=== vga_timing_detector ===
[config.mk]
export PLATFORM = sky130hd
export DESIGN_NAME = vga_timing_detector
export DESIGN_NICKNAME = d
export VERILOG_FILES = /design/src/rtl/vga_timing_detector.sv
export SDC_FILE = /design/constraint.sdc
export NUM_CORES = 1
export LEC_CHECK = 0
export CORE_ASPECT_RATIO = 0.5
export CORE_MARGIN = 5
export CORE_UTILIZATION = 40
export CTS_BUF_LIST = sky130_fd_sc_hd__clkbuf_8
export CTS_CLUSTER_DIAMETER = 60
export DETAILED_ROUTE_END_ITERATION = 7
export HOLD_SLACK_MARGIN = 0.08
export SYNTH_ARGS = -nofsm -noshare
export SYNTH_HDL_FRONTEND = slang
export SYNTH_SLANG_ARGS = --single-unit
[constraint.sdc]
create_clock -name clock_in -period 8.1 [get_ports clock_in]
set_input_delay 1.62 -clock clock_in [delete_from_list [all_inputs] [get_ports clock_in]]
set_output_delay 1.62 -clock clock_in [all_outputs]
set_load 0.005 [all_outputs]
[src/rtl/vga_timing_detector.sv]
// vga_timing_detector: measures incoming active-low VGA sync geometry,
// regenerates pixel/line counters and tracks timing lock.
module vga_timing_detector #(
  parameter int CNT_W       = 16,
  parameter int MAX_H       = 4095,
  parameter int LOCK_FRAMES = 2
) (
  input  logic             clock_in,
  input  logic             reset,
  input  logic             hSync,
  input  logic             vSync,
  output logic [CNT_W-1:0] hPixel,
  output logic [CNT_W-1:0] line,
  output logic [CNT_W-1:0] h_total,
  output logic [CNT_W-1:0] h_pulse,
  output logic [CNT_W-1:0] v_total,
  output logic [CNT_W-1:0] v_pulse,
  output logic             locked,
  output logic             frame_start,
  output logic             timing_error
);

  typedef enum logic [1:0] {
    SEARCH,
    MEASURE,
    LOCKED
  } state_t;

  localparam logic [CNT_W-1:0] ONE    = CNT_W'(1);
  localparam logic [CNT_W-1:0] MAX_HV = CNT_W'(MAX_H);
  localparam logic [CNT_W-1:0] LOCK_N = CNT_W'(LOCK_FRAMES);

  function automatic logic [CNT_W-1:0] sat_inc(
    input logic [CNT_W-1:0] v
  );
    return (v == '1) ? v : v + ONE;
  endfunction

  logic             hs_prev;
  logic             vs_prev;
  logic             hs_fall;
  logic             hs_rise;
  logic             vs_fall;
  logic             vs_rise;
  logic [CNT_W-1:0] h_cand;
  logic [CNT_W-1:0] v_cand;
  logic [CNT_W-1:0] hl_cnt;
  logic [CNT_W-1:0] vl_cnt;
  logic             to_seen;
  logic             timeout;

  logic [CNT_W-1:0] h_ref;
  logic             have_ref;
  logic             frame_bad;
  logic             frame_bad_now;
  logic [CNT_W-1:0] h_ref_now;

  state_t           state;
  logic [CNT_W-1:0] match_cnt;
  logic [CNT_W-1:0] h_prev;
  logic [CNT_W-1:0] v_prev;
  logic             meas_same;
  logic [CNT_W-1:0] meas_next;
  logic             lock_err;

  assign hs_fall = hs_prev & ~hSync;
  assign hs_rise = ~hs_prev & hSync;
  assign vs_fall = vs_prev & ~vSync;
  assign vs_rise = ~vs_prev & vSync;

  assign h_cand = sat_inc(hPixel);
  assign v_cand = sat_inc(line);

  assign timeout = (hPixel == MAX_HV) & ~hs_fall & ~to_seen;

  // A line ending on the closing vs_fall still belongs to that frame
  assign frame_bad_now = frame_bad |
    (hs_fall & have_ref & (h_cand != h_ref));
  assign h_ref_now = (!have_ref && hs_fall) ? h_cand : h_ref;

  assign meas_same = (match_cnt != '0) &&
    (h_ref_now == h_prev) && (v_cand == v_prev);
  assign meas_next = frame_bad_now ? '0 :
    (meas_same ? match_cnt + ONE : ONE);

  assign lock_err = (hs_fall & (h_cand != h_prev)) |
    (vs_fall & (v_cand != v_prev));

  always_ff @(posedge clock_in or posedge reset) begin
    if (reset) begin
      hs_prev     <= 1'b1;
      vs_prev     <= 1'b1;
      hPixel      <= '0;
      line        <= '0;
      h_total     <= '0;
      v_total     <= '0;
      hl_cnt      <= '0;
      vl_cnt      <= '0;
      h_pulse     <= '0;
      v_pulse     <= '0;
      frame_start <= 1'b0;
      to_seen     <= 1'b0;
    end else begin
      hs_prev     <= hSync;
      vs_prev     <= vSync;
      frame_start <= vs_fall;

      if (hs_fall) begin
        hPixel  <= '0;
        h_total <= h_cand;
      end else begin
        hPixel <= sat_inc(hPixel);
      end

      if (vs_fall) begin
        line    <= '0;
        v_total <= v_cand;
      end else if (hs_fall) begin
        line <= sat_inc(line);
      end

      if (hs_fall) begin
        hl_cnt <= '0;
      end else if (!hSync) begin
        hl_cnt <= sat_inc(hl_cnt);
      end
      if (hs_rise) begin
        h_pulse <= sat_inc(hl_cnt);
      end

      // Lines are counted by the hSync edges sampled while vSync is low
      if (vs_fall) begin
        vl_cnt <= hs_fall ? ONE : '0;
      end else if (!vSync && hs_fall) begin
        vl_cnt <= sat_inc(vl_cnt);
      end
      if (vs_rise) begin
        v_pulse <= vl_cnt;
      end

      if (hs_fall) begin
        to_seen <= 1'b0;
      end else if (timeout) begin
        to_seen <= 1'b1;
      end
    end
  end

  always_ff @(posedge clock_in or posedge reset) begin
    if (reset) begin
      h_ref     <= '0;
      have_ref  <= 1'b0;
      frame_bad <= 1'b0;
    end else if (vs_fall) begin
      have_ref  <= 1'b0;
      frame_bad <= 1'b0;
    end else if (hs_fall) begin
      if (!have_ref) begin
        h_ref    <= h_cand;
        have_ref <= 1'b1;
      end else if (h_cand != h_ref) begin
        frame_bad <= 1'b1;
      end
    end
  end

  always_ff @(posedge clock_in or posedge reset) begin
    if (reset) begin
      state        <= SEARCH;
      match_cnt    <= '0;
      h_prev       <= '0;
      v_prev       <= '0;
      locked       <= 1'b0;
      timing_error <= 1'b0;
    end else begin
      timing_error <= 1'b0;
      if (timeout) begin
        state        <= SEARCH;
        match_cnt    <= '0;
        locked       <= 1'b0;
        timing_error <= 1'b1;
      end else begin
        unique case (state)
          SEARCH: begin
            if (vs_fall) begin
              state     <= MEASURE;
              match_cnt <= '0;
            end
          end
          MEASURE: begin
            if (vs_fall) begin
              match_cnt <= meas_next;
              h_prev    <= h_ref_now;
              v_prev    <= v_cand;
              if (meas_next == LOCK_N) begin
                state  <= LOCKED;
                locked <= 1'b1;
              end
            end
          end
          LOCKED: begin
            if (lock_err) begin
              state        <= MEASURE;
              match_cnt    <= '0;
              locked       <= 1'b0;
              timing_error <= 1'b1;
            end
          end
          default: begin
            state     <= SEARCH;
            match_cnt <= '0;
            locked    <= 1'b0;
          end
        endcase
      end
    end
  end

endmodule

==> vga_timing_detector/zoom.png <==
Region (104, 45) to (144, 85) um. Cells in grey, sequential cells in the stronger grey; small squares are vias.
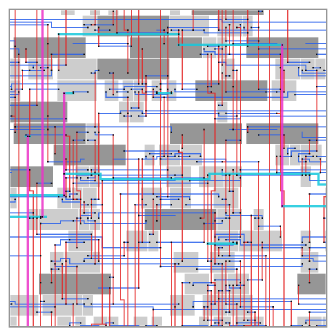
[met2] red
[met1] blue
[met3] cyan
[met4] magenta
cells with their middle in the window: 84
netlist names of flops here include: `h_prev` (6), `h_ref` (4), `v_prev` (2)
most frequent: dfrtp_1 (14), nand2_1 (13), o21ai_0 (11)
sequential cells in the window: 14

==> vga_timing_detector/clock_map.png <==
Scale bar: 50 um.
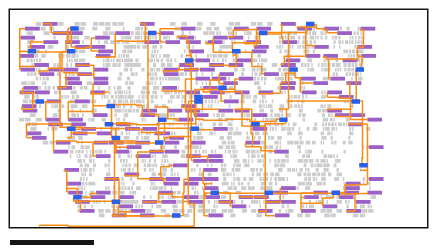
[cells driving clock nets] blue | count: 31
[clock wires] orange | length: 3200 um
[flip-flops] purple | count: 202
flops lie: all over the die
routed clock nets: 32
clk_skew: 0.01709 ns
Clock Latency Late Sink: 0.61 ns

==> run_results.csv <==
group,metric,value,unit
run_status,outcome,"finished clean",
cells_and_area,seq_area,5057,um2
synth,synth-xor-area-share,6.223,%
job,tool_warnings,29,
drt,routed_via_density,5.581,
grt,antenna_found_initial,0,
cells_and_area,clock_area_share,4.789,%
floorplanning,die-area,32180,um2
drt,drtIter0Drc,803,
power,fin_total_pwr,2.577,mW
cells_and_area,seq_share,38.25,%
synth,synth_flop_count,202,
floorplanning,initial_core_util,40.90,%
sta,tightest_slew,1.056,ns
critical_path,crit_required,8.63,ns
grt,grtUsageMet1,26.67,%
cells_and_area,seq_cells,202,
min_path,min_from,"v_total[5]",
synth,avgSynthCellArea,8.816,um2
critical_path,crit_family,"simple AND/OR/NAND/NOR gates",
cells_and_area,final_nets,1361,
drt,met3_length,1.648,mm
cts,cts.sinks,202,
floorplanning,coreArea,27870,um2
sta,finalClockPeriodUsage,62.66,%
cells_and_area,lay_top_count,"dfrtp_1",
floorplanning,pin_count,103,
cts,htreeDepth,1,
placed_design,port_buffers,102,
placed_design,place_ws,2.448,ns
synth,ys_sh_adder,0.6585,%
critical_path,crit_path_cell_trace,"clkdlybuf4s50_1, buf_4, or3b_2, a21oi_1, o2bb2ai_1, nor4bb_1, nand4_1, nor4_1, nand2_1, and4bb_1, a21oi_1, o21ai_0",

=== ram_arbiter ===
==> ram_arbiter/clock_map.png <==
Scale bar: 20 um.
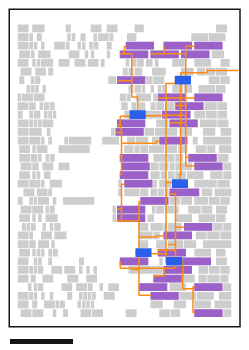
==> ram_arbiter/zoom.png <==
Region (16, 30) to (56, 70) um. Cells in grey, sequential cells in the stronger grey; small squares are vias.
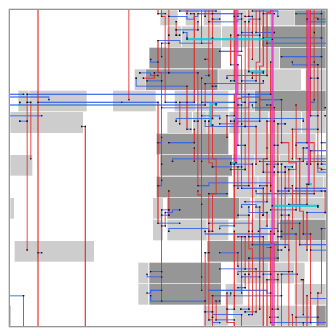
===== src/rtl/ram_arbiter.sv =====
// ram_arbiter: shares the single-port data RAM between the Hack CPU and a
// host port. The CPU normally owns the RAM. The host gets the RAM when the
// CPU is idle on memory, or after it has been blocked for MAX_WAIT busy
// cycles. A host grant lasts at most BURST_MAX accesses. It is followed by
// one DRAIN cycle, so the host's last read data never reaches the CPU as
// valid inM.
module ram_arbiter #(
  parameter int unsigned MAX_WAIT  = 8,
  parameter int unsigned BURST_MAX = 4
) (
  input  logic        clk,
  input  logic        reset,
  input  logic        cpu_req,
  input  logic        cpu_wr,
  input  logic [14:0] cpu_addr,
  input  logic [15:0] cpu_wdata,
  output logic [15:0] cpu_rdata,
  output logic        cpu_stall,
  input  logic        host_req,
  input  logic        host_wr,
  input  logic [14:0] host_addr,
  input  logic [15:0] host_wdata,
  output logic        host_gnt,
  output logic [15:0] host_rdata,
  output logic        host_rvalid,
  output logic [14:0] ram_addr,
  output logic        ram_wr,
  output logic [15:0] ram_din,
  input  logic [15:0] ram_dout
);

  typedef enum logic [1:0] {
    CPU_OWN  = 2'd0,
    HOST_OWN = 2'd1,
    DRAIN    = 2'd2
  } state_t;

  localparam logic [7:0] MAX_WAIT_C  = 8'(MAX_WAIT);
  localparam logic [7:0] BURST_MAX_C = 8'(BURST_MAX);

  state_t      state_r;
  logic [7:0]  wait_cnt_r;
  logic [7:0]  burst_cnt_r;
  logic        cpu_stall_r;
  logic        host_rvalid_r;
  logic [15:0] host_rdata_r;

  logic        host_gnt_s;
  logic [14:0] ram_addr_s;
  logic        ram_wr_s;
  logic [15:0] ram_din_s;
  logic [8:0]  burst_next_s;
  logic        force_host_s;

  // Count of host accesses including the one granted this cycle.
  assign burst_next_s = {1'b0, burst_cnt_r} + 9'd1;

  // The host gets in when the CPU is idle or once it has waited long enough.
  assign force_host_s = host_req & (~cpu_req | (wait_cnt_r >= MAX_WAIT_C));

  // RAM port mux and host grant, selected by the current owner.
  always_comb begin
    host_gnt_s = 1'b0;
    ram_addr_s = cpu_addr;
    ram_wr_s   = 1'b0;
    ram_din_s  = cpu_wdata;
    case (state_r)
      CPU_OWN: begin
        host_gnt_s = 1'b0;
        ram_addr_s = cpu_addr;
        ram_wr_s   = cpu_wr & cpu_req;
        ram_din_s  = cpu_wdata;
      end
      HOST_OWN: begin
        host_gnt_s = host_req;
        ram_addr_s = host_addr;
        ram_wr_s   = host_wr & host_req;
        ram_din_s  = host_wdata;
      end
      DRAIN: begin
        // The stalled CPU must not reach the RAM. Its address only
        // produces a harmless read.
        host_gnt_s = 1'b0;
        ram_addr_s = cpu_addr;
        ram_wr_s   = 1'b0;
        ram_din_s  = cpu_wdata;
      end
      default: begin
        host_gnt_s = 1'b0;
        ram_addr_s = cpu_addr;
        ram_wr_s   = 1'b0;
        ram_din_s  = cpu_wdata;
      end
    endcase
  end

  // Ownership FSM with the wait and burst counters and the registered CPU stall.
  always_ff @(posedge clk or negedge reset) begin
    if (!reset) begin
      state_r     <= CPU_OWN;
      wait_cnt_r  <= 8'd0;
      burst_cnt_r <= 8'd0;
      cpu_stall_r <= 1'b0;
    end else begin
      case (state_r)
        CPU_OWN: begin
          if (force_host_s) begin
            // The CPU access in this deciding cycle still completes.
            state_r     <= HOST_OWN;
            wait_cnt_r  <= 8'd0;
            burst_cnt_r <= 8'd0;
            cpu_stall_r <= 1'b1;
          end else begin
            state_r     <= CPU_OWN;
            burst_cnt_r <= 8'd0;
            cpu_stall_r <= 1'b0;
            if (host_req && cpu_req) begin
              if (wait_cnt_r == 8'hFF) begin
                wait_cnt_r <= wait_cnt_r;
              end else begin
                wait_cnt_r <= wait_cnt_r + 8'd1;
              end
            end else begin
              wait_cnt_r <= 8'd0;
            end
          end
        end
        HOST_OWN: begin
          wait_cnt_r  <= 8'd0;
          cpu_stall_r <= 1'b1;
          if (!host_req) begin
            state_r     <= DRAIN;
            burst_cnt_r <= burst_cnt_r;
          end else if (burst_next_s == {1'b0, BURST_MAX_C}) begin
            state_r     <= DRAIN;
            burst_cnt_r <= burst_next_s[7:0];
          end else begin
            state_r     <= HOST_OWN;
            burst_cnt_r <= burst_next_s[7:0];
          end
        end
        DRAIN: begin
          state_r     <= CPU_OWN;
          wait_cnt_r  <= 8'd0;
          burst_cnt_r <= 8'd0;
          cpu_stall_r <= 1'b0;
        end
        default: begin
          state_r     <= CPU_OWN;
          wait_cnt_r  <= 8'd0;
          burst_cnt_r <= 8'd0;
          cpu_stall_r <= 1'b0;
        end
      endcase
    end
  end

  // Host read return: flag the cycle after each granted read and keep the last word.
  always_ff @(posedge clk or negedge reset) begin
    if (!reset) begin
      host_rvalid_r <= 1'b0;
      host_rdata_r  <= 16'd0;
    end else begin
      host_rvalid_r <= host_gnt_s & ~host_wr;
      if (host_rvalid_r) begin
        host_rdata_r <= ram_dout;
      end else begin
        host_rdata_r <= host_rdata_r;
      end
    end
  end

  // ram_dout is the RAM's output register. While host_rvalid is high, the
  // host reads that register directly. Otherwise it sees the last word held.
  assign host_rdata  = host_rvalid_r ? ram_dout : host_rdata_r;
  assign host_rvalid = host_rvalid_r;
  assign host_gnt    = host_gnt_s;
  assign cpu_stall   = cpu_stall_r;
  assign cpu_rdata   = ram_dout;
  assign ram_addr    = ram_addr_s;
  assign ram_din     = ram_din_s;
  // The write strobe is blocked while reset is held.
  assign ram_wr      = reset ? ram_wr_s : 1'b0;

endmodule


===== config.mk =====
export PLATFORM = sky130hd
export DESIGN_NAME = ram_arbiter
export DESIGN_NICKNAME = d
export VERILOG_FILES = /design/src/rtl/ram_arbiter.sv
export SDC_FILE = /design/constraint.sdc
export NUM_CORES = 1
export LEC_CHECK = 0
export CAP_MARGIN = 20
export CORE_ASPECT_RATIO = 1.4
export CORE_MARGIN = 2
export CORE_UTILIZATION = 30
export DETAILED_ROUTE_END_ITERATION = 6
export GPL_TIMING_DRIVEN = 1
export PLACE_DENSITY = 0.83
export SYNTH_ARGS = -nofsm -noshare
export SYNTH_HDL_FRONTEND = slang
export SYNTH_SLANG_ARGS = --single-unit

===== constraint.sdc =====
create_clock -name clk -period 1.62 [get_ports clk]
set_clock_uncertainty 0.1 [all_clocks]
set_input_delay 0.324 -clock clk [delete_from_list [all_inputs] [get_ports clk]]
set_output_delay 0.324 -clock clk [all_outputs]
set_load 0.01 [all_outputs]

==> run_results.csv <==
group,metric,value,unit
cts,path_clk_slew,0.07,ns
power,p_clk,862,uW
cells_and_area,utilization,62.26,%
sta,finalClockPeriodUsage,114.6,%
power,fin_total_pwr,4.925,mW
sta,finalSetupViolations,53,
drt,firstDrtPassIters,4,
synth,synth.distinct_cells,27,
min_path,hp-class,"in2async",
synth,ys_sh_aoi,3.574,%
synth,ys_sh_mux,9.700,%
synth,ys_sh_adder,1.914,%
critical_path,r2r_cells,3,
synth,syn_area,1961,um2
drt,drtIter0Drc,85,
cells_and_area,lay_top_count,"nand2_1",
critical_path,crit_path_top_delay_cell,"dfrtp_1",
sta,timing.hold.ws,0.3972,ns
critical_path,critPathMaxStageDelay,0.42,ns
run_status,outcome,"complete, but fails checks",
drt,route.met2.wl,3.727,mm
sta,fin_crit,1.856,ns
synth,ys_warn_count,0,
sta,fin_ws,-0.2363,ns
drt,routed.top_layer,"met4",
cells_and_area,largest_cell_class,"buffers",
run_status,violations,"negative setup slack",
cells_and_area,most-common-layout-cells,"nand2_1, clkdlybuf4s50_1, dfrtp_1, buf_6, buf_2",
critical_path,rr_startpoint,"wait_cnt_r[4]",
Notes on ram_arbiter/clock_map.png above:
[cells driving clock nets] blue | count: 5
[flip-flops] purple | count: 36
[clock wires] orange | length: 462 um
routed clock nets: 6

Notes on ram_arbiter/zoom.png above:
[met3] cyan
[met1] blue
[met2] red
[met4] magenta
netlist names of flops here include: `wait_cnt_r` (5), `burst_cnt_r` (3), `state_r` (2)
cells with their middle in the window: 77
sequential cells in the window: 13
most frequent: dfrtp_1 (12), buf_4 (8), buf_6 (5)


=== iot_filter_ctrl_flat ===
==> iot_filter_ctrl_flat/final_clocks.png <==
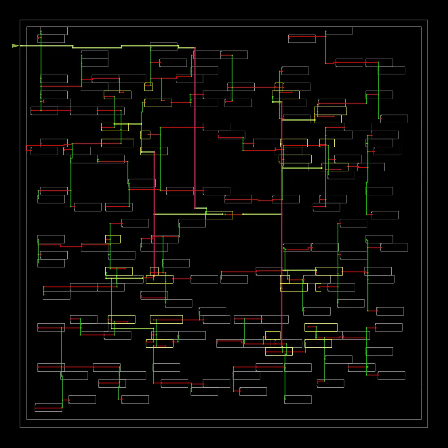
==> iot_filter_ctrl_flat/clock_map.png <==
Scale bar: 50 um.
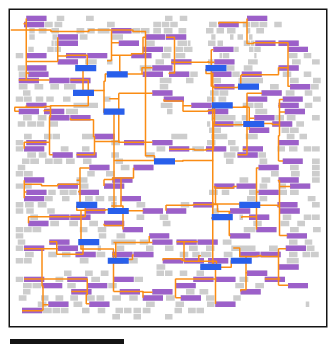
==> iot_filter_ctrl_flat/met3.png <==
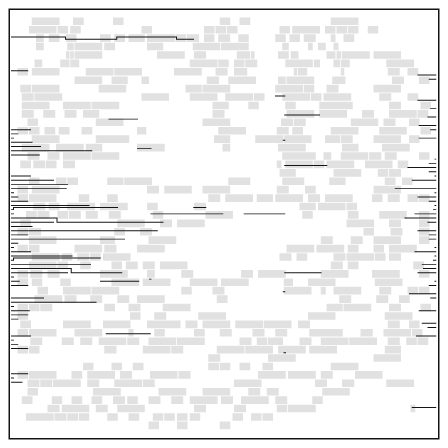
--- config.mk ---
export PLATFORM = sky130hd
export DESIGN_NAME = iot_filter_ctrl_flat
export DESIGN_NICKNAME = d
export VERILOG_FILES = /design/src/rtl/iot_filter_if.sv /design/src/rtl/iot_filter_ctrl.sv /design/src/flat_wrapper.sv
export SDC_FILE = /design/constraint.sdc
export NUM_CORES = 1
export LEC_CHECK = 0
export CAP_MARGIN = 20
export CORE_MARGIN = 2
export CORE_UTILIZATION = 30
export CTS_CLUSTER_DIAMETER = 200
export DETAILED_ROUTE_END_ITERATION = 8
export PLACE_DENSITY_LB_ADDON = 0.08
export RECOVER_POWER = 50
export SYNTH_ARGS = -nofsm -noshare
export SYNTH_HDL_FRONTEND = slang
export SYNTH_SLANG_ARGS = --single-unit
--- constraint.sdc ---
create_clock -name clk -period 3.4 [get_ports clk]
set_input_delay 0.51 -clock clk [delete_from_list [all_inputs] [get_ports clk]]
set_output_delay 0.51 -clock clk [all_outputs]
set_load 0.01 [all_outputs]
--- src/rtl/iot_filter_if.sv ---
// Host-side bundle of the IoT filter front-end: beat input, function select and sequencer outputs.
interface iot_filter_if #(
    parameter int BYTE_W          = 8,
    parameter int BYTES_PER_WORD  = 16,
    parameter int WORDS_PER_ROUND = 8,
    parameter int NUM_FN          = 7
);
    localparam int WORD_W = BYTE_W * BYTES_PER_WORD;
    localparam int CYC_W  = $clog2(BYTES_PER_WORD);
    localparam int DAT_W  = $clog2(WORDS_PER_ROUND);
    localparam int SEL_W  = $clog2(NUM_FN + 1);

    logic              in_en;
    logic [BYTE_W-1:0] iot_in;
    logic [SEL_W-1:0]  fn_sel;
    logic              busy;
    logic [WORD_W-1:0] data;
    logic [CYC_W-1:0]  cnt_cycle;
    logic [DAT_W-1:0]  cnt_data;
    logic [NUM_FN-1:0] fn_en;
    logic              valid;

    modport master (
        output in_en, iot_in, fn_sel,
        input  busy, data, cnt_cycle, cnt_data, fn_en, valid
    );

    modport slave (
        input  in_en, iot_in, fn_sel,
        output busy, data, cnt_cycle, cnt_data, fn_en, valid
    );
endinterface

--- src/rtl/iot_filter_ctrl.sv ---
// Front-end sequencer: assembles beats into words, counts slots, drives fn_en/valid/busy.
// Optional FN_SEL_LOCK_EN: sample fn_sel only on the first beat of a round and hold it.
module iot_filter_ctrl #(
    parameter int BYTE_W          = 8,
    parameter int BYTES_PER_WORD  = 16,
    parameter int WORDS_PER_ROUND = 8,
    parameter int NUM_FN          = 7
) (
    input  logic         clk,
    input  logic         rst_n,
    iot_filter_if.slave  bus
);
    localparam int WORD_W  = BYTE_W * BYTES_PER_WORD;
    localparam int SHIFT_W = WORD_W - BYTE_W;
    localparam int CYC_W   = $clog2(BYTES_PER_WORD);
    localparam int DAT_W   = $clog2(WORDS_PER_ROUND);
    localparam int SEL_W   = $clog2(NUM_FN + 1);
    localparam logic [CYC_W-1:0] CYC_LAST = CYC_W'(BYTES_PER_WORD - 1);
    localparam logic [DAT_W-1:0] DAT_LAST = DAT_W'(WORDS_PER_ROUND - 1);

    typedef enum logic [1:0] {IDLE, RUN, DONE} state_e;

    state_e             state_q, state_d;
    logic [SHIFT_W-1:0] shift_q, shift_d;
    logic [CYC_W-1:0]   cyc_q, cyc_d;
    logic [DAT_W-1:0]   dat_q, dat_d;
    logic [NUM_FN-1:0]  fn_en_q, fn_en_d, fn_dec;
    logic               last_slot;
    logic               accept;
    logic               round_start;

    assign last_slot = (cyc_q == CYC_LAST) && (dat_q == DAT_LAST);

    always_comb begin
        fn_dec = '0;
        for (int k = 0; k < NUM_FN; k++) begin
            if (bus.fn_sel == SEL_W'(k + 1)) fn_dec[k] = 1'b1;
        end
    end

    // NOTE: every signal written here gets a default first, so no path leaves one unassigned and no latch is inferred.
    always_comb begin
        state_d     = state_q;
        shift_d     = shift_q;
        cyc_d       = cyc_q;
        dat_d       = dat_q;
        accept      = 1'b0;
        round_start = 1'b0;

        unique case (state_q)
            IDLE: begin
                if (bus.in_en) begin
                    state_d     = RUN;
                    accept      = 1'b1;
                    round_start = 1'b1;
                end
            end
            RUN: begin
                if (bus.in_en) begin
                    accept = 1'b1;
                    if (last_slot) state_d = DONE;
                end
            end
            DONE: begin
                // The beat offered here is dropped; it only restarts the round.
                state_d     = bus.in_en ? RUN : IDLE;
                round_start = bus.in_en;
            end
            default: state_d = IDLE;
        endcase

        if (accept) begin
            shift_d = {shift_q[SHIFT_W-BYTE_W-1:0], bus.iot_in};
            if (cyc_q == CYC_LAST) begin
                cyc_d = '0;
                dat_d = (dat_q == DAT_LAST) ? '0 : dat_q + 1'b1;
            end else begin
                cyc_d = cyc_q + 1'b1;
            end
        end

`ifdef FN_SEL_LOCK_EN
        fn_en_d = round_start ? fn_dec : fn_en_q;
`else
        fn_en_d = fn_dec;
`endif
    end

    // NOTE: sequential state uses non-blocking assignments so every register samples pre-edge values.
    always_ff @(posedge clk or negedge rst_n) begin
        if (!rst_n) begin
            state_q <= IDLE;
            shift_q <= '0;
            cyc_q   <= '0;
            dat_q   <= '0;
            fn_en_q <= '0;
        end else begin
            state_q <= state_d;
            shift_q <= shift_d;
            cyc_q   <= cyc_d;
            dat_q   <= dat_d;
            fn_en_q <= fn_en_d;
        end
    end

    assign bus.data      = {shift_q, bus.iot_in};
    assign bus.cnt_cycle = cyc_q;
    assign bus.cnt_data  = dat_q;
    assign bus.fn_en     = fn_en_q;
    assign bus.busy      = (state_q == DONE);
    assign bus.valid     = (state_q == RUN) && bus.in_en && last_slot;
endmodule

--- src/flat_wrapper.sv ---
// flat-port wrapper written by rule: the top's interface ports become plain ports
module iot_filter_ctrl_flat 
#(
    parameter int BYTE_W          = 8,
    parameter int BYTES_PER_WORD  = 16,
    parameter int WORDS_PER_ROUND = 8,
    parameter int NUM_FN          = 7
)
  (clk, rst_n, bus_in_en, bus_iot_in, bus_fn_sel, bus_busy, bus_data, bus_cnt_cycle, bus_cnt_data, bus_fn_en, bus_valid);
  iot_filter_if #(.BYTE_W(BYTE_W), .BYTES_PER_WORD(BYTES_PER_WORD), .WORDS_PER_ROUND(WORDS_PER_ROUND), .NUM_FN(NUM_FN)) bus_i ();
  input  logic clk;
  input  logic rst_n;
  input wire logic [$bits(bus_i.in_en)-1:0] bus_in_en;
  input wire logic [$bits(bus_i.iot_in)-1:0] bus_iot_in;
  input wire logic [$bits(bus_i.fn_sel)-1:0] bus_fn_sel;
  output wire logic [$bits(bus_i.busy)-1:0] bus_busy;
  output wire logic [$bits(bus_i.data)-1:0] bus_data;
  output wire logic [$bits(bus_i.cnt_cycle)-1:0] bus_cnt_cycle;
  output wire logic [$bits(bus_i.cnt_data)-1:0] bus_cnt_data;
  output wire logic [$bits(bus_i.fn_en)-1:0] bus_fn_en;
  output wire logic [$bits(bus_i.valid)-1:0] bus_valid;
  assign bus_i.in_en = bus_in_en;
  assign bus_i.iot_in = bus_iot_in;
  assign bus_i.fn_sel = bus_fn_sel;
  assign bus_busy = bus_i.busy;
  assign bus_data = bus_i.data;
  assign bus_cnt_cycle = bus_i.cnt_cycle;
  assign bus_cnt_data = bus_i.cnt_data;
  assign bus_fn_en = bus_i.fn_en;
  assign bus_valid = bus_i.valid;
  iot_filter_ctrl #(.BYTE_W(BYTE_W), .BYTES_PER_WORD(BYTES_PER_WORD), .WORDS_PER_ROUND(WORDS_PER_ROUND), .NUM_FN(NUM_FN)) u_core (.clk(clk), .rst_n(rst_n), .bus(bus_i));
endmodule
==> run_results.csv <==
group,metric,value,unit
floorplanning,num_rows,49,
drt,drtIter0Drc,101,
floorplanning,die_w,138.3,um
grt,antenna_found_initial,0,
critical_path,worstSetupStartpoint,"bus_in_en",
cells_and_area,stdcell_count,712,
power,seqPwrFrac,38.5,%
drt,met3_length,916,um
run_status,violations,"max-capacitance violations, max-slew violations",
synth,synth_area_leader_cell,"dfrtp_1",
min_path,min_to,"u_core.bus.cnt_cycle[3]",
synth,synth-simple-area-share,2.405,%
cells_and_area,lay_top_count,"clkdlybuf4s50_1",
cells_and_area,largest_cell_class,"registers",
job,maxCapViolCount,1,
cells_and_area,clock_area_share,8.648,%
run_status,outcome,"complete, but fails checks",
drt,routed_via_density,4.317,
sta,maxSlewViolCount,85,
cts,cts_root_buffer,"clkbuf_16",
cts,postCtsSetupBuffers,0,
cells_and_area,n_all_buffers,163,
critical_path,r2r_slack,1.08,ns
sta,fin_ws,0.7897,ns
cts,path_clk_slew,0.06,ns
critical_path,crit_family,"buffers and inverters",
cells_and_area,drive_gt1_share,25.26,%
sta,rsz0062_at_grt,"false",
synth,ys_sh_aoi,0.3700,%
job,tool_warnings,26,
critical_path,cp_max_fo,4,
grt,grt_max_degree,85,
floorplanning,nWellTaps,229,
synth,synth.distinct_cells,23,
About iot_filter_ctrl_flat/final_clocks.png:
clk_skew: 0.009149 ns
Clk. pwr: 2.03 mW
Clock Latency Late Sink: 0.41 ns
Sink Count: 136

About iot_filter_ctrl_flat/clock_map.png:
[clock wires] orange | length: 1820 um
[cells driving clock nets] blue | count: 17
[flip-flops] purple | count: 136
flops lie: all over the die
routed clock nets: 18

About iot_filter_ctrl_flat/met3.png:
share of all routed wire: 8.2%
longest straight run: 47.1 um
wire length on this layer: 916 um


=== data_mem_arbiter ===
$ cat src/rtl/data_mem_arbiter.sv
// data_mem_arbiter
//
// Two-requester arbiter in front of a single data memory port. One
// transaction is in flight at a time. Requesters are served round-robin and
// the memory handshake is driven by mem_clk_stall: a command strobe is issued
// for one cycle, the memory raises mem_clk_stall while busy, and its falling
// edge marks the data as ready. If the memory never responds within TIMEOUT
// wait cycles, the transaction completes with err set and zero read data.
//
// Parameters
//   TIMEOUT         maximum number of wait cycles before a transaction aborts
//
// Ports
//   clk             clock; all state changes on the rising edge
//   rst_n           synchronous active-low reset
//   rN_req          requester N request, held until rN_ack
//   rN_addr         requester N byte address
//   rN_wdata        requester N write data
//   rN_we           requester N write enable (1 = write, 0 = read)
//   rN_sign_mask    requester N access size/signedness, passed to memory
//   rN_ack          one-cycle completion pulse to requester N
//   rN_rdata        read result, zero unless rN_ack is high
//   rN_err          timeout flag, zero unless rN_ack is high
//   mem_addr        registered address of the granted request
//   mem_write_data  registered write data of the granted request
//   mem_sign_mask   registered sign mask of the granted request
//   mem_memread     one-cycle read command strobe
//   mem_memwrite    one-cycle write command strobe
//   mem_read_data   memory read result
//   mem_clk_stall   memory busy indication

module data_mem_arbiter #(
  parameter int unsigned TIMEOUT = 15
) (
  input  logic        clk,
  input  logic        rst_n,

  input  logic        r0_req,
  input  logic [31:0] r0_addr,
  input  logic [31:0] r0_wdata,
  input  logic        r0_we,
  input  logic [3:0]  r0_sign_mask,
  output logic        r0_ack,
  output logic [31:0] r0_rdata,
  output logic        r0_err,

  input  logic        r1_req,
  input  logic [31:0] r1_addr,
  input  logic [31:0] r1_wdata,
  input  logic        r1_we,
  input  logic [3:0]  r1_sign_mask,
  output logic        r1_ack,
  output logic [31:0] r1_rdata,
  output logic        r1_err,

  output logic [31:0] mem_addr,
  output logic [31:0] mem_write_data,
  output logic [3:0]  mem_sign_mask,
  output logic        mem_memread,
  output logic        mem_memwrite,
  input  logic [31:0] mem_read_data,
  input  logic        mem_clk_stall
);

  // Counter must be able to hold the value TIMEOUT itself.
  localparam int unsigned CntW = (TIMEOUT < 1) ? 1 : $clog2(TIMEOUT + 1);

  typedef enum logic [2:0] {
    StIdle,
    StIssue,
    StWaitStall,
    StWaitDone,
    StResp
  } state_e;

  state_e          state_q, state_d;
  logic            gnt_q, gnt_d;      // 0 = r0, 1 = r1 for transaction in flight
  logic            last_q, last_d;    // last requester that completed
  logic            we_q, we_d;
  logic [31:0]     addr_q, addr_d;
  logic [31:0]     wdata_q, wdata_d;
  logic [3:0]      mask_q, mask_d;
  logic [31:0]     rdata_q, rdata_d;
  logic            err_q, err_d;
  logic [CntW-1:0] cnt_q, cnt_d;

  logic            sel;
  logic [CntW-1:0] cnt_inc;
  logic            timeout_hit;

  assign cnt_inc     = cnt_q + CntW'(1);
  assign timeout_hit = (cnt_inc == CntW'(TIMEOUT));

  // Round-robin pick: a lone requester wins, a tie goes to the one not
  // served last.
  always_comb begin
    sel = 1'b0;
    if (r0_req && r1_req) begin
      sel = ~last_q;
    end else begin
      sel = r1_req;
    end
  end

  always_comb begin
    state_d = state_q;
    gnt_d   = gnt_q;
    last_d  = last_q;
    we_d    = we_q;
    addr_d  = addr_q;
    wdata_d = wdata_q;
    mask_d  = mask_q;
    rdata_d = rdata_q;
    err_d   = err_q;
    cnt_d   = cnt_q;

    unique case (state_q)
      StIdle: begin
        if ((r0_req || r1_req) && !mem_clk_stall) begin
          gnt_d   = sel;
          we_d    = sel ? r1_we        : r0_we;
          addr_d  = sel ? r1_addr      : r0_addr;
          wdata_d = sel ? r1_wdata     : r0_wdata;
          mask_d  = sel ? r1_sign_mask : r0_sign_mask;
          state_d = StIssue;
        end
      end

      StIssue: begin
        cnt_d   = '0;
        state_d = StWaitStall;
      end

      StWaitStall: begin
        cnt_d = cnt_inc;
        if (timeout_hit) begin
          rdata_d = '0;
          err_d   = 1'b1;
          state_d = StResp;
        end else if (mem_clk_stall) begin
          state_d = StWaitDone;
        end
      end

      StWaitDone: begin
        cnt_d = cnt_inc;
        // Data arriving on the last permitted cycle still counts as success.
        if (!mem_clk_stall) begin
          rdata_d = we_q ? 32'h0 : mem_read_data;
          err_d   = 1'b0;
          state_d = StResp;
        end else if (timeout_hit) begin
          rdata_d = '0;
          err_d   = 1'b1;
          state_d = StResp;
        end
      end

      StResp: begin
        last_d  = gnt_q;
        rdata_d = '0;
        err_d   = 1'b0;
        state_d = StIdle;
      end

      default: begin
        state_d = StIdle;
      end
    endcase
  end

  always_ff @(posedge clk) begin
    if (!rst_n) begin
      state_q <= StIdle;
      gnt_q   <= 1'b0;
      last_q  <= 1'b1;
      we_q    <= 1'b0;
      addr_q  <= '0;
      wdata_q <= '0;
      mask_q  <= '0;
      rdata_q <= '0;
      err_q   <= 1'b0;
      cnt_q   <= '0;
    end else begin
      state_q <= state_d;
      gnt_q   <= gnt_d;
      last_q  <= last_d;
      we_q    <= we_d;
      addr_q  <= addr_d;
      wdata_q <= wdata_d;
      mask_q  <= mask_d;
      rdata_q <= rdata_d;
      err_q   <= err_d;
      cnt_q   <= cnt_d;
    end
  end

  assign mem_addr       = addr_q;
  assign mem_write_data = wdata_q;
  assign mem_sign_mask  = mask_q;
  assign mem_memread    = (state_q == StIssue) && !we_q;
  assign mem_memwrite   = (state_q == StIssue) && we_q;

  assign r0_ack   = (state_q == StResp) && !gnt_q;
  assign r1_ack   = (state_q == StResp) && gnt_q;
  assign r0_rdata = r0_ack ? rdata_q : 32'h0;
  assign r1_rdata = r1_ack ? rdata_q : 32'h0;
  assign r0_err   = r0_ack && err_q;
  assign r1_err   = r1_ack && err_q;

endmodule
$ cat config.mk
export PLATFORM = sky130hd
export DESIGN_NAME = data_mem_arbiter
export DESIGN_NICKNAME = d
export VERILOG_FILES = /design/src/rtl/data_mem_arbiter.sv
export SDC_FILE = /design/constraint.sdc
export NUM_CORES = 1
export LEC_CHECK = 0
export ABC_AREA = 1
export CAP_MARGIN = 10
export CORE_AREA = 2 2 122 124
export DETAILED_ROUTE_END_ITERATION = 7
export DIE_AREA = 0 0 124 126
export GPL_ROUTABILITY_DRIVEN = 0
export GPL_TIMING_DRIVEN = 0
export HOLD_SLACK_MARGIN = 0.02
export PLACE_DENSITY = 0.82
export SYNTH_ARGS = -nofsm -noshare
export SYNTH_HDL_FRONTEND = slang
export SYNTH_SLANG_ARGS = --single-unit
$ cat constraint.sdc
create_clock -name clk -period 5.4 [get_ports clk]
set_clock_uncertainty 0.2 [all_clocks]
set_input_delay 1.08 -clock clk [delete_from_list [all_inputs] [get_ports clk]]
set_output_delay 1.08 -clock clk [all_outputs]
set_load 0.01 [all_outputs]
==> data_mem_arbiter/clock_map.png <==
Scale bar: 20 um.
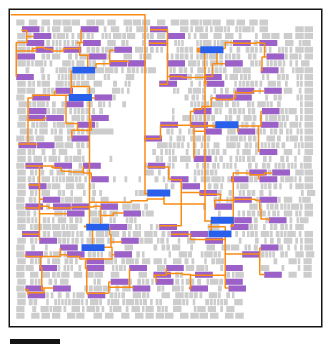
[flip-flops] purple | count: 111
[clock wires] orange | length: 1360 um
[cells driving clock nets] blue | count: 9
flops lie: all over the die
routed clock nets: 10

==> run_results.csv <==
group,metric,value,unit
synth,floorplan.nets,1071,
critical_path,r2r_cells,7,
cells_and_area,final_nets,1393,
grt,gr-usage-met3,8.107,%
sta,finalHoldViolCount,0,
synth,ys_top_cells_by_count,"nor2_1, nand2_1, dfxtp_1",
synth,yosysTopAreaCellShare,39.75,%
critical_path,crit_path_cell_trace,"nor2_4, nand2_1, nor2_1, clkinv_1, clkbuf_1, nor2_1, clkdlybuf4s50_1",
synth,syn_area,5590,um2
critical_path,crit_family,"buffers and inverters",
sta,finalSetupTns,0,ns
min_path,hp-class,"reg2reg",
power,clkPwrFrac,28.3,%
min_path,min_to,"mem_write_data[8]",
floorplanning,initial_core_util,39.06,%
floorplanning,coreArea,14310,um2
sta,finalSetupViolations,0,
cells_and_area,seq_share,24.01,%
cells_and_area,logic_area,2776,um2
sta,slew_headroom,57.36,%
cells_and_area,stdcell_count,1410,
grt,antenna_found_initial,4,
drt,drtIter0Drc,370,
grt,grt_max_degree,17,
run_status,outcome,"finished clean",
synth,synth-simple-area-share,35.16,%
cts,path_clk_slew,0.07,ns
drt,routed.top_layer,"met4",
synth,enable_flop_cells,0,
min_path,min_from,"mem_write_data[8]",
power,fin_total_pwr,2.445,mW
cts,cts.sinks,111,
floorplanning,num_rows,44,
sta,maxSlewViolCount,0,
cells_and_area,largest_cell_class,"buffers",
power,peakVddDrop,0.0001675,V
critical_path,crit_path_frequent_cell,"nor2_1",
cells_and_area,final_area,9256,um2
sta,fin_ws,1.590,ns
drt,firstDrtPassIters,5,
synth,netlist_instances,894,
power,comb-power,778,uW
==> data_mem_arbiter/zoom.png <==
Region (42, 43) to (82, 83) um. Cells in grey, sequential cells in the stronger grey; small squares are vias.
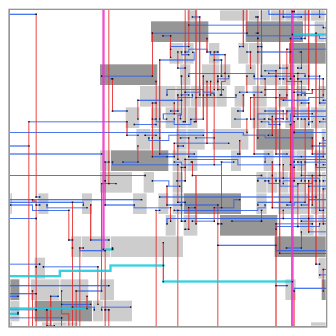
[met1] blue
[met3] cyan
[met2] red
[met4] magenta
most frequent: nand2_1 (17)
sequential cells in the window: 10
cells with their middle in the window: 93
netlist names of flops here include: `cnt_q` (4), `state_q` (3)


=== cache_line_loader_flat ===
==> cache_line_loader_flat/wire_density.png <==
Scale bar: 50 um. The die is cut into 31 by 38 equal tiles; white is low, dark blue is high, scaled to the fullest tile. Values are wire area over tile area, all layers added.
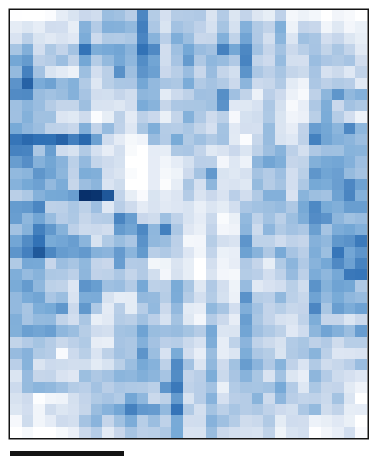
==> cache_line_loader_flat/zoom.png <==
Region (59, 74) to (99, 114) um. Cells in grey, sequential cells in the stronger grey; small squares are vias.
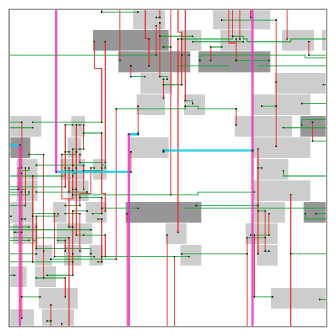
## src/rtl/cache_line_loader_if.sv

```systemverilog
// Miss-handler bus: CPU-side miss request, cache fill port and burst RAM command/data channels.
// With CACHE_LINE_LOADER_CRITICAL_WORD_FIRST_EN the bus also carries hit_word_valid.
interface cache_line_loader_if #(
    parameter int COLUMN_IX_BITWIDTH = 2,
    parameter int ADDRESS_BITWIDTH   = 32
);
    localparam int LINE_BITS = 32 << COLUMN_IX_BITWIDTH;

    logic                        miss_req;
    logic [ADDRESS_BITWIDTH-1:0] miss_addr;
    logic                        evict_dirty;
    logic [ADDRESS_BITWIDTH-1:0] evict_addr;
    logic [LINE_BITS-1:0]        evict_data;
    logic                        busy;
    logic                        done;
    logic                        cache_we;
    logic [ADDRESS_BITWIDTH-1:0] cache_addr;
    logic [31:0]                 cache_data;
    logic                        br_cmd_valid;
    logic                        br_cmd_write;
    logic [ADDRESS_BITWIDTH-1:0] br_cmd_addr;
    logic                        br_cmd_ready;
    logic [31:0]                 br_wdata;
    logic                        br_wdata_ack;
    logic [31:0]                 br_rdata;
    logic                        br_rdata_valid;
`ifdef CACHE_LINE_LOADER_CRITICAL_WORD_FIRST_EN
    logic                        hit_word_valid;
`endif

    modport slave (
`ifdef CACHE_LINE_LOADER_CRITICAL_WORD_FIRST_EN
        output hit_word_valid,
`endif
        input  miss_req, miss_addr, evict_dirty, evict_addr, evict_data,
        input  br_cmd_ready, br_wdata_ack, br_rdata, br_rdata_valid,
        output busy, done, cache_we, cache_addr, cache_data,
        output br_cmd_valid, br_cmd_write, br_cmd_addr, br_wdata
    );

    modport master (
`ifdef CACHE_LINE_LOADER_CRITICAL_WORD_FIRST_EN
        input  hit_word_valid,
`endif
        output miss_req, miss_addr, evict_dirty, evict_addr, evict_data,
        output br_cmd_ready, br_wdata_ack, br_rdata, br_rdata_valid,
        input  busy, done, cache_we, cache_addr, cache_data,
        input  br_cmd_valid, br_cmd_write, br_cmd_addr, br_wdata
    );
endinterface

```

## src/rtl/cache_line_loader.sv

```systemverilog
// Cache miss handler: writes back a dirty victim line, then fills the missed 4-word line into the cache.
// Latency: miss_req->br_cmd_valid 1 cycle, rdata->cache_we 1 cycle; stalls on br_cmd_ready/ack/rdata_valid.
// Macro CACHE_LINE_LOADER_CRITICAL_WORD_FIRST_EN: read burst starts at the missed word, adds hit_word_valid.
module cache_line_loader #(
    parameter int COLUMN_IX_BITWIDTH = 2,
    parameter int ADDRESS_BITWIDTH   = 32
) (
    input  logic               clk,
    input  logic               rst_n,
    cache_line_loader_if.slave bus
);
    localparam int CW    = COLUMN_IX_BITWIDTH;
    localparam int AW    = ADDRESS_BITWIDTH;
    localparam int WORDS = 1 << CW;
    localparam logic [CW-1:0] LAST_BEAT = '1;

    typedef enum logic [2:0] {
        S_IDLE, S_WB_CMD, S_WB_DATA, S_RD_CMD, S_RD_DATA, S_FILL_END, S_DONE
    } state_t;

    state_t            state_q, state_d;
    logic [CW-1:0]     beat_q, beat_d;
    logic [AW-1:0]     miss_addr_q;
    logic [AW-CW-3:0]  evict_line_q;
    logic [31:0]       evict_words_q [WORDS];
    logic              cache_we_q;
    logic [AW-1:0]     cache_addr_q;
    logic [31:0]       cache_data_q;
    logic              hit_q;
    logic              capture;
    logic              rd_take;
    logic [CW-1:0]     col_base;
    logic [CW-1:0]     col;
    logic [AW-1:0]     rd_cmd_addr;
    logic              unused_bits;

`ifdef CACHE_LINE_LOADER_CRITICAL_WORD_FIRST_EN
    assign col_base    = miss_addr_q[CW+1:2];
    assign rd_cmd_addr = {miss_addr_q[AW-1:2], 2'b00};
    assign bus.hit_word_valid = hit_q;
`else
    assign col_base    = '0;
    assign rd_cmd_addr = {miss_addr_q[AW-1:CW+2], {(CW+2){1'b0}}};
`endif

    assign col         = col_base + beat_q;
    assign rd_take     = (state_q == S_RD_DATA) && bus.br_rdata_valid;
    assign unused_bits = ^{bus.evict_addr[CW+1:0], miss_addr_q[CW+1:0]};

    always_comb begin
        state_d = state_q;
        beat_d  = beat_q;
        capture = 1'b0;
        case (state_q)
            S_IDLE: if (bus.miss_req) begin
                capture = 1'b1;
                state_d = bus.evict_dirty ? S_WB_CMD : S_RD_CMD;
            end
            S_WB_CMD: if (bus.br_cmd_ready) begin
                state_d = S_WB_DATA;
                beat_d  = '0;
            end
            S_WB_DATA: if (bus.br_wdata_ack) begin
                beat_d = beat_q + 1'b1;
                if (beat_q == LAST_BEAT) state_d = S_RD_CMD;
            end
            S_RD_CMD: if (bus.br_cmd_ready) begin
                state_d = S_RD_DATA;
                beat_d  = '0;
            end
            S_RD_DATA: if (bus.br_rdata_valid) begin
                beat_d = beat_q + 1'b1;
                if (beat_q == LAST_BEAT) state_d = S_FILL_END;
            end
            // FILL_END is the cycle the last word is written; done follows it
            S_FILL_END: state_d = S_DONE;
            S_DONE:     state_d = S_IDLE;
            default:    state_d = S_IDLE;
        endcase
    end

    always_comb begin
        bus.busy         = (state_q != S_IDLE) && (state_q != S_DONE);
        bus.done         = (state_q == S_DONE);
        bus.br_cmd_valid = (state_q == S_WB_CMD) || (state_q == S_RD_CMD);
        bus.br_cmd_write = (state_q == S_WB_CMD);
        bus.br_cmd_addr  = '0;
        bus.br_wdata     = '0;
        if (state_q == S_WB_CMD) bus.br_cmd_addr = {evict_line_q, {(CW+2){1'b0}}};
        if (state_q == S_RD_CMD) bus.br_cmd_addr = rd_cmd_addr;
        if (state_q == S_WB_DATA) bus.br_wdata = evict_words_q[beat_q];
    end

    assign bus.cache_we   = cache_we_q;
    assign bus.cache_addr = cache_addr_q;
    assign bus.cache_data = cache_data_q;

    always_ff @(posedge clk or negedge rst_n) begin
        if (!rst_n) begin
            state_q      <= S_IDLE;
            beat_q       <= '0;
            miss_addr_q  <= '0;
            evict_line_q <= '0;
            for (int k = 0; k < WORDS; k++) evict_words_q[k] <= '0;
            cache_we_q   <= 1'b0;
            cache_addr_q <= '0;
            cache_data_q <= '0;
            hit_q        <= 1'b0;
        end else begin
            state_q    <= state_d;
            beat_q     <= beat_d;
            cache_we_q <= rd_take;
            hit_q      <= rd_take && (col == miss_addr_q[CW+1:2]);
            if (capture) begin
                miss_addr_q  <= bus.miss_addr;
                evict_line_q <= bus.evict_addr[AW-1:CW+2];
                for (int k = 0; k < WORDS; k++) evict_words_q[k] <= bus.evict_data[32*k +: 32];
            end
            if (rd_take) begin
                cache_addr_q <= {miss_addr_q[AW-1:CW+2], col, 2'b00};
                cache_data_q <= bus.br_rdata;
            end
        end
    end
endmodule

```

## src/flat_wrapper.sv

```systemverilog
// flat-port wrapper written by rule: the top's interface ports become plain ports
module cache_line_loader_flat 
#(
    parameter int COLUMN_IX_BITWIDTH = 2,
    parameter int ADDRESS_BITWIDTH   = 32
)
  (clk, rst_n, bus_miss_req, bus_miss_addr, bus_evict_dirty, bus_evict_addr, bus_evict_data, bus_br_cmd_ready, bus_br_wdata_ack, bus_br_rdata, bus_br_rdata_valid, bus_busy, bus_done, bus_cache_we, bus_cache_addr, bus_cache_data, bus_br_cmd_valid, bus_br_cmd_write, bus_br_cmd_addr, bus_br_wdata);
  cache_line_loader_if #(.COLUMN_IX_BITWIDTH(COLUMN_IX_BITWIDTH), .ADDRESS_BITWIDTH(ADDRESS_BITWIDTH)) bus_i ();
  input  logic clk;
  input  logic rst_n;
  input wire logic [$bits(bus_i.miss_req)-1:0] bus_miss_req;
  input wire logic [$bits(bus_i.miss_addr)-1:0] bus_miss_addr;
  input wire logic [$bits(bus_i.evict_dirty)-1:0] bus_evict_dirty;
  input wire logic [$bits(bus_i.evict_addr)-1:0] bus_evict_addr;
  input wire logic [$bits(bus_i.evict_data)-1:0] bus_evict_data;
  input wire logic [$bits(bus_i.br_cmd_ready)-1:0] bus_br_cmd_ready;
  input wire logic [$bits(bus_i.br_wdata_ack)-1:0] bus_br_wdata_ack;
  input wire logic [$bits(bus_i.br_rdata)-1:0] bus_br_rdata;
  input wire logic [$bits(bus_i.br_rdata_valid)-1:0] bus_br_rdata_valid;
  output wire logic [$bits(bus_i.busy)-1:0] bus_busy;
  output wire logic [$bits(bus_i.done)-1:0] bus_done;
  output wire logic [$bits(bus_i.cache_we)-1:0] bus_cache_we;
  output wire logic [$bits(bus_i.cache_addr)-1:0] bus_cache_addr;
  output wire logic [$bits(bus_i.cache_data)-1:0] bus_cache_data;
  output wire logic [$bits(bus_i.br_cmd_valid)-1:0] bus_br_cmd_valid;
  output wire logic [$bits(bus_i.br_cmd_write)-1:0] bus_br_cmd_write;
  output wire logic [$bits(bus_i.br_cmd_addr)-1:0] bus_br_cmd_addr;
  output wire logic [$bits(bus_i.br_wdata)-1:0] bus_br_wdata;
  assign bus_i.miss_req = bus_miss_req;
  assign bus_i.miss_addr = bus_miss_addr;
  assign bus_i.evict_dirty = bus_evict_dirty;
  assign bus_i.evict_addr = bus_evict_addr;
  assign bus_i.evict_data = bus_evict_data;
  assign bus_i.br_cmd_ready = bus_br_cmd_ready;
  assign bus_i.br_wdata_ack = bus_br_wdata_ack;
  assign bus_i.br_rdata = bus_br_rdata;
  assign bus_i.br_rdata_valid = bus_br_rdata_valid;
  assign bus_busy = bus_i.busy;
  assign bus_done = bus_i.done;
  assign bus_cache_we = bus_i.cache_we;
  assign bus_cache_addr = bus_i.cache_addr;
  assign bus_cache_data = bus_i.cache_data;
  assign bus_br_cmd_valid = bus_i.br_cmd_valid;
  assign bus_br_cmd_write = bus_i.br_cmd_write;
  assign bus_br_cmd_addr = bus_i.br_cmd_addr;
  assign bus_br_wdata = bus_i.br_wdata;
  cache_line_loader #(.COLUMN_IX_BITWIDTH(COLUMN_IX_BITWIDTH), .ADDRESS_BITWIDTH(ADDRESS_BITWIDTH)) u_core (.clk(clk), .rst_n(rst_n), .bus(bus_i));
endmodule
```

## config.mk

```make
export PLATFORM = sky130hd
export DESIGN_NAME = cache_line_loader_flat
export DESIGN_NICKNAME = d
export VERILOG_FILES = /design/src/rtl/cache_line_loader_if.sv /design/src/rtl/cache_line_loader.sv /design/src/flat_wrapper.sv
export SDC_FILE = /design/constraint.sdc
export NUM_CORES = 1
export LEC_CHECK = 0
export ABC_CLOCK_PERIOD_IN_PS = 2600
export CELL_PAD_IN_SITES_DETAIL_PLACEMENT = 1
export CELL_PAD_IN_SITES_GLOBAL_PLACEMENT = 1
export CORE_ASPECT_RATIO = 1.2
export CORE_MARGIN = 1
export CORE_UTILIZATION = 38
export CTS_BUF_LIST = sky130_fd_sc_hd__clkbuf_8
export DETAILED_ROUTE_END_ITERATION = 16
export PLACE_DENSITY_LB_ADDON = 0.1
export SYNTH_ARGS = -nofsm -noshare
export SYNTH_HDL_FRONTEND = slang
export SYNTH_SLANG_ARGS = --single-unit
```

## constraint.sdc

```tcl
create_clock -name clk -period 2.6 [get_ports clk]
set_input_delay 0.78 -clock clk [delete_from_list [all_inputs] [get_ports clk]]
set_output_delay 0.78 -clock clk [all_outputs]
set_load 0.01 [all_outputs]
```

==> run_results.csv <==
group,metric,value,unit
critical_path,rr_startpoint,"u_core.state_q[1]",
synth,ys_top_cells_by_count,"dfrtp_1, mux2_2, mux2_1",
cells_and_area,utilization,57.80,%
synth,enable_flop_cells,0,
run_status,violations,"negative setup slack",
synth,ff_type,"dfrtp_1",
cts,clockBufferDepth,3,
critical_path,crit_required,1.82,ns
cells_and_area,seq_area,6310,um2
critical_path,critPathMaxStageDelay,0.44,ns
cells_and_area,fillCellCount,2800,
synth,synth_top_cell_by_count,"dfrtp_1",
drt,detail-route-antenna-nets,0,
grt,gr-usage-met3,7.234,%
sta,rsz0062_at_grt,"true",
cells_and_area,stdcell_count,1525,
critical_path,cp.arrival,2.06,ns
drt,met3_length,2.606,mm
synth,ys_sh_aoi,0.6163,%
sta,finalSetupViolations,32,
cells_and_area,seq_share,38.76,%
cells_and_area,comb_cells,410,
synth,ys_chip_area,10960,um2
power,switching_share,31.26,%
synth,ys_sh_mux,34.49,%
grt,top_usage_layer,"met2",
cells_and_area,final_nets,1342,
drt,routed_via_density,4.844,
run_status,outcome,"complete, but fails checks",
cts,postCtsSetupBuffers,11,
placed_design,dpl_cell_area,15110,um2
drt,drtIter0Drc,178,
critical_path,crit_family,"buffers and inverters",
floorplanning,coreArea,28170,um2
critical_path,r2r_cells,4,
drt,met1Wirelength,11.12,mm
cts,insertion_delay,0.55,ns
sta,fin_ws,-0.2436,ns
cts,ctsHoldBuffers,0,
grt,grt_max_degree,78,
critical_path,crit_path_top_delay_cell,"dfrtp_2",
## Picture notes: cache_line_loader_flat/wire_density.png
nearly empty tiles: 2.0%
mean over tiles: 0.17
tiles over half the peak: 15%
fullest tile: 0.51
emptiest ninth of the die: centre
via count: 7387
WL/cell: 19.42 um

## Picture notes: cache_line_loader_flat/zoom.png
[met4] magenta
[met3] cyan
[met2] red
[met1] green
sequential cells in the window: 4
netlist names of flops here include: `u_core.beat_q` (2), `u_core.evict_words_q` (2)
most frequent: buf_4 (7), buf_12 (7), buf_6 (6)
cells with their middle in the window: 46


=== dmem_arbiter ===
## config.mk

```make
export PLATFORM = sky130hd
export DESIGN_NAME = dmem_arbiter
export DESIGN_NICKNAME = d
export VERILOG_FILES = /design/src/rtl/dmem_arbiter.sv
export SDC_FILE = /design/constraint.sdc
export NUM_CORES = 1
export LEC_CHECK = 0
export CAP_MARGIN = 20
export CORE_UTILIZATION = 36
export CTS_CLUSTER_DIAMETER = 150
export CTS_CLUSTER_SIZE = 8
export DETAILED_ROUTE_END_ITERATION = 10
export GPL_ROUTABILITY_DRIVEN = 0
export PLACE_DENSITY_LB_ADDON = 0.15
export SLEW_MARGIN = 20
export SYNTH_ARGS = -nofsm -noshare
export SYNTH_HDL_FRONTEND = slang
export SYNTH_SLANG_ARGS = --single-unit
```

## constraint.sdc

```tcl
create_clock -name clk -period 1.9 [get_ports clk]
set_input_delay 0.475 -clock clk [delete_from_list [all_inputs] [get_ports clk]]
set_output_delay 0.475 -clock clk [all_outputs]
set_load 0.1 [all_outputs]
```

## src/rtl/dmem_arbiter.sv

```systemverilog
// rtl/dmem_arbiter.sv - two-port data memory arbiter with IDLE/ACCESS/RESP FSM.
// Defining DMEM_ARB_RR_EN selects round-robin tie-breaking; the default build uses fixed p0 priority.
module dmem_arbiter #(
    parameter int AW = 16,
    parameter int DW = 32
) (
    input  logic          clk,
    input  logic          rst_n,

    input  logic          p0_req,
    input  logic          p0_we,
    input  logic [31:0]   p0_addr,
    input  logic [DW-1:0] p0_wdata,
    output logic          p0_gnt,
    output logic          p0_rvalid,
    output logic          p0_err,

    input  logic          p1_req,
    input  logic          p1_we,
    input  logic [31:0]   p1_addr,
    input  logic [DW-1:0] p1_wdata,
    output logic          p1_gnt,
    output logic          p1_rvalid,
    output logic          p1_err,

    output logic [DW-1:0] rdata,

    output logic          mem_rd,
    output logic          mem_wrt,
    output logic [31:0]   mem_addr,
    output logic [DW-1:0] mem_datain,
    input  logic [DW-1:0] mem_dataout,

    output logic          busy
);

    typedef enum logic [1:0] {
        S_IDLE   = 2'd0,
        S_ACCESS = 2'd1,
        S_RESP   = 2'd2
    } state_t;

    state_t        r_state;
    state_t        w_state_nxt;

    logic          r_port;
    logic          r_we;
    logic          r_addr_err;
    logic          r_p0_gnt;
    logic          r_p1_gnt;
    logic          r_p0_rvalid;
    logic          r_p1_rvalid;
    logic          r_p0_err;
    logic          r_p1_err;
    logic          r_mem_rd;
    logic          r_mem_wrt;
    logic          r_busy;
    logic [31:0]   r_mem_addr;
    logic [DW-1:0] r_mem_datain;
    logic [DW-1:0] r_rdata;

    logic          w_port_nxt;
    logic          w_we_nxt;
    logic          w_addr_err_nxt;
    logic          w_p0_gnt_nxt;
    logic          w_p1_gnt_nxt;
    logic          w_p0_rvalid_nxt;
    logic          w_p1_rvalid_nxt;
    logic          w_p0_err_nxt;
    logic          w_p1_err_nxt;
    logic          w_mem_rd_nxt;
    logic          w_mem_wrt_nxt;
    logic          w_busy_nxt;
    logic [31:0]   w_mem_addr_nxt;
    logic [DW-1:0] w_mem_datain_nxt;
    logic [DW-1:0] w_rdata_nxt;

    logic          w_any_req;
    logic          w_pick_p1;
    logic          w_sel_we;
    logic          w_sel_err;
    logic [31:0]   w_sel_addr;
    logic [DW-1:0] w_sel_wdata;

    assign w_any_req = p0_req | p1_req;

`ifdef DMEM_ARB_RR_EN
    // Remembers whether p1 won the last grant; reset value makes p0 win the first tie.
    logic r_last_p1;

    assign w_pick_p1 = p1_req & (~p0_req | ~r_last_p1);

    always_ff @(posedge clk or negedge rst_n) begin
        if (!rst_n) begin
            r_last_p1 <= 1'b1;
        end else if (r_state == S_IDLE && w_any_req) begin
            r_last_p1 <= w_pick_p1;
        end
    end
`else
    assign w_pick_p1 = p1_req & ~p0_req;
`endif

    assign w_sel_we    = w_pick_p1 ? p1_we    : p0_we;
    assign w_sel_addr  = w_pick_p1 ? p1_addr  : p0_addr;
    assign w_sel_wdata = w_pick_p1 ? p1_wdata : p0_wdata;
    assign w_sel_err   = |w_sel_addr[31:AW];

    always_comb begin
        w_state_nxt      = r_state;
        w_port_nxt       = r_port;
        w_we_nxt         = r_we;
        w_addr_err_nxt   = r_addr_err;
        w_p0_gnt_nxt     = 1'b0;
        w_p1_gnt_nxt     = 1'b0;
        w_p0_rvalid_nxt  = 1'b0;
        w_p1_rvalid_nxt  = 1'b0;
        w_p0_err_nxt     = 1'b0;
        w_p1_err_nxt     = 1'b0;
        w_mem_rd_nxt     = 1'b0;
        w_mem_wrt_nxt    = 1'b0;
        w_mem_addr_nxt   = r_mem_addr;
        w_mem_datain_nxt = r_mem_datain;
        w_rdata_nxt      = r_rdata;

        case (r_state)
            S_IDLE: begin
                if (w_any_req) begin
                    w_state_nxt      = S_ACCESS;
                    w_port_nxt       = w_pick_p1;
                    w_we_nxt         = w_sel_we;
                    w_addr_err_nxt   = w_sel_err;
                    w_p0_gnt_nxt     = ~w_pick_p1;
                    w_p1_gnt_nxt     = w_pick_p1;
                    // Strobes launch with the grant so memory sees them at the ACCESS negedge.
                    w_mem_rd_nxt     = ~w_sel_we & ~w_sel_err;
                    w_mem_wrt_nxt    = w_sel_we & ~w_sel_err;
                    w_mem_addr_nxt   = {{(32-AW){1'b0}}, w_sel_addr[AW-1:0]};
                    w_mem_datain_nxt = w_sel_wdata;
                end
            end
            S_ACCESS: begin
                w_state_nxt = S_RESP;
                if (r_addr_err) begin
                    w_p0_err_nxt = ~r_port;
                    w_p1_err_nxt = r_port;
                end else begin
                    w_p0_rvalid_nxt = ~r_port;
                    w_p1_rvalid_nxt = r_port;
                    if (!r_we) begin
                        w_rdata_nxt = mem_dataout;
                    end
                end
            end
            S_RESP: begin
                w_state_nxt = S_IDLE;
            end
            default: begin
                w_state_nxt = S_IDLE;
            end
        endcase

        w_busy_nxt = (w_state_nxt != S_IDLE);
    end

    always_ff @(posedge clk or negedge rst_n) begin
        if (!rst_n) begin
            r_state      <= S_IDLE;
            r_port       <= 1'b0;
            r_we         <= 1'b0;
            r_addr_err   <= 1'b0;
            r_p0_gnt     <= 1'b0;
            r_p1_gnt     <= 1'b0;
            r_p0_rvalid  <= 1'b0;
            r_p1_rvalid  <= 1'b0;
            r_p0_err     <= 1'b0;
            r_p1_err     <= 1'b0;
            r_mem_rd     <= 1'b0;
            r_mem_wrt    <= 1'b0;
            r_busy       <= 1'b0;
            r_mem_addr   <= '0;
            r_mem_datain <= '0;
            r_rdata      <= '0;
        end else begin
            r_state      <= w_state_nxt;
            r_port       <= w_port_nxt;
            r_we         <= w_we_nxt;
            r_addr_err   <= w_addr_err_nxt;
            r_p0_gnt     <= w_p0_gnt_nxt;
            r_p1_gnt     <= w_p1_gnt_nxt;
            r_p0_rvalid  <= w_p0_rvalid_nxt;
            r_p1_rvalid  <= w_p1_rvalid_nxt;
            r_p0_err     <= w_p0_err_nxt;
            r_p1_err     <= w_p1_err_nxt;
            r_mem_rd     <= w_mem_rd_nxt;
            r_mem_wrt    <= w_mem_wrt_nxt;
            r_busy       <= w_busy_nxt;
            r_mem_addr   <= w_mem_addr_nxt;
            r_mem_datain <= w_mem_datain_nxt;
            r_rdata      <= w_rdata_nxt;
        end
    end

    assign p0_gnt     = r_p0_gnt;
    assign p1_gnt     = r_p1_gnt;
    assign p0_rvalid  = r_p0_rvalid;
    assign p1_rvalid  = r_p1_rvalid;
    assign p0_err     = r_p0_err;
    assign p1_err     = r_p1_err;
    assign mem_rd     = r_mem_rd;
    assign mem_wrt    = r_mem_wrt;
    assign mem_addr   = r_mem_addr;
    assign mem_datain = r_mem_datain;
    assign rdata      = r_rdata;
    assign busy       = r_busy;

endmodule

```

==> dmem_arbiter/met3.png <==
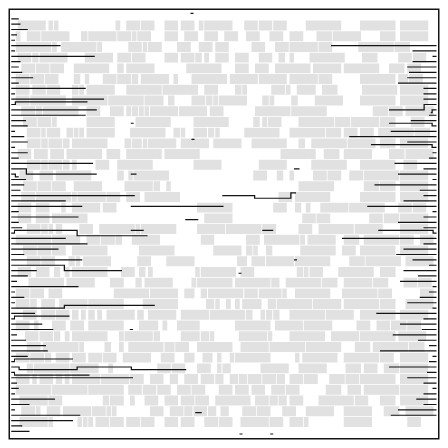
longest straight run: 31.1 um
nets with wire on the layer: 153
share of all routed wire: 11%
main direction: horizontal
GRT met3 Usage: 7.651%
via count: 3420

==> dmem_arbiter/zoom.png <==
Region (34, 34) to (74, 74) um. Cells in grey, sequential cells in the stronger grey; small squares are vias.
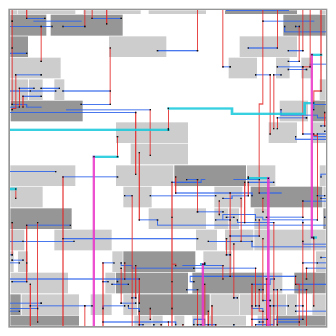
[met4] magenta
[met2] red
[met3] cyan
[met1] blue
sequential cells in the window: 13
most frequent: dfrtp_1 (13), buf_12 (10), nand2_1 (8)
cells with their middle in the window: 60
netlist names of flops here include: `mem_addr` (5), `mem_datain` (3)

==> run_results.csv <==
group,metric,value,unit
run_status,outcome,"finished clean",
min_path,hp-class,"in2async",
sta,rsz0062_at_grt,"false",
cts,cts_made_buffers,9,
sta,maxSlewViolCount,0,
floorplanning,die_w,108.7,um
cells_and_area,n_all_inverters,6,
critical_path,endpoint,"mem_datain[24]",
critical_path,reg2reg_to,"rdata[25]",
placed_design,dpl_cell_area,7686,um2
floorplanning,die-area,11810,um2
cells_and_area,final_area,7974,um2
sta,finalHoldViolCount,0,
critical_path,r2r_cells,4,
sta,fin_crit,1.532,ns
critical_path,cp.buffers_inverters,2,
drt,met3_length,1.295,mm
synth,avgSynthCellArea,11.90,um2
job,maxCapViolCount,0,
grt,grtUsageMet2,35.99,%
synth,ys_seq_share,57.44,%
synth,ys_cells,344,
drt,drcViolationCount,0,
critical_path,critPathMaxStageDelay,0.52,ns
critical_path,r2r_slack,0.47,ns
synth,syn_area,4095,um2
synth,netlist_instances,344,
floorplanning,chipHeight,108.7,um
cells_and_area,bufAreaShareNonClock,45.16,%
drt,firstDrtPassIters,4,

=== pipeline_stall_ctrl ===
## src/rtl/pipeline_stall_ctrl.sv

```systemverilog
// Pipeline stall/flush/freeze controller: maps hazard, redirect and memory-busy
// requests onto pipeline-register enables, and counts stall/flush/freeze cycles.
module pipeline_stall_ctrl #(
  parameter int unsigned BRANCH_PENALTY = 1,
  parameter int unsigned CNT_W          = 16
) (
  input  logic             clk,
  input  logic             rst_n,
  input  logic             hazard_detected,
  input  logic             branch_taken,
  input  logic             mem_busy,
  input  logic             cnt_clr,
  output logic             pc_we,
  output logic             ifid_we,
  output logic             ifid_flush,
  output logic             idex_bubble,
  output logic             pipe_hold,
  output logic [1:0]       ctrl_state,
  output logic [CNT_W-1:0] stall_cnt,
  output logic [CNT_W-1:0] flush_cnt,
  output logic [CNT_W-1:0] freeze_cnt
);

  typedef enum logic [1:0] {
    RUN    = 2'b00,
    FLUSH  = 2'b01,
    FREEZE = 2'b10
  } state_t;

  localparam logic [3:0]       PENALTY = 4'(BRANCH_PENALTY);
  localparam logic [CNT_W-1:0] CNT_ONE = {{(CNT_W-1){1'b0}}, 1'b1};
  localparam logic [CNT_W-1:0] CNT_MAX = {CNT_W{1'b1}};

  state_t     state, state_nx, eff_state;
  logic [3:0] fcnt, fcnt_nx;
  logic       stall_apply;

  // A freeze leaves the squash count untouched, so leaving FREEZE picks up
  // exactly where the interrupted flush (if any) stopped.
  assign eff_state = (state == FREEZE) ? ((fcnt != 4'd0) ? FLUSH : RUN) : state;

  always_ff @(posedge clk or negedge rst_n) begin
    if (!rst_n) begin
      state <= RUN;
      fcnt  <= 4'd0;
    end else begin
      state <= state_nx;
      fcnt  <= fcnt_nx;
    end
  end

  always_comb begin
    state_nx = state;
    fcnt_nx  = fcnt;
    if (mem_busy) begin
      state_nx = FREEZE;
    end else if (branch_taken) begin
      if (PENALTY == 4'd0) begin
        state_nx = RUN;
        fcnt_nx  = 4'd0;
      end else begin
        state_nx = FLUSH;
        fcnt_nx  = PENALTY;
      end
    end else if (eff_state == FLUSH) begin
      if (fcnt <= 4'd1) begin
        state_nx = RUN;
        fcnt_nx  = 4'd0;
      end else begin
        state_nx = FLUSH;
        fcnt_nx  = fcnt - 4'd1;
      end
    end else begin
      state_nx = RUN;
    end
  end

  // Hazard requests are ignored while flushing: ID holds a wrong-path instruction.
  always_comb begin
    pc_we       = 1'b0;
    ifid_we     = 1'b0;
    ifid_flush  = 1'b0;
    idex_bubble = 1'b0;
    pipe_hold   = 1'b0;
    stall_apply = 1'b0;
    if (rst_n) begin
      if (mem_busy) begin
        pipe_hold = 1'b1;
      end else if (branch_taken) begin
        pc_we       = 1'b1;
        ifid_we     = 1'b1;
        ifid_flush  = 1'b1;
        idex_bubble = 1'b1;
      end else if (eff_state == FLUSH) begin
        pc_we      = 1'b1;
        ifid_we    = 1'b1;
        ifid_flush = 1'b1;
      end else if (hazard_detected) begin
        idex_bubble = 1'b1;
        stall_apply = 1'b1;
      end else begin
        pc_we   = 1'b1;
        ifid_we = 1'b1;
      end
    end
  end

  assign ctrl_state = rst_n ? state : RUN;

  // Saturating counters; a clear wins over any increment in the same cycle.
  always_ff @(posedge clk or negedge rst_n) begin
    if (!rst_n) begin
      stall_cnt  <= '0;
      flush_cnt  <= '0;
      freeze_cnt <= '0;
    end else if (cnt_clr) begin
      stall_cnt  <= '0;
      flush_cnt  <= '0;
      freeze_cnt <= '0;
    end else begin
      if (stall_apply && stall_cnt != CNT_MAX)  stall_cnt  <= stall_cnt + CNT_ONE;
      if (ifid_flush && flush_cnt != CNT_MAX)   flush_cnt  <= flush_cnt + CNT_ONE;
      if (pipe_hold && freeze_cnt != CNT_MAX)   freeze_cnt <= freeze_cnt + CNT_ONE;
    end
  end

endmodule
```

## config.mk

```make
export PLATFORM = sky130hd
export DESIGN_NAME = pipeline_stall_ctrl
export DESIGN_NICKNAME = d
export VERILOG_FILES = /design/src/rtl/pipeline_stall_ctrl.sv
export SDC_FILE = /design/constraint.sdc
export NUM_CORES = 1
export LEC_CHECK = 0
export ABC_AREA = 1
export CORE_MARGIN = 2
export CORE_UTILIZATION = 30
export DETAILED_ROUTE_END_ITERATION = 8
export HOLD_SLACK_MARGIN = 0.06
export PLACE_DENSITY = 0.58
export SYNTH_ARGS = -nofsm -noshare
export SYNTH_HDL_FRONTEND = slang
export SYNTH_SLANG_ARGS = --single-unit
```

## constraint.sdc

```tcl
create_clock -name clk -period 2.3 [get_ports clk]
set_clock_uncertainty 0.15 [all_clocks]
set_input_delay 0.46 -clock clk [delete_from_list [all_inputs] [get_ports clk]]
set_output_delay 0.46 -clock clk [all_outputs]
set_load 0.02 [all_outputs]
```

==> pipeline_stall_ctrl/clock_map.png <==
Scale bar: 20 um.
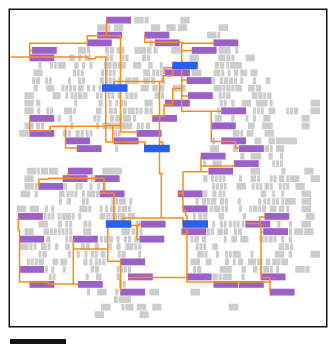
[clock wires] orange | length: 818 um
[cells driving clock nets] blue | count: 5
[flip-flops] purple | count: 54
flops lie: all over the die
routed clock nets: 6
Clock Latency Late Sink: 0.29 ns
Clock Power Share: 37.4%
Clk. pwr: 882 uW

==> run_results.csv <==
group,metric,value,unit
sta,finalClockPeriodUsage,97.23,%
sta,timing.hold.ws,0.1358,ns
synth,netlist_instances,526,
cells_and_area,final_nets,614,
grt,grtUsageMet1,21.31,%
cts,cts_made_buffers,5,
power,comb_power_share,19.1,%
floorplanning,die-area,12950,um2
cells_and_area,clkbuf_count,6,
run_status,outcome,"finished clean",
floorplanning,num_rows,40,
cells_and_area,utilization,39.19,%
cells_and_area,largest_cell_class,"logic gates",
cells_and_area,seq_cells,54,
floorplanning,pin_count,61,
critical_path,reg2reg_to,"stall_cnt[6]",
drt,met1Wirelength,4.760,mm
cts,cts_root_buffer,"clkbuf_16",
sta,maxSlewViolCount,0,
grt,grt_usage,15.50,%
synth,synthTopCellsByArea,"dfrtp_1, nand2_1, nand3_1",

=== systolic_skew_feeder_flat ===
==> systolic_skew_feeder_flat/final_clocks.png <==
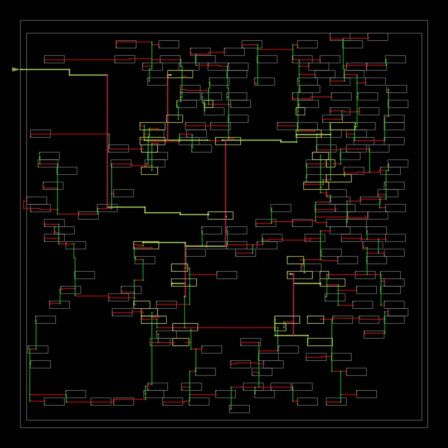
==> systolic_skew_feeder_flat/clock_map.png <==
Scale bar: 50 um.
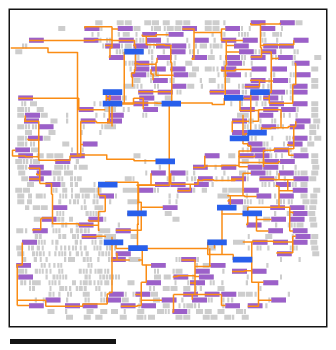
File: src/rtl/systolic_skew_feeder_if.sv
// Bundle between an upstream vector source and the systolic skew feeder.
// The feeder takes the slave side: it consumes the vector handshake and
// drives the PE-edge lanes and the shared en/sync/done controls.
// Optional macro FEEDER_BUBBLE_STATS_EN adds the o_bubble_cnt statistic.
interface systolic_skew_feeder_if #(
  parameter int W     = 16,
  parameter int N     = 4,
  parameter int CNT_W = 16
);
  logic             i_valid;
  logic             o_ready;
  logic [N*W-1:0]   i_data;
  logic             i_last;
  logic [N*W-1:0]   o_data;
  logic             o_en;
  logic             o_sync;
  logic             o_done;
  logic [CNT_W-1:0] o_beat_cnt;
`ifdef FEEDER_BUBBLE_STATS_EN
  logic [CNT_W-1:0] o_bubble_cnt;

  modport slave (
    input  i_valid, i_data, i_last,
    output o_ready, o_data, o_en, o_sync, o_done, o_beat_cnt, o_bubble_cnt
  );

  modport master (
    output i_valid, i_data, i_last,
    input  o_ready, o_data, o_en, o_sync, o_done, o_beat_cnt, o_bubble_cnt
  );
`else
  modport slave (
    input  i_valid, i_data, i_last,
    output o_ready, o_data, o_en, o_sync, o_done, o_beat_cnt
  );

  modport master (
    output i_valid, i_data, i_last,
    input  o_ready, o_data, o_en, o_sync, o_done, o_beat_cnt
  );
`endif
endinterface

File: src/rtl/systolic_skew_feeder.sv
// Input-staging stage in front of one edge of a systolic array.
// Each accepted N-lane vector is skewed diagonally (lane k delayed k extra
// cycles) and presented to the edge PEs together with the shared en/sync
// controls. en stays high for the whole tile; stalls become zero bubbles.
// Optional macro FEEDER_BUBBLE_STATS_EN adds o_bubble_cnt (stall count).
module systolic_skew_feeder #(
  parameter int W     = 16,
  parameter int N     = 4,
  parameter int CNT_W = 16
) (
  input logic                   i_clk,
  input logic                   i_rst,
  systolic_skew_feeder_if.slave bus
);

  localparam int DRN_W = (N > 1) ? $clog2(N) : 1;

  localparam logic [1:0] ST_IDLE   = 2'd0;
  localparam logic [1:0] ST_STREAM = 2'd1;
  localparam logic [1:0] ST_DRAIN  = 2'd2;
  localparam logic [1:0] ST_DONE   = 2'd3;

  // With a single lane nothing trails the last beat, so no drain is needed.
  localparam logic [1:0]       ST_AFTER_LAST = (N > 1) ? ST_DRAIN : ST_DONE;
  localparam logic [DRN_W-1:0] DRN_LOAD      = DRN_W'(N - 1);
  localparam logic [CNT_W-1:0] CNT_MAX       = '1;

  logic [1:0]       state_q, state_d;
  logic [DRN_W-1:0] drain_q, drain_d;
  logic [CNT_W-1:0] beat_cnt_q, beat_cnt_d;
  logic             en_q, en_d;
  logic             sync_q, sync_d;
  logic             done_q, done_d;

  logic             ready;
  logic             accept;
  logic             advance;
  logic [N*W-1:0]   shift_in;

  // Ready depends on state only, so upstream sees it in the same cycle.
  assign ready    = !i_rst && (state_q == ST_IDLE || state_q == ST_STREAM);
  assign accept   = bus.i_valid && ready;
  // The chain moves on an accept and for every STREAM/DRAIN cycle; idle
  // and done cycles load zeros so the edge sees a clean zero vector.
  assign advance  = accept || state_q == ST_STREAM || state_q == ST_DRAIN;
  assign shift_in = accept ? bus.i_data : '0;

  // Tile sequencing: next state, drain countdown, beat count, PE controls.
  always_comb begin
    // NOTE: every output of this block gets a default first; a path that
    // leaves one unassigned would otherwise infer a latch.
    state_d    = state_q;
    drain_d    = drain_q;
    beat_cnt_d = beat_cnt_q;
    en_d       = 1'b0;
    sync_d     = 1'b0;
    done_d     = 1'b0;
    case (state_q)
      ST_IDLE: begin
        if (accept) begin
          en_d       = 1'b1;
          sync_d     = 1'b1;
          beat_cnt_d = CNT_W'(1);
          drain_d    = DRN_LOAD;
          state_d    = bus.i_last ? ST_AFTER_LAST : ST_STREAM;
        end
      end
      ST_STREAM: begin
        en_d = 1'b1;
        if (accept) begin
          if (beat_cnt_q != CNT_MAX) begin
            beat_cnt_d = beat_cnt_q + 1'b1;
          end
          if (bus.i_last) begin
            drain_d = DRN_LOAD;
            state_d = ST_AFTER_LAST;
          end
        end
      end
      ST_DRAIN: begin
        en_d    = 1'b1;
        drain_d = drain_q - 1'b1;
        if (drain_q == DRN_W'(1)) begin
          state_d = ST_DONE;
        end
      end
      ST_DONE: begin
        done_d  = 1'b1;
        state_d = ST_IDLE;
      end
      default: state_d = ST_IDLE;
    endcase
  end

  // Control registers; reset aborts any tile in progress without o_done.
  always_ff @(posedge i_clk) begin
    // NOTE: state is updated with non-blocking assignments so every flop
    // samples the pre-edge values regardless of statement order.
    if (i_rst) begin
      state_q    <= ST_IDLE;
      drain_q    <= '0;
      beat_cnt_q <= '0;
      en_q       <= 1'b0;
      sync_q     <= 1'b0;
      done_q     <= 1'b0;
    end else begin
      state_q    <= state_d;
      drain_q    <= drain_d;
      beat_cnt_q <= beat_cnt_d;
      en_q       <= en_d;
      sync_q     <= sync_d;
      done_q     <= done_d;
    end
  end

  // Diagonal skew: lane k is a shift chain of depth k+1.
  for (genvar k = 0; k < N; k++) begin : g_lane
    logic [W-1:0] pipe_q [0:k];
    logic [W-1:0] pipe_d [0:k];

    // Shift the lane's slice in at stage 0, or flush to zero when idle.
    always_comb begin
      for (int s = 0; s <= k; s++) begin
        pipe_d[s] = '0;
      end
      if (advance) begin
        pipe_d[0] = shift_in[k*W +: W];
        for (int s = 1; s <= k; s++) begin
          pipe_d[s] = pipe_q[s-1];
        end
      end
    end

    // Skew chain registers.
    always_ff @(posedge i_clk) begin
      // NOTE: these stages feed the PE edge directly, so they are reset like
      // any control flop rather than left as an unreset data memory.
      if (i_rst) begin
        pipe_q <= '{default: '0};
      end else begin
        pipe_q <= pipe_d;
      end
    end

    assign bus.o_data[k*W +: W] = pipe_q[k];
  end

`ifdef FEEDER_BUBBLE_STATS_EN
  logic [CNT_W-1:0] bubble_cnt_q, bubble_cnt_d;

  // Count zero bubbles inserted while streaming; restart with each tile.
  always_comb begin
    bubble_cnt_d = bubble_cnt_q;
    if (state_q == ST_IDLE && accept) begin
      bubble_cnt_d = '0;
    end else if (state_q == ST_STREAM && !accept && bubble_cnt_q != CNT_MAX) begin
      bubble_cnt_d = bubble_cnt_q + 1'b1;
    end
  end

  // Bubble statistic register.
  always_ff @(posedge i_clk) begin
    if (i_rst) begin
      bubble_cnt_q <= '0;
    end else begin
      bubble_cnt_q <= bubble_cnt_d;
    end
  end

  assign bus.o_bubble_cnt = bubble_cnt_q;
`endif

  assign bus.o_ready    = ready;
  assign bus.o_en       = en_q;
  assign bus.o_sync     = sync_q;
  assign bus.o_done     = done_q;
  assign bus.o_beat_cnt = beat_cnt_q;

endmodule

File: src/flat_wrapper.sv
// flat-port wrapper written by rule: the top's interface ports become plain ports
module systolic_skew_feeder_flat 
#(
  parameter int W     = 16,
  parameter int N     = 4,
  parameter int CNT_W = 16
)
  (i_clk, i_rst, bus_i_valid, bus_i_data, bus_i_last, bus_o_ready, bus_o_data, bus_o_en, bus_o_sync, bus_o_done, bus_o_beat_cnt);
  systolic_skew_feeder_if #(.W(W), .N(N), .CNT_W(CNT_W)) bus_i ();
  input logic i_clk;
  input logic i_rst;
  input wire logic [$bits(bus_i.i_valid)-1:0] bus_i_valid;
  input wire logic [$bits(bus_i.i_data)-1:0] bus_i_data;
  input wire logic [$bits(bus_i.i_last)-1:0] bus_i_last;
  output wire logic [$bits(bus_i.o_ready)-1:0] bus_o_ready;
  output wire logic [$bits(bus_i.o_data)-1:0] bus_o_data;
  output wire logic [$bits(bus_i.o_en)-1:0] bus_o_en;
  output wire logic [$bits(bus_i.o_sync)-1:0] bus_o_sync;
  output wire logic [$bits(bus_i.o_done)-1:0] bus_o_done;
  output wire logic [$bits(bus_i.o_beat_cnt)-1:0] bus_o_beat_cnt;
  assign bus_i.i_valid = bus_i_valid;
  assign bus_i.i_data = bus_i_data;
  assign bus_i.i_last = bus_i_last;
  assign bus_o_ready = bus_i.o_ready;
  assign bus_o_data = bus_i.o_data;
  assign bus_o_en = bus_i.o_en;
  assign bus_o_sync = bus_i.o_sync;
  assign bus_o_done = bus_i.o_done;
  assign bus_o_beat_cnt = bus_i.o_beat_cnt;
  systolic_skew_feeder #(.W(W), .N(N), .CNT_W(CNT_W)) u_core (.i_clk(i_clk), .i_rst(i_rst), .bus(bus_i));
endmodule
File: config.mk
export PLATFORM = sky130hd
export DESIGN_NAME = systolic_skew_feeder_flat
export DESIGN_NICKNAME = d
export VERILOG_FILES = /design/src/rtl/systolic_skew_feeder_if.sv /design/src/rtl/systolic_skew_feeder.sv /design/src/flat_wrapper.sv
export SDC_FILE = /design/constraint.sdc
export NUM_CORES = 1
export LEC_CHECK = 0
export ABC_AREA = 1
export CAP_MARGIN = 5
export CORE_MARGIN = 2
export CORE_UTILIZATION = 30
export DETAILED_ROUTE_END_ITERATION = 16
export SLEW_MARGIN = 20
export SYNTH_ARGS = -nofsm -noshare
export SYNTH_HDL_FRONTEND = slang
export SYNTH_SLANG_ARGS = --single-unit
File: constraint.sdc
create_clock -name i_clk -period 2.4 [get_ports i_clk]
set_input_delay 0.48 -clock i_clk [delete_from_list [all_inputs] [get_ports i_clk]]
set_output_delay 0.48 -clock i_clk [all_outputs]
set_load 0.005 [all_outputs]
==> run_results.csv <==
group,metric,value,unit
sta,fin_ws,0.1290,ns
cts,postCtsSetupBuffers,0,
cts,clockBufferDepth,2,
run_status,outcome,"finished clean",
cells_and_area,comb_cells,333,
cts,path_clk_slew,0.08,ns
critical_path,crit_path_cell_trace,"inv_1, ha_1, nor2_2, nor2_2, clkdlybuf4s50_1",
critical_path,r2r_slack,0.35,ns
cells_and_area,n_all_buffers,161,
grt,grt_pass1_wl,19.20,mm
cells_and_area,largest_reg_flops,112,
critical_path,crit_required,1.92,ns
drt,routed.top_layer,"met5",
floorplanning,initial_core_util,30.81,%
drt,routed_wirelength,11.83,mm
## Picture notes: systolic_skew_feeder_flat/final_clocks.png
Clock Latency Late Sink: 0.42 ns
clk_skew: 0.01286 ns
Sink Count: 183
Num CTS Buffers: 17
Clk. pwr: 2.81 mW

## Picture notes: systolic_skew_feeder_flat/clock_map.png
[flip-flops] purple | count: 183
[clock wires] orange | length: 2160 um
[cells driving clock nets] blue | count: 17
flops lie: all over the die
routed clock nets: 18
Clock Power Share: 38.2%


=== regfile_writeback ===
==> regfile_writeback/zoom.png <==
Region (23, 63) to (63, 103) um. Cells in grey, sequential cells in the stronger grey; small squares are vias.
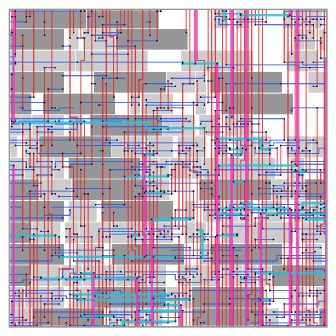
==> regfile_writeback/final_clocks.png <==
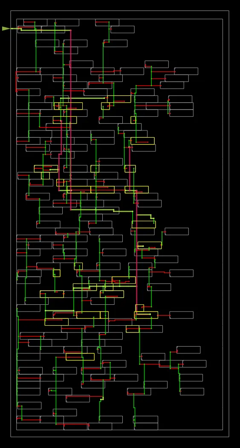
$ cat src/rtl/regfile_writeback.sv
// Register file write-port producer: merges 1-cycle ALU results with buffered LSU results
// and tracks in-flight long-latency destinations for the decode hazard stall.
module regfile_writeback #(
    parameter  int XLEN       = 32,
    parameter  int NREG       = 32,
    parameter  int FIFO_DEPTH = 2,
    localparam int AW         = $clog2(NREG),
    localparam int PW         = $clog2(FIFO_DEPTH),
    localparam int CW         = $clog2(FIFO_DEPTH) + 1
) (
    input  logic            clk,
    input  logic            reset,
    input  logic            issue_valid,
    input  logic            issue_long,
    input  logic [AW-1:0]   issue_rd,
    input  logic [AW-1:0]   rs1_addr,
    input  logic [AW-1:0]   rs2_addr,
    output logic            stall,
    input  logic            alu_valid,
    input  logic [AW-1:0]   alu_rd,
    input  logic [XLEN-1:0] alu_data,
    input  logic            lsu_valid,
    output logic            lsu_ready,
    input  logic [AW-1:0]   lsu_rd,
    input  logic [XLEN-1:0] lsu_data,
    output logic            rf_we,
    output logic [AW-1:0]   rf_waddr,
    output logic [XLEN-1:0] rf_wdata,
    output logic [CW-1:0]   fifo_count
);

    typedef struct packed {
        logic [AW-1:0]   rd;
        logic [XLEN-1:0] data;
    } entry_t;

    entry_t          fifo_q [FIFO_DEPTH];
    entry_t          fifo_d [FIFO_DEPTH];
    logic [PW-1:0]   wr_ptr_q, wr_ptr_d;
    logic [PW-1:0]   rd_ptr_q, rd_ptr_d;
    logic [CW-1:0]   count_q, count_d;
    logic [NREG-1:0] pending_q, pending_d;
    logic            rf_we_q, rf_we_d;
    logic [AW-1:0]   rf_waddr_q, rf_waddr_d;
    logic [XLEN-1:0] rf_wdata_q, rf_wdata_d;

    logic   alu_wr;
    logic   push;
    logic   pop;
    logic   set_pend;
    entry_t head;

    // Handshake and arbitration; ALU always wins, and x0 results never reach the port.
    always_comb begin
        lsu_ready = (count_q != CW'(FIFO_DEPTH));
        alu_wr    = alu_valid && (alu_rd != '0);
        push      = lsu_valid && lsu_ready && (lsu_rd != '0);
        pop       = !alu_wr && (count_q != '0);
        head      = fifo_q[rd_ptr_q];
    end

    always_comb begin
        stall = issue_valid &&
                (((rs1_addr != '0) && pending_q[rs1_addr]) ||
                 ((rs2_addr != '0) && pending_q[rs2_addr]) ||
                 ((issue_rd != '0) && pending_q[issue_rd]));
        set_pend = issue_valid && issue_long && (issue_rd != '0) && !stall;
    end

    // Pop reads the registered head, so an entry pushed this cycle is never popped with it.
    always_comb begin
        fifo_d   = fifo_q;
        wr_ptr_d = wr_ptr_q;
        rd_ptr_d = rd_ptr_q;
        count_d  = count_q;
        if (push) begin
            fifo_d[wr_ptr_q].rd   = lsu_rd;
            fifo_d[wr_ptr_q].data = lsu_data;
            wr_ptr_d              = wr_ptr_q + PW'(1);
        end
        if (pop) begin
            rd_ptr_d = rd_ptr_q + PW'(1);
        end
        case ({push, pop})
            2'b10:   count_d = count_q + CW'(1);
            2'b01:   count_d = count_q - CW'(1);
            default: count_d = count_q;
        endcase
    end

    // Set is applied after clear so a same-cycle set on the popped register survives.
    always_comb begin
        pending_d = pending_q;
        if (pop) begin
            pending_d[head.rd] = 1'b0;
        end
        if (set_pend) begin
            pending_d[issue_rd] = 1'b1;
        end
        pending_d[0] = 1'b0;
    end

    always_comb begin
        rf_we_d    = alu_wr || pop;
        rf_waddr_d = rf_waddr_q;
        rf_wdata_d = rf_wdata_q;
        if (alu_wr) begin
            rf_waddr_d = alu_rd;
            rf_wdata_d = alu_data;
        end else if (pop) begin
            rf_waddr_d = head.rd;
            rf_wdata_d = head.data;
        end
    end

    always_ff @(posedge clk or posedge reset) begin
        if (reset) begin
            for (int i = 0; i < FIFO_DEPTH; i++) begin
                fifo_q[i] <= '0;
            end
            wr_ptr_q   <= '0;
            rd_ptr_q   <= '0;
            count_q    <= '0;
            pending_q  <= '0;
            rf_we_q    <= 1'b0;
            rf_waddr_q <= '0;
            rf_wdata_q <= '0;
        end else begin
            fifo_q     <= fifo_d;
            wr_ptr_q   <= wr_ptr_d;
            rd_ptr_q   <= rd_ptr_d;
            count_q    <= count_d;
            pending_q  <= pending_d;
            rf_we_q    <= rf_we_d;
            rf_waddr_q <= rf_waddr_d;
            rf_wdata_q <= rf_wdata_d;
        end
    end

    assign rf_we      = rf_we_q;
    assign rf_waddr   = rf_waddr_q;
    assign rf_wdata   = rf_wdata_q;
    assign fifo_count = count_q;

    // Decode must never let an ALU op target a register still owed by the LSU.
    a_no_alu_to_pending: assert property (@(posedge clk) disable iff (reset)
        !(alu_wr && pending_q[alu_rd]));
    a_no_push_full: assert property (@(posedge clk) disable iff (reset)
        !(push && (count_q == CW'(FIFO_DEPTH))));
    a_count_bound: assert property (@(posedge clk) disable iff (reset)
        count_q <= CW'(FIFO_DEPTH));

endmodule

$ cat config.mk
export PLATFORM = sky130hd
export DESIGN_NAME = regfile_writeback
export DESIGN_NICKNAME = d
export VERILOG_FILES = /design/src/rtl/regfile_writeback.sv
export SDC_FILE = /design/constraint.sdc
export NUM_CORES = 1
export LEC_CHECK = 0
export CAP_MARGIN = 15
export CORE_ASPECT_RATIO = 2
export CORE_MARGIN = 2
export CORE_UTILIZATION = 57
export DETAILED_ROUTE_END_ITERATION = 8
export HOLD_SLACK_MARGIN = 0.15
export PLACE_DENSITY = 0.92
export SLEW_MARGIN = 20
export SYNTH_ARGS = -nofsm -noshare
export SYNTH_HDL_FRONTEND = slang
export SYNTH_SLANG_ARGS = --single-unit
$ cat constraint.sdc
create_clock -name clk -period 13.9 [get_ports clk]
set_input_delay 2.085 -clock clk [delete_from_list [all_inputs] [get_ports clk]]
set_output_delay 2.085 -clock clk [all_outputs]
set_load 0.01 [all_outputs]
==> run_results.csv <==
group,metric,value,unit
run_status,outcome,"finished clean",
cells_and_area,largest_cell_class,"registers",
sta,maxSlewViolCount,0,
grt,grt_pass1_vias,6974,
cells_and_area,sh_comb_area,37.97,%
min_path,hold_depth,1,
grt,antenna_found_initial,2,
cts,cts_root_buffer,"clkbuf_16",
cts,cts_tree,"built",
critical_path,worst_setup_path_end_kind,"output pin",
cts,insertion_delay,0.41,ns
critical_path,crit_path_cell_trace,"clkdlybuf4s50_1, mux4_2, nor2_1, a2111oi_0, o21ai_2, nand2_1, o31a_1, clkdlybuf4s50_1",
cells_and_area,bufAreaShareNonClock,14.75,%
sta,fin_ws,6.207,ns
power,comb-power,862,uW
critical_path,cp.arrival,5.61,ns
critical_path,critPathMaxStageDelay,0.83,ns
cells_and_area,seq_area,3680,um2
sta,finalSetupViolations,0,
synth,yosysTopAreaCellShare,48.90,%
synth,ys_sh_adder,0.1663,%
critical_path,worstSetupStartpoint,"rs2_addr[2]",
synth,syn_area,7522,um2
cells_and_area,clock_area_share,5.976,%
sta,finalSetupTns,0,ns
placed_design,dp_cells,946,
sta,tightest_slew,1.090,ns
floorplanning,num_rows,59,
placed_design,routabilityCongestion,1.017,
cells_and_area,antenna_cells,2,
cells_and_area,drive_gt1_share,14.30,%
cts,clockBufferDepth,2,
critical_path,crit_path_frequent_cell,"clkdlybuf4s50_1",
cells_and_area,n_all_inverters,10,
critical_path,endpoint,"stall",
power,seqPwrFrac,37.9,%
synth,ys_chip_area,7522,um2
## Picture notes: regfile_writeback/zoom.png
[met3] cyan
[met2] red
[met1] blue
[met4] magenta
most frequent: dfrtp_1 (24), nand2_1 (13), mux2_2 (10)
cells with their middle in the window: 117
sequential cells in the window: 24
netlist names of flops here include: `fifo_q` (14), `pending_q` (7), `rf_waddr` (2)

## Picture notes: regfile_writeback/final_clocks.png
Sink Count: 147
clock buffer count: 18
clk_skew: 0.009164 ns
Num CTS Buffers: 17


=== ptmch_spi_seq ===
### config.mk
export PLATFORM = sky130hd
export DESIGN_NAME = ptmch_spi_seq
export DESIGN_NICKNAME = d
export VERILOG_FILES = /design/src/rtl/ptmch_pkg.sv /design/src/rtl/ptmch_spi_shreg.sv /design/src/rtl/ptmch_spi_seq.sv
export SDC_FILE = /design/constraint.sdc
export NUM_CORES = 1
export LEC_CHECK = 0
export ABC_CLOCK_PERIOD_IN_PS = 3100
export CAP_MARGIN = 40
export CORE_UTILIZATION = 35
export DETAILED_ROUTE_END_ITERATION = 12
export MAX_ROUTING_LAYER = met4
export PLACE_DENSITY = 0.66
export SETUP_SLACK_MARGIN = 0.3
export SYNTH_ARGS = -nofsm -noshare
export SYNTH_HDL_FRONTEND = slang
export SYNTH_SLANG_ARGS = --single-unit
### constraint.sdc
create_clock -name SPI_CLK -period 3.1 [get_ports SPI_CLK]
set_input_delay 0.62 -clock SPI_CLK [delete_from_list [all_inputs] [get_ports SPI_CLK]]
set_output_delay 0.62 -clock SPI_CLK [all_outputs]
set_load 0.01 [all_outputs]
### src/rtl/ptmch_pkg.sv
// ptmch_pkg
// Shared definitions for the SPI-NAND pattern-match block:
//   - SPI-NAND opcode constants (also used by the CLK160M trigger block)
//   - cmd_class_e : command classification published to the trigger side
//   - seq_state_e : frame sequencer states
//   - decode_opc  : opcode -> command class lookup
package ptmch_pkg;

    localparam logic [7:0] OPC_PG_EXEC   = 8'h10;
    localparam logic [7:0] OPC_PG_READ   = 8'h13;
    localparam logic [7:0] OPC_BLK_ERASE = 8'hD8;
    localparam logic [7:0] OPC_GET_FEAT  = 8'h0F;
    localparam logic [7:0] OPC_RD_SR     = 8'h05;
    localparam logic [7:0] OPC_SET_FEAT  = 8'h1F;
    localparam logic [7:0] OPC_WR_SR     = 8'h01;

    typedef enum logic [2:0] {
        CLS_NONE      = 3'd0,
        CLS_PG_EXEC   = 3'd1,
        CLS_PG_READ   = 3'd2,
        CLS_BLK_ERASE = 3'd3,
        CLS_RD_STAT   = 3'd4,
        CLS_WR_STAT   = 3'd5,
        CLS_UNKNOWN   = 3'd6
    } cmd_class_e;

    typedef enum logic [2:0] {
        ST_OPC        = 3'd0,
        ST_ADDR_DUMMY = 3'd1,
        ST_ADDR       = 3'd2,
        ST_SR_ADDR    = 3'd3,
        ST_SR_DATA    = 3'd4,
        ST_RD_DATA    = 3'd5,
        ST_DONE       = 3'd6,
        ST_SKIP       = 3'd7
    } seq_state_e;

    // Map a captured opcode onto its command class.
    function automatic cmd_class_e decode_opc(input logic [7:0] opc);
        cmd_class_e cls_s;
        case (opc)
            OPC_PG_EXEC:   cls_s = CLS_PG_EXEC;
            OPC_PG_READ:   cls_s = CLS_PG_READ;
            OPC_BLK_ERASE: cls_s = CLS_BLK_ERASE;
            OPC_GET_FEAT:  cls_s = CLS_RD_STAT;
            OPC_RD_SR:     cls_s = CLS_RD_STAT;
            OPC_SET_FEAT:  cls_s = CLS_WR_STAT;
            OPC_WR_SR:     cls_s = CLS_WR_STAT;
            default:       cls_s = CLS_UNKNOWN;
        endcase
        return cls_s;
    endfunction

endpackage

### src/rtl/ptmch_spi_shreg.sv
// ptmch_spi_shreg
// 16-bit MSB-first shift register with a 3-bit wrapping bit counter.
// The "next" shift value and the byte strobe are presented combinationally
// so the sequencer can capture a complete byte on the very edge that
// clocks in its last bit.
// Ports:
//   SPI_CLK        in   SPI clock, MOSI sampled on rising edge
//   c_spi_reset_n  in   asynchronous active-low frame reset
//   SPI_MOSI       in   serial data, MSB first
//   shift_nxt_s    out  shift contents including the bit being sampled now
//   byte_stb_s     out  high while the current edge completes a byte
module ptmch_spi_shreg (
    input  logic        SPI_CLK,
    input  logic        c_spi_reset_n,
    input  logic        SPI_MOSI,
    output logic [15:0] shift_nxt_s,
    output logic        byte_stb_s
);

    logic [15:0] shift_r;
    logic [2:0]  bit_cnt_r;

    assign shift_nxt_s = {shift_r[14:0], SPI_MOSI};
    assign byte_stb_s  = (bit_cnt_r == 3'd7);

    // Shift in one bit per edge; the bit counter wraps modulo 8.
    always_ff @(posedge SPI_CLK or negedge c_spi_reset_n) begin
        if (!c_spi_reset_n) begin
            shift_r   <= 16'h0000;
            bit_cnt_r <= 3'd0;
        end else begin
            shift_r   <= shift_nxt_s;
            bit_cnt_r <= bit_cnt_r + 3'd1;
        end
    end

endmodule

### src/rtl/ptmch_spi_seq.sv
// ptmch_spi_seq
// SPI_CLK-domain frame sequencer: follows one chip-select frame (each frame
// starts from reset), captures and classifies the opcode, captures the
// argument field and flags bits beyond a fixed-length command. Captured
// fields are write-once per frame so the CLK160M side can sample them
// through plain double-flop synchronisers.
// Ports:
//   SPI_CLK        in   SPI clock
//   c_spi_reset_n  in   asynchronous active-low reset (CS fall / global)
//   SPI_MOSI       in   serial data, MSB first
//   INST_CODE      out  captured opcode
//   INST_VLD       out  INST_CODE / CMD_CLASS valid
//   CMD_CLASS      out  command class
//   ARG            out  page address or {SR address, SR data}
//   ARG_VLD        out  ARG complete
//   DATA_CNT       out  saturating count of read-data bytes (RD_STAT)
//   OVERRUN        out  sticky: extra bits after a fixed-length command
module ptmch_spi_seq
    import ptmch_pkg::*;
#(
    parameter int unsigned P_DATA_CNT_W = 8
) (
    input  logic                    SPI_CLK,
    input  logic                    c_spi_reset_n,
    input  logic                    SPI_MOSI,
    output logic [7:0]              INST_CODE,
    output logic                    INST_VLD,
    output cmd_class_e              CMD_CLASS,
    output logic [15:0]             ARG,
    output logic                    ARG_VLD,
    output logic [P_DATA_CNT_W-1:0] DATA_CNT,
    output logic                    OVERRUN
);

    localparam logic [P_DATA_CNT_W-1:0] DATA_CNT_MAX = {P_DATA_CNT_W{1'b1}};
    localparam logic [P_DATA_CNT_W-1:0] DATA_CNT_ONE = {{(P_DATA_CNT_W-1){1'b0}}, 1'b1};

    logic [15:0] shift_nxt_s;
    logic        byte_stb_s;
    cmd_class_e  dec_cls_s;
    seq_state_e  state_r;
    logic [1:0]  phase_cnt_r;

    ptmch_spi_shreg u_shreg (
        .SPI_CLK       (SPI_CLK),
        .c_spi_reset_n (c_spi_reset_n),
        .SPI_MOSI      (SPI_MOSI),
        .shift_nxt_s   (shift_nxt_s),
        .byte_stb_s    (byte_stb_s)
    );

    assign dec_cls_s = decode_opc(shift_nxt_s[7:0]);

    // Frame sequencer: state, captured fields and flags, all registered.
    always_ff @(posedge SPI_CLK or negedge c_spi_reset_n) begin
        if (!c_spi_reset_n) begin
            state_r     <= ST_OPC;
            phase_cnt_r <= 2'd0;
            INST_CODE   <= 8'h00;
            INST_VLD    <= 1'b0;
            CMD_CLASS   <= CLS_NONE;
            ARG         <= 16'h0000;
            ARG_VLD     <= 1'b0;
            DATA_CNT    <= {P_DATA_CNT_W{1'b0}};
            OVERRUN     <= 1'b0;
        end else begin
            case (state_r)
                ST_OPC: begin
                    if (byte_stb_s) begin
                        INST_CODE <= shift_nxt_s[7:0];
                        INST_VLD  <= 1'b1;
                        CMD_CLASS <= dec_cls_s;
                        case (dec_cls_s)
                            CLS_PG_EXEC, CLS_PG_READ, CLS_BLK_ERASE: state_r <= ST_ADDR_DUMMY;
                            CLS_RD_STAT, CLS_WR_STAT:                state_r <= ST_SR_ADDR;
                            default:                                 state_r <= ST_SKIP;
                        endcase
                    end
                end
                ST_ADDR_DUMMY: begin
                    if (byte_stb_s) begin
                        state_r     <= ST_ADDR;
                        phase_cnt_r <= 2'd0;
                    end
                end
                ST_ADDR: begin
                    // Two address bytes; ARG is written only once both are in.
                    if (byte_stb_s) begin
                        if (phase_cnt_r == 2'd1) begin
                            ARG     <= shift_nxt_s;
                            ARG_VLD <= 1'b1;
                            state_r <= ST_DONE;
                        end else begin
                            phase_cnt_r <= phase_cnt_r + 2'd1;
                        end
                    end
                end
                ST_SR_ADDR: begin
                    if (byte_stb_s) begin
                        ARG[15:8] <= shift_nxt_s[7:0];
                        if (CMD_CLASS == CLS_RD_STAT) begin
                            ARG[7:0] <= 8'h00;
                            ARG_VLD  <= 1'b1;
                            state_r  <= ST_RD_DATA;
                        end else begin
                            state_r  <= ST_SR_DATA;
                        end
                    end
                end
                ST_SR_DATA: begin
                    if (byte_stb_s) begin
                        ARG[7:0] <= shift_nxt_s[7:0];
                        ARG_VLD  <= 1'b1;
                        state_r  <= ST_DONE;
                    end
                end
                ST_RD_DATA: begin
                    // Continuous read is legal: count bytes, never overrun.
                    if (byte_stb_s && (DATA_CNT != DATA_CNT_MAX)) begin
                        DATA_CNT <= DATA_CNT + DATA_CNT_ONE;
                    end
                end
                ST_DONE: begin
                    OVERRUN <= 1'b1;
                end
                ST_SKIP: begin
                    state_r <= ST_SKIP;
                end
                default: begin
                    state_r <= ST_OPC;
                end
            endcase
        end
    end

endmodule

==> ptmch_spi_seq/final_clocks.png <==
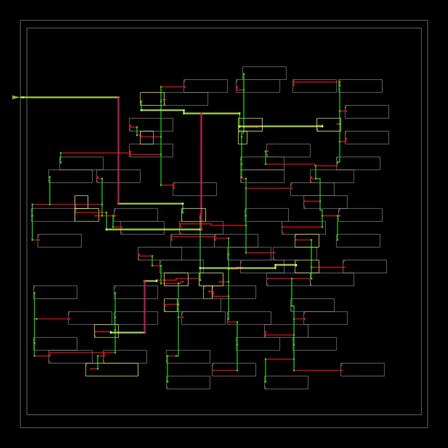
Clock Latency Late Sink: 0.34 ns
Num CTS Buffers: 9

==> run_results.csv <==
group,metric,value,unit
synth,topCombFamilyByArea,"simple AND/OR/NAND/NOR gates",
synth,synth-simple-area-share,13.44,%
drt,routed.top_layer,"met4",
cells_and_area,drive_gt1_share,12.50,%
cells_and_area,logic_area,892.1,um2
synth,synth_top_cell_by_count,"dfrtp_1",
cells_and_area,seq_cells,61,
sta,finalClockPeriodUsage,64.16,%
placed_design,place_ws,1.077,ns
critical_path,worst-setup-path-type,"reg2out",
run_status,outcome,"finished clean",
floorplanning,initial_core_util,36.30,%
synth,syn_area,2466,um2
power,comb-power,28.4,uW
cts,cts_tree,"built",
synth,synthTopCellsByArea,"dfrtp_1, mux2i_1, a22o_1",
cells_and_area,seq_share,48.13,%
cells_and_area,top_register,"ARG",
power,power-top-group,"sequential cells",
cells_and_area,area_growth,28.61,%
critical_path,cp.buffers_inverters,1,
==> ptmch_spi_seq/clock_map.png <==
Scale bar: 20 um.
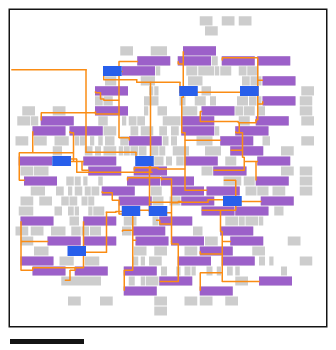
[clock wires] orange | length: 733 um
[cells driving clock nets] blue | count: 9
[flip-flops] purple | count: 61
flops lie: all over the die
Clock Power Share: 45.1%
clk_skew: 0.009433 ns
Clk. pwr: 697 uW


=== aes_inv_rcon ===
==> aes_inv_rcon/metal_stack.png <==
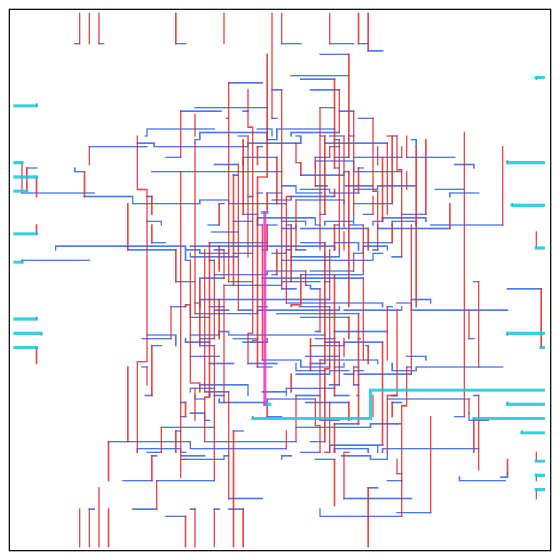
==> aes_inv_rcon/met3.png <==
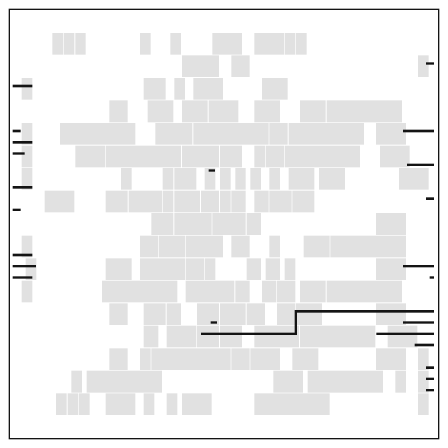
==> aes_inv_rcon/final_clocks.png <==
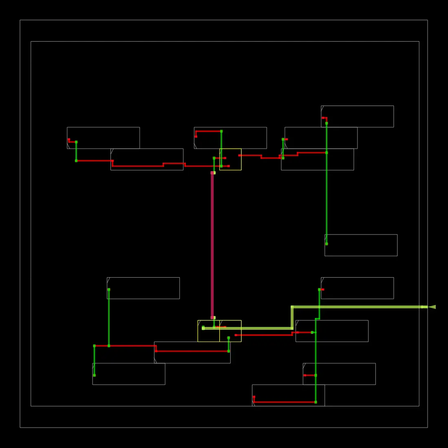
## src/rtl/aes_inv_rcon.sv

```systemverilog
// Reverse-order AES round-constant generator for the decryption key schedule.
// A key load (kld) starts the sequence at START_IDX. Each adv cycle then steps
// one round constant backward, down to 0x01, where the index saturates.
// All outputs are registered. There is no combinational path from inputs to outputs.
module aes_inv_rcon #(
  // rcon index loaded on kld: 9 for AES-128, 7 for AES-192, 6 for AES-256.
  parameter int unsigned START_IDX = 9
) (
  input  logic        clk,
  input  logic        rst,
  input  logic        kld,
  input  logic        adv,
  output logic [31:0] out,
  output logic [3:0]  rnd,
  output logic        valid,
  output logic        last
);

  // The state is carried by r_valid. It is not a separate register.
  localparam logic ST_IDLE = 1'b0;
  localparam logic ST_RUN  = 1'b1;

  localparam logic [3:0] START_RND = 4'(START_IDX);

  // Fixed index-to-byte map. Indices 10..15 are unreachable and read as zero.
  function automatic logic [7:0] rcon_byte(input logic [3:0] idx);
    logic [7:0] b;
    b = 8'h00;
    case (idx)
      4'd0:    b = 8'h01;
      4'd1:    b = 8'h02;
      4'd2:    b = 8'h04;
      4'd3:    b = 8'h08;
      4'd4:    b = 8'h10;
      4'd5:    b = 8'h20;
      4'd6:    b = 8'h40;
      4'd7:    b = 8'h80;
      4'd8:    b = 8'h1b;
      4'd9:    b = 8'h36;
      default: b = 8'h00;
    endcase
    return b;
  endfunction

  logic [31:0] r_out;
  logic [3:0]  r_rnd;
  logic        r_valid;
  logic        r_last;

  logic        w_state;
  logic        w_step;
  logic [3:0]  w_rnd_dec;
  logic [31:0] w_out_nxt;
  logic [3:0]  w_rnd_nxt;
  logic        w_valid_nxt;
  logic        w_last_nxt;

  assign w_state   = r_valid;
  assign w_rnd_dec = r_rnd - 4'd1;
  // A step happens only in RUN with a non-zero index. At index 0 the sequence saturates and does not wrap.
  assign w_step    = (w_state == ST_RUN) && adv && (r_rnd != 4'd0);

  // Next-state selection. kld has priority over adv. With neither active, every output holds.
  always_comb begin
    w_out_nxt   = r_out;
    w_rnd_nxt   = r_rnd;
    w_valid_nxt = r_valid;
    w_last_nxt  = r_last;
    if (kld) begin
      w_rnd_nxt   = START_RND;
      w_out_nxt   = {rcon_byte(START_RND), 24'h000000};
      w_valid_nxt = 1'b1;
      w_last_nxt  = (START_RND == 4'd0);
    end else if (w_step) begin
      // out comes from the next index, so it changes on the same edge as rnd and last.
      w_rnd_nxt   = w_rnd_dec;
      w_out_nxt   = {rcon_byte(w_rnd_dec), 24'h000000};
      w_last_nxt  = (w_rnd_dec == 4'd0);
    end
  end

  // Output registers. An asynchronous reset returns the block to IDLE.
  always_ff @(posedge clk or posedge rst) begin
    if (rst) begin
      r_out   <= 32'h0000_0000;
      r_rnd   <= 4'd0;
      r_valid <= ST_IDLE;
      r_last  <= 1'b0;
    end else begin
      r_out   <= w_out_nxt;
      r_rnd   <= w_rnd_nxt;
      r_valid <= w_valid_nxt;
      r_last  <= w_last_nxt;
    end
  end

  assign out   = r_out;
  assign rnd   = r_rnd;
  assign valid = r_valid;
  assign last  = r_last;

  // Invariants that hold by construction.
  a_last_consistent : assert property (@(posedge clk) disable iff (rst)
    last == (valid && (rnd == 4'd0)));
  a_rnd_bounded : assert property (@(posedge clk) disable iff (rst)
    rnd <= START_RND);
  a_out_matches_rnd : assert property (@(posedge clk) disable iff (rst)
    valid |-> (out == {rcon_byte(rnd), 24'h000000}));
  a_idle_quiet : assert property (@(posedge clk) disable iff (rst)
    !valid |-> (out == 32'h0 && rnd == 4'd0 && !last));

endmodule

```

## config.mk

```make
export PLATFORM = sky130hd
export DESIGN_NAME = aes_inv_rcon
export DESIGN_NICKNAME = d
export VERILOG_FILES = /design/src/rtl/aes_inv_rcon.sv
export SDC_FILE = /design/constraint.sdc
export NUM_CORES = 1
export LEC_CHECK = 0
export ABC_CLOCK_PERIOD_IN_PS = 2100
export CAP_MARGIN = 5
export CORE_UTILIZATION = 43
export DETAILED_ROUTE_END_ITERATION = 6
export HOLD_SLACK_MARGIN = 0.03
export MAX_ROUTING_LAYER = met4
export PLACE_DENSITY = 0.79
export SLEW_MARGIN = 5
export SYNTH_ARGS = -nofsm -noshare
export SYNTH_HDL_FRONTEND = slang
export SYNTH_SLANG_ARGS = --single-unit
```

## constraint.sdc

```tcl
create_clock -name clk -period 2.1 [get_ports clk]
set_clock_uncertainty 0.2 [all_clocks]
set_input_delay 0.42 -clock clk [delete_from_list [all_inputs] [get_ports clk]]
set_output_delay 0.42 -clock clk [all_outputs]
set_load 0.01 [all_outputs]
```

==> run_results.csv <==
group,metric,value,unit
synth,ys_sh_aoi,15.09,%
power,seqPwrFrac,42.3,%
run_status,outcome,"finished clean",
power,leakage,0.5288,nW
sta,slew_headroom,64.86,%
synth,synth.distinct_cells,35,
critical_path,crit_family,"buffers and inverters",
drt,detail-route-antenna-nets,0,
synth,netlist_instances,112,
power,seq_cell_power,313,uW
synth,ys_async_sr_fraction,100.0,%
critical_path,worstSetupStartpoint,"rnd[2]",
grt,grt_pass1_wl,3.284,mm
cts,cts_tree,"built",
cts,cts_made_buffers,3,
drt,vias,766,
sta,finalSetupViolations,0,
cells_and_area,largest_cell_class,"logic gates",
critical_path,cp.depth,1,
About aes_inv_rcon/metal_stack.png:
[met3] cyan | wire length: 72.2 um
[met4] magenta | wire length: 18.4 um
[met2] red | wire length: 972 um
[met1] blue | wire length: 827 um

About aes_inv_rcon/met3.png:
longest straight run: 16.6 um
nets with wire on the layer: 23
main direction: horizontal
share of all routed wire: 3.8%

About aes_inv_rcon/final_clocks.png:
clock buffer count: 3
Clock Latency Late Sink: 0.27 ns
Sink Count: 14
Seq cells: 14
Clk. pwr: 149 uW


=== vga_timing ===
==> vga_timing/clock_map.png <==
Scale bar: 20 um.
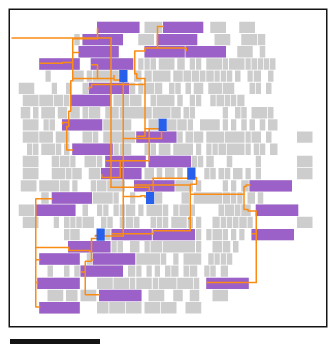
==> vga_timing/met3.png <==
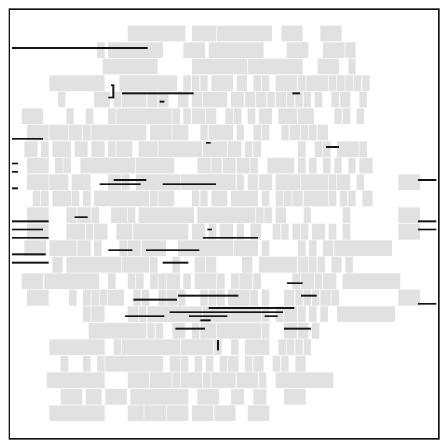
==> vga_timing/zoom.png <==
Region (15, 15) to (55, 55) um. Cells in grey, sequential cells in the stronger grey; small squares are vias.
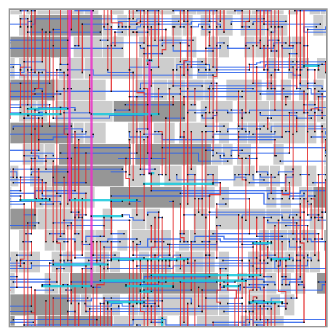
[config.mk]
export PLATFORM = sky130hd
export DESIGN_NAME = vga_timing
export DESIGN_NICKNAME = d
export VERILOG_FILES = /design/src/rtl/vga_timing.sv
export SDC_FILE = /design/constraint.sdc
export NUM_CORES = 1
export LEC_CHECK = 0
export ABC_AREA = 1
export CORE_MARGIN = 1.5
export CORE_UTILIZATION = 48
export CTS_BUF_LIST = sky130_fd_sc_hd__clkbuf_2
export DETAILED_ROUTE_END_ITERATION = 8
export PLACE_DENSITY = 0.83
export REMOVE_ABC_BUFFERS = 1
export SKIP_LAST_GASP = 1
export SLEW_MARGIN = 20
export SYNTH_ARGS = -nofsm -noshare
export SYNTH_HDL_FRONTEND = slang
export SYNTH_SLANG_ARGS = --single-unit
[constraint.sdc]
create_clock -name clk -period 2.3 [get_ports clk]
set_input_delay 0.345 -clock clk [delete_from_list [all_inputs] [get_ports clk]]
set_output_delay 0.345 -clock clk [all_outputs]
set_load 0.01 [all_outputs]
[src/rtl/vga_timing.sv]
// 640x480@60 VGA raster generator: column/row counters plus registered sync,
// active-video and line/frame strobes, all aligned to the same pixel position.
module vga_timing #(
  parameter int H_ACTIVE = 640,
  parameter int H_FP     = 16,
  parameter int H_SYNC   = 96,
  parameter int H_BP     = 48,
  parameter int V_ACTIVE = 480,
  parameter int V_FP     = 10,
  parameter int V_SYNC   = 2,
  parameter int V_BP     = 33
) (
  input  logic       clk,
  input  logic       reset,
  output logic [9:0] column,
  output logic [9:0] row,
  output logic       video_on,
  output logic       hsync,
  output logic       vsync,
  output logic       line_tick,
  output logic       frame_tick,
  output logic [7:0] frame_count
);

  // Both totals must fit the 10-bit counters (<= 1024).
  localparam int H_TOTAL = H_ACTIVE + H_FP + H_SYNC + H_BP;
  localparam int V_TOTAL = V_ACTIVE + V_FP + V_SYNC + V_BP;

  localparam logic [9:0] H_LAST     = 10'(H_TOTAL - 1);
  localparam logic [9:0] V_LAST     = 10'(V_TOTAL - 1);
  localparam logic [9:0] H_ACT      = 10'(H_ACTIVE);
  localparam logic [9:0] V_ACT      = 10'(V_ACTIVE);
  localparam logic [9:0] HS_FIRST   = 10'(H_ACTIVE + H_FP);
  localparam logic [9:0] HS_LAST    = 10'(H_ACTIVE + H_FP + H_SYNC - 1);
  localparam logic [9:0] VS_FIRST   = 10'(V_ACTIVE + V_FP);
  localparam logic [9:0] VS_LAST    = 10'(V_ACTIVE + V_FP + V_SYNC - 1);

  logic [9:0] col_next;
  logic [9:0] row_next;
  logic       frame_next;

  always_comb begin
    col_next = column + 10'd1;
    row_next = row;
    if (column == H_LAST) begin
      col_next = '0;
      row_next = (row == V_LAST) ? '0 : row + 10'd1;
    end
  end

  assign frame_next = (col_next == '0) && (row_next == V_ACT);

  // Decoding from the next-state counters keeps every registered output
  // describing the same position as column/row in the same cycle.
  always_ff @(posedge clk or posedge reset) begin
    if (reset) begin
      column      <= H_LAST;
      row         <= V_LAST;
      video_on    <= 1'b0;
      hsync       <= 1'b1;
      vsync       <= 1'b1;
      line_tick   <= 1'b0;
      frame_tick  <= 1'b0;
      frame_count <= '0;
    end else begin
      column     <= col_next;
      row        <= row_next;
      video_on   <= (col_next < H_ACT) && (row_next < V_ACT);
      hsync      <= !((col_next >= HS_FIRST) && (col_next <= HS_LAST));
      vsync      <= !((row_next >= VS_FIRST) && (row_next <= VS_LAST));
      line_tick  <= (col_next == '0);
      frame_tick <= frame_next;
      if (frame_next) frame_count <= frame_count + 8'd1;
    end
  end

endmodule
==> run_results.csv <==
group,metric,value,unit
run_status,outcome,"finished clean",
power,p_int,666.1,uW
critical_path,cp.depth,10,
sta,finalSetupViolations,0,
power,seqPwrFrac,66.9,%
drt,route.met2.wl,2.552,mm
sta,maxSlewViolCount,0,
critical_path,critPathLaunchType,"flop",
drt,routed_via_density,5.191,
power,pwr_density_cell,318.3,nW/um2
sta,max_freq,460.4,MHz
placed_design,port_buffers,34,
synth,synth.distinct_cells,27,
drt,routed_wirelength,5.266,mm
synth,ys_warn_count,0,
placed_design,place_ws,0.001268,ns
sta,fin_ws,0.1278,ns
critical_path,reg2reg_to,"frame_count[6]",
cts,cts_tree,"built",
synth,syn_area,2188,um2
critical_path,crit_path_top_delay_cell,"dfstp_2",
## Picture notes: vga_timing/clock_map.png
[flip-flops] purple | count: 33
[clock wires] orange | length: 451 um
[cells driving clock nets] blue | count: 5
routed clock nets: 6
clk_skew: 0.02841 ns
Clock Latency Late Sink: 0.37 ns
Clock Power Share: 31.5%
Clk. pwr: 274 uW

## Picture notes: vga_timing/met3.png
share of all routed wire: 4.0%
wire length on this layer: 211 um
main direction: horizontal

## Picture notes: vga_timing/zoom.png
[met1] blue
[met4] magenta
[met2] red
[met3] cyan
sequential cells in the window: 12
cells with their middle in the window: 171
most frequent: nand2_1 (52), inv_1 (22)
netlist names of flops here include: `frame_count` (6), `column` (4), `row` (2)


=== reception ===
==> reception/wire_density.png <==
Scale bar: 20 um. The die is cut into 16 by 16 equal tiles; white is low, dark blue is high, scaled to the fullest tile. Values are wire area over tile area, all layers added.
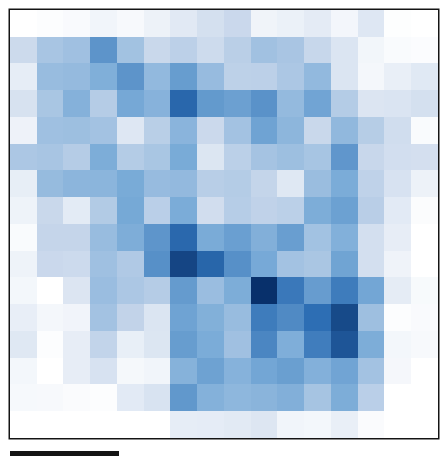
==> reception/met3.png <==
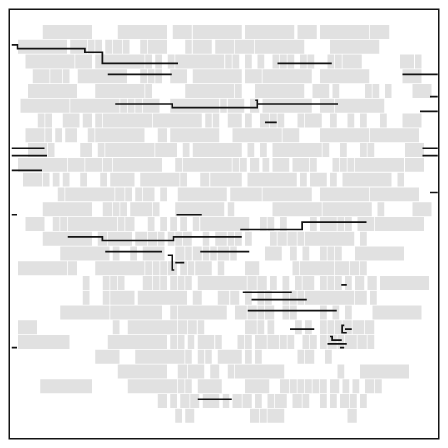
==> reception/final_clocks.png <==
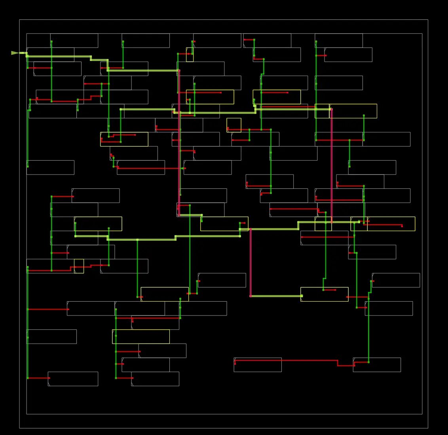
File: src/rtl/uart_pkg.sv
// Shared UART definitions for the chess-link transmitter and receiver.
package uart_pkg;

  localparam int unsigned DATA_FRAME = 8;

  typedef enum logic [2:0] {
    IDLE,
    START,
    DATA,
    STOP,
    DONE
  } rx_state_t;

  // Clock cycles per bit; truncating division matches the transmitter.
  function automatic int unsigned calc_divisor(input int unsigned clock, input int unsigned baud);
    return clock / baud;
  endfunction

endpackage

File: src/rtl/uart_sync.sv
// Two-flop synchroniser for the serial line plus falling-edge detect.
module uart_sync (
  input  logic clk_in,
  input  logic rst_in,
  input  logic rx_in,
  output logic rx_s,
  output logic fall
);

  logic rx_meta;
  logic rx_q;

  always_ff @(posedge clk_in or posedge rst_in) begin
    if (rst_in) begin
      rx_meta <= 1'b1;
      rx_s    <= 1'b1;
      rx_q    <= 1'b1;
    end else begin
      rx_meta <= rx_in;
      rx_s    <= rx_meta;
      rx_q    <= rx_s;
    end
  end

  assign fall = rx_q & ~rx_s;

endmodule

File: src/rtl/reception.sv
// 8N1 UART receiver assembling BUFFER_SIZE/8 bytes (lowest first) into one word.
// Define RECEPTION_TIMEOUT_EN to drop a partial word after a long inter-byte gap.
module reception
  import uart_pkg::*;
#(
  parameter int unsigned BUFFER_SIZE = 16,
  parameter int unsigned CLOCK       = 65000000,
  parameter int unsigned BAUD        = 9600
) (
  input  logic                   clk_in,
  input  logic                   rst_in,
  input  logic                   rx_in,
  output logic [BUFFER_SIZE-1:0] data_out,
  output logic                   valid_out
);

  localparam int unsigned DIVISOR = calc_divisor(CLOCK, BAUD);
  localparam int unsigned HALF    = DIVISOR / 2;
  localparam int unsigned BYTES   = BUFFER_SIZE / DATA_FRAME;
  localparam int unsigned BAUD_W  = $clog2(DIVISOR);
  localparam int unsigned IDX_W   = $clog2(BYTES) + 1;
  localparam int unsigned BIT_W   = $clog2(DATA_FRAME);

  if (BUFFER_SIZE == 0 || (BUFFER_SIZE % DATA_FRAME) != 0) begin : g_bad_size
    $error("reception: BUFFER_SIZE must be a non-zero multiple of 8");
  end

  logic rx_s;
  logic fall;

  uart_sync u_sync (
    .clk_in (clk_in),
    .rst_in (rst_in),
    .rx_in  (rx_in),
    .rx_s   (rx_s),
    .fall   (fall)
  );

  rx_state_t              state, state_next;
  logic [BAUD_W-1:0]      baud_count, baud_count_next;
  logic [BIT_W-1:0]       bit_cnt, bit_cnt_next;
  logic [7:0]             shift, shift_next;
  logic [IDX_W-1:0]       byte_idx, byte_idx_next;
  logic [BUFFER_SIZE-1:0] asm_word, asm_word_next;
  logic [BUFFER_SIZE-1:0] data_next;
  logic                   valid_next;

`ifdef RECEPTION_TIMEOUT_EN
  localparam int unsigned LIMIT = 20 * DIVISOR;
  localparam int unsigned TO_W  = $clog2(LIMIT);
  logic [TO_W-1:0] to_count, to_count_next;
`endif

  always_ff @(posedge clk_in or posedge rst_in) begin
    if (rst_in) begin
      state      <= IDLE;
      baud_count <= '0;
      bit_cnt    <= '0;
      shift      <= '0;
      byte_idx   <= '0;
      asm_word   <= '0;
      data_out   <= '0;
      valid_out  <= 1'b0;
`ifdef RECEPTION_TIMEOUT_EN
      to_count   <= '0;
`endif
    end else begin
      state      <= state_next;
      baud_count <= baud_count_next;
      bit_cnt    <= bit_cnt_next;
      shift      <= shift_next;
      byte_idx   <= byte_idx_next;
      asm_word   <= asm_word_next;
      data_out   <= data_next;
      valid_out  <= valid_next;
`ifdef RECEPTION_TIMEOUT_EN
      to_count   <= to_count_next;
`endif
    end
  end

  // Frame sequencing: start-bit centre check, 8 data samples, stop-bit check.
  always_comb begin
    state_next      = state;
    baud_count_next = baud_count;
    bit_cnt_next    = bit_cnt;
    shift_next      = shift;
    byte_idx_next   = byte_idx;
    asm_word_next   = asm_word;
    data_next       = data_out;
    valid_next      = 1'b0;
`ifdef RECEPTION_TIMEOUT_EN
    to_count_next   = '0;
`endif

    case (state)
      IDLE: begin
        if (fall) begin
          baud_count_next = '0;
          state_next      = START;
        end
      end

      START: begin
        if (baud_count == BAUD_W'(HALF - 1)) begin
          if (!rx_s) begin
            baud_count_next = '0;
            bit_cnt_next    = '0;
            state_next      = DATA;
          end else begin
            state_next = IDLE;
          end
        end else begin
          baud_count_next = baud_count + BAUD_W'(1);
        end
      end

      DATA: begin
        if (baud_count == BAUD_W'(DIVISOR - 1)) begin
          shift_next      = {rx_s, shift[7:1]};
          baud_count_next = '0;
          bit_cnt_next    = bit_cnt + BIT_W'(1);
          if (bit_cnt == BIT_W'(DATA_FRAME - 1)) begin
            state_next = STOP;
          end
        end else begin
          baud_count_next = baud_count + BAUD_W'(1);
        end
      end

      STOP: begin
        if (baud_count == BAUD_W'(DIVISOR - 1)) begin
          baud_count_next = '0;
          if (rx_s) begin
            for (int k = 0; k < int'(BYTES); k++) begin
              if (byte_idx == IDX_W'(k)) begin
                asm_word_next[8*k +: 8] = shift;
              end
            end
            if (byte_idx == IDX_W'(BYTES - 1)) begin
              state_next = DONE;
            end else begin
              byte_idx_next = byte_idx + IDX_W'(1);
              state_next    = IDLE;
            end
          end else begin
            byte_idx_next = '0;
            state_next    = IDLE;
          end
        end else begin
          baud_count_next = baud_count + BAUD_W'(1);
        end
      end

      DONE: begin
        data_next     = asm_word;
        valid_next    = 1'b1;
        byte_idx_next = '0;
        state_next    = IDLE;
      end

      default: state_next = IDLE;
    endcase

`ifdef RECEPTION_TIMEOUT_EN
    // Resynchronise after a lost byte: give up on a stale partial word.
    if (state == IDLE && byte_idx != '0 && !fall) begin
      if (to_count == TO_W'(LIMIT - 1)) begin
        byte_idx_next = '0;
      end else begin
        to_count_next = to_count + TO_W'(1);
      end
    end
`endif
  end

endmodule

File: config.mk
export PLATFORM = sky130hd
export DESIGN_NAME = reception
export DESIGN_NICKNAME = d
export VERILOG_FILES = /design/src/rtl/uart_pkg.sv /design/src/rtl/uart_sync.sv /design/src/rtl/reception.sv
export SDC_FILE = /design/constraint.sdc
export NUM_CORES = 1
export LEC_CHECK = 0
export ABC_AREA = 1
export CAP_MARGIN = 25
export CORE_UTILIZATION = 55
export CTS_BUF_LIST = sky130_fd_sc_hd__clkbuf_16
export CTS_CLUSTER_DIAMETER = 50
export DETAILED_ROUTE_END_ITERATION = 16
export PLACE_DENSITY = 0.82
export SETUP_SLACK_MARGIN = 0.3
export SLEW_MARGIN = 10
export SYNTH_ARGS = -nofsm -noshare
export SYNTH_HDL_FRONTEND = slang
export SYNTH_SLANG_ARGS = --single-unit
File: constraint.sdc
create_clock -name clk_in -period 6.5 [get_ports clk_in]
set_input_delay 1.95 -clock clk_in [delete_from_list [all_inputs] [get_ports clk_in]]
set_output_delay 1.95 -clock clk_in [all_outputs]
set_load 0.02 [all_outputs]
==> run_results.csv <==
group,metric,value,unit
synth,ys_async_sr_fraction,100.0,%
cells_and_area,lay_top_count,"nand2_1",
drt,routed_via_density,5.165,
floorplanning,pin_count,20,
sta,timing.hold.ws,0.3566,ns
cells_and_area,largest_cell_class,"registers",
synth,ys_top_cells_by_count,"nand2_1, dfrtp_1, nand3_1",
cells_and_area,final_nets,424,
drt,routed_wirelength,6.318,mm
synth,ys_cells,391,
run_status,outcome,"finished clean",
synth,ys_sh_aoi,6.972,%
synth,synth-simple-area-share,32.24,%
critical_path,crit_path_cell_trace,"clkdlybuf4s50_1",
cells_and_area,area_growth,16.10,%
drt,routed.top_layer,"met4",
synth,floorplan.nets,401,
synth,synth.distinct_cells,28,
synth,netlist_instances,391,
floorplanning,coreArea,5608,um2
## Picture notes: reception/wire_density.png
mean over tiles: 0.16
nearly empty tiles: 9.4%
tiles over half the peak: 17%
emptiest ninth of the die: lower left
densest ninth of the die: centre
fullest tile: 0.54

## Picture notes: reception/met3.png
longest straight run: 16.1 um
nets with wire on the layer: 26
wire length on this layer: 275 um
GRT met3 Usage: 8.621%
via count: 2536

## Picture notes: reception/final_clocks.png
clock buffer count: 9
clk_skew: 0.004351 ns
Sink Count: 65
Num CTS Buffers: 9
Seq cells: 65


=== ro_ex_latch ===
==> ro_ex_latch/met3.png <==
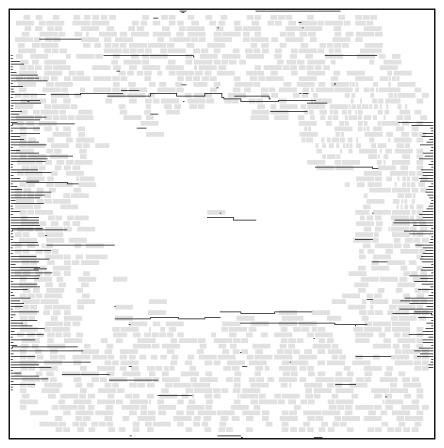
## src/rtl/cpu_pipe_pkg.sv

```systemverilog
// Shared pipeline definitions: RO/EX latch occupancy encoding and destination width.
package cpu_pipe_pkg;

  localparam int unsigned REG_W = 3;

  typedef enum logic [1:0] {
    LATCH_EMPTY = 2'b00,
    LATCH_LIVE  = 2'b01,
    LATCH_HELD  = 2'b10
  } latch_state_t;

endpackage

```

## src/rtl/sat_counter.sv

```systemverilog
// Saturating up-counter with synchronous clear; clear wins over increment.
module sat_counter #(
  parameter int unsigned CNT_W = 16
) (
  input  logic             clk,
  input  logic             rst_n,
  input  logic             inc,
  input  logic             clr,
  output logic [CNT_W-1:0] cnt
);

  logic at_max;
  assign at_max = (cnt == {CNT_W{1'b1}});

  always_ff @(posedge clk or negedge rst_n) begin
    if (!rst_n) begin
      cnt <= '0;
    end else if (clr) begin
      cnt <= '0;
    end else if (inc && !at_max) begin
      cnt <= cnt + CNT_W'(1);
    end
  end

endmodule

```

## src/rtl/ro_ex_latch.sv

```systemverilog
// RO->EX pipeline register: loads on ld_ex, holds while EX stalls, drops the entry on flush.
// Registered destination enables feed the RO dependency-stall compare.
//
//   state       | meaning
//   ------------+-----------------------------------------------
//   LATCH_EMPTY | no valid instruction in EX (bubble or flushed)
//   LATCH_LIVE  | valid instruction, loaded on the last edge
//   LATCH_HELD  | valid instruction, held by an EX stall
module ro_ex_latch
  import cpu_pipe_pkg::*;
#(
  parameter int unsigned DATA_W  = 32,
  parameter int unsigned MM_W    = 64,
  parameter int unsigned ALUOP_W = 5,
  parameter int unsigned CNT_W   = 16
) (
  input  logic               clk,
  input  logic               rst_n,
  input  logic               ld_ex,
  input  logic               V_ex,
  input  logic               flush,
  input  logic               perf_clr,
  input  logic [DATA_W-1:0]  ro_eip,
  input  logic [DATA_W-1:0]  ro_op1,
  input  logic [DATA_W-1:0]  ro_op2,
  input  logic [MM_W-1:0]    ro_mm1,
  input  logic [MM_W-1:0]    ro_mm2,
  input  logic [ALUOP_W-1:0] ro_aluop,
  input  logic [REG_W-1:0]   ro_dreg1,
  input  logic [REG_W-1:0]   ro_dreg2,
  input  logic [REG_W-1:0]   ro_dreg3,
  input  logic               v_ro_ld_reg1,
  input  logic               v_ro_ld_reg2,
  input  logic               v_ro_ld_reg3,
  input  logic [REG_W-1:0]   ro_dmm,
  input  logic               v_ro_ld_mm,
  input  logic [REG_W-1:0]   ro_dseg,
  input  logic               v_ro_ld_seg,
  input  logic               v_ro_ld_flag_ZF,
  output logic [DATA_W-1:0]  ex_eip,
  output logic [DATA_W-1:0]  ex_op1,
  output logic [DATA_W-1:0]  ex_op2,
  output logic [MM_W-1:0]    ex_mm1,
  output logic [MM_W-1:0]    ex_mm2,
  output logic [ALUOP_W-1:0] ex_aluop,
  output logic [REG_W-1:0]   ex_dreg1,
  output logic [REG_W-1:0]   ex_dreg2,
  output logic [REG_W-1:0]   ex_dreg3,
  output logic [REG_W-1:0]   ex_dmm,
  output logic [REG_W-1:0]   ex_dseg,
  output logic               v_ex_ld_reg1,
  output logic               v_ex_ld_reg2,
  output logic               v_ex_ld_reg3,
  output logic               v_ex_ld_mm,
  output logic               v_ex_ld_seg,
  output logic               v_ex_ld_flag_ZF,
  output logic               V_ex_q,
  output logic               ex_held,
  output logic [CNT_W-1:0]   hold_cnt
);

  latch_state_t state_q;
  latch_state_t state_d;
  logic         load_en;

  assign load_en = ld_ex & ~flush;

  always_ff @(posedge clk or negedge rst_n) begin
    if (!rst_n) begin
      state_q <= LATCH_EMPTY;
    end else begin
      state_q <= state_d;
    end
  end

  always_comb begin
    state_d = state_q;
    if (flush) begin
      state_d = LATCH_EMPTY;
    end else if (ld_ex) begin
      state_d = V_ex ? LATCH_LIVE : LATCH_EMPTY;
    end else begin
      case (state_q)
        LATCH_EMPTY: state_d = LATCH_EMPTY;
        LATCH_LIVE:  state_d = LATCH_HELD;
        LATCH_HELD:  state_d = LATCH_HELD;
        default:     state_d = LATCH_EMPTY;
      endcase
    end
  end

  assign V_ex_q  = (state_q != LATCH_EMPTY);
  assign ex_held = (state_q == LATCH_HELD);

  // Payload is functionally don't-care when empty; reset only keeps it X-free.
  always_ff @(posedge clk or negedge rst_n) begin
    if (!rst_n) begin
      ex_eip   <= '0;
      ex_op1   <= '0;
      ex_op2   <= '0;
      ex_mm1   <= '0;
      ex_mm2   <= '0;
      ex_aluop <= '0;
      ex_dreg1 <= '0;
      ex_dreg2 <= '0;
      ex_dreg3 <= '0;
      ex_dmm   <= '0;
      ex_dseg  <= '0;
    end else if (load_en) begin
      ex_eip   <= ro_eip;
      ex_op1   <= ro_op1;
      ex_op2   <= ro_op2;
      ex_mm1   <= ro_mm1;
      ex_mm2   <= ro_mm2;
      ex_aluop <= ro_aluop;
      ex_dreg1 <= ro_dreg1;
      ex_dreg2 <= ro_dreg2;
      ex_dreg3 <= ro_dreg3;
      ex_dmm   <= ro_dmm;
      ex_dseg  <= ro_dseg;
    end
  end

  // Enables are qualified by valid before the flop so a bubble never advertises a write.
  always_ff @(posedge clk or negedge rst_n) begin
    if (!rst_n) begin
      v_ex_ld_reg1    <= 1'b0;
      v_ex_ld_reg2    <= 1'b0;
      v_ex_ld_reg3    <= 1'b0;
      v_ex_ld_mm      <= 1'b0;
      v_ex_ld_seg     <= 1'b0;
      v_ex_ld_flag_ZF <= 1'b0;
    end else if (flush) begin
      v_ex_ld_reg1    <= 1'b0;
      v_ex_ld_reg2    <= 1'b0;
      v_ex_ld_reg3    <= 1'b0;
      v_ex_ld_mm      <= 1'b0;
      v_ex_ld_seg     <= 1'b0;
      v_ex_ld_flag_ZF <= 1'b0;
    end else if (ld_ex) begin
      v_ex_ld_reg1    <= v_ro_ld_reg1 & V_ex;
      v_ex_ld_reg2    <= v_ro_ld_reg2 & V_ex;
      v_ex_ld_reg3    <= v_ro_ld_reg3 & V_ex;
      v_ex_ld_mm      <= v_ro_ld_mm & V_ex;
      v_ex_ld_seg     <= v_ro_ld_seg & V_ex;
      v_ex_ld_flag_ZF <= v_ro_ld_flag_ZF & V_ex;
    end
  end

  sat_counter #(
    .CNT_W (CNT_W)
  ) u_hold_cnt (
    .clk   (clk),
    .rst_n (rst_n),
    .inc   (state_d == LATCH_HELD),
    .clr   (perf_clr),
    .cnt   (hold_cnt)
  );

endmodule

```

## config.mk

```make
export PLATFORM = sky130hd
export DESIGN_NAME = ro_ex_latch
export DESIGN_NICKNAME = d
export VERILOG_FILES = /design/src/rtl/cpu_pipe_pkg.sv /design/src/rtl/sat_counter.sv /design/src/rtl/ro_ex_latch.sv
export SDC_FILE = /design/constraint.sdc
export NUM_CORES = 1
export LEC_CHECK = 0
export ABC_CLOCK_PERIOD_IN_PS = 2200
export CORE_AREA = 2 2 205 207
export CTS_CLUSTER_DIAMETER = 40
export DETAILED_ROUTE_END_ITERATION = 16
export DIE_AREA = 0 0 207 209
export GPL_ROUTABILITY_DRIVEN = 0
export PLACE_DENSITY = 0.59
export SYNTH_ARGS = -nofsm -noshare
export SYNTH_HDL_FRONTEND = slang
export SYNTH_SLANG_ARGS = --single-unit
```

## constraint.sdc

```tcl
create_clock -name clk -period 2.2 [get_ports clk]
set_input_delay 0.44 -clock clk [delete_from_list [all_inputs] [get_ports clk]]
set_output_delay 0.44 -clock clk [all_outputs]
set_load 0.005 [all_outputs]
```

==> run_results.csv <==
group,metric,value,unit
run_status,outcome,"complete, but fails checks",
run_status,violations,"negative setup slack",
synth,ys_sh_adder,0.3670,%
synth,ys_cells,654,
synth,ff_type,"dfrtp_1",
power,p_int,12.55,mW
cells_and_area,most-common-layout-cells,"clkdlybuf4s50_1, dfrtp_1, mux2_2, clkbuf_16, buf_4",
synth,synth_flop_count,268,
synth,synth-xor-area-share,0,%
cells_and_area,bufAreaShareNonClock,32.15,%
synth,avgSynthCellArea,15.64,um2
critical_path,cp.depth,6,
placed_design,port_buffers,523,
synth,topCombFamilyByArea,"multiplexers",
synth,synthTopCellsByArea,"dfrtp_1, mux2_2, clkbuf_1",
critical_path,cp_max_fo,4,
floorplanning,die_w,207,um
sta,fin_crit,2.243,ns
synth,syn_area,10230,um2
synth,ys_chip_area,10230,um2
drt,firstDrtPassIters,4,
critical_path,worst-setup-path-type,"reg2reg",
critical_path,crit_required,2.62,ns
sta,fin_ws,-0.04275,ns
power,switching_share,22.53,%
power,leakage,7.452,nW
power,p_clk,7.22,mW
drt,routedWlPerCell,17.93,um
placed_design,dpl_cell_area,16660,um2
critical_path,cp.arrival,2.66,ns
critical_path,worstSetupStartpoint,"state_q[1]",
critical_path,r2r_slack,-0.04,ns
grt,grt_usage,14.75,%
cells_and_area,n_all_buffers,578,
min_path,hp-class,"in2async",
power,peakVddDrop,0.0006664,V
cts,insertion_delay,0.54,ns
sta,finalSetupViolations,1,
cells_and_area,area_growth,78.84,%
About ro_ex_latch/met3.png:
share of all routed wire: 7.2%
main direction: horizontal
GRT met3 Usage: 5.305%
via count: 7758
Post-Route WL: 32.61 mm


=== ddr_pixel_writer ===
--- config.mk ---
export PLATFORM = sky130hd
export DESIGN_NAME = ddr_pixel_writer
export DESIGN_NICKNAME = d
export VERILOG_FILES = /design/src/rtl/ddr_pixel_writer.sv
export SDC_FILE = /design/constraint.sdc
export NUM_CORES = 1
export LEC_CHECK = 0
export ABC_CLOCK_PERIOD_IN_PS = 4400
export CAP_MARGIN = 20
export CORE_MARGIN = 2
export CORE_UTILIZATION = 53
export CTS_CLUSTER_DIAMETER = 60
export DETAILED_ROUTE_END_ITERATION = 10
export PLACE_DENSITY_LB_ADDON = 0.15
export SKIP_CTS_REPAIR_TIMING = 1
export SLEW_MARGIN = 10
export SYNTH_ARGS = -nofsm -noshare
export SYNTH_HDL_FRONTEND = slang
export SYNTH_SLANG_ARGS = --single-unit
--- constraint.sdc ---
create_clock -name clk -period 4.4 [get_ports clk]
set_input_delay 1.1 -clock clk [delete_from_list [all_inputs] [get_ports clk]]
set_output_delay 1.1 -clock clk [all_outputs]
set_load 0.01 [all_outputs]
--- src/rtl/ddr_pixel_writer.sv ---
// Packs 24-bit RGB pixels five per word and writes each word to DDR at consecutive addresses.
// Define DDR_WR_TAG_EN to place {frame[4:0], valid pixel count[2:0]} in bits [127:120] of each word.
module ddr_pixel_writer #(
    parameter int unsigned DDR_DATA_WIDTH   = 128,
    parameter int unsigned NUMBER_OF_PIXELS = 196608,
    parameter int unsigned NUMBER_OF_FRAMES = 1
) (
    input  logic                      clk,
    input  logic                      reset,
    input  logic [23:0]               pixel_in,
    input  logic                      pixel_valid,
    output logic                      pixel_ready,
    input  logic                      ddr_wr_busy,
    output logic                      ddr_wr_en,
    output logic [DDR_DATA_WIDTH-1:0] ddr_wr_data,
    output logic [23:0]               ddr_addr,
    output logic                      frame_done,
    output logic                      end_of_write
);
    localparam int unsigned PIX_W  = 24;
    localparam int unsigned SLOTS  = 5;
    localparam int unsigned PCNT_W = $clog2(NUMBER_OF_PIXELS + 1);
    localparam int unsigned FCNT_W = 8;
    localparam logic [PCNT_W-1:0] LAST_PIX   = PCNT_W'(NUMBER_OF_PIXELS - 1);
    localparam logic [FCNT_W-1:0] LAST_FRAME = FCNT_W'(NUMBER_OF_FRAMES - 1);

    typedef enum logic [1:0] {FILL, WRITE, DONE} state_t;

    state_t                    r_state;
    logic [2:0]                r_slot;
    logic [PCNT_W-1:0]         r_pix_cnt;
    logic [FCNT_W-1:0]         r_frame_cnt;
    logic                      r_frame_close;
    logic [DDR_DATA_WIDTH-1:0] r_data;
    logic [23:0]               r_addr;
    logic                      r_frame_done;
    logic                      r_eow;

    logic w_accept;
    logic w_strobe;
    logic w_word_full;
    logic w_frame_end;

    // Handshake and write strobe are combinational so a waiting word goes out the first non-busy cycle.
    assign pixel_ready  = (r_state == FILL) & ~reset;
    assign w_strobe     = (r_state == WRITE) & ~ddr_wr_busy & ~reset;
    assign w_accept     = pixel_valid & pixel_ready;
    assign w_word_full  = (r_slot == 3'(SLOTS - 1));
    assign w_frame_end  = (r_pix_cnt == LAST_PIX);

    assign ddr_wr_en    = w_strobe;
    assign ddr_wr_data  = r_data;
    assign ddr_addr     = r_addr;
    assign frame_done   = r_frame_done;
    assign end_of_write = r_eow;

    always_ff @(posedge clk) begin
        if (reset) begin
            r_state       <= FILL;
            r_slot        <= '0;
            r_pix_cnt     <= '0;
            r_frame_cnt   <= '0;
            r_frame_close <= 1'b0;
            r_data        <= '0;
            r_addr        <= '0;
            r_frame_done  <= 1'b0;
            r_eow         <= 1'b0;
        end else begin
            r_frame_done <= 1'b0;
            case (r_state)
                FILL: begin
                    if (w_accept) begin
                        for (int k = 0; k < int'(SLOTS); k++) begin
                            if (r_slot == 3'(k)) begin
                                r_data[k*PIX_W +: PIX_W] <= pixel_in;
                            end
                        end
`ifdef DDR_WR_TAG_EN
                        r_data[127:120] <= {r_frame_cnt[4:0], r_slot + 3'd1};
`endif
                        r_slot    <= r_slot + 3'd1;
                        r_pix_cnt <= r_pix_cnt + PCNT_W'(1);
                        // A frame's last pixel closes the word early so each frame starts on a fresh word.
                        if (w_word_full || w_frame_end) begin
                            r_state       <= WRITE;
                            r_frame_close <= w_frame_end;
                        end
                    end
                end
                WRITE: begin
                    if (w_strobe) begin
                        r_addr  <= r_addr + 24'd1;
                        r_data  <= '0;
                        r_slot  <= '0;
                        r_state <= FILL;
                        if (r_frame_close) begin
                            r_pix_cnt    <= '0;
                            r_frame_cnt  <= r_frame_cnt + FCNT_W'(1);
                            r_frame_done <= 1'b1;
                            if (r_frame_cnt == LAST_FRAME) begin
                                r_state <= DONE;
                                r_eow   <= 1'b1;
                            end
                        end
                    end
                end
                DONE: begin
                    r_eow <= 1'b1;
                end
                default: begin
                    r_state <= FILL;
                end
            endcase
        end
    end
endmodule

==> ddr_pixel_writer/zoom.png <==
Region (41, 41) to (81, 81) um. Cells in grey, sequential cells in the stronger grey; small squares are vias.
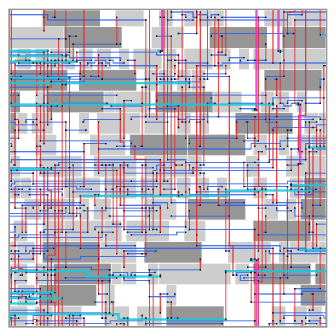
[met3] cyan
[met2] red
[met1] blue
[met4] magenta
most frequent: dfxtp_1 (20), nand3_1 (18), a21oi_1 (17)
cells with their middle in the window: 122
sequential cells in the window: 20
netlist names of flops here include: `ddr_wr_data` (13), `r_slot` (2), `r_state` (2)

==> run_results.csv <==
group,metric,value,unit
run_status,outcome,"finished clean",
drt,routed_via_density,5.761,
critical_path,crit_required,3.30,ns
power,pwr_density_cell,355.3,nW/um2
cells_and_area,drive_gt1_share,5.712,%
power,switchingPower,737.2,uW
grt,top_usage_layer,"met2",
synth,ys_sh_aoi,15.43,%
grt,grt_pass1_wl,31.51,mm
synth,synthTopCellsByArea,"dfxtp_1, a21oi_1, nand3_1",
floorplanning,num_rows,42,
power,comb_power_share,5.6,%
cells_and_area,comb_cells,625,
power,leakage,3.163,nW
synth,ys_seq_share,48.95,%
cells_and_area,n_all_buffers,185,
placed_design,port_buffers,175,
synth,ff_type,"dfxtp_1",
min_path,min_to,"ddr_wr_data[110]",
synth,enable_flop_cells,0,
sta,fin_crit,4.034,ns
placed_design,dp.final_hpwl,13.34,mm
cells_and_area,area_growth,33.19,%
cts,cts.sinks,178,
grt,antenna_found_initial,0,
cts,clockBufferDepth,2,
cells_and_area,largest_cell_class,"registers",

=== uart_rx_flat ===
==> uart_rx_flat/wire_density.png <==
Scale bar: 20 um. The die is cut into 12 by 12 equal tiles; white is low, dark blue is high, scaled to the fullest tile. Values are wire area over tile area, all layers added.
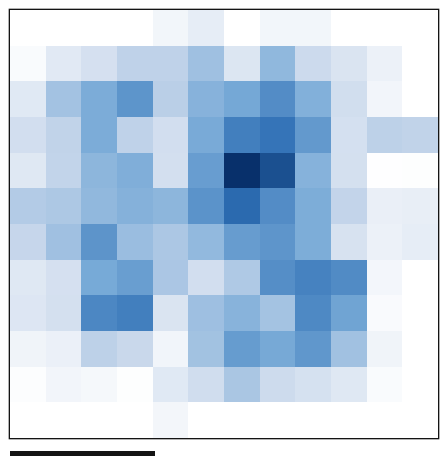
==> uart_rx_flat/final_clocks.png <==
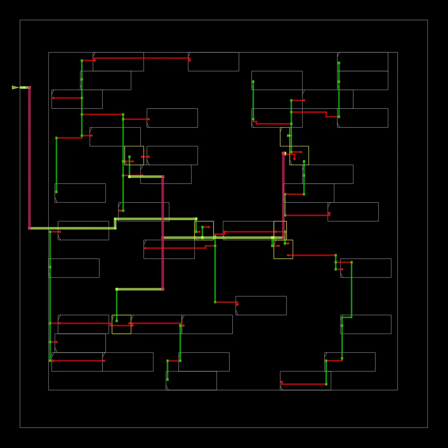
**config.mk**
```make
export PLATFORM = sky130hd
export DESIGN_NAME = uart_rx_flat
export DESIGN_NICKNAME = d
export VERILOG_FILES = /design/src/rtl/uart_pkg.sv /design/src/rtl/uart_rx_if.sv /design/src/rtl/sync_2ff.sv /design/src/rtl/uart_rx.sv /design/src/flat_wrapper.sv
export SDC_FILE = /design/constraint.sdc
export NUM_CORES = 1
export LEC_CHECK = 0
export ABC_AREA = 1
export CAP_MARGIN = 20
export CORE_MARGIN = 4
export CORE_UTILIZATION = 58
export DETAILED_ROUTE_END_ITERATION = 7
export GPL_ROUTABILITY_DRIVEN = 0
export PLACE_DENSITY = 0.83
export SYNTH_ARGS = -nofsm -noshare
export SYNTH_HDL_FRONTEND = slang
export SYNTH_SLANG_ARGS = --single-unit
```
**constraint.sdc**
```tcl
create_clock -name i_clk -period 3.2 [get_ports i_clk]
set_input_delay 0.32 -clock i_clk [delete_from_list [all_inputs] [get_ports i_clk]]
set_output_delay 0.32 -clock i_clk [all_outputs]
set_load 0.01 [all_outputs]
```
**src/rtl/uart_pkg.sv**
```systemverilog
// Shared UART definitions: line state encoding used by both receiver and
// transmitter, plus the default bit period for a 100 MHz / 115200 baud link.
package uart_pkg;

  localparam int CLKS_PER_BIT_DEFAULT = 868;

  typedef enum logic [2:0] {
    ST_IDLE      = 3'd0,
    ST_START     = 3'd1,
    ST_DATA      = 3'd2,
    ST_STOP      = 3'd3,
    ST_WAIT_HIGH = 3'd4
  } uart_state_t;

endpackage

```
**src/rtl/uart_rx_if.sv**
```systemverilog
// Receive-side result bundle: byte, its strobe, framing-error strobe, busy flag
// and the FSM state for observation.
interface uart_rx_if;
  import uart_pkg::*;

  // o_valid and o_frame_err are single-cycle strobes with no back-pressure:
  // the consumer must capture o_data in the cycle o_valid is high. o_data is
  // stable between strobes. The two strobes are mutually exclusive.
  logic [7:0]  o_data;
  logic        o_valid;
  logic        o_frame_err;
  logic        o_busy;
  uart_state_t state;

  modport master (
    output o_data,
    output o_valid,
    output o_frame_err,
    output o_busy,
    output state
  );

  modport slave (
    input o_data,
    input o_valid,
    input o_frame_err,
    input o_busy,
    input state
  );

endinterface

```
**src/rtl/sync_2ff.sv**
```systemverilog
// Two-flop synchronizer for a single asynchronous bit; reset level is a
// parameter so an idle-high line comes out of reset already idle.
module sync_2ff #(
  parameter logic RESET_VAL = 1'b1
) (
  input  logic i_clk,
  input  logic i_rst_n,
  input  logic i_d,
  output logic o_q
);

  logic meta_q;
  logic sync_q;

  always_ff @(posedge i_clk) begin
    if (!i_rst_n) begin
      meta_q <= RESET_VAL;
      sync_q <= RESET_VAL;
    end else begin
      meta_q <= i_d;
      sync_q <= meta_q;
    end
  end

  assign o_q = sync_q;

endmodule

```
**src/rtl/uart_rx.sv**
```systemverilog
// 8N1 UART receiver: mid-bit sampling driven by a baud counter restarted at
// the falling start edge, with glitch rejection and break handling.
module uart_rx
  import uart_pkg::*;
#(
  parameter int CLKS_PER_BIT = CLKS_PER_BIT_DEFAULT
) (
  input  logic      i_clk,
  input  logic      i_rst_n,
  input  logic      i_rx,
  uart_rx_if.master rx_if
);

  localparam int              CNT_W    = $clog2(CLKS_PER_BIT);
  localparam logic [CNT_W-1:0] HALF_CNT = CNT_W'(CLKS_PER_BIT / 2 - 1);
  localparam logic [CNT_W-1:0] LAST_CNT = CNT_W'(CLKS_PER_BIT - 1);

  logic rx_s;

  uart_state_t      state_q, state_d;
  logic [CNT_W-1:0] cnt_q, cnt_d;
  logic [2:0]       bit_idx_q, bit_idx_d;
  logic [7:0]       shift_q, shift_d;
  logic [7:0]       data_q, data_d;
  logic             valid_q, valid_d;
  logic             ferr_q, ferr_d;

  sync_2ff #(
    .RESET_VAL(1'b1)
  ) u_sync (
    .i_clk  (i_clk),
    .i_rst_n(i_rst_n),
    .i_d    (i_rx),
    .o_q    (rx_s)
  );

  always_ff @(posedge i_clk) begin
    if (!i_rst_n) begin
      state_q   <= ST_IDLE;
      cnt_q     <= '0;
      bit_idx_q <= '0;
      shift_q   <= '0;
      data_q    <= '0;
      valid_q   <= 1'b0;
      ferr_q    <= 1'b0;
    end else begin
      state_q   <= state_d;
      cnt_q     <= cnt_d;
      bit_idx_q <= bit_idx_d;
      shift_q   <= shift_d;
      data_q    <= data_d;
      valid_q   <= valid_d;
      ferr_q    <= ferr_d;
    end
  end

  always_comb begin
    state_d   = state_q;
    cnt_d     = cnt_q;
    bit_idx_d = bit_idx_q;
    shift_d   = shift_q;
    data_d    = data_q;
    valid_d   = 1'b0;
    ferr_d    = 1'b0;

    unique case (state_q)
      ST_IDLE: begin
        cnt_d     = '0;
        bit_idx_d = '0;
        if (!rx_s) begin
          state_d = ST_START;
        end
      end

      // Re-check the line half a bit in: a short low glitch is dropped here.
      ST_START: begin
        if (cnt_q == HALF_CNT) begin
          cnt_d   = '0;
          state_d = rx_s ? ST_IDLE : ST_DATA;
        end else begin
          cnt_d = cnt_q + CNT_W'(1);
        end
      end

      ST_DATA: begin
        if (cnt_q == LAST_CNT) begin
          cnt_d     = '0;
          shift_d   = {rx_s, shift_q[7:1]};
          bit_idx_d = bit_idx_q + 3'd1;
          if (bit_idx_q == 3'd7) begin
            state_d = ST_STOP;
          end
        end else begin
          cnt_d = cnt_q + CNT_W'(1);
        end
      end

      ST_STOP: begin
        if (cnt_q == LAST_CNT) begin
          cnt_d = '0;
          if (rx_s) begin
            data_d  = shift_q;
            valid_d = 1'b1;
            state_d = ST_IDLE;
          end else begin
            ferr_d  = 1'b1;
            state_d = ST_WAIT_HIGH;
          end
        end else begin
          cnt_d = cnt_q + CNT_W'(1);
        end
      end

      // A low stop bit may be a break; wait for the line to recover before
      // looking for another start edge.
      ST_WAIT_HIGH: begin
        cnt_d = '0;
        if (rx_s) begin
          state_d = ST_IDLE;
        end
      end

      default: begin
        state_d = ST_IDLE;
        cnt_d   = '0;
      end
    endcase
  end

  assign rx_if.o_data      = data_q;
  assign rx_if.o_valid     = valid_q;
  assign rx_if.o_frame_err = ferr_q;
  assign rx_if.o_busy      = (state_q != ST_IDLE);
  assign rx_if.state       = state_q;

endmodule

```
**src/flat_wrapper.sv**
```systemverilog
// flat-port wrapper written by rule: the top's interface ports become plain ports
module uart_rx_flat import uart_pkg::*;
#(
  parameter int CLKS_PER_BIT = CLKS_PER_BIT_DEFAULT
)
  (i_clk, i_rst_n, i_rx, rx_if_o_data, rx_if_o_valid, rx_if_o_frame_err, rx_if_o_busy, rx_if_state);
  uart_rx_if rx_if_i ();
  input  logic i_clk;
  input  logic i_rst_n;
  input  logic i_rx;
  output wire logic [$bits(rx_if_i.o_data)-1:0] rx_if_o_data;
  output wire logic [$bits(rx_if_i.o_valid)-1:0] rx_if_o_valid;
  output wire logic [$bits(rx_if_i.o_frame_err)-1:0] rx_if_o_frame_err;
  output wire logic [$bits(rx_if_i.o_busy)-1:0] rx_if_o_busy;
  output wire logic [$bits(rx_if_i.state)-1:0] rx_if_state;
  assign rx_if_o_data = rx_if_i.o_data;
  assign rx_if_o_valid = rx_if_i.o_valid;
  assign rx_if_o_frame_err = rx_if_i.o_frame_err;
  assign rx_if_o_busy = rx_if_i.o_busy;
  assign rx_if_state = rx_if_i.state;
  uart_rx #(.CLKS_PER_BIT(CLKS_PER_BIT)) u_core (.i_clk(i_clk), .i_rst_n(i_rst_n), .i_rx(i_rx), .rx_if(rx_if_i));
endmodule
```
==> run_results.csv <==
group,metric,value,unit
cts,path_clk_slew,0.09,ns
drt,routed_via_density,5.281,
grt,grt_pass1_vias,1234,
cts,clockBufferDepth,2,
cts,cts_root_buffer,"clkbuf_4",
min_path,min_from,"u_core.u_sync.meta_q",
critical_path,crit_required,2.88,ns
power,seq_cell_power,477,uW
power,power-top-group,"sequential cells",
cells_and_area,stdcell_count,235,
critical_path,critPathMaxStageDelay,0.50,ns
run_status,outcome,"finished clean",
cells_and_area,bufAreaShareNonClock,9.269,%
synth,ys_seq_share,47.60,%
power,peakVddDrop,0.0003863,V
power,leakage,0.6365,nW
floorplanning,coreArea,2477,um2
power,switching_share,30.27,%
cells_and_area,clkbuf_count,6,
job,maxCapViolCount,0,
critical_path,worst-setup-path-type,"reg2out",
sta,tightest_slew,0.6183,ns
floorplanning,die_w,59.09,um
drt,met1Wirelength,1.247,mm
synth,synth-simple-area-share,24.21,%
sta,finalSetupTns,0,ns
power,clkPwrFrac,24.5,%
cts,ctsHoldBuffers,0,
cells_and_area,most-common-layout-cells,"dfxtp_1, nand2_1, inv_1, a21oi_1, nor2_1",
cells_and_area,top_register,"u_core.cnt_q",
cells_and_area,n_all_inverters,22,
synth,synth_flop_count,36,
power,comb-power,189,uW
grt,antenna_found_initial,0,
sta,finalHoldViolCount,0,
sta,max_freq,514.1,MHz
grt,grtUsageMet1,22.80,%
critical_path,crit_path_cell_trace,"nor2_1, nand2_1, clkdlybuf4s50_1",
drt,drcViolationCount,0,
grt,overflow,0,
About uart_rx_flat/wire_density.png:
mean over tiles: 0.13
nearly empty tiles: 20%
fullest tile: 0.48
densest ninth of the die: centre
tiles over half the peak: 19%
WL/cell: 11.84 um
via count: 1241
Post-Route WL: 2.783 mm
gr usage total: 18.57%

About uart_rx_flat/final_clocks.png:
Clock Latency Late Sink: 0.33 ns
Num CTS Buffers: 5
Sink Count: 36
clk_skew: 0.01060 ns


=== memory_controller ===
`config.mk`:
```
export PLATFORM = sky130hd
export DESIGN_NAME = memory_controller
export DESIGN_NICKNAME = d
export VERILOG_FILES = /design/src/rtl/memory_controller.sv
export SDC_FILE = /design/constraint.sdc
export NUM_CORES = 1
export LEC_CHECK = 0
export ABC_AREA = 1
export CORE_MARGIN = 5
export CORE_UTILIZATION = 45
export DETAILED_ROUTE_END_ITERATION = 6
export PLACE_DENSITY_LB_ADDON = 0.12
export SKIP_LAST_GASP = 1
export SLEW_MARGIN = 10
export SYNTH_ARGS = -nofsm -noshare
export SYNTH_HDL_FRONTEND = slang
export SYNTH_SLANG_ARGS = --single-unit
```
`constraint.sdc`:
```
create_clock -name clk_i -period 3.15 [get_ports clk_i]
set_input_delay 0.7875 -clock clk_i [delete_from_list [all_inputs] [get_ports clk_i]]
set_output_delay 0.7875 -clock clk_i [all_outputs]
set_load 0.02 [all_outputs]
```
`src/rtl/memory_controller.sv`:
```
// Memory access sequencer between the control unit and the 16-bit data memory.
// One transaction per request: lane enables, write-data steering, read alignment,
// PSW redirection and fault reporting for bad accesses.
module memory_controller #(
    parameter int unsigned WORD        = 16,
    parameter int unsigned WAIT_STATES = 1
) (
    input  logic            clk_i,
    input  logic            rst_n_i,
    input  logic            req_i,
    input  logic            write_i,
    input  logic [WORD-1:0] addr_i,
    input  logic [WORD-1:0] wdata_i,
    input  logic [1:0]      datSel_i,
    input  logic            badMem_i,
    input  logic            pswAddr_i,
    input  logic [WORD-1:0] psw_i,
    output logic [WORD-1:0] rdata_o,
    output logic            ack_o,
    output logic            fault_o,
    output logic            busy_o,
    output logic            psw_we_o,
    output logic [WORD-1:0] psw_wdata_o,
    output logic            mem_en_o,
    output logic            mem_we_o,
    output logic [1:0]      mem_be_o,
    output logic [WORD-1:0] mem_addr_o,
    output logic [WORD-1:0] mem_wdata_o,
    input  logic [WORD-1:0] mem_rdata_i
);

    typedef enum logic [2:0] {
        StIdle,
        StAccess,
        StPsw,
        StFault,
        StDone
    } state_e;

    localparam logic [1:0] SelBad  = 2'd0;
    localparam logic [1:0] SelLb   = 2'd1;
    localparam logic [1:0] SelHb   = 2'd2;
    localparam logic [1:0] SelWord = 2'd3;
    localparam logic [3:0] LastCnt = 4'(WAIT_STATES);

    state_e          r_state;
    state_e          w_state_next;
    logic [3:0]      r_cnt;
    logic [WORD-1:0] r_addr;
    logic [WORD-1:0] r_wdata;
    logic            r_write;
    logic [1:0]      r_sel;
    logic            r_fault;
    logic [WORD-1:0] r_rdata;

    // Byte reads are zero-extended; sign extension is the control unit's job.
    function automatic logic [WORD-1:0] align_rd(input logic [WORD-1:0] d,
                                                 input logic [1:0]      sel);
        case (sel)
            SelLb:   align_rd = {{(WORD-8){1'b0}}, d[7:0]};
            SelHb:   align_rd = {{(WORD-8){1'b0}}, d[15:8]};
            default: align_rd = d;
        endcase
    endfunction

    // State register, request latch, access counter, read capture and fault flag.
    always_ff @(posedge clk_i) begin
        if (!rst_n_i) begin
            r_state <= StIdle;
            r_cnt   <= 4'd0;
            r_addr  <= '0;
            r_wdata <= '0;
            r_write <= 1'b0;
            r_sel   <= SelBad;
            r_fault <= 1'b0;
            r_rdata <= '0;
        end else begin
            r_state <= w_state_next;
            case (r_state)
                StIdle: begin
                    r_cnt <= 4'd0;
                    if (req_i) begin
                        r_addr  <= addr_i;
                        r_wdata <= wdata_i;
                        r_write <= write_i;
                        r_sel   <= datSel_i;
                    end
                end
                StAccess: begin
                    r_cnt <= r_cnt + 4'd1;
                    if (r_cnt == LastCnt && !r_write) begin
                        r_rdata <= align_rd(mem_rdata_i, r_sel);
                    end
                end
                StPsw: begin
                    if (!r_write) begin
                        r_rdata <= align_rd(psw_i, r_sel);
                    end
                end
                StFault: begin
                    r_rdata <= '0;
                    r_fault <= 1'b1;
                end
                StDone: begin
                    // Flag is seen by fault_o during DONE, then cleared for IDLE.
                    r_fault <= 1'b0;
                    r_cnt   <= 4'd0;
                end
                default: r_cnt <= 4'd0;
            endcase
        end
    end

    // Next-state decode and per-state output strobes.
    always_comb begin
        w_state_next = r_state;
        ack_o        = 1'b0;
        busy_o       = 1'b1;
        mem_en_o     = 1'b0;
        mem_we_o     = 1'b0;
        mem_be_o     = 2'b00;
        psw_we_o     = 1'b0;
        psw_wdata_o  = '0;
        case (r_state)
            StIdle: begin
                busy_o = 1'b0;
                if (req_i) begin
                    // Fault wins over PSW so a bad PSW access never writes the PSW.
                    if (badMem_i || datSel_i == SelBad) begin
                        w_state_next = StFault;
                    end else if (pswAddr_i) begin
                        w_state_next = StPsw;
                    end else begin
                        w_state_next = StAccess;
                    end
                end
            end
            StAccess: begin
                mem_en_o = 1'b1;
                mem_we_o = r_write;
                case (r_sel)
                    SelLb:   mem_be_o = 2'b01;
                    SelHb:   mem_be_o = 2'b10;
                    SelWord: mem_be_o = 2'b11;
                    default: mem_be_o = 2'b00;
                endcase
                if (r_cnt == LastCnt) begin
                    w_state_next = StDone;
                end
            end
            StPsw: begin
                psw_we_o = r_write;
                if (r_write) begin
                    case (r_sel)
                        SelLb:   psw_wdata_o = {psw_i[15:8], r_wdata[7:0]};
                        SelHb:   psw_wdata_o = {r_wdata[7:0], psw_i[7:0]};
                        default: psw_wdata_o = r_wdata;
                    endcase
                end
                w_state_next = StDone;
            end
            StFault: begin
                w_state_next = StDone;
            end
            StDone: begin
                ack_o        = 1'b1;
                w_state_next = StIdle;
            end
            default: begin
                w_state_next = StIdle;
            end
        endcase
    end

    assign fault_o     = ack_o & r_fault;
    assign rdata_o     = r_rdata;
    assign mem_addr_o  = {r_addr[WORD-1:1], 1'b0};
    // Byte writes replicate the byte on both lanes; mem_be_o picks the live one.
    assign mem_wdata_o = (r_sel == SelWord) ? r_wdata : {r_wdata[7:0], r_wdata[7:0]};

endmodule

```
==> memory_controller/met3.png <==
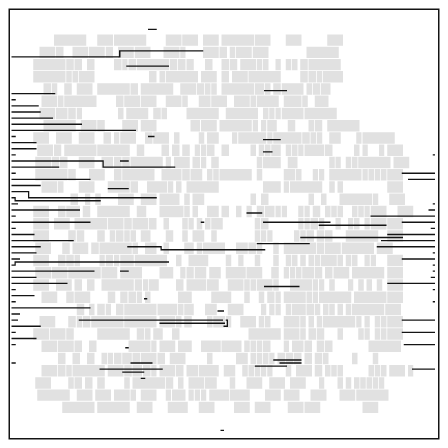
nets with wire on the layer: 88
main direction: horizontal
longest straight run: 34.0 um

==> run_results.csv <==
group,metric,value,unit
power,comb_power_share,57.9,%
synth,floorplan.nets,581,
synth,ys_seq_share,35.64,%
synth,synth-simple-area-share,30.34,%
cts,path_clk_slew,0.07,ns
critical_path,crit_required,2.36,ns
drt,route.met2.wl,4.683,mm
drt,met3_length,774,um
cells_and_area,n_all_buffers,152,
run_status,outcome,"finished clean",
drt,drcViolationCount,0,
synth,synth_top_cell_by_count,"nand2_1",
cells_and_area,final_area,4848,um2
cells_and_area,stdcell_count,730,
cells_and_area,seq_cells,58,
min_path,hp-class,"reg2reg",
critical_path,reg2reg_to,"r_wdata[0]",
placed_design,dp.final_hpwl,7.430,mm
synth,synthTopCellsByArea,"dfxtp_1, nand2_1, a21oi_1",
placed_design,routabilityCongestion,0.9324,
cells_and_area,utilization,67.93,%
synth,synth_area_leader_cell,"dfxtp_1",
cells_and_area,clkbuf_count,10,
critical_path,r2r_cells,7,

=== mod_seq_counter_flat ===
==> mod_seq_counter_flat/met3.png <==
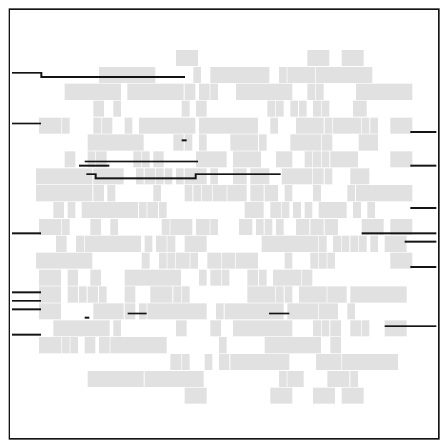
==> mod_seq_counter_flat/final_clocks.png <==
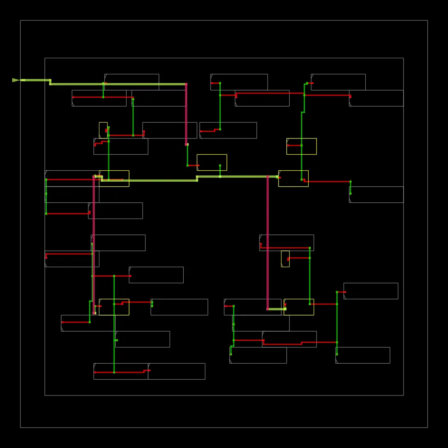
===== src/rtl/mod_seq_pkg.sv =====
// Shared helpers for the multi-phase modulus counter: modulus decoding,
// reset-default moduli and active-phase clamping.
package mod_seq_pkg;

    localparam int MIN_ACT = 1;

    // A programmed modulus of 0 stands for the full 2**cnt_w range.
    function automatic int eff_mod(input int value, input int cnt_w);
        return (value == 0) ? (1 << cnt_w) : value;
    endfunction

    function automatic int def_mod(input int idx, input int mod_even, input int mod_odd);
        return ((idx % 2) != 0) ? mod_odd : mod_even;
    endfunction

    function automatic int clamp_act(input int act, input int num_ph);
        if (act < MIN_ACT) begin
            return MIN_ACT;
        end
        if (act > num_ph) begin
            return num_ph;
        end
        return act;
    endfunction

endpackage


===== src/rtl/mod_seq_counter_if.sv =====
// Control/status bundle of the sequence counter: enable, configuration
// write ports and the count/phase/strobe outputs.
interface mod_seq_counter_if #(
    parameter int CNT_W = 4,
    parameter int PH_W  = 2
) ();
    logic             en;
    logic             cfg_we;
    logic [PH_W-1:0]  cfg_idx;
    logic [CNT_W:0]   cfg_mod;
    logic             act_we;
    logic [PH_W:0]    act_ph;
    logic [CNT_W-1:0] cnt;
    logic [PH_W-1:0]  phase;
    logic             tc;
    logic             seq_done;

    modport master (
        output en, cfg_we, cfg_idx, cfg_mod, act_we, act_ph,
        input  cnt, phase, tc, seq_done
    );

    modport slave (
        input  en, cfg_we, cfg_idx, cfg_mod, act_we, act_ph,
        output cnt, phase, tc, seq_done
    );
endinterface


===== src/rtl/mod_seq_cfg.sv =====
// Per-phase modulus register file and active-phase-count register; presents
// the decoded modulus of the current phase and the clamped active count.
module mod_seq_cfg
    import mod_seq_pkg::*;
#(
    parameter int CNT_W        = 4,
    parameter int NUM_PH       = 4,
    parameter int PH_W         = (NUM_PH > 1) ? $clog2(NUM_PH) : 1,
    parameter int DEF_MOD_EVEN = 4,
    parameter int DEF_MOD_ODD  = 6,
    parameter int DEF_ACT_PH   = 2
) (
    input  logic            clk,
    input  logic            rst,
    input  logic            i_cfg_we,
    input  logic [PH_W-1:0] i_cfg_idx,
    input  logic [CNT_W:0]  i_cfg_mod,
    input  logic            i_act_we,
    input  logic [PH_W:0]   i_act_ph,
    input  logic [PH_W-1:0] i_phase,
    output logic [CNT_W:0]  o_eff_mod,
    output logic [PH_W:0]   o_eff_act
);

    logic [CNT_W:0] r_mod [NUM_PH];
    logic [PH_W:0]  r_act;

    always_ff @(posedge clk or posedge rst) begin
        if (rst) begin
            for (int p = 0; p < NUM_PH; p++) begin
                r_mod[p] <= (CNT_W+1)'(def_mod(p, DEF_MOD_EVEN, DEF_MOD_ODD));
            end
            r_act <= (PH_W+1)'(DEF_ACT_PH);
        end else begin
            // Slot indices beyond the implemented phases are ignored.
            if (i_cfg_we && (int'(i_cfg_idx) < NUM_PH)) begin
                r_mod[i_cfg_idx] <= i_cfg_mod;
            end
            if (i_act_we) begin
                r_act <= i_act_ph;
            end
        end
    end

    assign o_eff_mod = (CNT_W+1)'(eff_mod(int'(r_mod[i_phase]), CNT_W));
    assign o_eff_act = (PH_W+1)'(clamp_act(int'(r_act), NUM_PH));

endmodule


===== src/rtl/mod_seq_counter.sv =====
// Multi-phase modulus counter: counts 0..mod[p]-1 in each active phase,
// advancing phases and wrapping after the last one, with tc/seq_done strobes.
module mod_seq_counter
    import mod_seq_pkg::*;
#(
    parameter int CNT_W        = 4,
    parameter int NUM_PH       = 4,
    parameter int PH_W         = (NUM_PH > 1) ? $clog2(NUM_PH) : 1,
    parameter int DEF_MOD_EVEN = 4,
    parameter int DEF_MOD_ODD  = 6,
    parameter int DEF_ACT_PH   = 2
) (
    input logic               clk,
    input logic               rst,
    mod_seq_counter_if.slave  bus
);

    localparam logic [CNT_W:0]   MOD_ONE = (CNT_W+1)'(1);
    localparam logic [PH_W:0]    ACT_ONE = (PH_W+1)'(1);
    localparam logic [CNT_W-1:0] CNT_INC = CNT_W'(1);
    localparam logic [PH_W-1:0]  PH_INC  = PH_W'(1);

    logic [CNT_W-1:0] r_cnt;
    logic [PH_W-1:0]  r_phase;
    logic [CNT_W:0]   w_eff_mod;
    logic [PH_W:0]    w_eff_act;
    logic             w_term;
    logic             w_last;
    logic             w_tc;

    mod_seq_cfg #(
        .CNT_W        (CNT_W),
        .NUM_PH       (NUM_PH),
        .PH_W         (PH_W),
        .DEF_MOD_EVEN (DEF_MOD_EVEN),
        .DEF_MOD_ODD  (DEF_MOD_ODD),
        .DEF_ACT_PH   (DEF_ACT_PH)
    ) u_cfg (
        .clk       (clk),
        .rst       (rst),
        .i_cfg_we  (bus.cfg_we),
        .i_cfg_idx (bus.cfg_idx),
        .i_cfg_mod (bus.cfg_mod),
        .i_act_we  (bus.act_we),
        .i_act_ph  (bus.act_ph),
        .i_phase   (r_phase),
        .o_eff_mod (w_eff_mod),
        .o_eff_act (w_eff_act)
    );

    // >= rather than == so a modulus or active count shrunk below the current
    // position still terminates on the next enabled cycle.
    assign w_term = ({1'b0, r_cnt} >= (w_eff_mod - MOD_ONE));
    assign w_last = ({1'b0, r_phase} >= (w_eff_act - ACT_ONE));
    assign w_tc   = bus.en & w_term;

    always_ff @(posedge clk or posedge rst) begin
        if (rst) begin
            r_cnt   <= '0;
            r_phase <= '0;
        end else if (bus.en) begin
            if (w_term) begin
                r_cnt   <= '0;
                r_phase <= w_last ? '0 : (r_phase + PH_INC);
            end else begin
                r_cnt   <= r_cnt + CNT_INC;
            end
        end
    end

    assign bus.cnt      = r_cnt;
    assign bus.phase    = r_phase;
    assign bus.tc       = w_tc;
    assign bus.seq_done = w_tc & w_last;

endmodule


===== src/flat_wrapper.sv =====
// flat-port wrapper written by rule: the top's interface ports become plain ports
module mod_seq_counter_flat import mod_seq_pkg::*;
#(
    parameter int CNT_W        = 4,
    parameter int NUM_PH       = 4,
    parameter int PH_W         = (NUM_PH > 1) ? $clog2(NUM_PH) : 1,
    parameter int DEF_MOD_EVEN = 4,
    parameter int DEF_MOD_ODD  = 6,
    parameter int DEF_ACT_PH   = 2
)
  (clk, rst, bus_en, bus_cfg_we, bus_cfg_idx, bus_cfg_mod, bus_act_we, bus_act_ph, bus_cnt, bus_phase, bus_tc, bus_seq_done);
  mod_seq_counter_if #(.CNT_W(CNT_W), .PH_W(PH_W)) bus_i ();
  input logic clk;
  input logic rst;
  input wire logic [$bits(bus_i.en)-1:0] bus_en;
  input wire logic [$bits(bus_i.cfg_we)-1:0] bus_cfg_we;
  input wire logic [$bits(bus_i.cfg_idx)-1:0] bus_cfg_idx;
  input wire logic [$bits(bus_i.cfg_mod)-1:0] bus_cfg_mod;
  input wire logic [$bits(bus_i.act_we)-1:0] bus_act_we;
  input wire logic [$bits(bus_i.act_ph)-1:0] bus_act_ph;
  output wire logic [$bits(bus_i.cnt)-1:0] bus_cnt;
  output wire logic [$bits(bus_i.phase)-1:0] bus_phase;
  output wire logic [$bits(bus_i.tc)-1:0] bus_tc;
  output wire logic [$bits(bus_i.seq_done)-1:0] bus_seq_done;
  assign bus_i.en = bus_en;
  assign bus_i.cfg_we = bus_cfg_we;
  assign bus_i.cfg_idx = bus_cfg_idx;
  assign bus_i.cfg_mod = bus_cfg_mod;
  assign bus_i.act_we = bus_act_we;
  assign bus_i.act_ph = bus_act_ph;
  assign bus_cnt = bus_i.cnt;
  assign bus_phase = bus_i.phase;
  assign bus_tc = bus_i.tc;
  assign bus_seq_done = bus_i.seq_done;
  mod_seq_counter #(.CNT_W(CNT_W), .NUM_PH(NUM_PH), .PH_W(PH_W), .DEF_MOD_EVEN(DEF_MOD_EVEN), .DEF_MOD_ODD(DEF_MOD_ODD), .DEF_ACT_PH(DEF_ACT_PH)) u_core (.clk(clk), .rst(rst), .bus(bus_i));
endmodule

===== config.mk =====
export PLATFORM = sky130hd
export DESIGN_NAME = mod_seq_counter_flat
export DESIGN_NICKNAME = d
export VERILOG_FILES = /design/src/rtl/mod_seq_pkg.sv /design/src/rtl/mod_seq_counter_if.sv /design/src/rtl/mod_seq_cfg.sv /design/src/rtl/mod_seq_counter.sv /design/src/flat_wrapper.sv
export SDC_FILE = /design/constraint.sdc
export NUM_CORES = 1
export LEC_CHECK = 0
export ABC_AREA = 1
export CORE_MARGIN = 4
export CORE_UTILIZATION = 44
export CTS_CLUSTER_DIAMETER = 40
export DETAILED_ROUTE_END_ITERATION = 7
export GPL_ROUTABILITY_DRIVEN = 0
export PLACE_DENSITY = 0.68
export SLEW_MARGIN = 20
export SYNTH_ARGS = -nofsm -noshare
export SYNTH_HDL_FRONTEND = slang
export SYNTH_SLANG_ARGS = --single-unit

===== constraint.sdc =====
create_clock -name clk -period 6.1 [get_ports clk]
set_input_delay 1.22 -clock clk [delete_from_list [all_inputs] [get_ports clk]]
set_output_delay 1.22 -clock clk [all_outputs]
set_load 0.05 [all_outputs]

==> run_results.csv <==
group,metric,value,unit
min_path,min_to,"u_core.u_cfg.r_mod[12]",
critical_path,critPathLaunchType,"flop",
power,p_int,506.0,uW
placed_design,place_ws,1.593,ns
cells_and_area,lay_top_count,"nand2_1",
cells_and_area,final_nets,252,
critical_path,cp.depth,12,
critical_path,cp_max_fo,15,
min_path,hold_depth,2,
floorplanning,die-area,4753,um2
cells_and_area,area_growth,21.36,%
run_status,outcome,"finished clean",
cells_and_area,seq_share,37.03,%
synth,netlist_instances,201,
synth,ys_sh_mux,0.6891,%
synth,ys_chip_area,1634,um2
grt,overflow,0,
critical_path,worst-setup-path-type,"reg2out",
grt,grtUsageMet2,24.76,%
critical_path,endpoint,"bus_seq_done",
power,seq_cell_power,287,uW
floorplanning,initial_core_util,47.11,%
placed_design,dp.final_hpwl,2.315,mm
cells_and_area,seq_area,734.5,um2
drt,routedWlPerCell,11.33,um
job,maxCapViolCount,0,
Notes on mod_seq_counter_flat/met3.png above:
share of all routed wire: 5.0%
nets with wire on the layer: 18
wire length on this layer: 156 um

Notes on mod_seq_counter_flat/final_clocks.png above:
Sink Count: 29
Seq cells: 29
clock buffer count: 8
Clock Latency Late Sink: 0.28 ns


=== piso_serializer ===
==> piso_serializer/clock_map.png <==
Scale bar: 20 um.
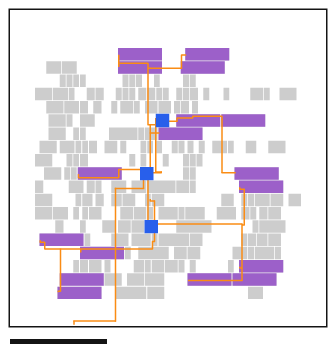
==> piso_serializer/wire_density.png <==
Scale bar: 20 um. The die is cut into 13 by 13 equal tiles; white is low, dark blue is high, scaled to the fullest tile. Values are wire area over tile area, all layers added.
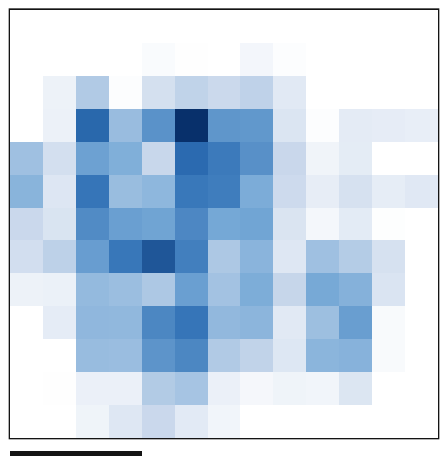
$ cat config.mk
export PLATFORM = sky130hd
export DESIGN_NAME = piso_serializer
export DESIGN_NICKNAME = d
export VERILOG_FILES = /design/src/rtl/piso_serializer.sv
export SDC_FILE = /design/constraint.sdc
export NUM_CORES = 1
export LEC_CHECK = 0
export ABC_AREA = 1
export CAP_MARGIN = 15
export CORE_MARGIN = 5
export CORE_UTILIZATION = 38
export DETAILED_ROUTE_END_ITERATION = 8
export PLACE_DENSITY = 0.58
export SYNTH_ARGS = -nofsm -noshare
export SYNTH_HDL_FRONTEND = slang
export SYNTH_SLANG_ARGS = --single-unit
$ cat constraint.sdc
create_clock -name CLK -period 1.85 [get_ports CLK]
set_clock_uncertainty 0.05 [all_clocks]
set_input_delay 0.37 -clock CLK [delete_from_list [all_inputs] [get_ports CLK]]
set_output_delay 0.37 -clock CLK [all_outputs]
set_load 0.005 [all_outputs]
$ cat src/rtl/piso_serializer.sv
// Parallel-in/serial-out serializer with valid/ready load, selectable shift order,
// optional parity slot and back-to-back frames paced by the EN bit tick.
module piso_serializer #(
  parameter int N         = 8,
  parameter bit MSB_FIRST = 1'b0,
  parameter int PARITY    = 0,
  parameter bit IDLE_LVL  = 1'b0
) (
  input  logic         CLK,
  input  logic         RESET,
  input  logic         EN,
  input  logic         LOAD_VALID,
  output logic         LOAD_READY,
  input  logic [N-1:0] DATAW,
  output logic         SOUT,
  output logic         SVALID,
  output logic         BUSY,
  output logic         DONE
);

  localparam int F  = N + ((PARITY != 0) ? 1 : 0);
  localparam int CW = $clog2(F + 1);
  localparam logic [CW-1:0] LAST_DATA = CW'(N - 1);

  typedef enum logic [1:0] {S_IDLE, S_SHIFT, S_PAR} state_e;

  state_e        state_q, state_d;
  logic [N-1:0]  shreg_q, shreg_d;
  logic [CW-1:0] cnt_q, cnt_d;
  logic          par_q, par_d;
  logic          sout_q, sout_d;
  logic          svalid_q, svalid_d;
  logic          done_q, done_d;

  logic          last_slot;
  logic          frame_end;
  logic          load;
  logic [N-1:0]  shreg_next;

  function automatic logic first_bit(input logic [N-1:0] w);
    return MSB_FIRST ? w[N-1] : w[0];
  endfunction

  // Ready opens on the EN edge that closes the last slot, so frames chain without a gap.
  always_comb begin
    last_slot  = (state_q == S_PAR) ||
                 ((state_q == S_SHIFT) && (cnt_q == LAST_DATA) && (PARITY == 0));
    frame_end  = last_slot && EN;
    LOAD_READY = (state_q == S_IDLE) || frame_end;
    load       = LOAD_VALID && LOAD_READY;
    shreg_next = MSB_FIRST ? {shreg_q[N-2:0], 1'b0} : {1'b0, shreg_q[N-1:1]};
  end

  // NOTE: every variable gets its hold value first so no path leaves it unassigned (no latches).
  always_comb begin
    state_d  = state_q;
    shreg_d  = shreg_q;
    cnt_d    = cnt_q;
    par_d    = par_q;
    sout_d   = sout_q;
    svalid_d = svalid_q;
    done_d   = 1'b0;

    if (load) begin
      state_d  = S_SHIFT;
      shreg_d  = DATAW;
      cnt_d    = '0;
      par_d    = (^DATAW) ^ (PARITY == 2);
      sout_d   = first_bit(DATAW);
      svalid_d = 1'b1;
      done_d   = frame_end;
    end else if (frame_end) begin
      state_d  = S_IDLE;
      shreg_d  = '0;
      cnt_d    = '0;
      sout_d   = IDLE_LVL;
      svalid_d = 1'b0;
      done_d   = 1'b1;
    end else if (EN && (state_q == S_SHIFT)) begin
      cnt_d = cnt_q + CW'(1);
      if (cnt_q == LAST_DATA) begin
        state_d = S_PAR;
        sout_d  = par_q;
      end else begin
        shreg_d = shreg_next;
        sout_d  = first_bit(shreg_next);
      end
    end
  end

  // NOTE: state registers use non-blocking assignments so all flops update from pre-edge values.
  always_ff @(posedge CLK or posedge RESET) begin
    if (RESET) begin
      state_q  <= S_IDLE;
      shreg_q  <= '0;
      cnt_q    <= '0;
      par_q    <= 1'b0;
      sout_q   <= IDLE_LVL;
      svalid_q <= 1'b0;
      done_q   <= 1'b0;
    end else begin
      state_q  <= state_d;
      shreg_q  <= shreg_d;
      cnt_q    <= cnt_d;
      par_q    <= par_d;
      sout_q   <= sout_d;
      svalid_q <= svalid_d;
      done_q   <= done_d;
    end
  end

  assign SOUT   = sout_q;
  assign SVALID = svalid_q;
  assign BUSY   = (state_q != S_IDLE);
  assign DONE   = done_q;

endmodule

==> run_results.csv <==
group,metric,value,unit
run_status,outcome,"finished clean",
power,switchingPower,818.8,uW
synth,floorplan.nets,159,
cells_and_area,area_growth,35.93,%
sta,slew_headroom,83.23,%
cts,cts_root_buffer,"clkbuf_4",
grt,overflow,0,
cells_and_area,reg_top3,"shreg_q (7), cnt_q (4), state_q (2)",
cells_and_area,largest_cell_class,"logic gates",
power,peakVddDrop,0.0005638,V
cells_and_area,drive_gt1_share,27.13,%
synth,ys_async_sr_fraction,100.0,%
synth,synthTopCellsByArea,"dfrtp_1, nand2_1, nand3_1",
critical_path,crit_required,1.43,ns
critical_path,r2r_cells,9,
synth,synth.distinct_cells,24,
cells_and_area,final_area,1553,um2
cts,cts_resized,7,
critical_path,cp_max_fo,3,
floorplanning,coreArea,2829,um2
floorplanning,pin_count,17,
synth,ys_seq_share,37.24,%
synth,ff_type,"dfrtp_1",
critical_path,reg2reg_to,"shreg_q[1]",
synth,ys_sh_aoi,9.529,%
synth,ys_warn_count,0,
placed_design,routabilityCongestion,0.8203,
synth,synth_top_cell_by_count,"nand2_1",
synth,synth_area_leader_cell,"dfrtp_1",
cts,htreeDepth,1,
cells_and_area,clkbuf_count,4,
About piso_serializer/clock_map.png:
[flip-flops] purple | count: 17
[cells driving clock nets] blue | count: 3
[clock wires] orange | length: 259 um
routed clock nets: 4
Clock Power Share: 10.3%
Clock Latency Late Sink: 0.29 ns
Clk. pwr: 207 uW

About piso_serializer/wire_density.png:
tiles over half the peak: 17%
emptiest ninth of the die: upper right
mean over tiles: 0.093
gr usage total: 13.36%
via count: 1038
WL/cell: 11.42 um
Post-Route WL: 2.500 mm


=== hazard_stall_ctrl ===
==> hazard_stall_ctrl/wire_density.png <==
Scale bar: 20 um. The die is cut into 14 by 14 equal tiles; white is low, dark blue is high, scaled to the fullest tile. Values are wire area over tile area, all layers added.
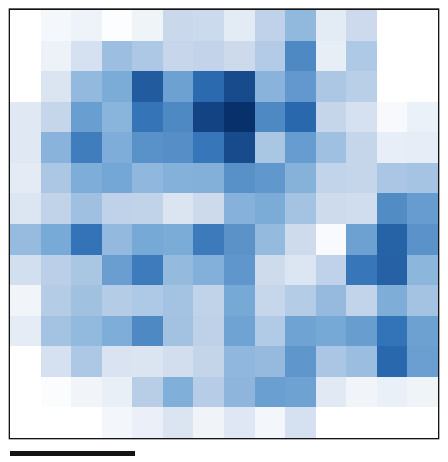
==> hazard_stall_ctrl/clock_map.png <==
Scale bar: 20 um.
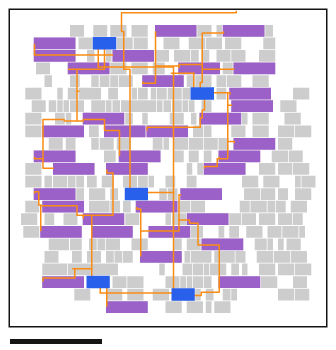
==> hazard_stall_ctrl/final_clocks.png <==
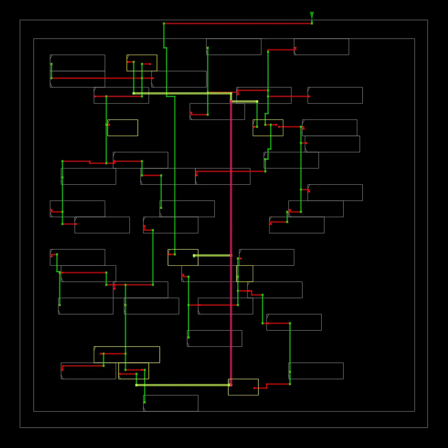
File: src/rtl/hazard_stall_ctrl.sv
// Hazard/stall controller beside ID: load-use and no-forwarding RAW stalls,
// multi-cycle EX occupancy FSM and a saturating stall-cycle counter.
module hazard_stall_ctrl #(
    parameter int REG_AW = 5,
    parameter int FWD_EN = 1,
    parameter int MC_LAT = 4,
    parameter int CNT_W  = 32
) (
    input  logic              clk,
    input  logic              reset_n,
    input  logic [REG_AW-1:0] id_rs1,
    input  logic [REG_AW-1:0] id_rs2,
    input  logic              id_use_rs1,
    input  logic              id_use_rs2,
    input  logic [REG_AW-1:0] ex_rd,
    input  logic              ex_reg_write,
    input  logic              ex_mem_read,
    input  logic              ex_is_mc,
    input  logic [REG_AW-1:0] mem_rd,
    input  logic              mem_reg_write,
    input  logic              flush,
    output logic              pc_write,
    output logic              if_id_write,
    output logic              id_ex_write,
    output logic              id_ex_bubble,
    output logic              ex_mem_bubble,
    output logic              mc_busy,
    output logic [CNT_W-1:0]  stall_cycles
);

    localparam int CW = $clog2(MC_LAT) + 1;
    localparam logic MC_ON = (MC_LAT >= 2);
    localparam logic [CW-1:0] CNT_INIT = (MC_LAT >= 2) ? CW'(MC_LAT - 2) : '0;

    typedef enum logic [1:0] {IDLE, BUSY, DRAIN} state_t;

    typedef struct packed {
        logic pc_write;
        logic if_id_write;
        logic id_ex_write;
        logic id_ex_bubble;
        logic ex_mem_bubble;
    } ctrl_t;

    localparam ctrl_t CTRL_RUN  = '{1'b1, 1'b1, 1'b1, 1'b0, 1'b0};
    localparam ctrl_t CTRL_MC   = '{1'b0, 1'b0, 1'b0, 1'b0, 1'b1};
    localparam ctrl_t CTRL_RAW  = '{1'b0, 1'b0, 1'b1, 1'b1, 1'b0};

    state_t          state, state_n;
    logic [CW-1:0]   cnt, cnt_n;
    logic            mc_stall;
    logic            ex_hit, mem_hit, raw_stall;
    ctrl_t           ctrl;

    // Register 0 is hardwired zero, so it can never carry a dependency.
    assign ex_hit  = (ex_rd != '0) &&
                     ((id_use_rs1 && id_rs1 == ex_rd) || (id_use_rs2 && id_rs2 == ex_rd));
    assign mem_hit = (mem_rd != '0) &&
                     ((id_use_rs1 && id_rs1 == mem_rd) || (id_use_rs2 && id_rs2 == mem_rd));

    assign raw_stall = (FWD_EN != 0) ? (ex_mem_read && ex_hit)
                                     : ((ex_reg_write && ex_hit) || (mem_reg_write && mem_hit));

    always_ff @(posedge clk or negedge reset_n) begin
        if (!reset_n) begin
            state <= IDLE;
            cnt   <= '0;
        end else begin
            state <= state_n;
            cnt   <= cnt_n;
        end
    end

    always_comb begin
        state_n  = state;
        cnt_n    = cnt;
        mc_stall = 1'b0;
        case (state)
            IDLE: begin
                if (ex_is_mc && MC_ON) begin
                    mc_stall = 1'b1;
                    if (MC_LAT == 2) begin
                        state_n = DRAIN;
                    end else begin
                        state_n = BUSY;
                        cnt_n   = CNT_INIT;
                    end
                end
            end
            BUSY: begin
                mc_stall = 1'b1;
                if (cnt == CW'(1)) state_n = DRAIN;
                else               cnt_n   = cnt - CW'(1);
            end
            // The op leaves EX here; ex_is_mc still belongs to it, so ignore it.
            DRAIN:   state_n = IDLE;
            default: state_n = IDLE;
        endcase
    end

    // Outputs are forced to the run pattern while reset is asserted.
    always_comb begin
        ctrl = CTRL_RUN;
        if (reset_n) begin
            if (mc_stall)       ctrl = CTRL_MC;
            else if (flush)     ctrl = CTRL_RUN;
            else if (raw_stall) ctrl = CTRL_RAW;
        end
    end

    assign pc_write      = ctrl.pc_write;
    assign if_id_write   = ctrl.if_id_write;
    assign id_ex_write   = ctrl.id_ex_write;
    assign id_ex_bubble  = ctrl.id_ex_bubble;
    assign ex_mem_bubble = ctrl.ex_mem_bubble;
    assign mc_busy       = reset_n && (mc_stall || state != IDLE);

    always_ff @(posedge clk or negedge reset_n) begin
        if (!reset_n)
            stall_cycles <= '0;
        else if (!pc_write && stall_cycles != '1)
            stall_cycles <= stall_cycles + CNT_W'(1);
    end

endmodule

File: config.mk
export PLATFORM = sky130hd
export DESIGN_NAME = hazard_stall_ctrl
export DESIGN_NICKNAME = d
export VERILOG_FILES = /design/src/rtl/hazard_stall_ctrl.sv
export SDC_FILE = /design/constraint.sdc
export NUM_CORES = 1
export LEC_CHECK = 0
export ABC_AREA = 0
export ABC_CLOCK_PERIOD_IN_PS = 6490
export CAP_MARGIN = 0
export CORE_MARGIN = 2
export CORE_UTILIZATION = 49
export DETAILED_ROUTE_END_ITERATION = 6
export PLACE_DENSITY = 0.84
export REMOVE_ABC_BUFFERS = 1
export SYNTH_ARGS = -nofsm -noshare
export SYNTH_HDL_FRONTEND = slang
export SYNTH_SLANG_ARGS = --single-unit
File: constraint.sdc
create_clock -name clk -period 6.49 [get_ports clk]
set_input_delay 1.298 -clock clk [delete_from_list [all_inputs] [get_ports clk]]
set_output_delay 1.298 -clock clk [all_outputs]
set_load 0.03 [all_outputs]
==> run_results.csv <==
group,metric,value,unit
cells_and_area,seq_share,33.41,%
synth,syn_area,2033,um2
cells_and_area,lay_top_count,"clkdlybuf4s50_1",
synth,synth-simple-area-share,26.71,%
run_status,outcome,"finished clean",
power,comb-power,321,uW
critical_path,crit_path_cell_trace,"clkdlybuf4s50_1, nor3_1, a211oi_1, a21oi_2, buf_4, clkdlybuf4s50_1",
cts,cts_tree,"built",
cts,cts.sinks,37,
drt,drtIter0Drc,110,
critical_path,worst_setup_path_end_kind,"output pin",
critical_path,worst-setup-path-type,"in2out",
synth,synth_flop_count,37,
synth,ys_sh_mux,0.7385,%
synth,ys_async_sr_fraction,100.0,%
cells_and_area,reg_top3,"stall_cycles (32), cnt (3), state (2)",
grt,grtUsageMet2,34.98,%
cts,cts_resized,0,
synth,yosysTopAreaCellShare,45.54,%
floorplanning,die_w,68.42,um
critical_path,cp.depth,6,
grt,overflow,0,
cells_and_area,final_nets,299,
cts,postCtsSetupBuffers,0,
synth,ff_type,"dfrtp_1",
## Picture notes: hazard_stall_ctrl/wire_density.png
fullest tile: 0.48
emptiest ninth of the die: lower left
densest ninth of the die: top centre
gr usage total: 21.16%
WL/cell: 14.89 um
via count: 1783

## Picture notes: hazard_stall_ctrl/clock_map.png
[flip-flops] purple | count: 37
[clock wires] orange | length: 497 um
[cells driving clock nets] blue | count: 5
routed clock nets: 6

## Picture notes: hazard_stall_ctrl/final_clocks.png
clk_skew: 0.009270 ns
Seq cells: 37


=== param_updown_counter ===
**src/rtl/param_updown_counter.sv**
```systemverilog
// param_updown_counter: parametrised up/down event/timer counter.
// Provides wrap or saturate at 0 / MAX_COUNT, synchronous clear and parallel
// load, a registered terminal-count pulse, a sticky overflow flag and a
// compare-match output.
// Optional feature macro: COUNTER_PRESCALE_EN. When it is defined, a step
// happens only once every PRESCALE enabled cycles. When it is undefined,
// every enabled cycle is a step.
module param_updown_counter #(
  parameter int WIDTH     = 8,
  parameter int MAX_COUNT = 2**WIDTH-1,
  parameter int SATURATE  = 0,
  parameter int PRESCALE  = 4
) (
  input  logic             clk,
  input  logic             reset,
  input  logic             clr,
  input  logic             load,
  input  logic [WIDTH-1:0] load_val,
  input  logic             en,
  input  logic             up_dn,
  input  logic [WIDTH-1:0] cmp_val,
  output logic [WIDTH-1:0] count,
  output logic             tc,
  output logic             ovf,
  output logic             match
);

  localparam logic [WIDTH-1:0] MAX_V = WIDTH'(MAX_COUNT);

  // Reject configurations the counter cannot represent.
  if (WIDTH < 2) begin : g_bad_width
    $error("param_updown_counter: WIDTH must be >= 2");
  end
  if (MAX_COUNT < 1 || MAX_COUNT > 2**WIDTH-1) begin : g_bad_max
    $error("param_updown_counter: MAX_COUNT out of range");
  end
  if (PRESCALE < 1) begin : g_bad_prescale
    $error("param_updown_counter: PRESCALE must be >= 1");
  end

  // A load value above the top of the range is clamped to MAX_COUNT.
  function automatic logic [WIDTH-1:0] clamp_load(input logic [WIDTH-1:0] v);
    return (v > MAX_V) ? MAX_V : v;
  endfunction

  // The current count sits on the boundary that a step in this direction would cross.
  function automatic logic at_bound(input logic [WIDTH-1:0] c, input logic up);
    return up ? (c == MAX_V) : (c == '0);
  endfunction

  // Next count for one step: either wrap to the other end or hold at the boundary.
  function automatic logic [WIDTH-1:0] step_val(input logic [WIDTH-1:0] c, input logic up);
    if (at_bound(c, up)) begin
      if (SATURATE != 0) return c;
      else               return up ? '0 : MAX_V;
    end
    return up ? (c + WIDTH'(1)) : (c - WIDTH'(1));
  endfunction

  logic [WIDTH-1:0] cnt_p0, cnt_p1;
  logic             tc_p0, tc_p1;
  logic             ovf_p0, ovf_p1;
  logic             step_p0;

`ifdef COUNTER_PRESCALE_EN
  localparam int PS_W = (PRESCALE > 1) ? $clog2(PRESCALE) : 1;
  localparam logic [PS_W-1:0] PS_LAST = PS_W'(PRESCALE-1);

  logic [PS_W-1:0] ps_p1;

  assign step_p0 = en && (ps_p1 == PS_LAST);

  // Prescaler: counts enabled cycles, restarts after each step, and is zeroed by clear and load.
  always_ff @(posedge clk or posedge reset) begin
    if (reset)            ps_p1 <= '0;
    else if (clr || load) ps_p1 <= '0;
    else if (en)          ps_p1 <= (ps_p1 == PS_LAST) ? '0 : (ps_p1 + PS_W'(1));
  end
`else
  assign step_p0 = en;
`endif

  // ---- stage p0: next-state selection (clr > load > step > hold) ----
  // Decide the next count, terminal-count pulse and overflow flag.
  always_comb begin
    cnt_p0 = cnt_p1;
    tc_p0  = 1'b0;
    ovf_p0 = ovf_p1;
    if (clr) begin
      cnt_p0 = '0;
      ovf_p0 = 1'b0;
    end else if (load) begin
      cnt_p0 = clamp_load(load_val);
    end else if (step_p0) begin
      cnt_p0 = step_val(cnt_p1, up_dn);
      if (at_bound(cnt_p1, up_dn)) begin
        tc_p0  = 1'b1;
        ovf_p0 = 1'b1;
      end
    end
  end

  // ---- stage p1: registered counter state ----
  // Capture the state. Reset clears it immediately, without waiting for a clock edge.
  always_ff @(posedge clk or posedge reset) begin
    if (reset) begin
      cnt_p1 <= '0;
      tc_p1  <= 1'b0;
      ovf_p1 <= 1'b0;
    end else begin
      cnt_p1 <= cnt_p0;
      tc_p1  <= tc_p0;
      ovf_p1 <= ovf_p0;
    end
  end

  assign count = cnt_p1;
  assign tc    = tc_p1;
  assign ovf   = ovf_p1;
  assign match = (cnt_p1 == cmp_val);

endmodule

```
**config.mk**
```make
export PLATFORM = sky130hd
export DESIGN_NAME = param_updown_counter
export DESIGN_NICKNAME = d
export VERILOG_FILES = /design/src/rtl/param_updown_counter.sv
export SDC_FILE = /design/constraint.sdc
export NUM_CORES = 1
export LEC_CHECK = 0
export ABC_AREA = 1
export CAP_MARGIN = 20
export CORE_MARGIN = 3
export CORE_UTILIZATION = 40
export CTS_CLUSTER_DIAMETER = 50
export DETAILED_ROUTE_END_ITERATION = 16
export GPL_TIMING_DRIVEN = 0
export PLACE_DENSITY = 0.83
export SETUP_SLACK_MARGIN = 0.1
export SLEW_MARGIN = 20
export SYNTH_ARGS = -nofsm -noshare
export SYNTH_HDL_FRONTEND = slang
export SYNTH_SLANG_ARGS = --single-unit
```
**constraint.sdc**
```tcl
create_clock -name clk -period 1.4 [get_ports clk]
set_input_delay 0.14 -clock clk [delete_from_list [all_inputs] [get_ports clk]]
set_output_delay 0.14 -clock clk [all_outputs]
set_load 0.1 [all_outputs]
```
==> param_updown_counter/wire_density.png <==
Scale bar: 20 um. The die is cut into 11 by 11 equal tiles; white is low, dark blue is high, scaled to the fullest tile. Values are wire area over tile area, all layers added.
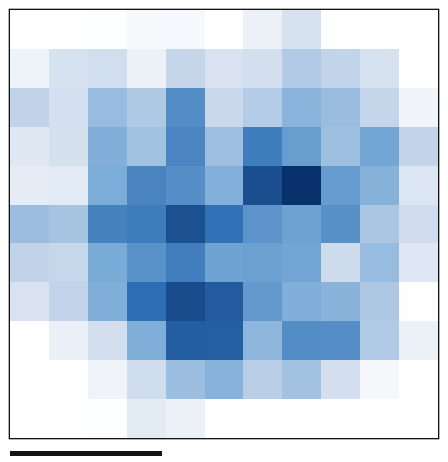
nearly empty tiles: 18%
densest ninth of the die: centre
tiles over half the peak: 25%
via count: 1262
gr usage total: 23.90%
WL/cell: 15.55 um
Post-Route WL: 3.717 mm

==> run_results.csv <==
group,metric,value,unit
cells_and_area,seq_cells,10,
drt,routed.top_layer,"met4",
run_status,outcome,"complete, but fails checks",
run_status,violations,"negative setup slack",
grt,grtUsageMet2,44.57,%
synth,ff_type,"dfrtp_1",
drt,met1Wirelength,1.452,mm
power,comb_power_share,59.0,%
cells_and_area,utilization,76.42,%
sta,finalHoldViolCount,0,
critical_path,rr_startpoint,"count[6]",
power,clkPwrFrac,14.9,%
sta,fin_ws,-0.3357,ns
floorplanning,pin_count,33,
cts,cts.sinks,10,
cells_and_area,drive_gt1_share,40.28,%
synth,ys_cells,161,
power,pwr_density_cell,800.5,nW/um2
power,fin_total_pwr,1.418,mW
synth,yosysTopAreaCellShare,24.66,%
cts,cts_root_buffer,"clkbuf_4",
sta,max_freq,576.1,MHz
sta,finalSetupViolations,10,
synth,ys_top_cells_by_count,"nand2_1, inv_1, nor2_1",
synth,netlist_instances,161,
critical_path,crit_required,1.26,ns
placed_design,routabilityCongestion,0.8996,
placed_design,dp_cells,221,
floorplanning,chipHeight,56.37,um
sta,slew_headroom,67.78,%
floorplanning,coreArea,2318,um2
==> param_updown_counter/clock_map.png <==
Scale bar: 20 um.
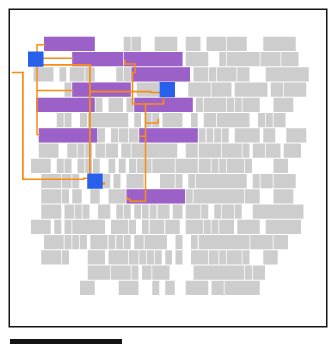
[clock wires] orange | length: 156 um
[flip-flops] purple | count: 10
[cells driving clock nets] blue | count: 3
routed clock nets: 4


=== vending_machine_param ===
==> vending_machine_param/metal_stack.png <==
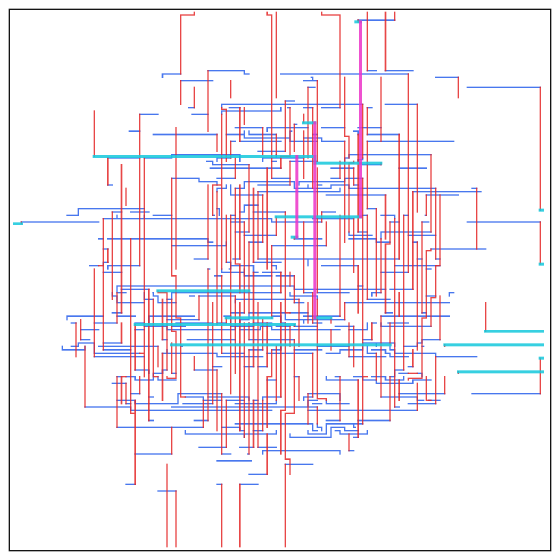
==> vending_machine_param/wire_density.png <==
Scale bar: 20 um. The die is cut into 11 by 11 equal tiles; white is low, dark blue is high, scaled to the fullest tile. Values are wire area over tile area, all layers added.
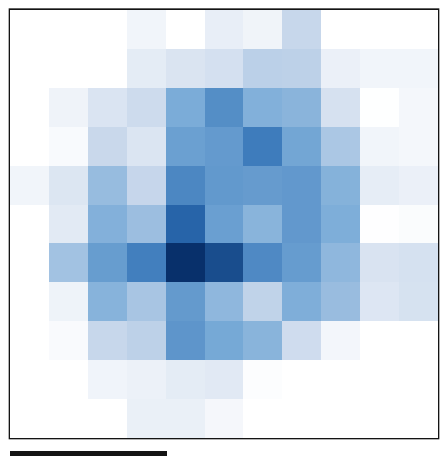
## src/rtl/vending_machine_param.sv

```systemverilog
// Parametrised coin-operated vending controller: accumulates credit, vends at PRICE_UNITS,
// returns excess or cancelled credit as serial change_5 pulses, and tracks item stock.
module vending_machine_param #(
   parameter int PRICE_UNITS = 3,
   parameter int C1_UNITS    = 1,
   parameter int C2_UNITS    = 2,
   parameter int C3_UNITS    = 5,
   parameter int CREDIT_W    = 4,
   parameter int STOCK_W     = 4,
   parameter int STOCK_INIT  = 5
) (
   input  logic                clk,
   input  logic                reset,
   input  logic [1:0]          coin,
   input  logic                cancel,
   input  logic                restock,
   output logic                newspaper,
   output logic                change_5,
   output logic                coin_reject,
   output logic                sold_out,
   output logic                busy,
   output logic [CREDIT_W-1:0] credit,
   output logic [STOCK_W-1:0]  stock
);

   localparam logic [1:0] S_ACCEPT = 2'd0;
   localparam logic [1:0] S_VEND   = 2'd1;
   localparam logic [1:0] S_RETURN = 2'd2;

   localparam logic [CREDIT_W-1:0] PRICE      = CREDIT_W'(PRICE_UNITS);
   localparam logic [STOCK_W-1:0]  STOCK_LOAD = STOCK_W'(STOCK_INIT);

   logic [1:0]          r_state;
   logic [CREDIT_W-1:0] r_credit;
   logic [STOCK_W-1:0]  r_stock;
   logic                r_coin_reject;

   logic [CREDIT_W-1:0] w_coin_val;
   logic [CREDIT_W-1:0] w_sum;
   logic [CREDIT_W-1:0] w_after_vend;
   logic                w_sold_out;

   always_comb begin
      w_coin_val = '0;
      case (coin)
         2'b01:   w_coin_val = CREDIT_W'(C1_UNITS);
         2'b10:   w_coin_val = CREDIT_W'(C2_UNITS);
         2'b11:   w_coin_val = CREDIT_W'(C3_UNITS);
         default: w_coin_val = '0;
      endcase
   end

   assign w_sum        = r_credit + w_coin_val;
   assign w_after_vend = r_credit - PRICE;
   assign w_sold_out   = (r_stock == '0);

   always_ff @(posedge clk or posedge reset) begin
      if (reset) begin
         r_state       <= S_ACCEPT;
         r_credit      <= '0;
         r_stock       <= STOCK_LOAD;
         r_coin_reject <= 1'b0;
      end else begin
         r_coin_reject <= 1'b0;
         case (r_state)
            S_ACCEPT: begin
               if (cancel) begin
                  if (r_credit != '0) r_state <= S_RETURN;
                  if (coin != 2'b00)  r_coin_reject <= 1'b1;
               end else if (coin != 2'b00) begin
                  if (w_sold_out) begin
                     r_coin_reject <= 1'b1;
                  end else begin
                     r_credit <= w_sum;
                     if (w_sum >= PRICE) r_state <= S_VEND;
                  end
               end
            end
            S_VEND: begin
               r_credit <= w_after_vend;
               if (!w_sold_out)    r_stock <= r_stock - 1'b1;
               if (coin != 2'b00)  r_coin_reject <= 1'b1;
               r_state <= (w_after_vend != '0) ? S_RETURN : S_ACCEPT;
            end
            S_RETURN: begin
               if (coin != 2'b00) r_coin_reject <= 1'b1;
               if (r_credit != '0) r_credit <= r_credit - 1'b1;
               if (r_credit <= 1)  r_state <= S_ACCEPT;
            end
            default: r_state <= S_ACCEPT;
         endcase
         // Restock is evaluated last so it wins over a decrement in the same cycle.
         if (restock) r_stock <= STOCK_LOAD;
      end
   end

   assign newspaper   = (r_state == S_VEND);
   assign change_5    = (r_state == S_RETURN);
   assign busy        = (r_state != S_ACCEPT);
   assign coin_reject = r_coin_reject;
   assign sold_out    = w_sold_out;
   assign credit      = r_credit;
   assign stock       = r_stock;

endmodule
```

## config.mk

```make
export PLATFORM = sky130hd
export DESIGN_NAME = vending_machine_param
export DESIGN_NICKNAME = d
export VERILOG_FILES = /design/src/rtl/vending_machine_param.sv
export SDC_FILE = /design/constraint.sdc
export NUM_CORES = 1
export LEC_CHECK = 0
export CAP_MARGIN = 20
export CORE_MARGIN = 5
export CORE_UTILIZATION = 50
export CTS_BUF_LIST = sky130_fd_sc_hd__clkbuf_16
export DETAILED_ROUTE_END_ITERATION = 7
export MAX_ROUTING_LAYER = met4
export PLACE_DENSITY = 0.85
export SLEW_MARGIN = 20
export SYNTH_ARGS = -nofsm -noshare
export SYNTH_HDL_FRONTEND = slang
export SYNTH_SLANG_ARGS = --single-unit
```

## constraint.sdc

```tcl
create_clock -name clk -period 2.95 [get_ports clk]
set_clock_uncertainty 0.1 [all_clocks]
set_input_delay 0.7375 -clock clk [delete_from_list [all_inputs] [get_ports clk]]
set_output_delay 0.7375 -clock clk [all_outputs]
set_load 0.05 [all_outputs]
```

==> run_results.csv <==
group,metric,value,unit
run_status,outcome,"finished clean",
cells_and_area,fillCellCount,162,
synth,ys_cells,115,
cts,cts_made_buffers,3,
sta,rsz0062_at_grt,"false",
power,pwr_density_cell,1183,nW/um2
power,seqPwrFrac,18.7,%
sta,finalClockPeriodUsage,95.58,%
power,comb-power,1.00,mW
critical_path,rr_startpoint,"credit[0]",
cts,clockBufferDepth,2,
critical_path,endpoint,"change_5",
critical_path,critPathLaunchType,"flop",
cells_and_area,antenna_cells,0,
cts,cts_root_buffer,"clkbuf_16",
power,switching_share,48.95,%
synth,ys_async_sr_fraction,100.0,%
sta,finalSetupViolations,0,
placed_design,dpl_cell_area,1219,um2
Notes on vending_machine_param/metal_stack.png above:
[met4] magenta | wire length: 47.6 um
[met3] cyan | wire length: 119 um
[met2] red | wire length: 1230 um
[met1] blue | wire length: 975 um

Notes on vending_machine_param/wire_density.png above:
densest ninth of the die: centre
nearly empty tiles: 29%
emptiest ninth of the die: upper left
mean over tiles: 0.13


=== cycle_timeout_counter ===
--- config.mk ---
export PLATFORM = sky130hd
export DESIGN_NAME = cycle_timeout_counter
export DESIGN_NICKNAME = d
export VERILOG_FILES = /design/src/rtl/uart_msg_checker_cycle_timeout_counter.sv
export SDC_FILE = /design/constraint.sdc
export NUM_CORES = 1
export LEC_CHECK = 0
export CAP_MARGIN = 20
export CORE_UTILIZATION = 47
export CTS_BUF_LIST = sky130_fd_sc_hd__clkbuf_4 sky130_fd_sc_hd__clkbuf_8
export CTS_CLUSTER_DIAMETER = 80
export CTS_CLUSTER_SIZE = 14
export DETAILED_ROUTE_END_ITERATION = 6
export GPL_TIMING_DRIVEN = 0
export HOLD_SLACK_MARGIN = 0.05
export PLACE_DENSITY_LB_ADDON = 0.3
export SETUP_SLACK_MARGIN = 0.02
export SKIP_CTS_REPAIR_TIMING = 1
export SLEW_MARGIN = 30
export SYNTH_ARGS = -nofsm -noshare
export SYNTH_HDL_FRONTEND = slang
export SYNTH_SLANG_ARGS = --single-unit
--- constraint.sdc ---
create_clock -name clk -period 2.5 [get_ports clk]
set_clock_uncertainty 0.05 [all_clocks]
set_input_delay 0.25 -clock clk [delete_from_list [all_inputs] [get_ports clk]]
set_output_delay 0.25 -clock clk [all_outputs]
set_load 0.02 [all_outputs]
--- src/rtl/uart_msg_checker_cycle_timeout_counter.sv ---
// Cycle counter that flags expiry when it reaches MAX-1; MAX == 0 never expires.
module cycle_timeout_counter #(
    parameter int unsigned MAX = 100000
) (
    input  logic clk,
    input  logic reset,
    input  logic clear,
    input  logic en,
    output logic expired
);

    localparam int unsigned W     = (MAX < 1) ? 1 : $clog2(MAX + 1);
    localparam logic [W-1:0] LIMIT = W'(MAX - 1);

    logic [W-1:0] count;

    // Count enabled cycles, holding at the limit once reached.
    always_ff @(posedge clk) begin
        if (reset || clear) begin
            count <= '0;
        end else if (en && (count != LIMIT)) begin
            count <= count + W'(1);
        end
    end

    assign expired = (MAX != 0) && (count == LIMIT);

endmodule

==> cycle_timeout_counter/clock_map.png <==
Scale bar: 10 um.
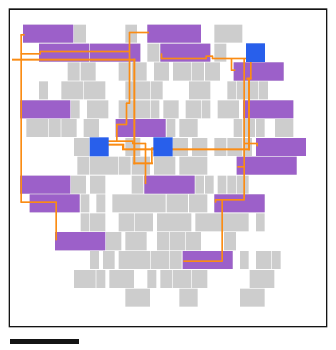
[clock wires] orange | length: 220 um
[cells driving clock nets] blue | count: 3
[flip-flops] purple | count: 17
routed clock nets: 4
Clock Latency Late Sink: 0.30 ns
Clk. pwr: 149 uW

==> cycle_timeout_counter/metal_stack.png <==
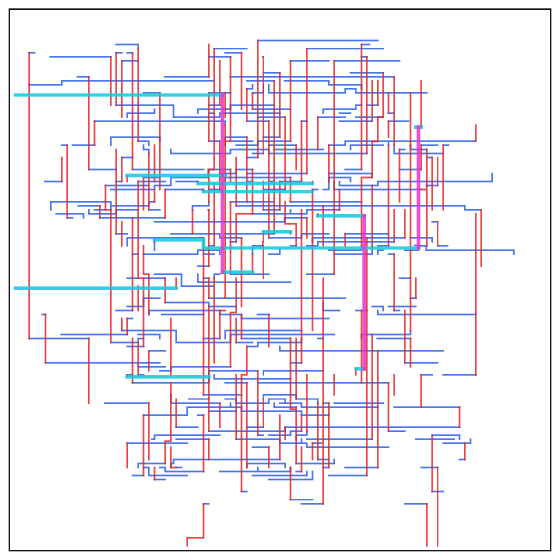
[met4] magenta | wire length: 38.1 um
[met3] cyan | wire length: 97.7 um
[met1] blue | wire length: 932 um
[met2] red | wire length: 848 um

==> run_results.csv <==
group,metric,value,unit
min_path,hold_depth,2,
synth,synth_area_leader_cell,"dfxtp_1",
drt,drtIter0Drc,27,
critical_path,cp_max_fo,3,
power,pwr_density_cell,423.8,nW/um2
cells_and_area,clock_area_share,2.616,%
floorplanning,coreArea,1745,um2
sta,fin_crit,2.492,ns
grt,grt_max_degree,11,
grt,overflow,0,
synth,netlist_instances,106,
synth,ys_warn_count,0,
power,switchingPower,104.2,uW
run_status,outcome,"finished clean",
drt,met1Wirelength,931,um
placed_design,routabilityCongestion,0.7766,
synth,ys_cells,106,
cells_and_area,sh_comb_area,49.94,%
sta,finalHoldViolCount,0,
min_path,min_to,"count[16]",
cells_and_area,final_nets,125,

=== display_arbiter ===
==> display_arbiter/clock_map.png <==
Scale bar: 20 um.
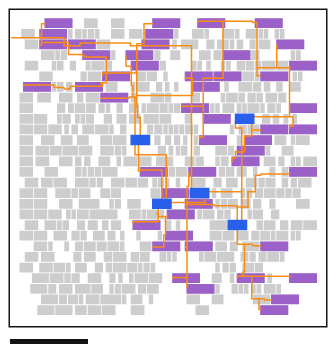
`src/rtl/display_arbiter_pkg.sv`:
```
// Shared types, sizes and the value clamp for the display arbiter.
package display_pkg;

   localparam int NUM_SRC = 3;
   localparam int VAL_W   = 10;

   typedef enum logic [1:0] {
      IDLE = 2'd0,
      SHOW = 2'd1,
      GAP  = 2'd2
   } state_t;

   typedef struct packed {
      logic [VAL_W-1:0] num;
      logic             ovf;
   } clamp_t;

   // Limit a source value to what the four digits can show; flag when clipped.
   function automatic clamp_t clamp_val(input logic [VAL_W-1:0] value,
                                        input logic [VAL_W-1:0] max_val);
      clamp_t res;
      if (value > max_val) begin
         res.num = max_val;
         res.ovf = 1'b1;
      end else begin
         res.num = value;
         res.ovf = 1'b0;
      end
      return res;
   endfunction

endpackage

```
`src/rtl/display_arbiter_tick_prescaler.sv`:
```
// Timing-tick prescaler: one-cycle tick every TICK_DIV clocks, restartable
// so that a timed interval can be measured exactly from the restart edge.
module tick_prescaler #(
   parameter int TICK_DIV = 50000
) (
   input  logic clk,
   input  logic rst_n,
   input  logic restart,
   output logic tick
);

   localparam int CNT_W = (TICK_DIV > 1) ? $clog2(TICK_DIV + 1) : 1;
   localparam logic [CNT_W-1:0] TERM = CNT_W'(TICK_DIV - 1);

   logic [CNT_W-1:0] cnt_reg;

   // Free-running divider, cleared on reset or restart, wrapping at terminal count.
   always_ff @(posedge clk) begin
      if (!rst_n || restart) begin
         cnt_reg <= '0;
      end else if (cnt_reg >= TERM) begin
         cnt_reg <= '0;
      end else begin
         cnt_reg <= cnt_reg + CNT_W'(1);
      end
   end

   assign tick = (cnt_reg == TERM);

endmodule

```
`src/rtl/display_arbiter.sv`:
```
// Round-robin sharing of one seven-segment display between three sources,
// with a minimum on-screen hold per grant and a blank gap between sources.
module display_arbiter
   import display_pkg::*;
#(
   parameter int TICK_DIV   = 50000,
   parameter int HOLD_TICKS = 2000,
   parameter int GAP_TICKS  = 100,
   parameter int MAX_VAL    = 999
) (
   input  logic               clk,
   input  logic               rst_n,
   input  logic [NUM_SRC-1:0] req,
   input  logic [VAL_W-1:0]   data0,
   input  logic [VAL_W-1:0]   data1,
   input  logic [VAL_W-1:0]   data2,
   output logic [NUM_SRC-1:0] ack,
   output logic [NUM_SRC-1:0] grant,
   output logic [VAL_W-1:0]   disp_num,
   output logic               dig_show,
   output logic               ovf
);

   localparam int PTR_W  = $clog2(NUM_SRC);
   localparam int TMAX   = (HOLD_TICKS > GAP_TICKS) ? HOLD_TICKS : GAP_TICKS;
   localparam int TCNT_W = (TMAX > 0) ? $clog2(TMAX + 1) : 1;
   localparam logic [VAL_W-1:0]   MAXV     = VAL_W'(MAX_VAL);
   localparam logic [TCNT_W-1:0]  HOLD_LIM = TCNT_W'(HOLD_TICKS);
   localparam logic [TCNT_W-1:0]  GAP_LIM  = TCNT_W'(GAP_TICKS);
   localparam logic [NUM_SRC-1:0] ONE_HOT0 = NUM_SRC'(1);

   state_t              state_reg,    state_next;
   logic [PTR_W-1:0]    ptr_reg,      ptr_next;
   logic [TCNT_W-1:0]   tick_cnt_reg, tick_cnt_next;
   logic [NUM_SRC-1:0]  ack_reg,      ack_next;
   logic [NUM_SRC-1:0]  grant_reg,    grant_next;
   logic [VAL_W-1:0]    disp_num_reg, disp_num_next;
   logic                dig_show_reg, dig_show_next;
   logic                ovf_reg,      ovf_next;

   logic                tick;
   logic                restart;
   logic [TCNT_W-1:0]   tick_limit;
   logic                interval_done;
   logic [VAL_W-1:0]    data_arr [NUM_SRC];
   logic [NUM_SRC-1:0]  others_req;
   logic                win_valid;
   logic [PTR_W-1:0]    win_idx;
   int                  cand_idx;
   clamp_t              win_clamp;
   clamp_t              cur_clamp;

   assign data_arr[0] = data0;
   assign data_arr[1] = data1;
   assign data_arr[2] = data2;

   // Requests from sources other than the one currently on screen (pointer = owner).
   generate
      for (genvar gi = 0; gi < NUM_SRC; gi++) begin : g_others
         assign others_req[gi] = req[gi] && (ptr_reg != PTR_W'(gi));
      end
   endgenerate

   // Every state entry restarts the timing so hold and gap lengths are exact.
   assign restart = (state_next != state_reg);

   tick_prescaler #(
      .TICK_DIV (TICK_DIV)
   ) u_prescaler (
      .clk     (clk),
      .rst_n   (rst_n),
      .restart (restart),
      .tick    (tick)
   );

   // Interval ends on the clock whose tick reaches the limit, and stays ended.
   assign tick_limit    = (state_reg == GAP) ? GAP_LIM : HOLD_LIM;
   assign interval_done = (tick_cnt_reg >= tick_limit) ||
                          (tick && ((tick_cnt_reg + TCNT_W'(1)) == tick_limit));

   // Round-robin search ptr+1, ptr+2, ptr; iterate backwards so the nearest wins.
   always_comb begin
      win_valid = 1'b0;
      win_idx   = ptr_reg;
      cand_idx  = 0;
      for (int k = NUM_SRC; k >= 1; k--) begin
         cand_idx = (int'(ptr_reg) + k) % NUM_SRC;
         if (req[cand_idx]) begin
            win_valid = 1'b1;
            win_idx   = PTR_W'(cand_idx);
         end
      end
   end

   assign win_clamp = clamp_val(data_arr[win_idx], MAXV);
   assign cur_clamp = clamp_val(data_arr[ptr_reg], MAXV);

   // FSM next state, grant bookkeeping and next output values.
   always_comb begin
      state_next    = state_reg;
      ptr_next      = ptr_reg;
      ack_next      = '0;
      grant_next    = grant_reg;
      disp_num_next = disp_num_reg;
      dig_show_next = dig_show_reg;
      ovf_next      = ovf_reg;

      case (state_reg)
         IDLE: begin
            if (win_valid) begin
               state_next    = SHOW;
               ptr_next      = win_idx;
               ack_next      = ONE_HOT0 << win_idx;
               grant_next    = ONE_HOT0 << win_idx;
               disp_num_next = win_clamp.num;
               ovf_next      = win_clamp.ovf;
               dig_show_next = 1'b1;
            end
         end

         SHOW: begin
            if (req[ptr_reg]) begin
               disp_num_next = cur_clamp.num;
               ovf_next      = cur_clamp.ovf;
            end
            if (interval_done) begin
               if (|others_req) begin
                  state_next    = GAP;
                  grant_next    = '0;
                  dig_show_next = 1'b0;
                  ovf_next      = 1'b0;
                  disp_num_next = disp_num_reg;
               end else if (!req[ptr_reg]) begin
                  state_next    = IDLE;
                  grant_next    = '0;
                  dig_show_next = 1'b0;
                  ovf_next      = 1'b0;
                  disp_num_next = disp_num_reg;
               end
            end
         end

         GAP: begin
            if (interval_done) begin
               if (win_valid) begin
                  state_next    = SHOW;
                  ptr_next      = win_idx;
                  ack_next      = ONE_HOT0 << win_idx;
                  grant_next    = ONE_HOT0 << win_idx;
                  disp_num_next = win_clamp.num;
                  ovf_next      = win_clamp.ovf;
                  dig_show_next = 1'b1;
               end else begin
                  state_next = IDLE;
               end
            end
         end

         default: begin
            state_next    = IDLE;
            grant_next    = '0;
            dig_show_next = 1'b0;
            ovf_next      = 1'b0;
         end
      endcase
   end

   // Tick counter saturates at the current interval limit and clears on state entry.
   always_comb begin
      tick_cnt_next = tick_cnt_reg;
      if (tick && (tick_cnt_reg < tick_limit)) begin
         tick_cnt_next = tick_cnt_reg + TCNT_W'(1);
      end
      if (restart) begin
         tick_cnt_next = '0;
      end
   end

   // State, pointer, tick counter and output registers.
   always_ff @(posedge clk) begin
      if (!rst_n) begin
         state_reg    <= IDLE;
         ptr_reg      <= PTR_W'(NUM_SRC - 1);
         tick_cnt_reg <= '0;
         ack_reg      <= '0;
         grant_reg    <= '0;
         disp_num_reg <= '0;
         dig_show_reg <= 1'b0;
         ovf_reg      <= 1'b0;
      end else begin
         state_reg    <= state_next;
         ptr_reg      <= ptr_next;
         tick_cnt_reg <= tick_cnt_next;
         ack_reg      <= ack_next;
         grant_reg    <= grant_next;
         disp_num_reg <= disp_num_next;
         dig_show_reg <= dig_show_next;
         ovf_reg      <= ovf_next;
      end
   end

   assign ack      = ack_reg;
   assign grant    = grant_reg;
   assign disp_num = disp_num_reg;
   assign dig_show = dig_show_reg;
   assign ovf      = ovf_reg;

endmodule

```
`config.mk`:
```
export PLATFORM = sky130hd
export DESIGN_NAME = display_arbiter
export DESIGN_NICKNAME = d
export VERILOG_FILES = /design/src/rtl/display_arbiter_pkg.sv /design/src/rtl/display_arbiter_tick_prescaler.sv /design/src/rtl/display_arbiter.sv
export SDC_FILE = /design/constraint.sdc
export NUM_CORES = 1
export LEC_CHECK = 0
export CORE_MARGIN = 2
export CORE_UTILIZATION = 59
export CTS_CLUSTER_DIAMETER = 60
export DETAILED_ROUTE_END_ITERATION = 8
export GPL_ROUTABILITY_DRIVEN = 0
export PLACE_DENSITY = 0.82
export SETUP_SLACK_MARGIN = 0.1
export SLEW_MARGIN = 10
export SYNTH_ARGS = -nofsm -noshare
export SYNTH_HDL_FRONTEND = slang
export SYNTH_SLANG_ARGS = --single-unit
export TNS_END_PERCENT = 10
```
`constraint.sdc`:
```
create_clock -name clk -period 11.8 [get_ports clk]
set_input_delay 1.77 -clock clk [delete_from_list [all_inputs] [get_ports clk]]
set_output_delay 1.77 -clock clk [all_outputs]
set_load 0.005 [all_outputs]
```
==> run_results.csv <==
group,metric,value,unit
run_status,outcome,"finished clean",
cells_and_area,final_nets,529,
placed_design,dp.final_hpwl,6.650,mm
drt,routedWlPerCell,16.04,um
critical_path,worstSetupStartpoint,"req[2]",
cts,postCtsSetupBuffers,0,
cells_and_area,utilization,70.12,%
sta,finalClockPeriodUsage,41.05,%
cells_and_area,logic_area,2332,um2
placed_design,place_ws,6.687,ns
cells_and_area,bufAreaShareNonClock,12.95,%
cts,cts_root_buffer,"clkbuf_8",
cells_and_area,sh_comb_area,57.20,%
floorplanning,nWellTaps,75,
floorplanning,pin_count,53,
cells_and_area,n_all_buffers,53,
power,switching_share,45.60,%
synth,ys_cells,453,
synth,syn_area,3488,um2
cts,htreeDepth,2,
critical_path,crit_path_top_delay_cell,"or4_1",
synth,ys_async_sr_fraction,0,%
critical_path,critPathMaxStageDelay,0.70,ns
synth,synth-xor-area-share,6.528,%
About display_arbiter/clock_map.png:
[flip-flops] purple | count: 49
[cells driving clock nets] blue | count: 5
[clock wires] orange | length: 641 um
flops lie: all over the die
Clock Power Share: 12.0%
Clk. pwr: 103 uW
clk_skew: 0.008431 ns


=== ps2_keyboard_rx_flat ===
File: config.mk
export PLATFORM = sky130hd
export DESIGN_NAME = ps2_keyboard_rx_flat
export DESIGN_NICKNAME = d
export VERILOG_FILES = /design/src/rtl/ps2_keyboard_rx_if.sv /design/src/rtl/ps2_keyboard_rx.sv /design/src/flat_wrapper.sv
export SDC_FILE = /design/constraint.sdc
export NUM_CORES = 1
export LEC_CHECK = 0
export ABC_AREA = 1
export CELL_PAD_IN_SITES_DETAIL_PLACEMENT = 0
export CELL_PAD_IN_SITES_GLOBAL_PLACEMENT = 1
export CORE_UTILIZATION = 49
export DETAILED_ROUTE_END_ITERATION = 6
export PLACE_DENSITY = 0.85
export SETUP_SLACK_MARGIN = 0.5
export SLEW_MARGIN = 5
export SYNTH_ARGS = -nofsm -noshare
export SYNTH_HDL_FRONTEND = slang
export SYNTH_SLANG_ARGS = --single-unit
File: constraint.sdc
create_clock -name clk -period 3.65 [get_ports clk]
set_clock_uncertainty 0.05 [all_clocks]
set_input_delay 0.73 -clock clk [delete_from_list [all_inputs] [get_ports clk]]
set_output_delay 0.73 -clock clk [all_outputs]
set_load 0.01 [all_outputs]
File: src/rtl/ps2_keyboard_rx_if.sv
// Read-side bundle of the PS/2 keyboard receiver: the game logic pops decoded
// keystrokes and watches the error and overflow status.
interface ps2_keyboard_rx_if;
  logic       rd_en;
  logic       ready;
  logic [7:0] scan_code;
  logic [7:0] ascii;
  logic       overflow;
  logic       frame_err;

  modport master (
    output rd_en,
    input  ready, scan_code, ascii, overflow, frame_err
  );

  modport slave (
    input  rd_en,
    output ready, scan_code, ascii, overflow, frame_err
  );
endinterface

File: src/rtl/ps2_keyboard_rx.sv
// PS/2 Set-2 keyboard receiver: synchronises the raw lines, deframes 11-bit
// frames with odd parity, strips F0/E0 prefixes, maps make codes to ASCII and
// queues {scan_code, ascii} pairs in a show-ahead FIFO.
module ps2_keyboard_rx #(
  parameter int FIFO_AW = 3,
  parameter int TIMEOUT = 50000
) (
  input  logic               clk,
  input  logic               rst,
  input  logic               ps2_clk,
  input  logic               ps2_data,
  ps2_keyboard_rx_if.slave   rx
);

  localparam int DEPTH = 1 << FIFO_AW;
  localparam int TW    = (TIMEOUT > 2) ? $clog2(TIMEOUT) : 1;
  localparam logic [TW-1:0]      TO_LAST = TW'(TIMEOUT - 1);
  localparam logic [FIFO_AW:0]   FULL_CNT = (FIFO_AW + 1)'(DEPTH);

  typedef enum logic [1:0] {IDLE, DATA, PARITY, STOP} state_t;

  function automatic logic [7:0] ascii_of(input logic [7:0] code);
    case (code)
      8'h1C: ascii_of = 8'h41; 8'h32: ascii_of = 8'h42; 8'h21: ascii_of = 8'h43;
      8'h23: ascii_of = 8'h44; 8'h24: ascii_of = 8'h45; 8'h2B: ascii_of = 8'h46;
      8'h34: ascii_of = 8'h47; 8'h33: ascii_of = 8'h48; 8'h43: ascii_of = 8'h49;
      8'h3B: ascii_of = 8'h4A; 8'h42: ascii_of = 8'h4B; 8'h4B: ascii_of = 8'h4C;
      8'h3A: ascii_of = 8'h4D; 8'h31: ascii_of = 8'h4E; 8'h44: ascii_of = 8'h4F;
      8'h4D: ascii_of = 8'h50; 8'h15: ascii_of = 8'h51; 8'h2D: ascii_of = 8'h52;
      8'h1B: ascii_of = 8'h53; 8'h2C: ascii_of = 8'h54; 8'h3C: ascii_of = 8'h55;
      8'h2A: ascii_of = 8'h56; 8'h1D: ascii_of = 8'h57; 8'h22: ascii_of = 8'h58;
      8'h35: ascii_of = 8'h59; 8'h1A: ascii_of = 8'h5A;
      8'h45: ascii_of = 8'h30; 8'h16: ascii_of = 8'h31; 8'h1E: ascii_of = 8'h32;
      8'h26: ascii_of = 8'h33; 8'h25: ascii_of = 8'h34; 8'h2E: ascii_of = 8'h35;
      8'h36: ascii_of = 8'h36; 8'h3D: ascii_of = 8'h37; 8'h3E: ascii_of = 8'h38;
      8'h46: ascii_of = 8'h39;
      8'h29: ascii_of = 8'h20; 8'h5A: ascii_of = 8'h0D; 8'h66: ascii_of = 8'h08;
      default: ascii_of = 8'h00;
    endcase
  endfunction

  logic [2:0]         ps2c_q;
  logic [1:0]         ps2d_q;
  state_t             state_q, state_d;
  logic [2:0]         bitcnt_q, bitcnt_d;
  logic [TW-1:0]      tocnt_q;
  logic [7:0]         shift_q;
  logic               par_q;
  logic               bv_q, bv_d;
  logic               ferr_q, ferr_d;
  logic               brk_q, ext_q;
  logic               ovf_q;
  logic [FIFO_AW-1:0] wr_ptr_q, rd_ptr_q;
  logic [FIFO_AW:0]   count_q;
  logic [15:0]        mem [DEPTH];

  logic fall, din, timeout;
  logic is_f0, is_e0, push_req, full, pop, push_ok;

  assign fall    = (ps2c_q[2:1] == 2'b10);
  assign din     = ps2d_q[1];
  assign timeout = (state_q != IDLE) && !fall && (tocnt_q == TO_LAST);

  // Synchronise the PS/2 lines; idle-high reset value avoids a false edge.
  always_ff @(posedge clk or posedge rst) begin
    if (rst) begin
      ps2c_q <= 3'b111;
      ps2d_q <= 2'b11;
    end else begin
      ps2c_q <= {ps2c_q[1:0], ps2_clk};
      ps2d_q <= {ps2d_q[0], ps2_data};
    end
  end

  // Frame FSM state, bit counter, status pulses and inactivity counter.
  always_ff @(posedge clk or posedge rst) begin
    if (rst) begin
      state_q  <= IDLE;
      bitcnt_q <= '0;
      bv_q     <= 1'b0;
      ferr_q   <= 1'b0;
      tocnt_q  <= '0;
    end else begin
      state_q  <= state_d;
      bitcnt_q <= bitcnt_d;
      bv_q     <= bv_d;
      ferr_q   <= ferr_d;
      if (state_q == IDLE || fall) tocnt_q <= '0;
      else                         tocnt_q <= tocnt_q + TW'(1);
    end
  end

  // Frame FSM next state: advances on PS/2 falling edges, aborts on timeout.
  always_comb begin
    state_d  = state_q;
    bitcnt_d = bitcnt_q;
    bv_d     = 1'b0;
    ferr_d   = 1'b0;
    if (timeout) begin
      state_d = IDLE;
      ferr_d  = 1'b1;
    end else if (fall) begin
      case (state_q)
        IDLE: if (!din) begin
          state_d  = DATA;
          bitcnt_d = '0;
        end
        DATA: begin
          bitcnt_d = bitcnt_q + 3'd1;
          if (bitcnt_q == 3'd7) state_d = PARITY;
        end
        PARITY: state_d = STOP;
        STOP: begin
          if (din && (^{shift_q, par_q})) bv_d   = 1'b1;
          else                            ferr_d = 1'b1;
          state_d = IDLE;
        end
        default: state_d = IDLE;
      endcase
    end
  end

  // Data bits shift in LSB-first; the byte stays put until the next frame's data.
  always_ff @(posedge clk) begin
    if (fall && state_q == DATA)   shift_q <= {din, shift_q[7:1]};
    if (fall && state_q == PARITY) par_q   <= din;
  end

  assign is_f0    = (shift_q == 8'hF0);
  assign is_e0    = (shift_q == 8'hE0);
  assign push_req = bv_q && !is_f0 && !is_e0 && !brk_q;
  assign full     = (count_q == FULL_CNT);
  assign pop      = rx.rd_en && (count_q != '0);
  assign push_ok  = push_req && (!full || pop);

  // Prefix tracking: F0 marks a release, E0 an extended key.
  always_ff @(posedge clk or posedge rst) begin
    if (rst) begin
      brk_q <= 1'b0;
      ext_q <= 1'b0;
    end else if (bv_q) begin
      if (is_f0)      brk_q <= 1'b1;
      else if (is_e0) ext_q <= 1'b1;
      else begin
        brk_q <= 1'b0;
        ext_q <= 1'b0;
      end
    end
  end

  // FIFO pointers, occupancy and sticky overflow.
  always_ff @(posedge clk or posedge rst) begin
    if (rst) begin
      wr_ptr_q <= '0;
      rd_ptr_q <= '0;
      count_q  <= '0;
      ovf_q    <= 1'b0;
    end else begin
      if (push_ok) wr_ptr_q <= wr_ptr_q + FIFO_AW'(1);
      if (pop)     rd_ptr_q <= rd_ptr_q + FIFO_AW'(1);
      case ({push_ok, pop})
        2'b10:   count_q <= count_q + (FIFO_AW + 1)'(1);
        2'b01:   count_q <= count_q - (FIFO_AW + 1)'(1);
        default: count_q <= count_q;
      endcase
      if (push_req && full && !pop) ovf_q <= 1'b1;
    end
  end

  // FIFO storage; extended keys carry no ASCII.
  always_ff @(posedge clk) begin
    if (push_ok) mem[wr_ptr_q] <= {shift_q, (ext_q ? 8'h00 : ascii_of(shift_q))};
  end

  assign rx.ready     = (count_q != '0);
  assign rx.scan_code = rx.ready ? mem[rd_ptr_q][15:8] : 8'h00;
  assign rx.ascii     = rx.ready ? mem[rd_ptr_q][7:0]  : 8'h00;
  assign rx.overflow  = ovf_q;
  assign rx.frame_err = ferr_q;

endmodule

File: src/flat_wrapper.sv
// flat-port wrapper written by rule: the top's interface ports become plain ports
module ps2_keyboard_rx_flat 
#(
  parameter int FIFO_AW = 3,
  parameter int TIMEOUT = 50000
)
  (clk, rst, ps2_clk, ps2_data, rx_rd_en, rx_ready, rx_scan_code, rx_ascii, rx_overflow, rx_frame_err);
  ps2_keyboard_rx_if rx_i ();
  input  logic clk;
  input  logic rst;
  input  logic ps2_clk;
  input  logic ps2_data;
  input wire logic [$bits(rx_i.rd_en)-1:0] rx_rd_en;
  output wire logic [$bits(rx_i.ready)-1:0] rx_ready;
  output wire logic [$bits(rx_i.scan_code)-1:0] rx_scan_code;
  output wire logic [$bits(rx_i.ascii)-1:0] rx_ascii;
  output wire logic [$bits(rx_i.overflow)-1:0] rx_overflow;
  output wire logic [$bits(rx_i.frame_err)-1:0] rx_frame_err;
  assign rx_i.rd_en = rx_rd_en;
  assign rx_ready = rx_i.ready;
  assign rx_scan_code = rx_i.scan_code;
  assign rx_ascii = rx_i.ascii;
  assign rx_overflow = rx_i.overflow;
  assign rx_frame_err = rx_i.frame_err;
  ps2_keyboard_rx #(.FIFO_AW(FIFO_AW), .TIMEOUT(TIMEOUT)) u_core (.clk(clk), .rst(rst), .ps2_clk(ps2_clk), .ps2_data(ps2_data), .rx(rx_i));
endmodule
==> ps2_keyboard_rx_flat/clock_map.png <==
Scale bar: 50 um.
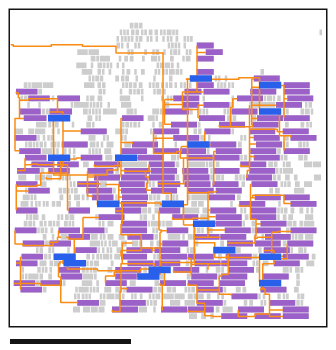
[flip-flops] purple | count: 177
[clock wires] orange | length: 1830 um
[cells driving clock nets] blue | count: 17
routed clock nets: 18
Clock Power Share: 27.0%
Clock Latency Late Sink: 0.42 ns
Clk. pwr: 1.75 mW

==> ps2_keyboard_rx_flat/zoom.png <==
Region (45, 45) to (85, 85) um. Cells in grey, sequential cells in the stronger grey; small squares are vias.
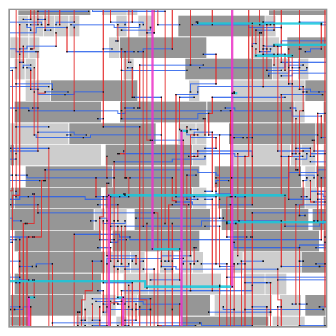
[met4] magenta
[met3] cyan
[met2] red
[met1] blue
cells with their middle in the window: 79
sequential cells in the window: 26
netlist names of flops here include: `u_core.mem` (21), `u_core.shift_q` (3), `u_core.rd_ptr_q` (2)
most frequent: edfxtp_1 (24), nor2_1 (15), o21ai_0 (11)

==> run_results.csv <==
group,metric,value,unit
floorplanning,die_w,130.2,um
synth,synth-xor-area-share,1.522,%
cts,htreeDepth,4,
cells_and_area,largest_cell_class,"registers",
synth,ys_sh_adder,3.106,%
drt,drtIter0Drc,634,
floorplanning,die-area,16960,um2
synth,yosysTopAreaCellShare,48.07,%
cells_and_area,final_area,9206,um2
min_path,min_from,"u_core.ps2d_q[0]",
power,seqPwrFrac,38.1,%
synth,topCombFamilyByArea,"simple AND/OR/NAND/NOR gates",
synth,ys_warn_count,0,
cells_and_area,stdcell_count,1063,
run_status,outcome,"finished clean",
synth,synth-simple-area-share,17.59,%
min_path,min_to,"u_core.ps2d_q[1]",
cts,cts.sinks,177,
drt,firstDrtPassIters,5,
cells_and_area,utilization,57.75,%
drt,routed_wirelength,17.15,mm
power,leakage,3.690,nW
floorplanning,chipHeight,130.2,um
sta,finalHoldViolCount,0,
power,peakVddDrop,0.0005561,V
floorplanning,num_rows,46,
floorplanning,nWellTaps,216,
placed_design,dpl_cell_area,8561,um2
critical_path,crit_path_cell_trace,"inv_2, buf_12, o21ai_0, o22ai_1, o21ai_0, a31oi_1, clkdlybuf4s50_1",
cells_and_area,seq_share,54.82,%
cts,cts_root_buffer,"clkbuf_16",
floorplanning,pin_count,24,
sta,maxSlewViolCount,0,
critical_path,cp.arrival,2.26,ns
placed_design,dp.final_hpwl,11.39,mm
cells_and_area,comb_cells,540,
critical_path,r2r_cells,14,
cts,cts_made_buffers,17,
cells_and_area,sh_comb_area,28.93,%
critical_path,rr_startpoint,"u_core.shift_q[1]",
power,comb-power,2.26,mW
floorplanning,coreArea,15940,um2
sta,tightest_slew,1.131,ns

=== pif_reg_slice ===
[config.mk]
export PLATFORM = sky130hd
export DESIGN_NAME = pif_reg_slice
export DESIGN_NICKNAME = d
export VERILOG_FILES = /design/src/rtl/pif_reg_slice.sv
export SDC_FILE = /design/constraint.sdc
export NUM_CORES = 1
export LEC_CHECK = 0
export CAP_MARGIN = 10
export CORE_MARGIN = 1
export CORE_UTILIZATION = 30
export CTS_CLUSTER_DIAMETER = 200
export DETAILED_ROUTE_END_ITERATION = 12
export GPL_ROUTABILITY_DRIVEN = 0
export HOLD_SLACK_MARGIN = 0.03
export PLACE_DENSITY_LB_ADDON = 0.15
export SYNTH_ARGS = -nofsm -noshare
export SYNTH_HDL_FRONTEND = slang
export SYNTH_HIERARCHICAL = 1
export SYNTH_SLANG_ARGS = --single-unit
[constraint.sdc]
create_clock -name CLK -period 4.55 [get_ports CLK]
set_input_delay 0.91 -clock CLK [delete_from_list [all_inputs] [get_ports CLK]]
set_output_delay 0.91 -clock CLK [all_outputs]
set_load 0.005 [all_outputs]
[src/rtl/pif_reg_slice.sv]
// PIF register slice: independent request (M->S) and response (S->M) FIFOs, all outputs registered.
// Optional route-ID sideband payload is enabled by defining PIF_REG_SLICE_ROUTE_ID_EN.

module pif_reg_slice_fifo #(
  parameter int unsigned WIDTH = 8,
  parameter int unsigned DEPTH = 2
) (
  input  logic             clk,
  input  logic             rst_n,
  input  logic             en,
  input  logic             in_valid,
  input  logic [WIDTH-1:0] in_data,
  output logic             in_ready,
  output logic             out_valid,
  output logic [WIDTH-1:0] out_data,
  input  logic             out_ready
);

  localparam int unsigned PTR_W = (DEPTH > 1) ? $clog2(DEPTH) : 1;
  localparam int unsigned CNT_W = $clog2(DEPTH + 1);

  logic [WIDTH-1:0] mem_q [DEPTH];
  logic [WIDTH-1:0] mem_d [DEPTH];
  logic [PTR_W-1:0] wr_ptr_q, wr_ptr_d;
  logic [PTR_W-1:0] rd_ptr_q, rd_ptr_d;
  logic [CNT_W-1:0] cnt_q, cnt_d;
  logic             full, empty, push, pop;

  // Handshake signals decode only registered state, so no input reaches an output combinationally.
  assign full      = (cnt_q == CNT_W'(DEPTH));
  assign empty     = (cnt_q == '0);
  assign in_ready  = en & ~full;
  assign out_valid = ~empty;
  assign out_data  = empty ? '0 : mem_q[rd_ptr_q];
  assign push      = in_valid & in_ready;
  assign pop       = out_valid & out_ready;

  always_comb begin
    mem_d    = mem_q;
    wr_ptr_d = wr_ptr_q;
    rd_ptr_d = rd_ptr_q;
    cnt_d    = cnt_q;
    if (push) begin
      mem_d[wr_ptr_q] = in_data;
      wr_ptr_d = (wr_ptr_q == PTR_W'(DEPTH - 1)) ? '0 : wr_ptr_q + PTR_W'(1);
    end
    if (pop) begin
      rd_ptr_d = (rd_ptr_q == PTR_W'(DEPTH - 1)) ? '0 : rd_ptr_q + PTR_W'(1);
    end
    case ({push, pop})
      2'b10:   cnt_d = cnt_q + CNT_W'(1);
      2'b01:   cnt_d = cnt_q - CNT_W'(1);
      default: cnt_d = cnt_q;
    endcase
  end

  always_ff @(posedge clk or negedge rst_n) begin
    if (!rst_n) begin
      wr_ptr_q <= '0;
      rd_ptr_q <= '0;
      cnt_q    <= '0;
    end else begin
      wr_ptr_q <= wr_ptr_d;
      rd_ptr_q <= rd_ptr_d;
      cnt_q    <= cnt_d;
    end
  end

  // Storage needs no reset: stale entries are unreachable once occupancy is cleared.
  always_ff @(posedge clk) begin
    mem_q <= mem_d;
  end

endmodule

module pif_reg_slice #(
  parameter int unsigned DATA_W    = 32,
  parameter int unsigned ID_W      = 6,
  parameter int unsigned REQ_DEPTH = 2,
  parameter int unsigned RSP_DEPTH = 2,
  parameter int unsigned ROUTE_W   = 4
) (
  input  logic                CLK,
  input  logic                BResetN,
  input  logic                POReqValid_M,
  output logic                POReqValid_S,
  output logic                PIReqRdy_M,
  input  logic                PIReqRdy_S,
  input  logic [7:0]          POReqCntl_M,
  output logic [7:0]          POReqCntl_S,
  input  logic [31:0]         POReqAdrs_M,
  output logic [31:0]         POReqAdrs_S,
  input  logic [DATA_W-1:0]   POReqData_M,
  output logic [DATA_W-1:0]   POReqData_S,
  input  logic [DATA_W/8-1:0] POReqDataBE_M,
  output logic [DATA_W/8-1:0] POReqDataBE_S,
  input  logic [ID_W-1:0]     POReqId_M,
  output logic [ID_W-1:0]     POReqId_S,
  input  logic [1:0]          POReqPriority_M,
  output logic [1:0]          POReqPriority_S,
`ifdef PIF_REG_SLICE_ROUTE_ID_EN
  input  logic [ROUTE_W-1:0]  POReqRouteId_M,
  output logic [ROUTE_W-1:0]  POReqRouteId_S,
  input  logic [ROUTE_W-1:0]  PIRespRouteId_S,
  output logic [ROUTE_W-1:0]  PIRespRouteId_M,
`endif
  input  logic                PIRespValid_S,
  output logic                PIRespValid_M,
  input  logic                PORespRdy_M,
  output logic                PORespRdy_S,
  input  logic [7:0]          PIRespCntl_S,
  output logic [7:0]          PIRespCntl_M,
  input  logic [DATA_W-1:0]   PIRespData_S,
  output logic [DATA_W-1:0]   PIRespData_M,
  input  logic [ID_W-1:0]     PIRespId_S,
  output logic [ID_W-1:0]     PIRespId_M,
  input  logic [1:0]          PIRespPriority_S,
  output logic [1:0]          PIRespPriority_M
);

`ifdef PIF_REG_SLICE_ROUTE_ID_EN
  localparam bit ROUTE_EN = 1'b1;
`else
  localparam bit ROUTE_EN = 1'b0;
`endif
  localparam int unsigned ROUTE_BITS = ROUTE_EN ? ROUTE_W : 0;
  localparam int unsigned REQ_W = 8 + 32 + DATA_W + DATA_W/8 + ID_W + 2 + ROUTE_BITS;
  localparam int unsigned RSP_W = 8 + DATA_W + ID_W + 2 + ROUTE_BITS;

  if (DATA_W != 32 && DATA_W != 64 && DATA_W != 128) begin : g_bad_data_w
    $error("pif_reg_slice: DATA_W must be 32, 64 or 128");
  end
  if (REQ_DEPTH != 2 && REQ_DEPTH != 4 && REQ_DEPTH != 8 && REQ_DEPTH != 16) begin : g_bad_req_depth
    $error("pif_reg_slice: REQ_DEPTH must be 2, 4, 8 or 16");
  end
  if (RSP_DEPTH != 2 && RSP_DEPTH != 4 && RSP_DEPTH != 8 && RSP_DEPTH != 16) begin : g_bad_rsp_depth
    $error("pif_reg_slice: RSP_DEPTH must be 2, 4, 8 or 16");
  end

  logic             init_q, init_d;
  logic [REQ_W-1:0] req_in, req_out;
  logic [RSP_W-1:0] rsp_in, rsp_out;

  // Readies stay low through reset and rise on the first edge after release.
  always_comb begin
    init_d = 1'b1;
  end

  always_ff @(posedge CLK or negedge BResetN) begin
    if (!BResetN) begin
      init_q <= 1'b0;
    end else begin
      init_q <= init_d;
    end
  end

`ifdef PIF_REG_SLICE_ROUTE_ID_EN
  assign req_in = {POReqCntl_M, POReqAdrs_M, POReqData_M, POReqDataBE_M,
                   POReqId_M, POReqPriority_M, POReqRouteId_M};
  assign {POReqCntl_S, POReqAdrs_S, POReqData_S, POReqDataBE_S,
          POReqId_S, POReqPriority_S, POReqRouteId_S} = req_out;
  assign rsp_in = {PIRespCntl_S, PIRespData_S, PIRespId_S, PIRespPriority_S, PIRespRouteId_S};
  assign {PIRespCntl_M, PIRespData_M, PIRespId_M, PIRespPriority_M, PIRespRouteId_M} = rsp_out;
`else
  assign req_in = {POReqCntl_M, POReqAdrs_M, POReqData_M, POReqDataBE_M,
                   POReqId_M, POReqPriority_M};
  assign {POReqCntl_S, POReqAdrs_S, POReqData_S, POReqDataBE_S,
          POReqId_S, POReqPriority_S} = req_out;
  assign rsp_in = {PIRespCntl_S, PIRespData_S, PIRespId_S, PIRespPriority_S};
  assign {PIRespCntl_M, PIRespData_M, PIRespId_M, PIRespPriority_M} = rsp_out;
`endif

  pif_reg_slice_fifo #(
    .WIDTH (REQ_W),
    .DEPTH (REQ_DEPTH)
  ) u_req_fifo (
    .clk       (CLK),
    .rst_n     (BResetN),
    .en        (init_q),
    .in_valid  (POReqValid_M),
    .in_data   (req_in),
    .in_ready  (PIReqRdy_M),
    .out_valid (POReqValid_S),
    .out_data  (req_out),
    .out_ready (PIReqRdy_S)
  );

  pif_reg_slice_fifo #(
    .WIDTH (RSP_W),
    .DEPTH (RSP_DEPTH)
  ) u_rsp_fifo (
    .clk       (CLK),
    .rst_n     (BResetN),
    .en        (init_q),
    .in_valid  (PIRespValid_S),
    .in_data   (rsp_in),
    .in_ready  (PORespRdy_S),
    .out_valid (PIRespValid_M),
    .out_data  (rsp_out),
    .out_ready (PORespRdy_M)
  );

endmodule

==> pif_reg_slice/wire_density.png <==
Scale bar: 50 um. The die is cut into 38 by 38 equal tiles; white is low, dark blue is high, scaled to the fullest tile. Values are wire area over tile area, all layers added.
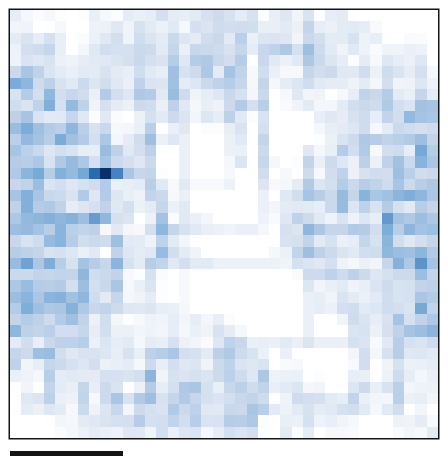
tiles over half the peak: 0.80%
mean over tiles: 0.11
densest ninth of the die: middle left

==> run_results.csv <==
group,metric,value,unit
drt,routedWlPerCell,16.82,um
grt,top_usage_layer,"met2",
floorplanning,die-area,36060,um2
critical_path,worstSetupStartpoint,"u_req_fifo/rd_ptr_q",
cells_and_area,most-common-layout-cells,"clkdlybuf4s50_1, edfxtp_1, mux2i_1, nor2_1, clkbuf_16",
synth,syn_area,10590,um2
drt,route.met2.wl,10.09,mm
power,power-top-group,"sequential cells",
synth,synth.distinct_cells,23,
cells_and_area,antenna_cells,1,
sta,fin_ws,0.9567,ns
sta,timing.hold.ws,0.5490,ns
run_status,outcome,"finished clean",
sta,finalSetupTns,0,ns
grt,grtUsageMet2,19.13,%
synth,yosysTopAreaCellShare,74.86,%
placed_design,dp.final_hpwl,15.18,mm
cells_and_area,n_all_buffers,288,
min_path,min_to,"u_req_fifo/cnt_q[1]",
cts,ctsHoldBuffers,0,
floorplanning,initial_core_util,30.58,%
critical_path,rr_startpoint,"u_req_fifo/cnt_q[0]",
cts,cts_tree,"built",
synth,synth-simple-area-share,6.285,%
cells_and_area,n_all_inverters,4,
synth,ys_cells,600,
sta,max_freq,278.3,MHz
synth,ys_sh_adder,0.2363,%
floorplanning,num_rows,68,
cells_and_area,largest_reg_flops,168,
power,p_int,6.241,mW

=== anton_neopixel_feeder ===
==> anton_neopixel_feeder/clock_map.png <==
Scale bar: 50 um.
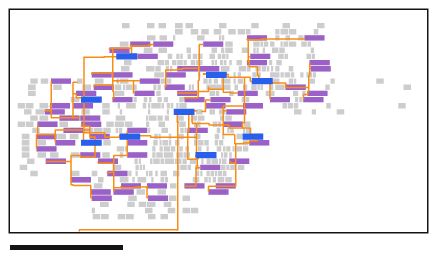
--- config.mk ---
export PLATFORM = sky130hd
export DESIGN_NAME = anton_neopixel_feeder
export DESIGN_NICKNAME = d
export VERILOG_FILES = /design/src/rtl/anton_neopixel_feeder.sv
export SDC_FILE = /design/constraint.sdc
export NUM_CORES = 1
export LEC_CHECK = 0
export CAP_MARGIN = 20
export CORE_AREA = 3 3 181 95
export CTS_BUF_LIST = sky130_fd_sc_hd__clkbuf_16
export DETAILED_ROUTE_END_ITERATION = 6
export DIE_AREA = 0 0 184 98
export HOLD_SLACK_MARGIN = 0.06
export SLEW_MARGIN = 20
export SYNTH_ARGS = -nofsm -noshare
export SYNTH_HDL_FRONTEND = slang
export SYNTH_SLANG_ARGS = --single-unit
--- constraint.sdc ---
create_clock -name busClk -period 5.67 [get_ports busClk]
set_input_delay 0.567 -clock busClk [delete_from_list [all_inputs] [get_ports busClk]]
set_output_delay 0.567 -clock busClk [all_outputs]
set_load 0.01 [all_outputs]
--- src/rtl/anton_neopixel_feeder.sv ---
// Pixel-stream to byte-bus feeder: unpacks 24/32-bit pixels into sequential buffer writes,
// then closes each frame with reg_max low/high and control-register writes.
module anton_neopixel_feeder #(
   parameter int unsigned BUFFER_END = 8191,
   parameter logic [13:0] MAX_ADDR   = 14'h2000,
   parameter logic [13:0] CTRL_ADDR  = 14'h2002,
   parameter logic [7:0]  CTRL_START = 8'h05
) (
   input  logic        busClk,
   input  logic        busResetN,
   input  logic        pixValid,
   output logic        pixReady,
   input  logic [31:0] pixData,
   input  logic        pixLast,
   input  logic        mode32,
   output logic [13:0] busAddr,
   output logic [7:0]  busData,
   output logic        busWrite,
   output logic        frameDone,
   output logic        overflow
);

   typedef enum logic [2:0] {IDLE, BYTES, MAX_LO, MAX_HI, CTRL} state_t;

   state_t      state_q, state_d;
   logic [31:0] data_q, data_d;
   logic        last_q, last_d;
   logic        mode32_q, mode32_d;
   logic        first_q, first_d;
   logic [1:0]  idx_q, idx_d;
   logic [13:0] addr_q, addr_d;
   logic [12:0] count_q, count_d;
   logic        overflow_q, overflow_d;

   logic        in_range;
   logic        last_byte;
   logic [12:0] count_m1;
   logic [7:0]  cur_byte;

   assign in_range  = ({18'd0, addr_q} <= BUFFER_END);
   assign last_byte = (idx_q == (mode32_q ? 2'd3 : 2'd2));
   assign count_m1  = count_q - 13'd1;
   assign overflow  = overflow_q;

   always_comb begin
      case (idx_q)
         2'd0:    cur_byte = data_q[7:0];
         2'd1:    cur_byte = data_q[15:8];
         2'd2:    cur_byte = data_q[23:16];
         default: cur_byte = data_q[31:24];
      endcase
   end

   always_comb begin
      state_d    = state_q;
      data_d     = data_q;
      last_d     = last_q;
      mode32_d   = mode32_q;
      first_d    = first_q;
      idx_d      = idx_q;
      addr_d     = addr_q;
      count_d    = count_q;
      overflow_d = overflow_q;
      pixReady   = 1'b0;
      busAddr    = 14'd0;
      busData    = 8'd0;
      busWrite   = 1'b0;
      frameDone  = 1'b0;

      case (state_q)
         IDLE: begin
            // Ready is gated by reset so nothing upstream sees a handshake while held.
            pixReady = busResetN;
            if (pixValid && busResetN) begin
               data_d  = pixData;
               last_d  = pixLast;
               idx_d   = 2'd0;
               state_d = BYTES;
               if (first_q) begin
                  mode32_d   = mode32;
                  addr_d     = 14'd0;
                  count_d    = 13'd0;
                  overflow_d = 1'b0;
                  first_d    = 1'b0;
               end
            end
         end
         BYTES: begin
            busAddr  = addr_q;
            busData  = cur_byte;
            busWrite = in_range;
            if (!in_range) overflow_d = 1'b1;
            // Saturate rather than wrap so out-of-range bytes never hit low addresses.
            addr_d = (addr_q == 14'h3FFF) ? addr_q : addr_q + 14'd1;
            if (last_byte) begin
               idx_d   = 2'd0;
               count_d = (count_q == 13'h1FFF) ? count_q : count_q + 13'd1;
               state_d = last_q ? MAX_LO : IDLE;
            end else begin
               idx_d = idx_q + 2'd1;
            end
         end
         MAX_LO: begin
            busAddr  = MAX_ADDR;
            busData  = count_m1[7:0];
            busWrite = 1'b1;
            state_d  = MAX_HI;
         end
         MAX_HI: begin
            busAddr  = MAX_ADDR + 14'd1;
            busData  = {3'b000, count_m1[12:8]};
            busWrite = 1'b1;
            state_d  = CTRL;
         end
         CTRL: begin
            busAddr   = CTRL_ADDR;
            busData   = CTRL_START;
            busWrite  = 1'b1;
            frameDone = 1'b1;
            first_d   = 1'b1;
            state_d   = IDLE;
         end
         default: state_d = IDLE;
      endcase
   end

   always_ff @(posedge busClk or negedge busResetN) begin
      if (!busResetN) begin
         state_q    <= IDLE;
         data_q     <= 32'd0;
         last_q     <= 1'b0;
         mode32_q   <= 1'b0;
         first_q    <= 1'b1;
         idx_q      <= 2'd0;
         addr_q     <= 14'd0;
         count_q    <= 13'd0;
         overflow_q <= 1'b0;
      end else begin
         state_q    <= state_d;
         data_q     <= data_d;
         last_q     <= last_d;
         mode32_q   <= mode32_d;
         first_q    <= first_d;
         idx_q      <= idx_d;
         addr_q     <= addr_d;
         count_q    <= count_d;
         overflow_q <= overflow_d;
      end
   end

endmodule

==> run_results.csv <==
group,metric,value,unit
cells_and_area,largest_reg_flops,32,
sta,maxSlewViolCount,0,
cells_and_area,seq_area,1703,um2
drt,routed_wirelength,10.11,mm
power,pwr_density_cell,475.7,nW/um2
synth,ys_async_sr_fraction,100.0,%
floorplanning,nWellTaps,204,
critical_path,endpoint,"busData[2]",
synth,topCombFamilyByArea,"simple AND/OR/NAND/NOR gates",
critical_path,crit_path_top_delay_cell,"clkdlybuf4s50_1",
cells_and_area,stdcell_count,663,
cells_and_area,drive_gt1_share,13.29,%
placed_design,place_ws,2.766,ns
cts,ctsHoldBuffers,0,
cts,cts_resized,0,
grt,grtUsageMet1,16.89,%
critical_path,critPathLaunchType,"flop",
critical_path,reg2reg_to,"count_q[1]",
drt,routedWlPerCell,15.25,um
grt,antenna_found_initial,0,
cells_and_area,n_all_buffers,66,
grt,overflow,0,
cells_and_area,utilization,32.21,%
run_status,outcome,"finished clean",
## Picture notes: anton_neopixel_feeder/clock_map.png
[clock wires] orange | length: 976 um
[cells driving clock nets] blue | count: 9
[flip-flops] purple | count: 68
routed clock nets: 10


=== rr_resp_router ===
[config.mk]
export PLATFORM = sky130hd
export DESIGN_NAME = rr_resp_router
export DESIGN_NICKNAME = d
export VERILOG_FILES = /design/src/rtl/rr_resp_router.sv
export SDC_FILE = /design/constraint.sdc
export NUM_CORES = 1
export LEC_CHECK = 0
export ABC_AREA = 0
export CORE_AREA = 10 10 111 88
export DETAILED_ROUTE_END_ITERATION = 10
export DIE_AREA = 0 0 121 98
export PLACE_DENSITY = 0.84
export REMOVE_ABC_BUFFERS = 1
export SLEW_MARGIN = 20
export SYNTH_ARGS = -nofsm -noshare
export SYNTH_HDL_FRONTEND = slang
export SYNTH_SLANG_ARGS = --single-unit
[constraint.sdc]
create_clock -name clk -period 7.4 [get_ports clk]
set_input_delay 1.48 -clock clk [delete_from_list [all_inputs] [get_ports clk]]
set_output_delay 1.48 -clock clk [all_outputs]
set_load 0.02 [all_outputs]
[src/rtl/rr_resp_router.sv]
// Per-slave response router: in-order tag FIFO of {master_id, cmd}, routes s_ack/s_rdata to the owning master.
// Optional watchdog forced-error response enabled by defining RR_RESP_TIMEOUT_EN.
module rr_resp_router #(
   parameter int unsigned DEPTH   = 4,
   parameter int unsigned TIMEOUT = 16
) (
   input  logic        clk,
   input  logic        reset,
   input  logic        perm0,
   input  logic        perm1,
   input  logic        cmd_to,
   input  logic        s_ack,
   input  logic [31:0] s_rdata,
   output logic        ack0,
   output logic [31:0] rdata0,
   output logic        err0,
   output logic        ack1,
   output logic [31:0] rdata1,
   output logic        err1,
   output logic        stall,
   output logic        proto_err
);

   localparam int unsigned AW = $clog2(DEPTH);
   localparam int unsigned CW = AW + 1;

   if (DEPTH < 2 || (DEPTH & (DEPTH - 1)) != 0 || TIMEOUT < 1) begin : g_bad_param
      $error("rr_resp_router: DEPTH must be a power of 2 >= 2 and TIMEOUT >= 1");
   end

   // Entry layout: bit 1 = master id, bit 0 = cmd (1 = write)
   logic [1:0]    tag_mem [DEPTH];
   logic [AW-1:0] wr_ptr;
   logic [AW-1:0] rd_ptr;
   logic [CW-1:0] count;
   logic [CW-1:0] count_nxt;

   logic          empty;
   logic          full;
   logic [1:0]    head;
   logic          perm_any;
   logic          push;
   logic          pop;
   logic          expire;
   logic          perr_set;
   logic [31:0]   resp_data;

`ifdef RR_RESP_TIMEOUT_EN
   localparam int unsigned TW = $clog2(TIMEOUT + 1);
   logic [TW-1:0] wd_cnt;

   always_comb begin
      expire = !empty && !s_ack && (wd_cnt == TW'(TIMEOUT - 1));
   end

   // Clearing while empty also covers a push into an empty FIFO
   always_ff @(posedge clk or negedge reset) begin
      if (!reset) begin
         wd_cnt <= '0;
      end else if (empty || s_ack || expire) begin
         wd_cnt <= '0;
      end else begin
         wd_cnt <= wd_cnt + TW'(1);
      end
   end
`else
   always_comb begin
      expire = 1'b0;
   end
`endif

   always_comb begin
      empty     = (count == '0);
      full      = (count == CW'(DEPTH));
      head      = tag_mem[rd_ptr];
      perm_any  = perm0 | perm1;
      pop       = (s_ack && !empty) || expire;
      push      = perm_any && (!full || pop);
      count_nxt = count + CW'(push) - CW'(pop);
      perr_set  = (perm0 && perm1) || (perm_any && full && !pop) || (s_ack && empty);
      if (expire) begin
         resp_data = 32'hDEAD_BEEF;
      end else if (head[0]) begin
         resp_data = '0;
      end else begin
         resp_data = s_rdata;
      end
   end

   always_ff @(posedge clk) begin
      if (push) begin
         tag_mem[wr_ptr] <= {~perm0, cmd_to};
      end
   end

   always_ff @(posedge clk or negedge reset) begin
      if (!reset) begin
         wr_ptr    <= '0;
         rd_ptr    <= '0;
         count     <= '0;
         stall     <= 1'b0;
         proto_err <= 1'b0;
      end else begin
         if (push) begin
            wr_ptr <= wr_ptr + AW'(1);
         end
         if (pop) begin
            rd_ptr <= rd_ptr + AW'(1);
         end
         count <= count_nxt;
         stall <= (count_nxt == CW'(DEPTH));
         if (perr_set) begin
            proto_err <= 1'b1;
         end
      end
   end

   always_ff @(posedge clk or negedge reset) begin
      if (!reset) begin
         ack0   <= 1'b0;
         ack1   <= 1'b0;
         rdata0 <= '0;
         rdata1 <= '0;
      end else begin
         ack0 <= pop && !head[1];
         ack1 <= pop && head[1];
         if (pop && !head[1]) begin
            rdata0 <= resp_data;
         end
         if (pop && head[1]) begin
            rdata1 <= resp_data;
         end
      end
   end

`ifdef RR_RESP_TIMEOUT_EN
   always_ff @(posedge clk or negedge reset) begin
      if (!reset) begin
         err0 <= 1'b0;
         err1 <= 1'b0;
      end else begin
         err0 <= expire && !head[1];
         err1 <= expire && head[1];
      end
   end
`else
   assign err0 = 1'b0;
   assign err1 = 1'b0;
`endif

endmodule
==> rr_resp_router/wire_density.png <==
Scale bar: 20 um. The die is cut into 24 by 20 equal tiles; white is low, dark blue is high, scaled to the fullest tile. Values are wire area over tile area, all layers added.
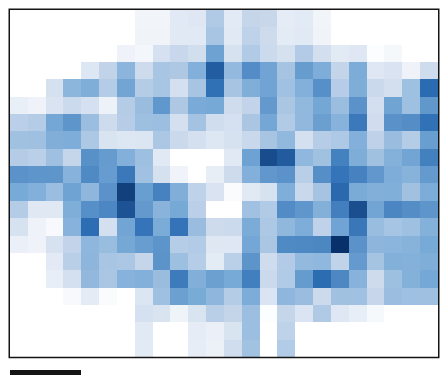
emptiest ninth of the die: lower left
fullest tile: 0.40
densest ninth of the die: middle right
tiles over half the peak: 20%
nearly empty tiles: 21%

==> run_results.csv <==
group,metric,value,unit
critical_path,r2r_cells,10,
run_status,outcome,"finished clean",
synth,topCombFamilyByArea,"multiplexers",
cells_and_area,stdcell_count,447,
cells_and_area,fillCellCount,548,
critical_path,crit_required,7.66,ns
floorplanning,num_rows,28,
cts,cts.sinks,83,
critical_path,cp.arrival,4.14,ns
synth,ys_chip_area,3746,um2
cells_and_area,lay_top_count,"clkdlybuf4s50_1",
cts,cts_made_buffers,9,
cts,ctsHoldBuffers,0,
grt,grt_max_degree,76,
sta,rsz0062_at_grt,"false",
placed_design,dp.final_hpwl,6.008,mm
cts,insertion_delay,0.34,ns
placed_design,dp_cells,431,
drt,drcViolationCount,0,
cells_and_area,seq_cells,83,
critical_path,worst_setup_path_end_kind,"flop",
placed_design,routabilityCongestion,0.7307,
grt,grt_pass1_wl,13.44,mm
critical_path,crit_family,"adder cells",
power,seqPwrFrac,33.9,%
critical_path,crit_path_cell_trace,"clkdlybuf4s50_1, inv_1, a31oi_1, inv_1, ha_1, inv_1, ha_1, fa_1, xor2_1, xnor2_1, nor3b_1",
critical_path,cp.buffers_inverters,4,
cells_and_area,antenna_cells,0,
grt,grt_usage,14.37,%
power,p_int,1.419,mW
synth,ff_type,"dfrtp_1",
power,leakage,2.294,nW
synth,ys_seq_share,56.51,%
==> rr_resp_router/met3.png <==
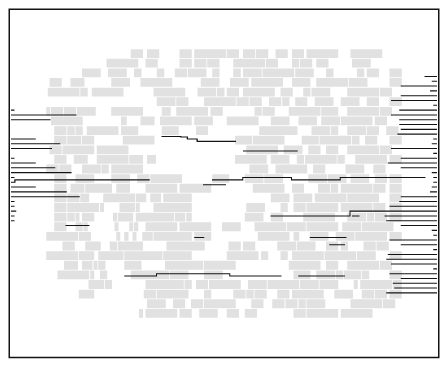
share of all routed wire: 9.1%
wire length on this layer: 780 um



==> gallery <==
Metal layers overlaid.
image #1
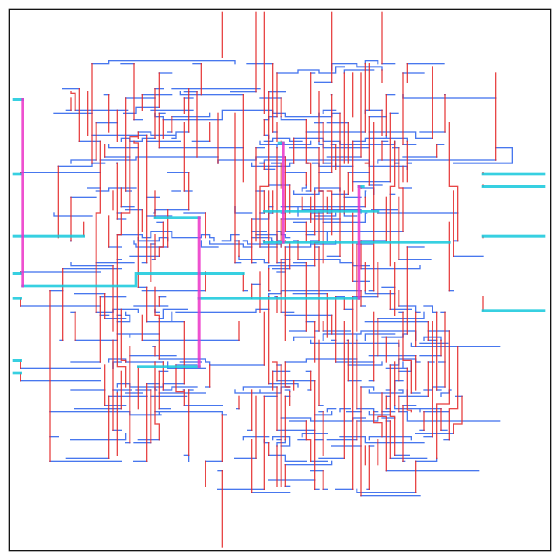
image #2
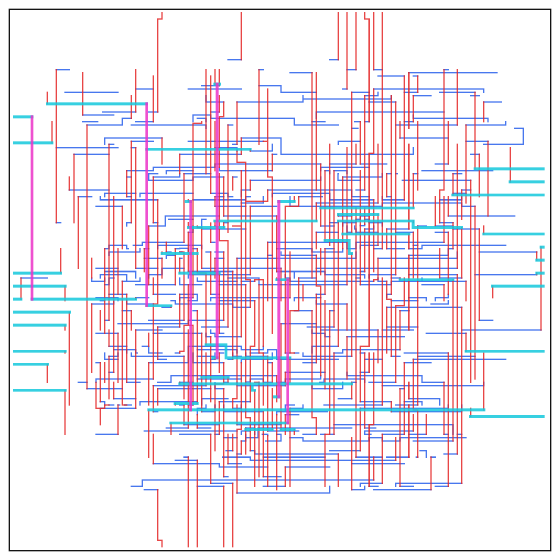
image #3
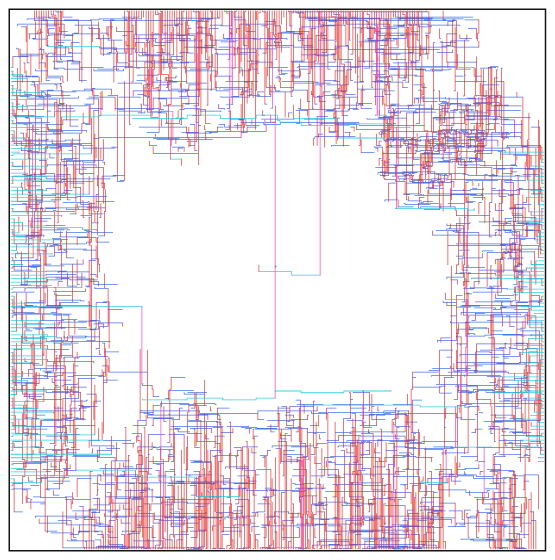
ro_ex_latch -> image #3
uart_rx_flat -> image #1
param_updown_counter -> image #2
- most wire: image #3

Key to image #1:
[met4] magenta | wire length: 59.8 um
[met2] red | wire length: 1350 um
[met3] cyan | wire length: 126 um
[met1] blue | wire length: 1250 um


==> gallery <==
Wiring heat map.
(a)
Scale bar: 20 um. The die is cut into 25 by 25 equal tiles; white is low, dark blue is high, scaled to the fullest tile. Values are wire area over tile area, all layers added.
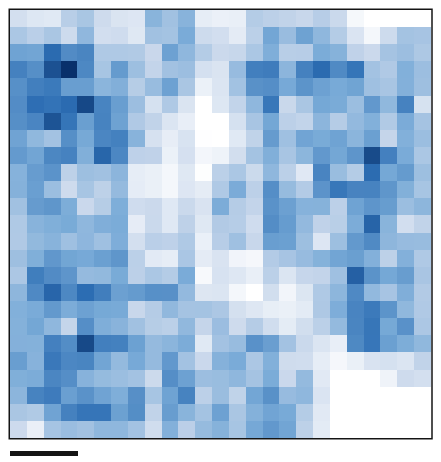
(b)
Scale bar: 20 um. The die is cut into 14 by 14 equal tiles; white is low, dark blue is high, scaled to the fullest tile. Values are wire area over tile area, all layers added.
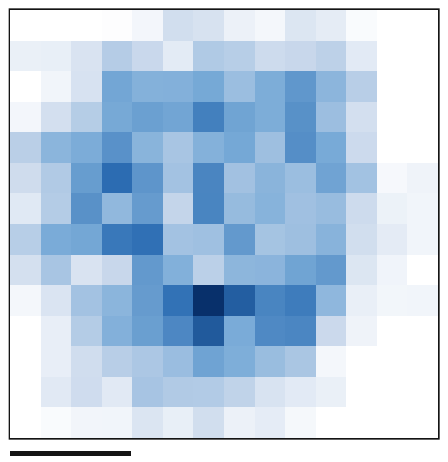
(c)
Scale bar: 20 um. The die is cut into 19 by 19 equal tiles; white is low, dark blue is high, scaled to the fullest tile. Values are wire area over tile area, all layers added.
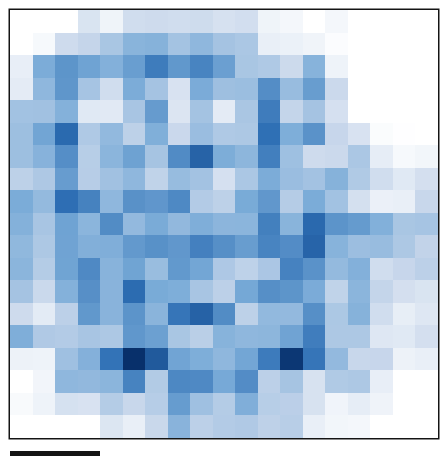
(d)
Scale bar: 20 um. The die is cut into 22 by 22 equal tiles; white is low, dark blue is high, scaled to the fullest tile. Values are wire area over tile area, all layers added.
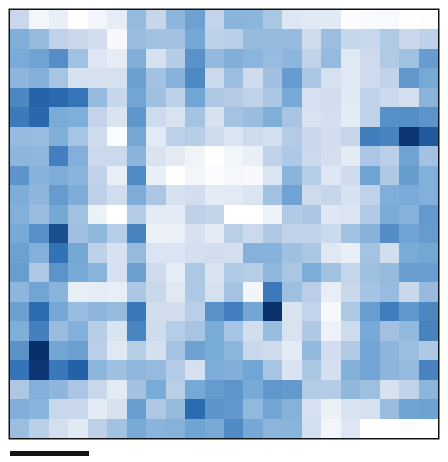
(e)
Scale bar: 20 um. The die is cut into 24 by 24 equal tiles; white is low, dark blue is high, scaled to the fullest tile. Values are wire area over tile area, all layers added.
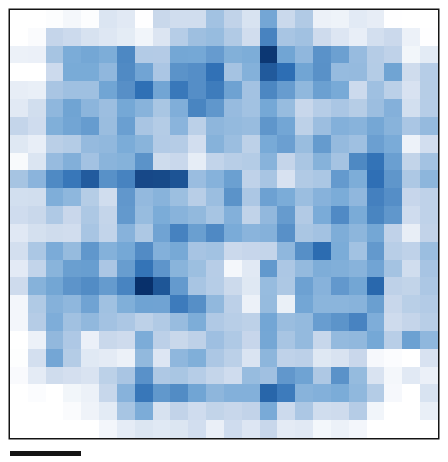
(f)
Scale bar: 50 um. The die is cut into 26 by 26 equal tiles; white is low, dark blue is high, scaled to the fullest tile. Values are wire area over tile area, all layers added.
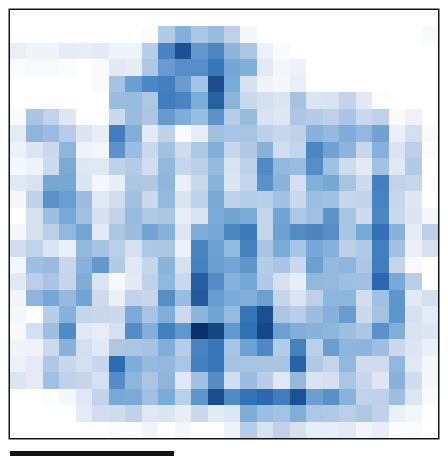
- smallest die: (b)
| from | picture |
|---|---|
| ddr_pixel_writer | (e) |
| vga_timing | (b) |
| dmem_arbiter | (d) |
| memory_controller | (c) |
| data_mem_arbiter | (a) |
| ps2_keyboard_rx_flat | (f) |

Key to (a):
tiles over half the peak: 29%
nearly empty tiles: 5.1%
fullest tile: 0.58
mean over tiles: 0.22

Power is estimated from default activity; no workload was simulated.
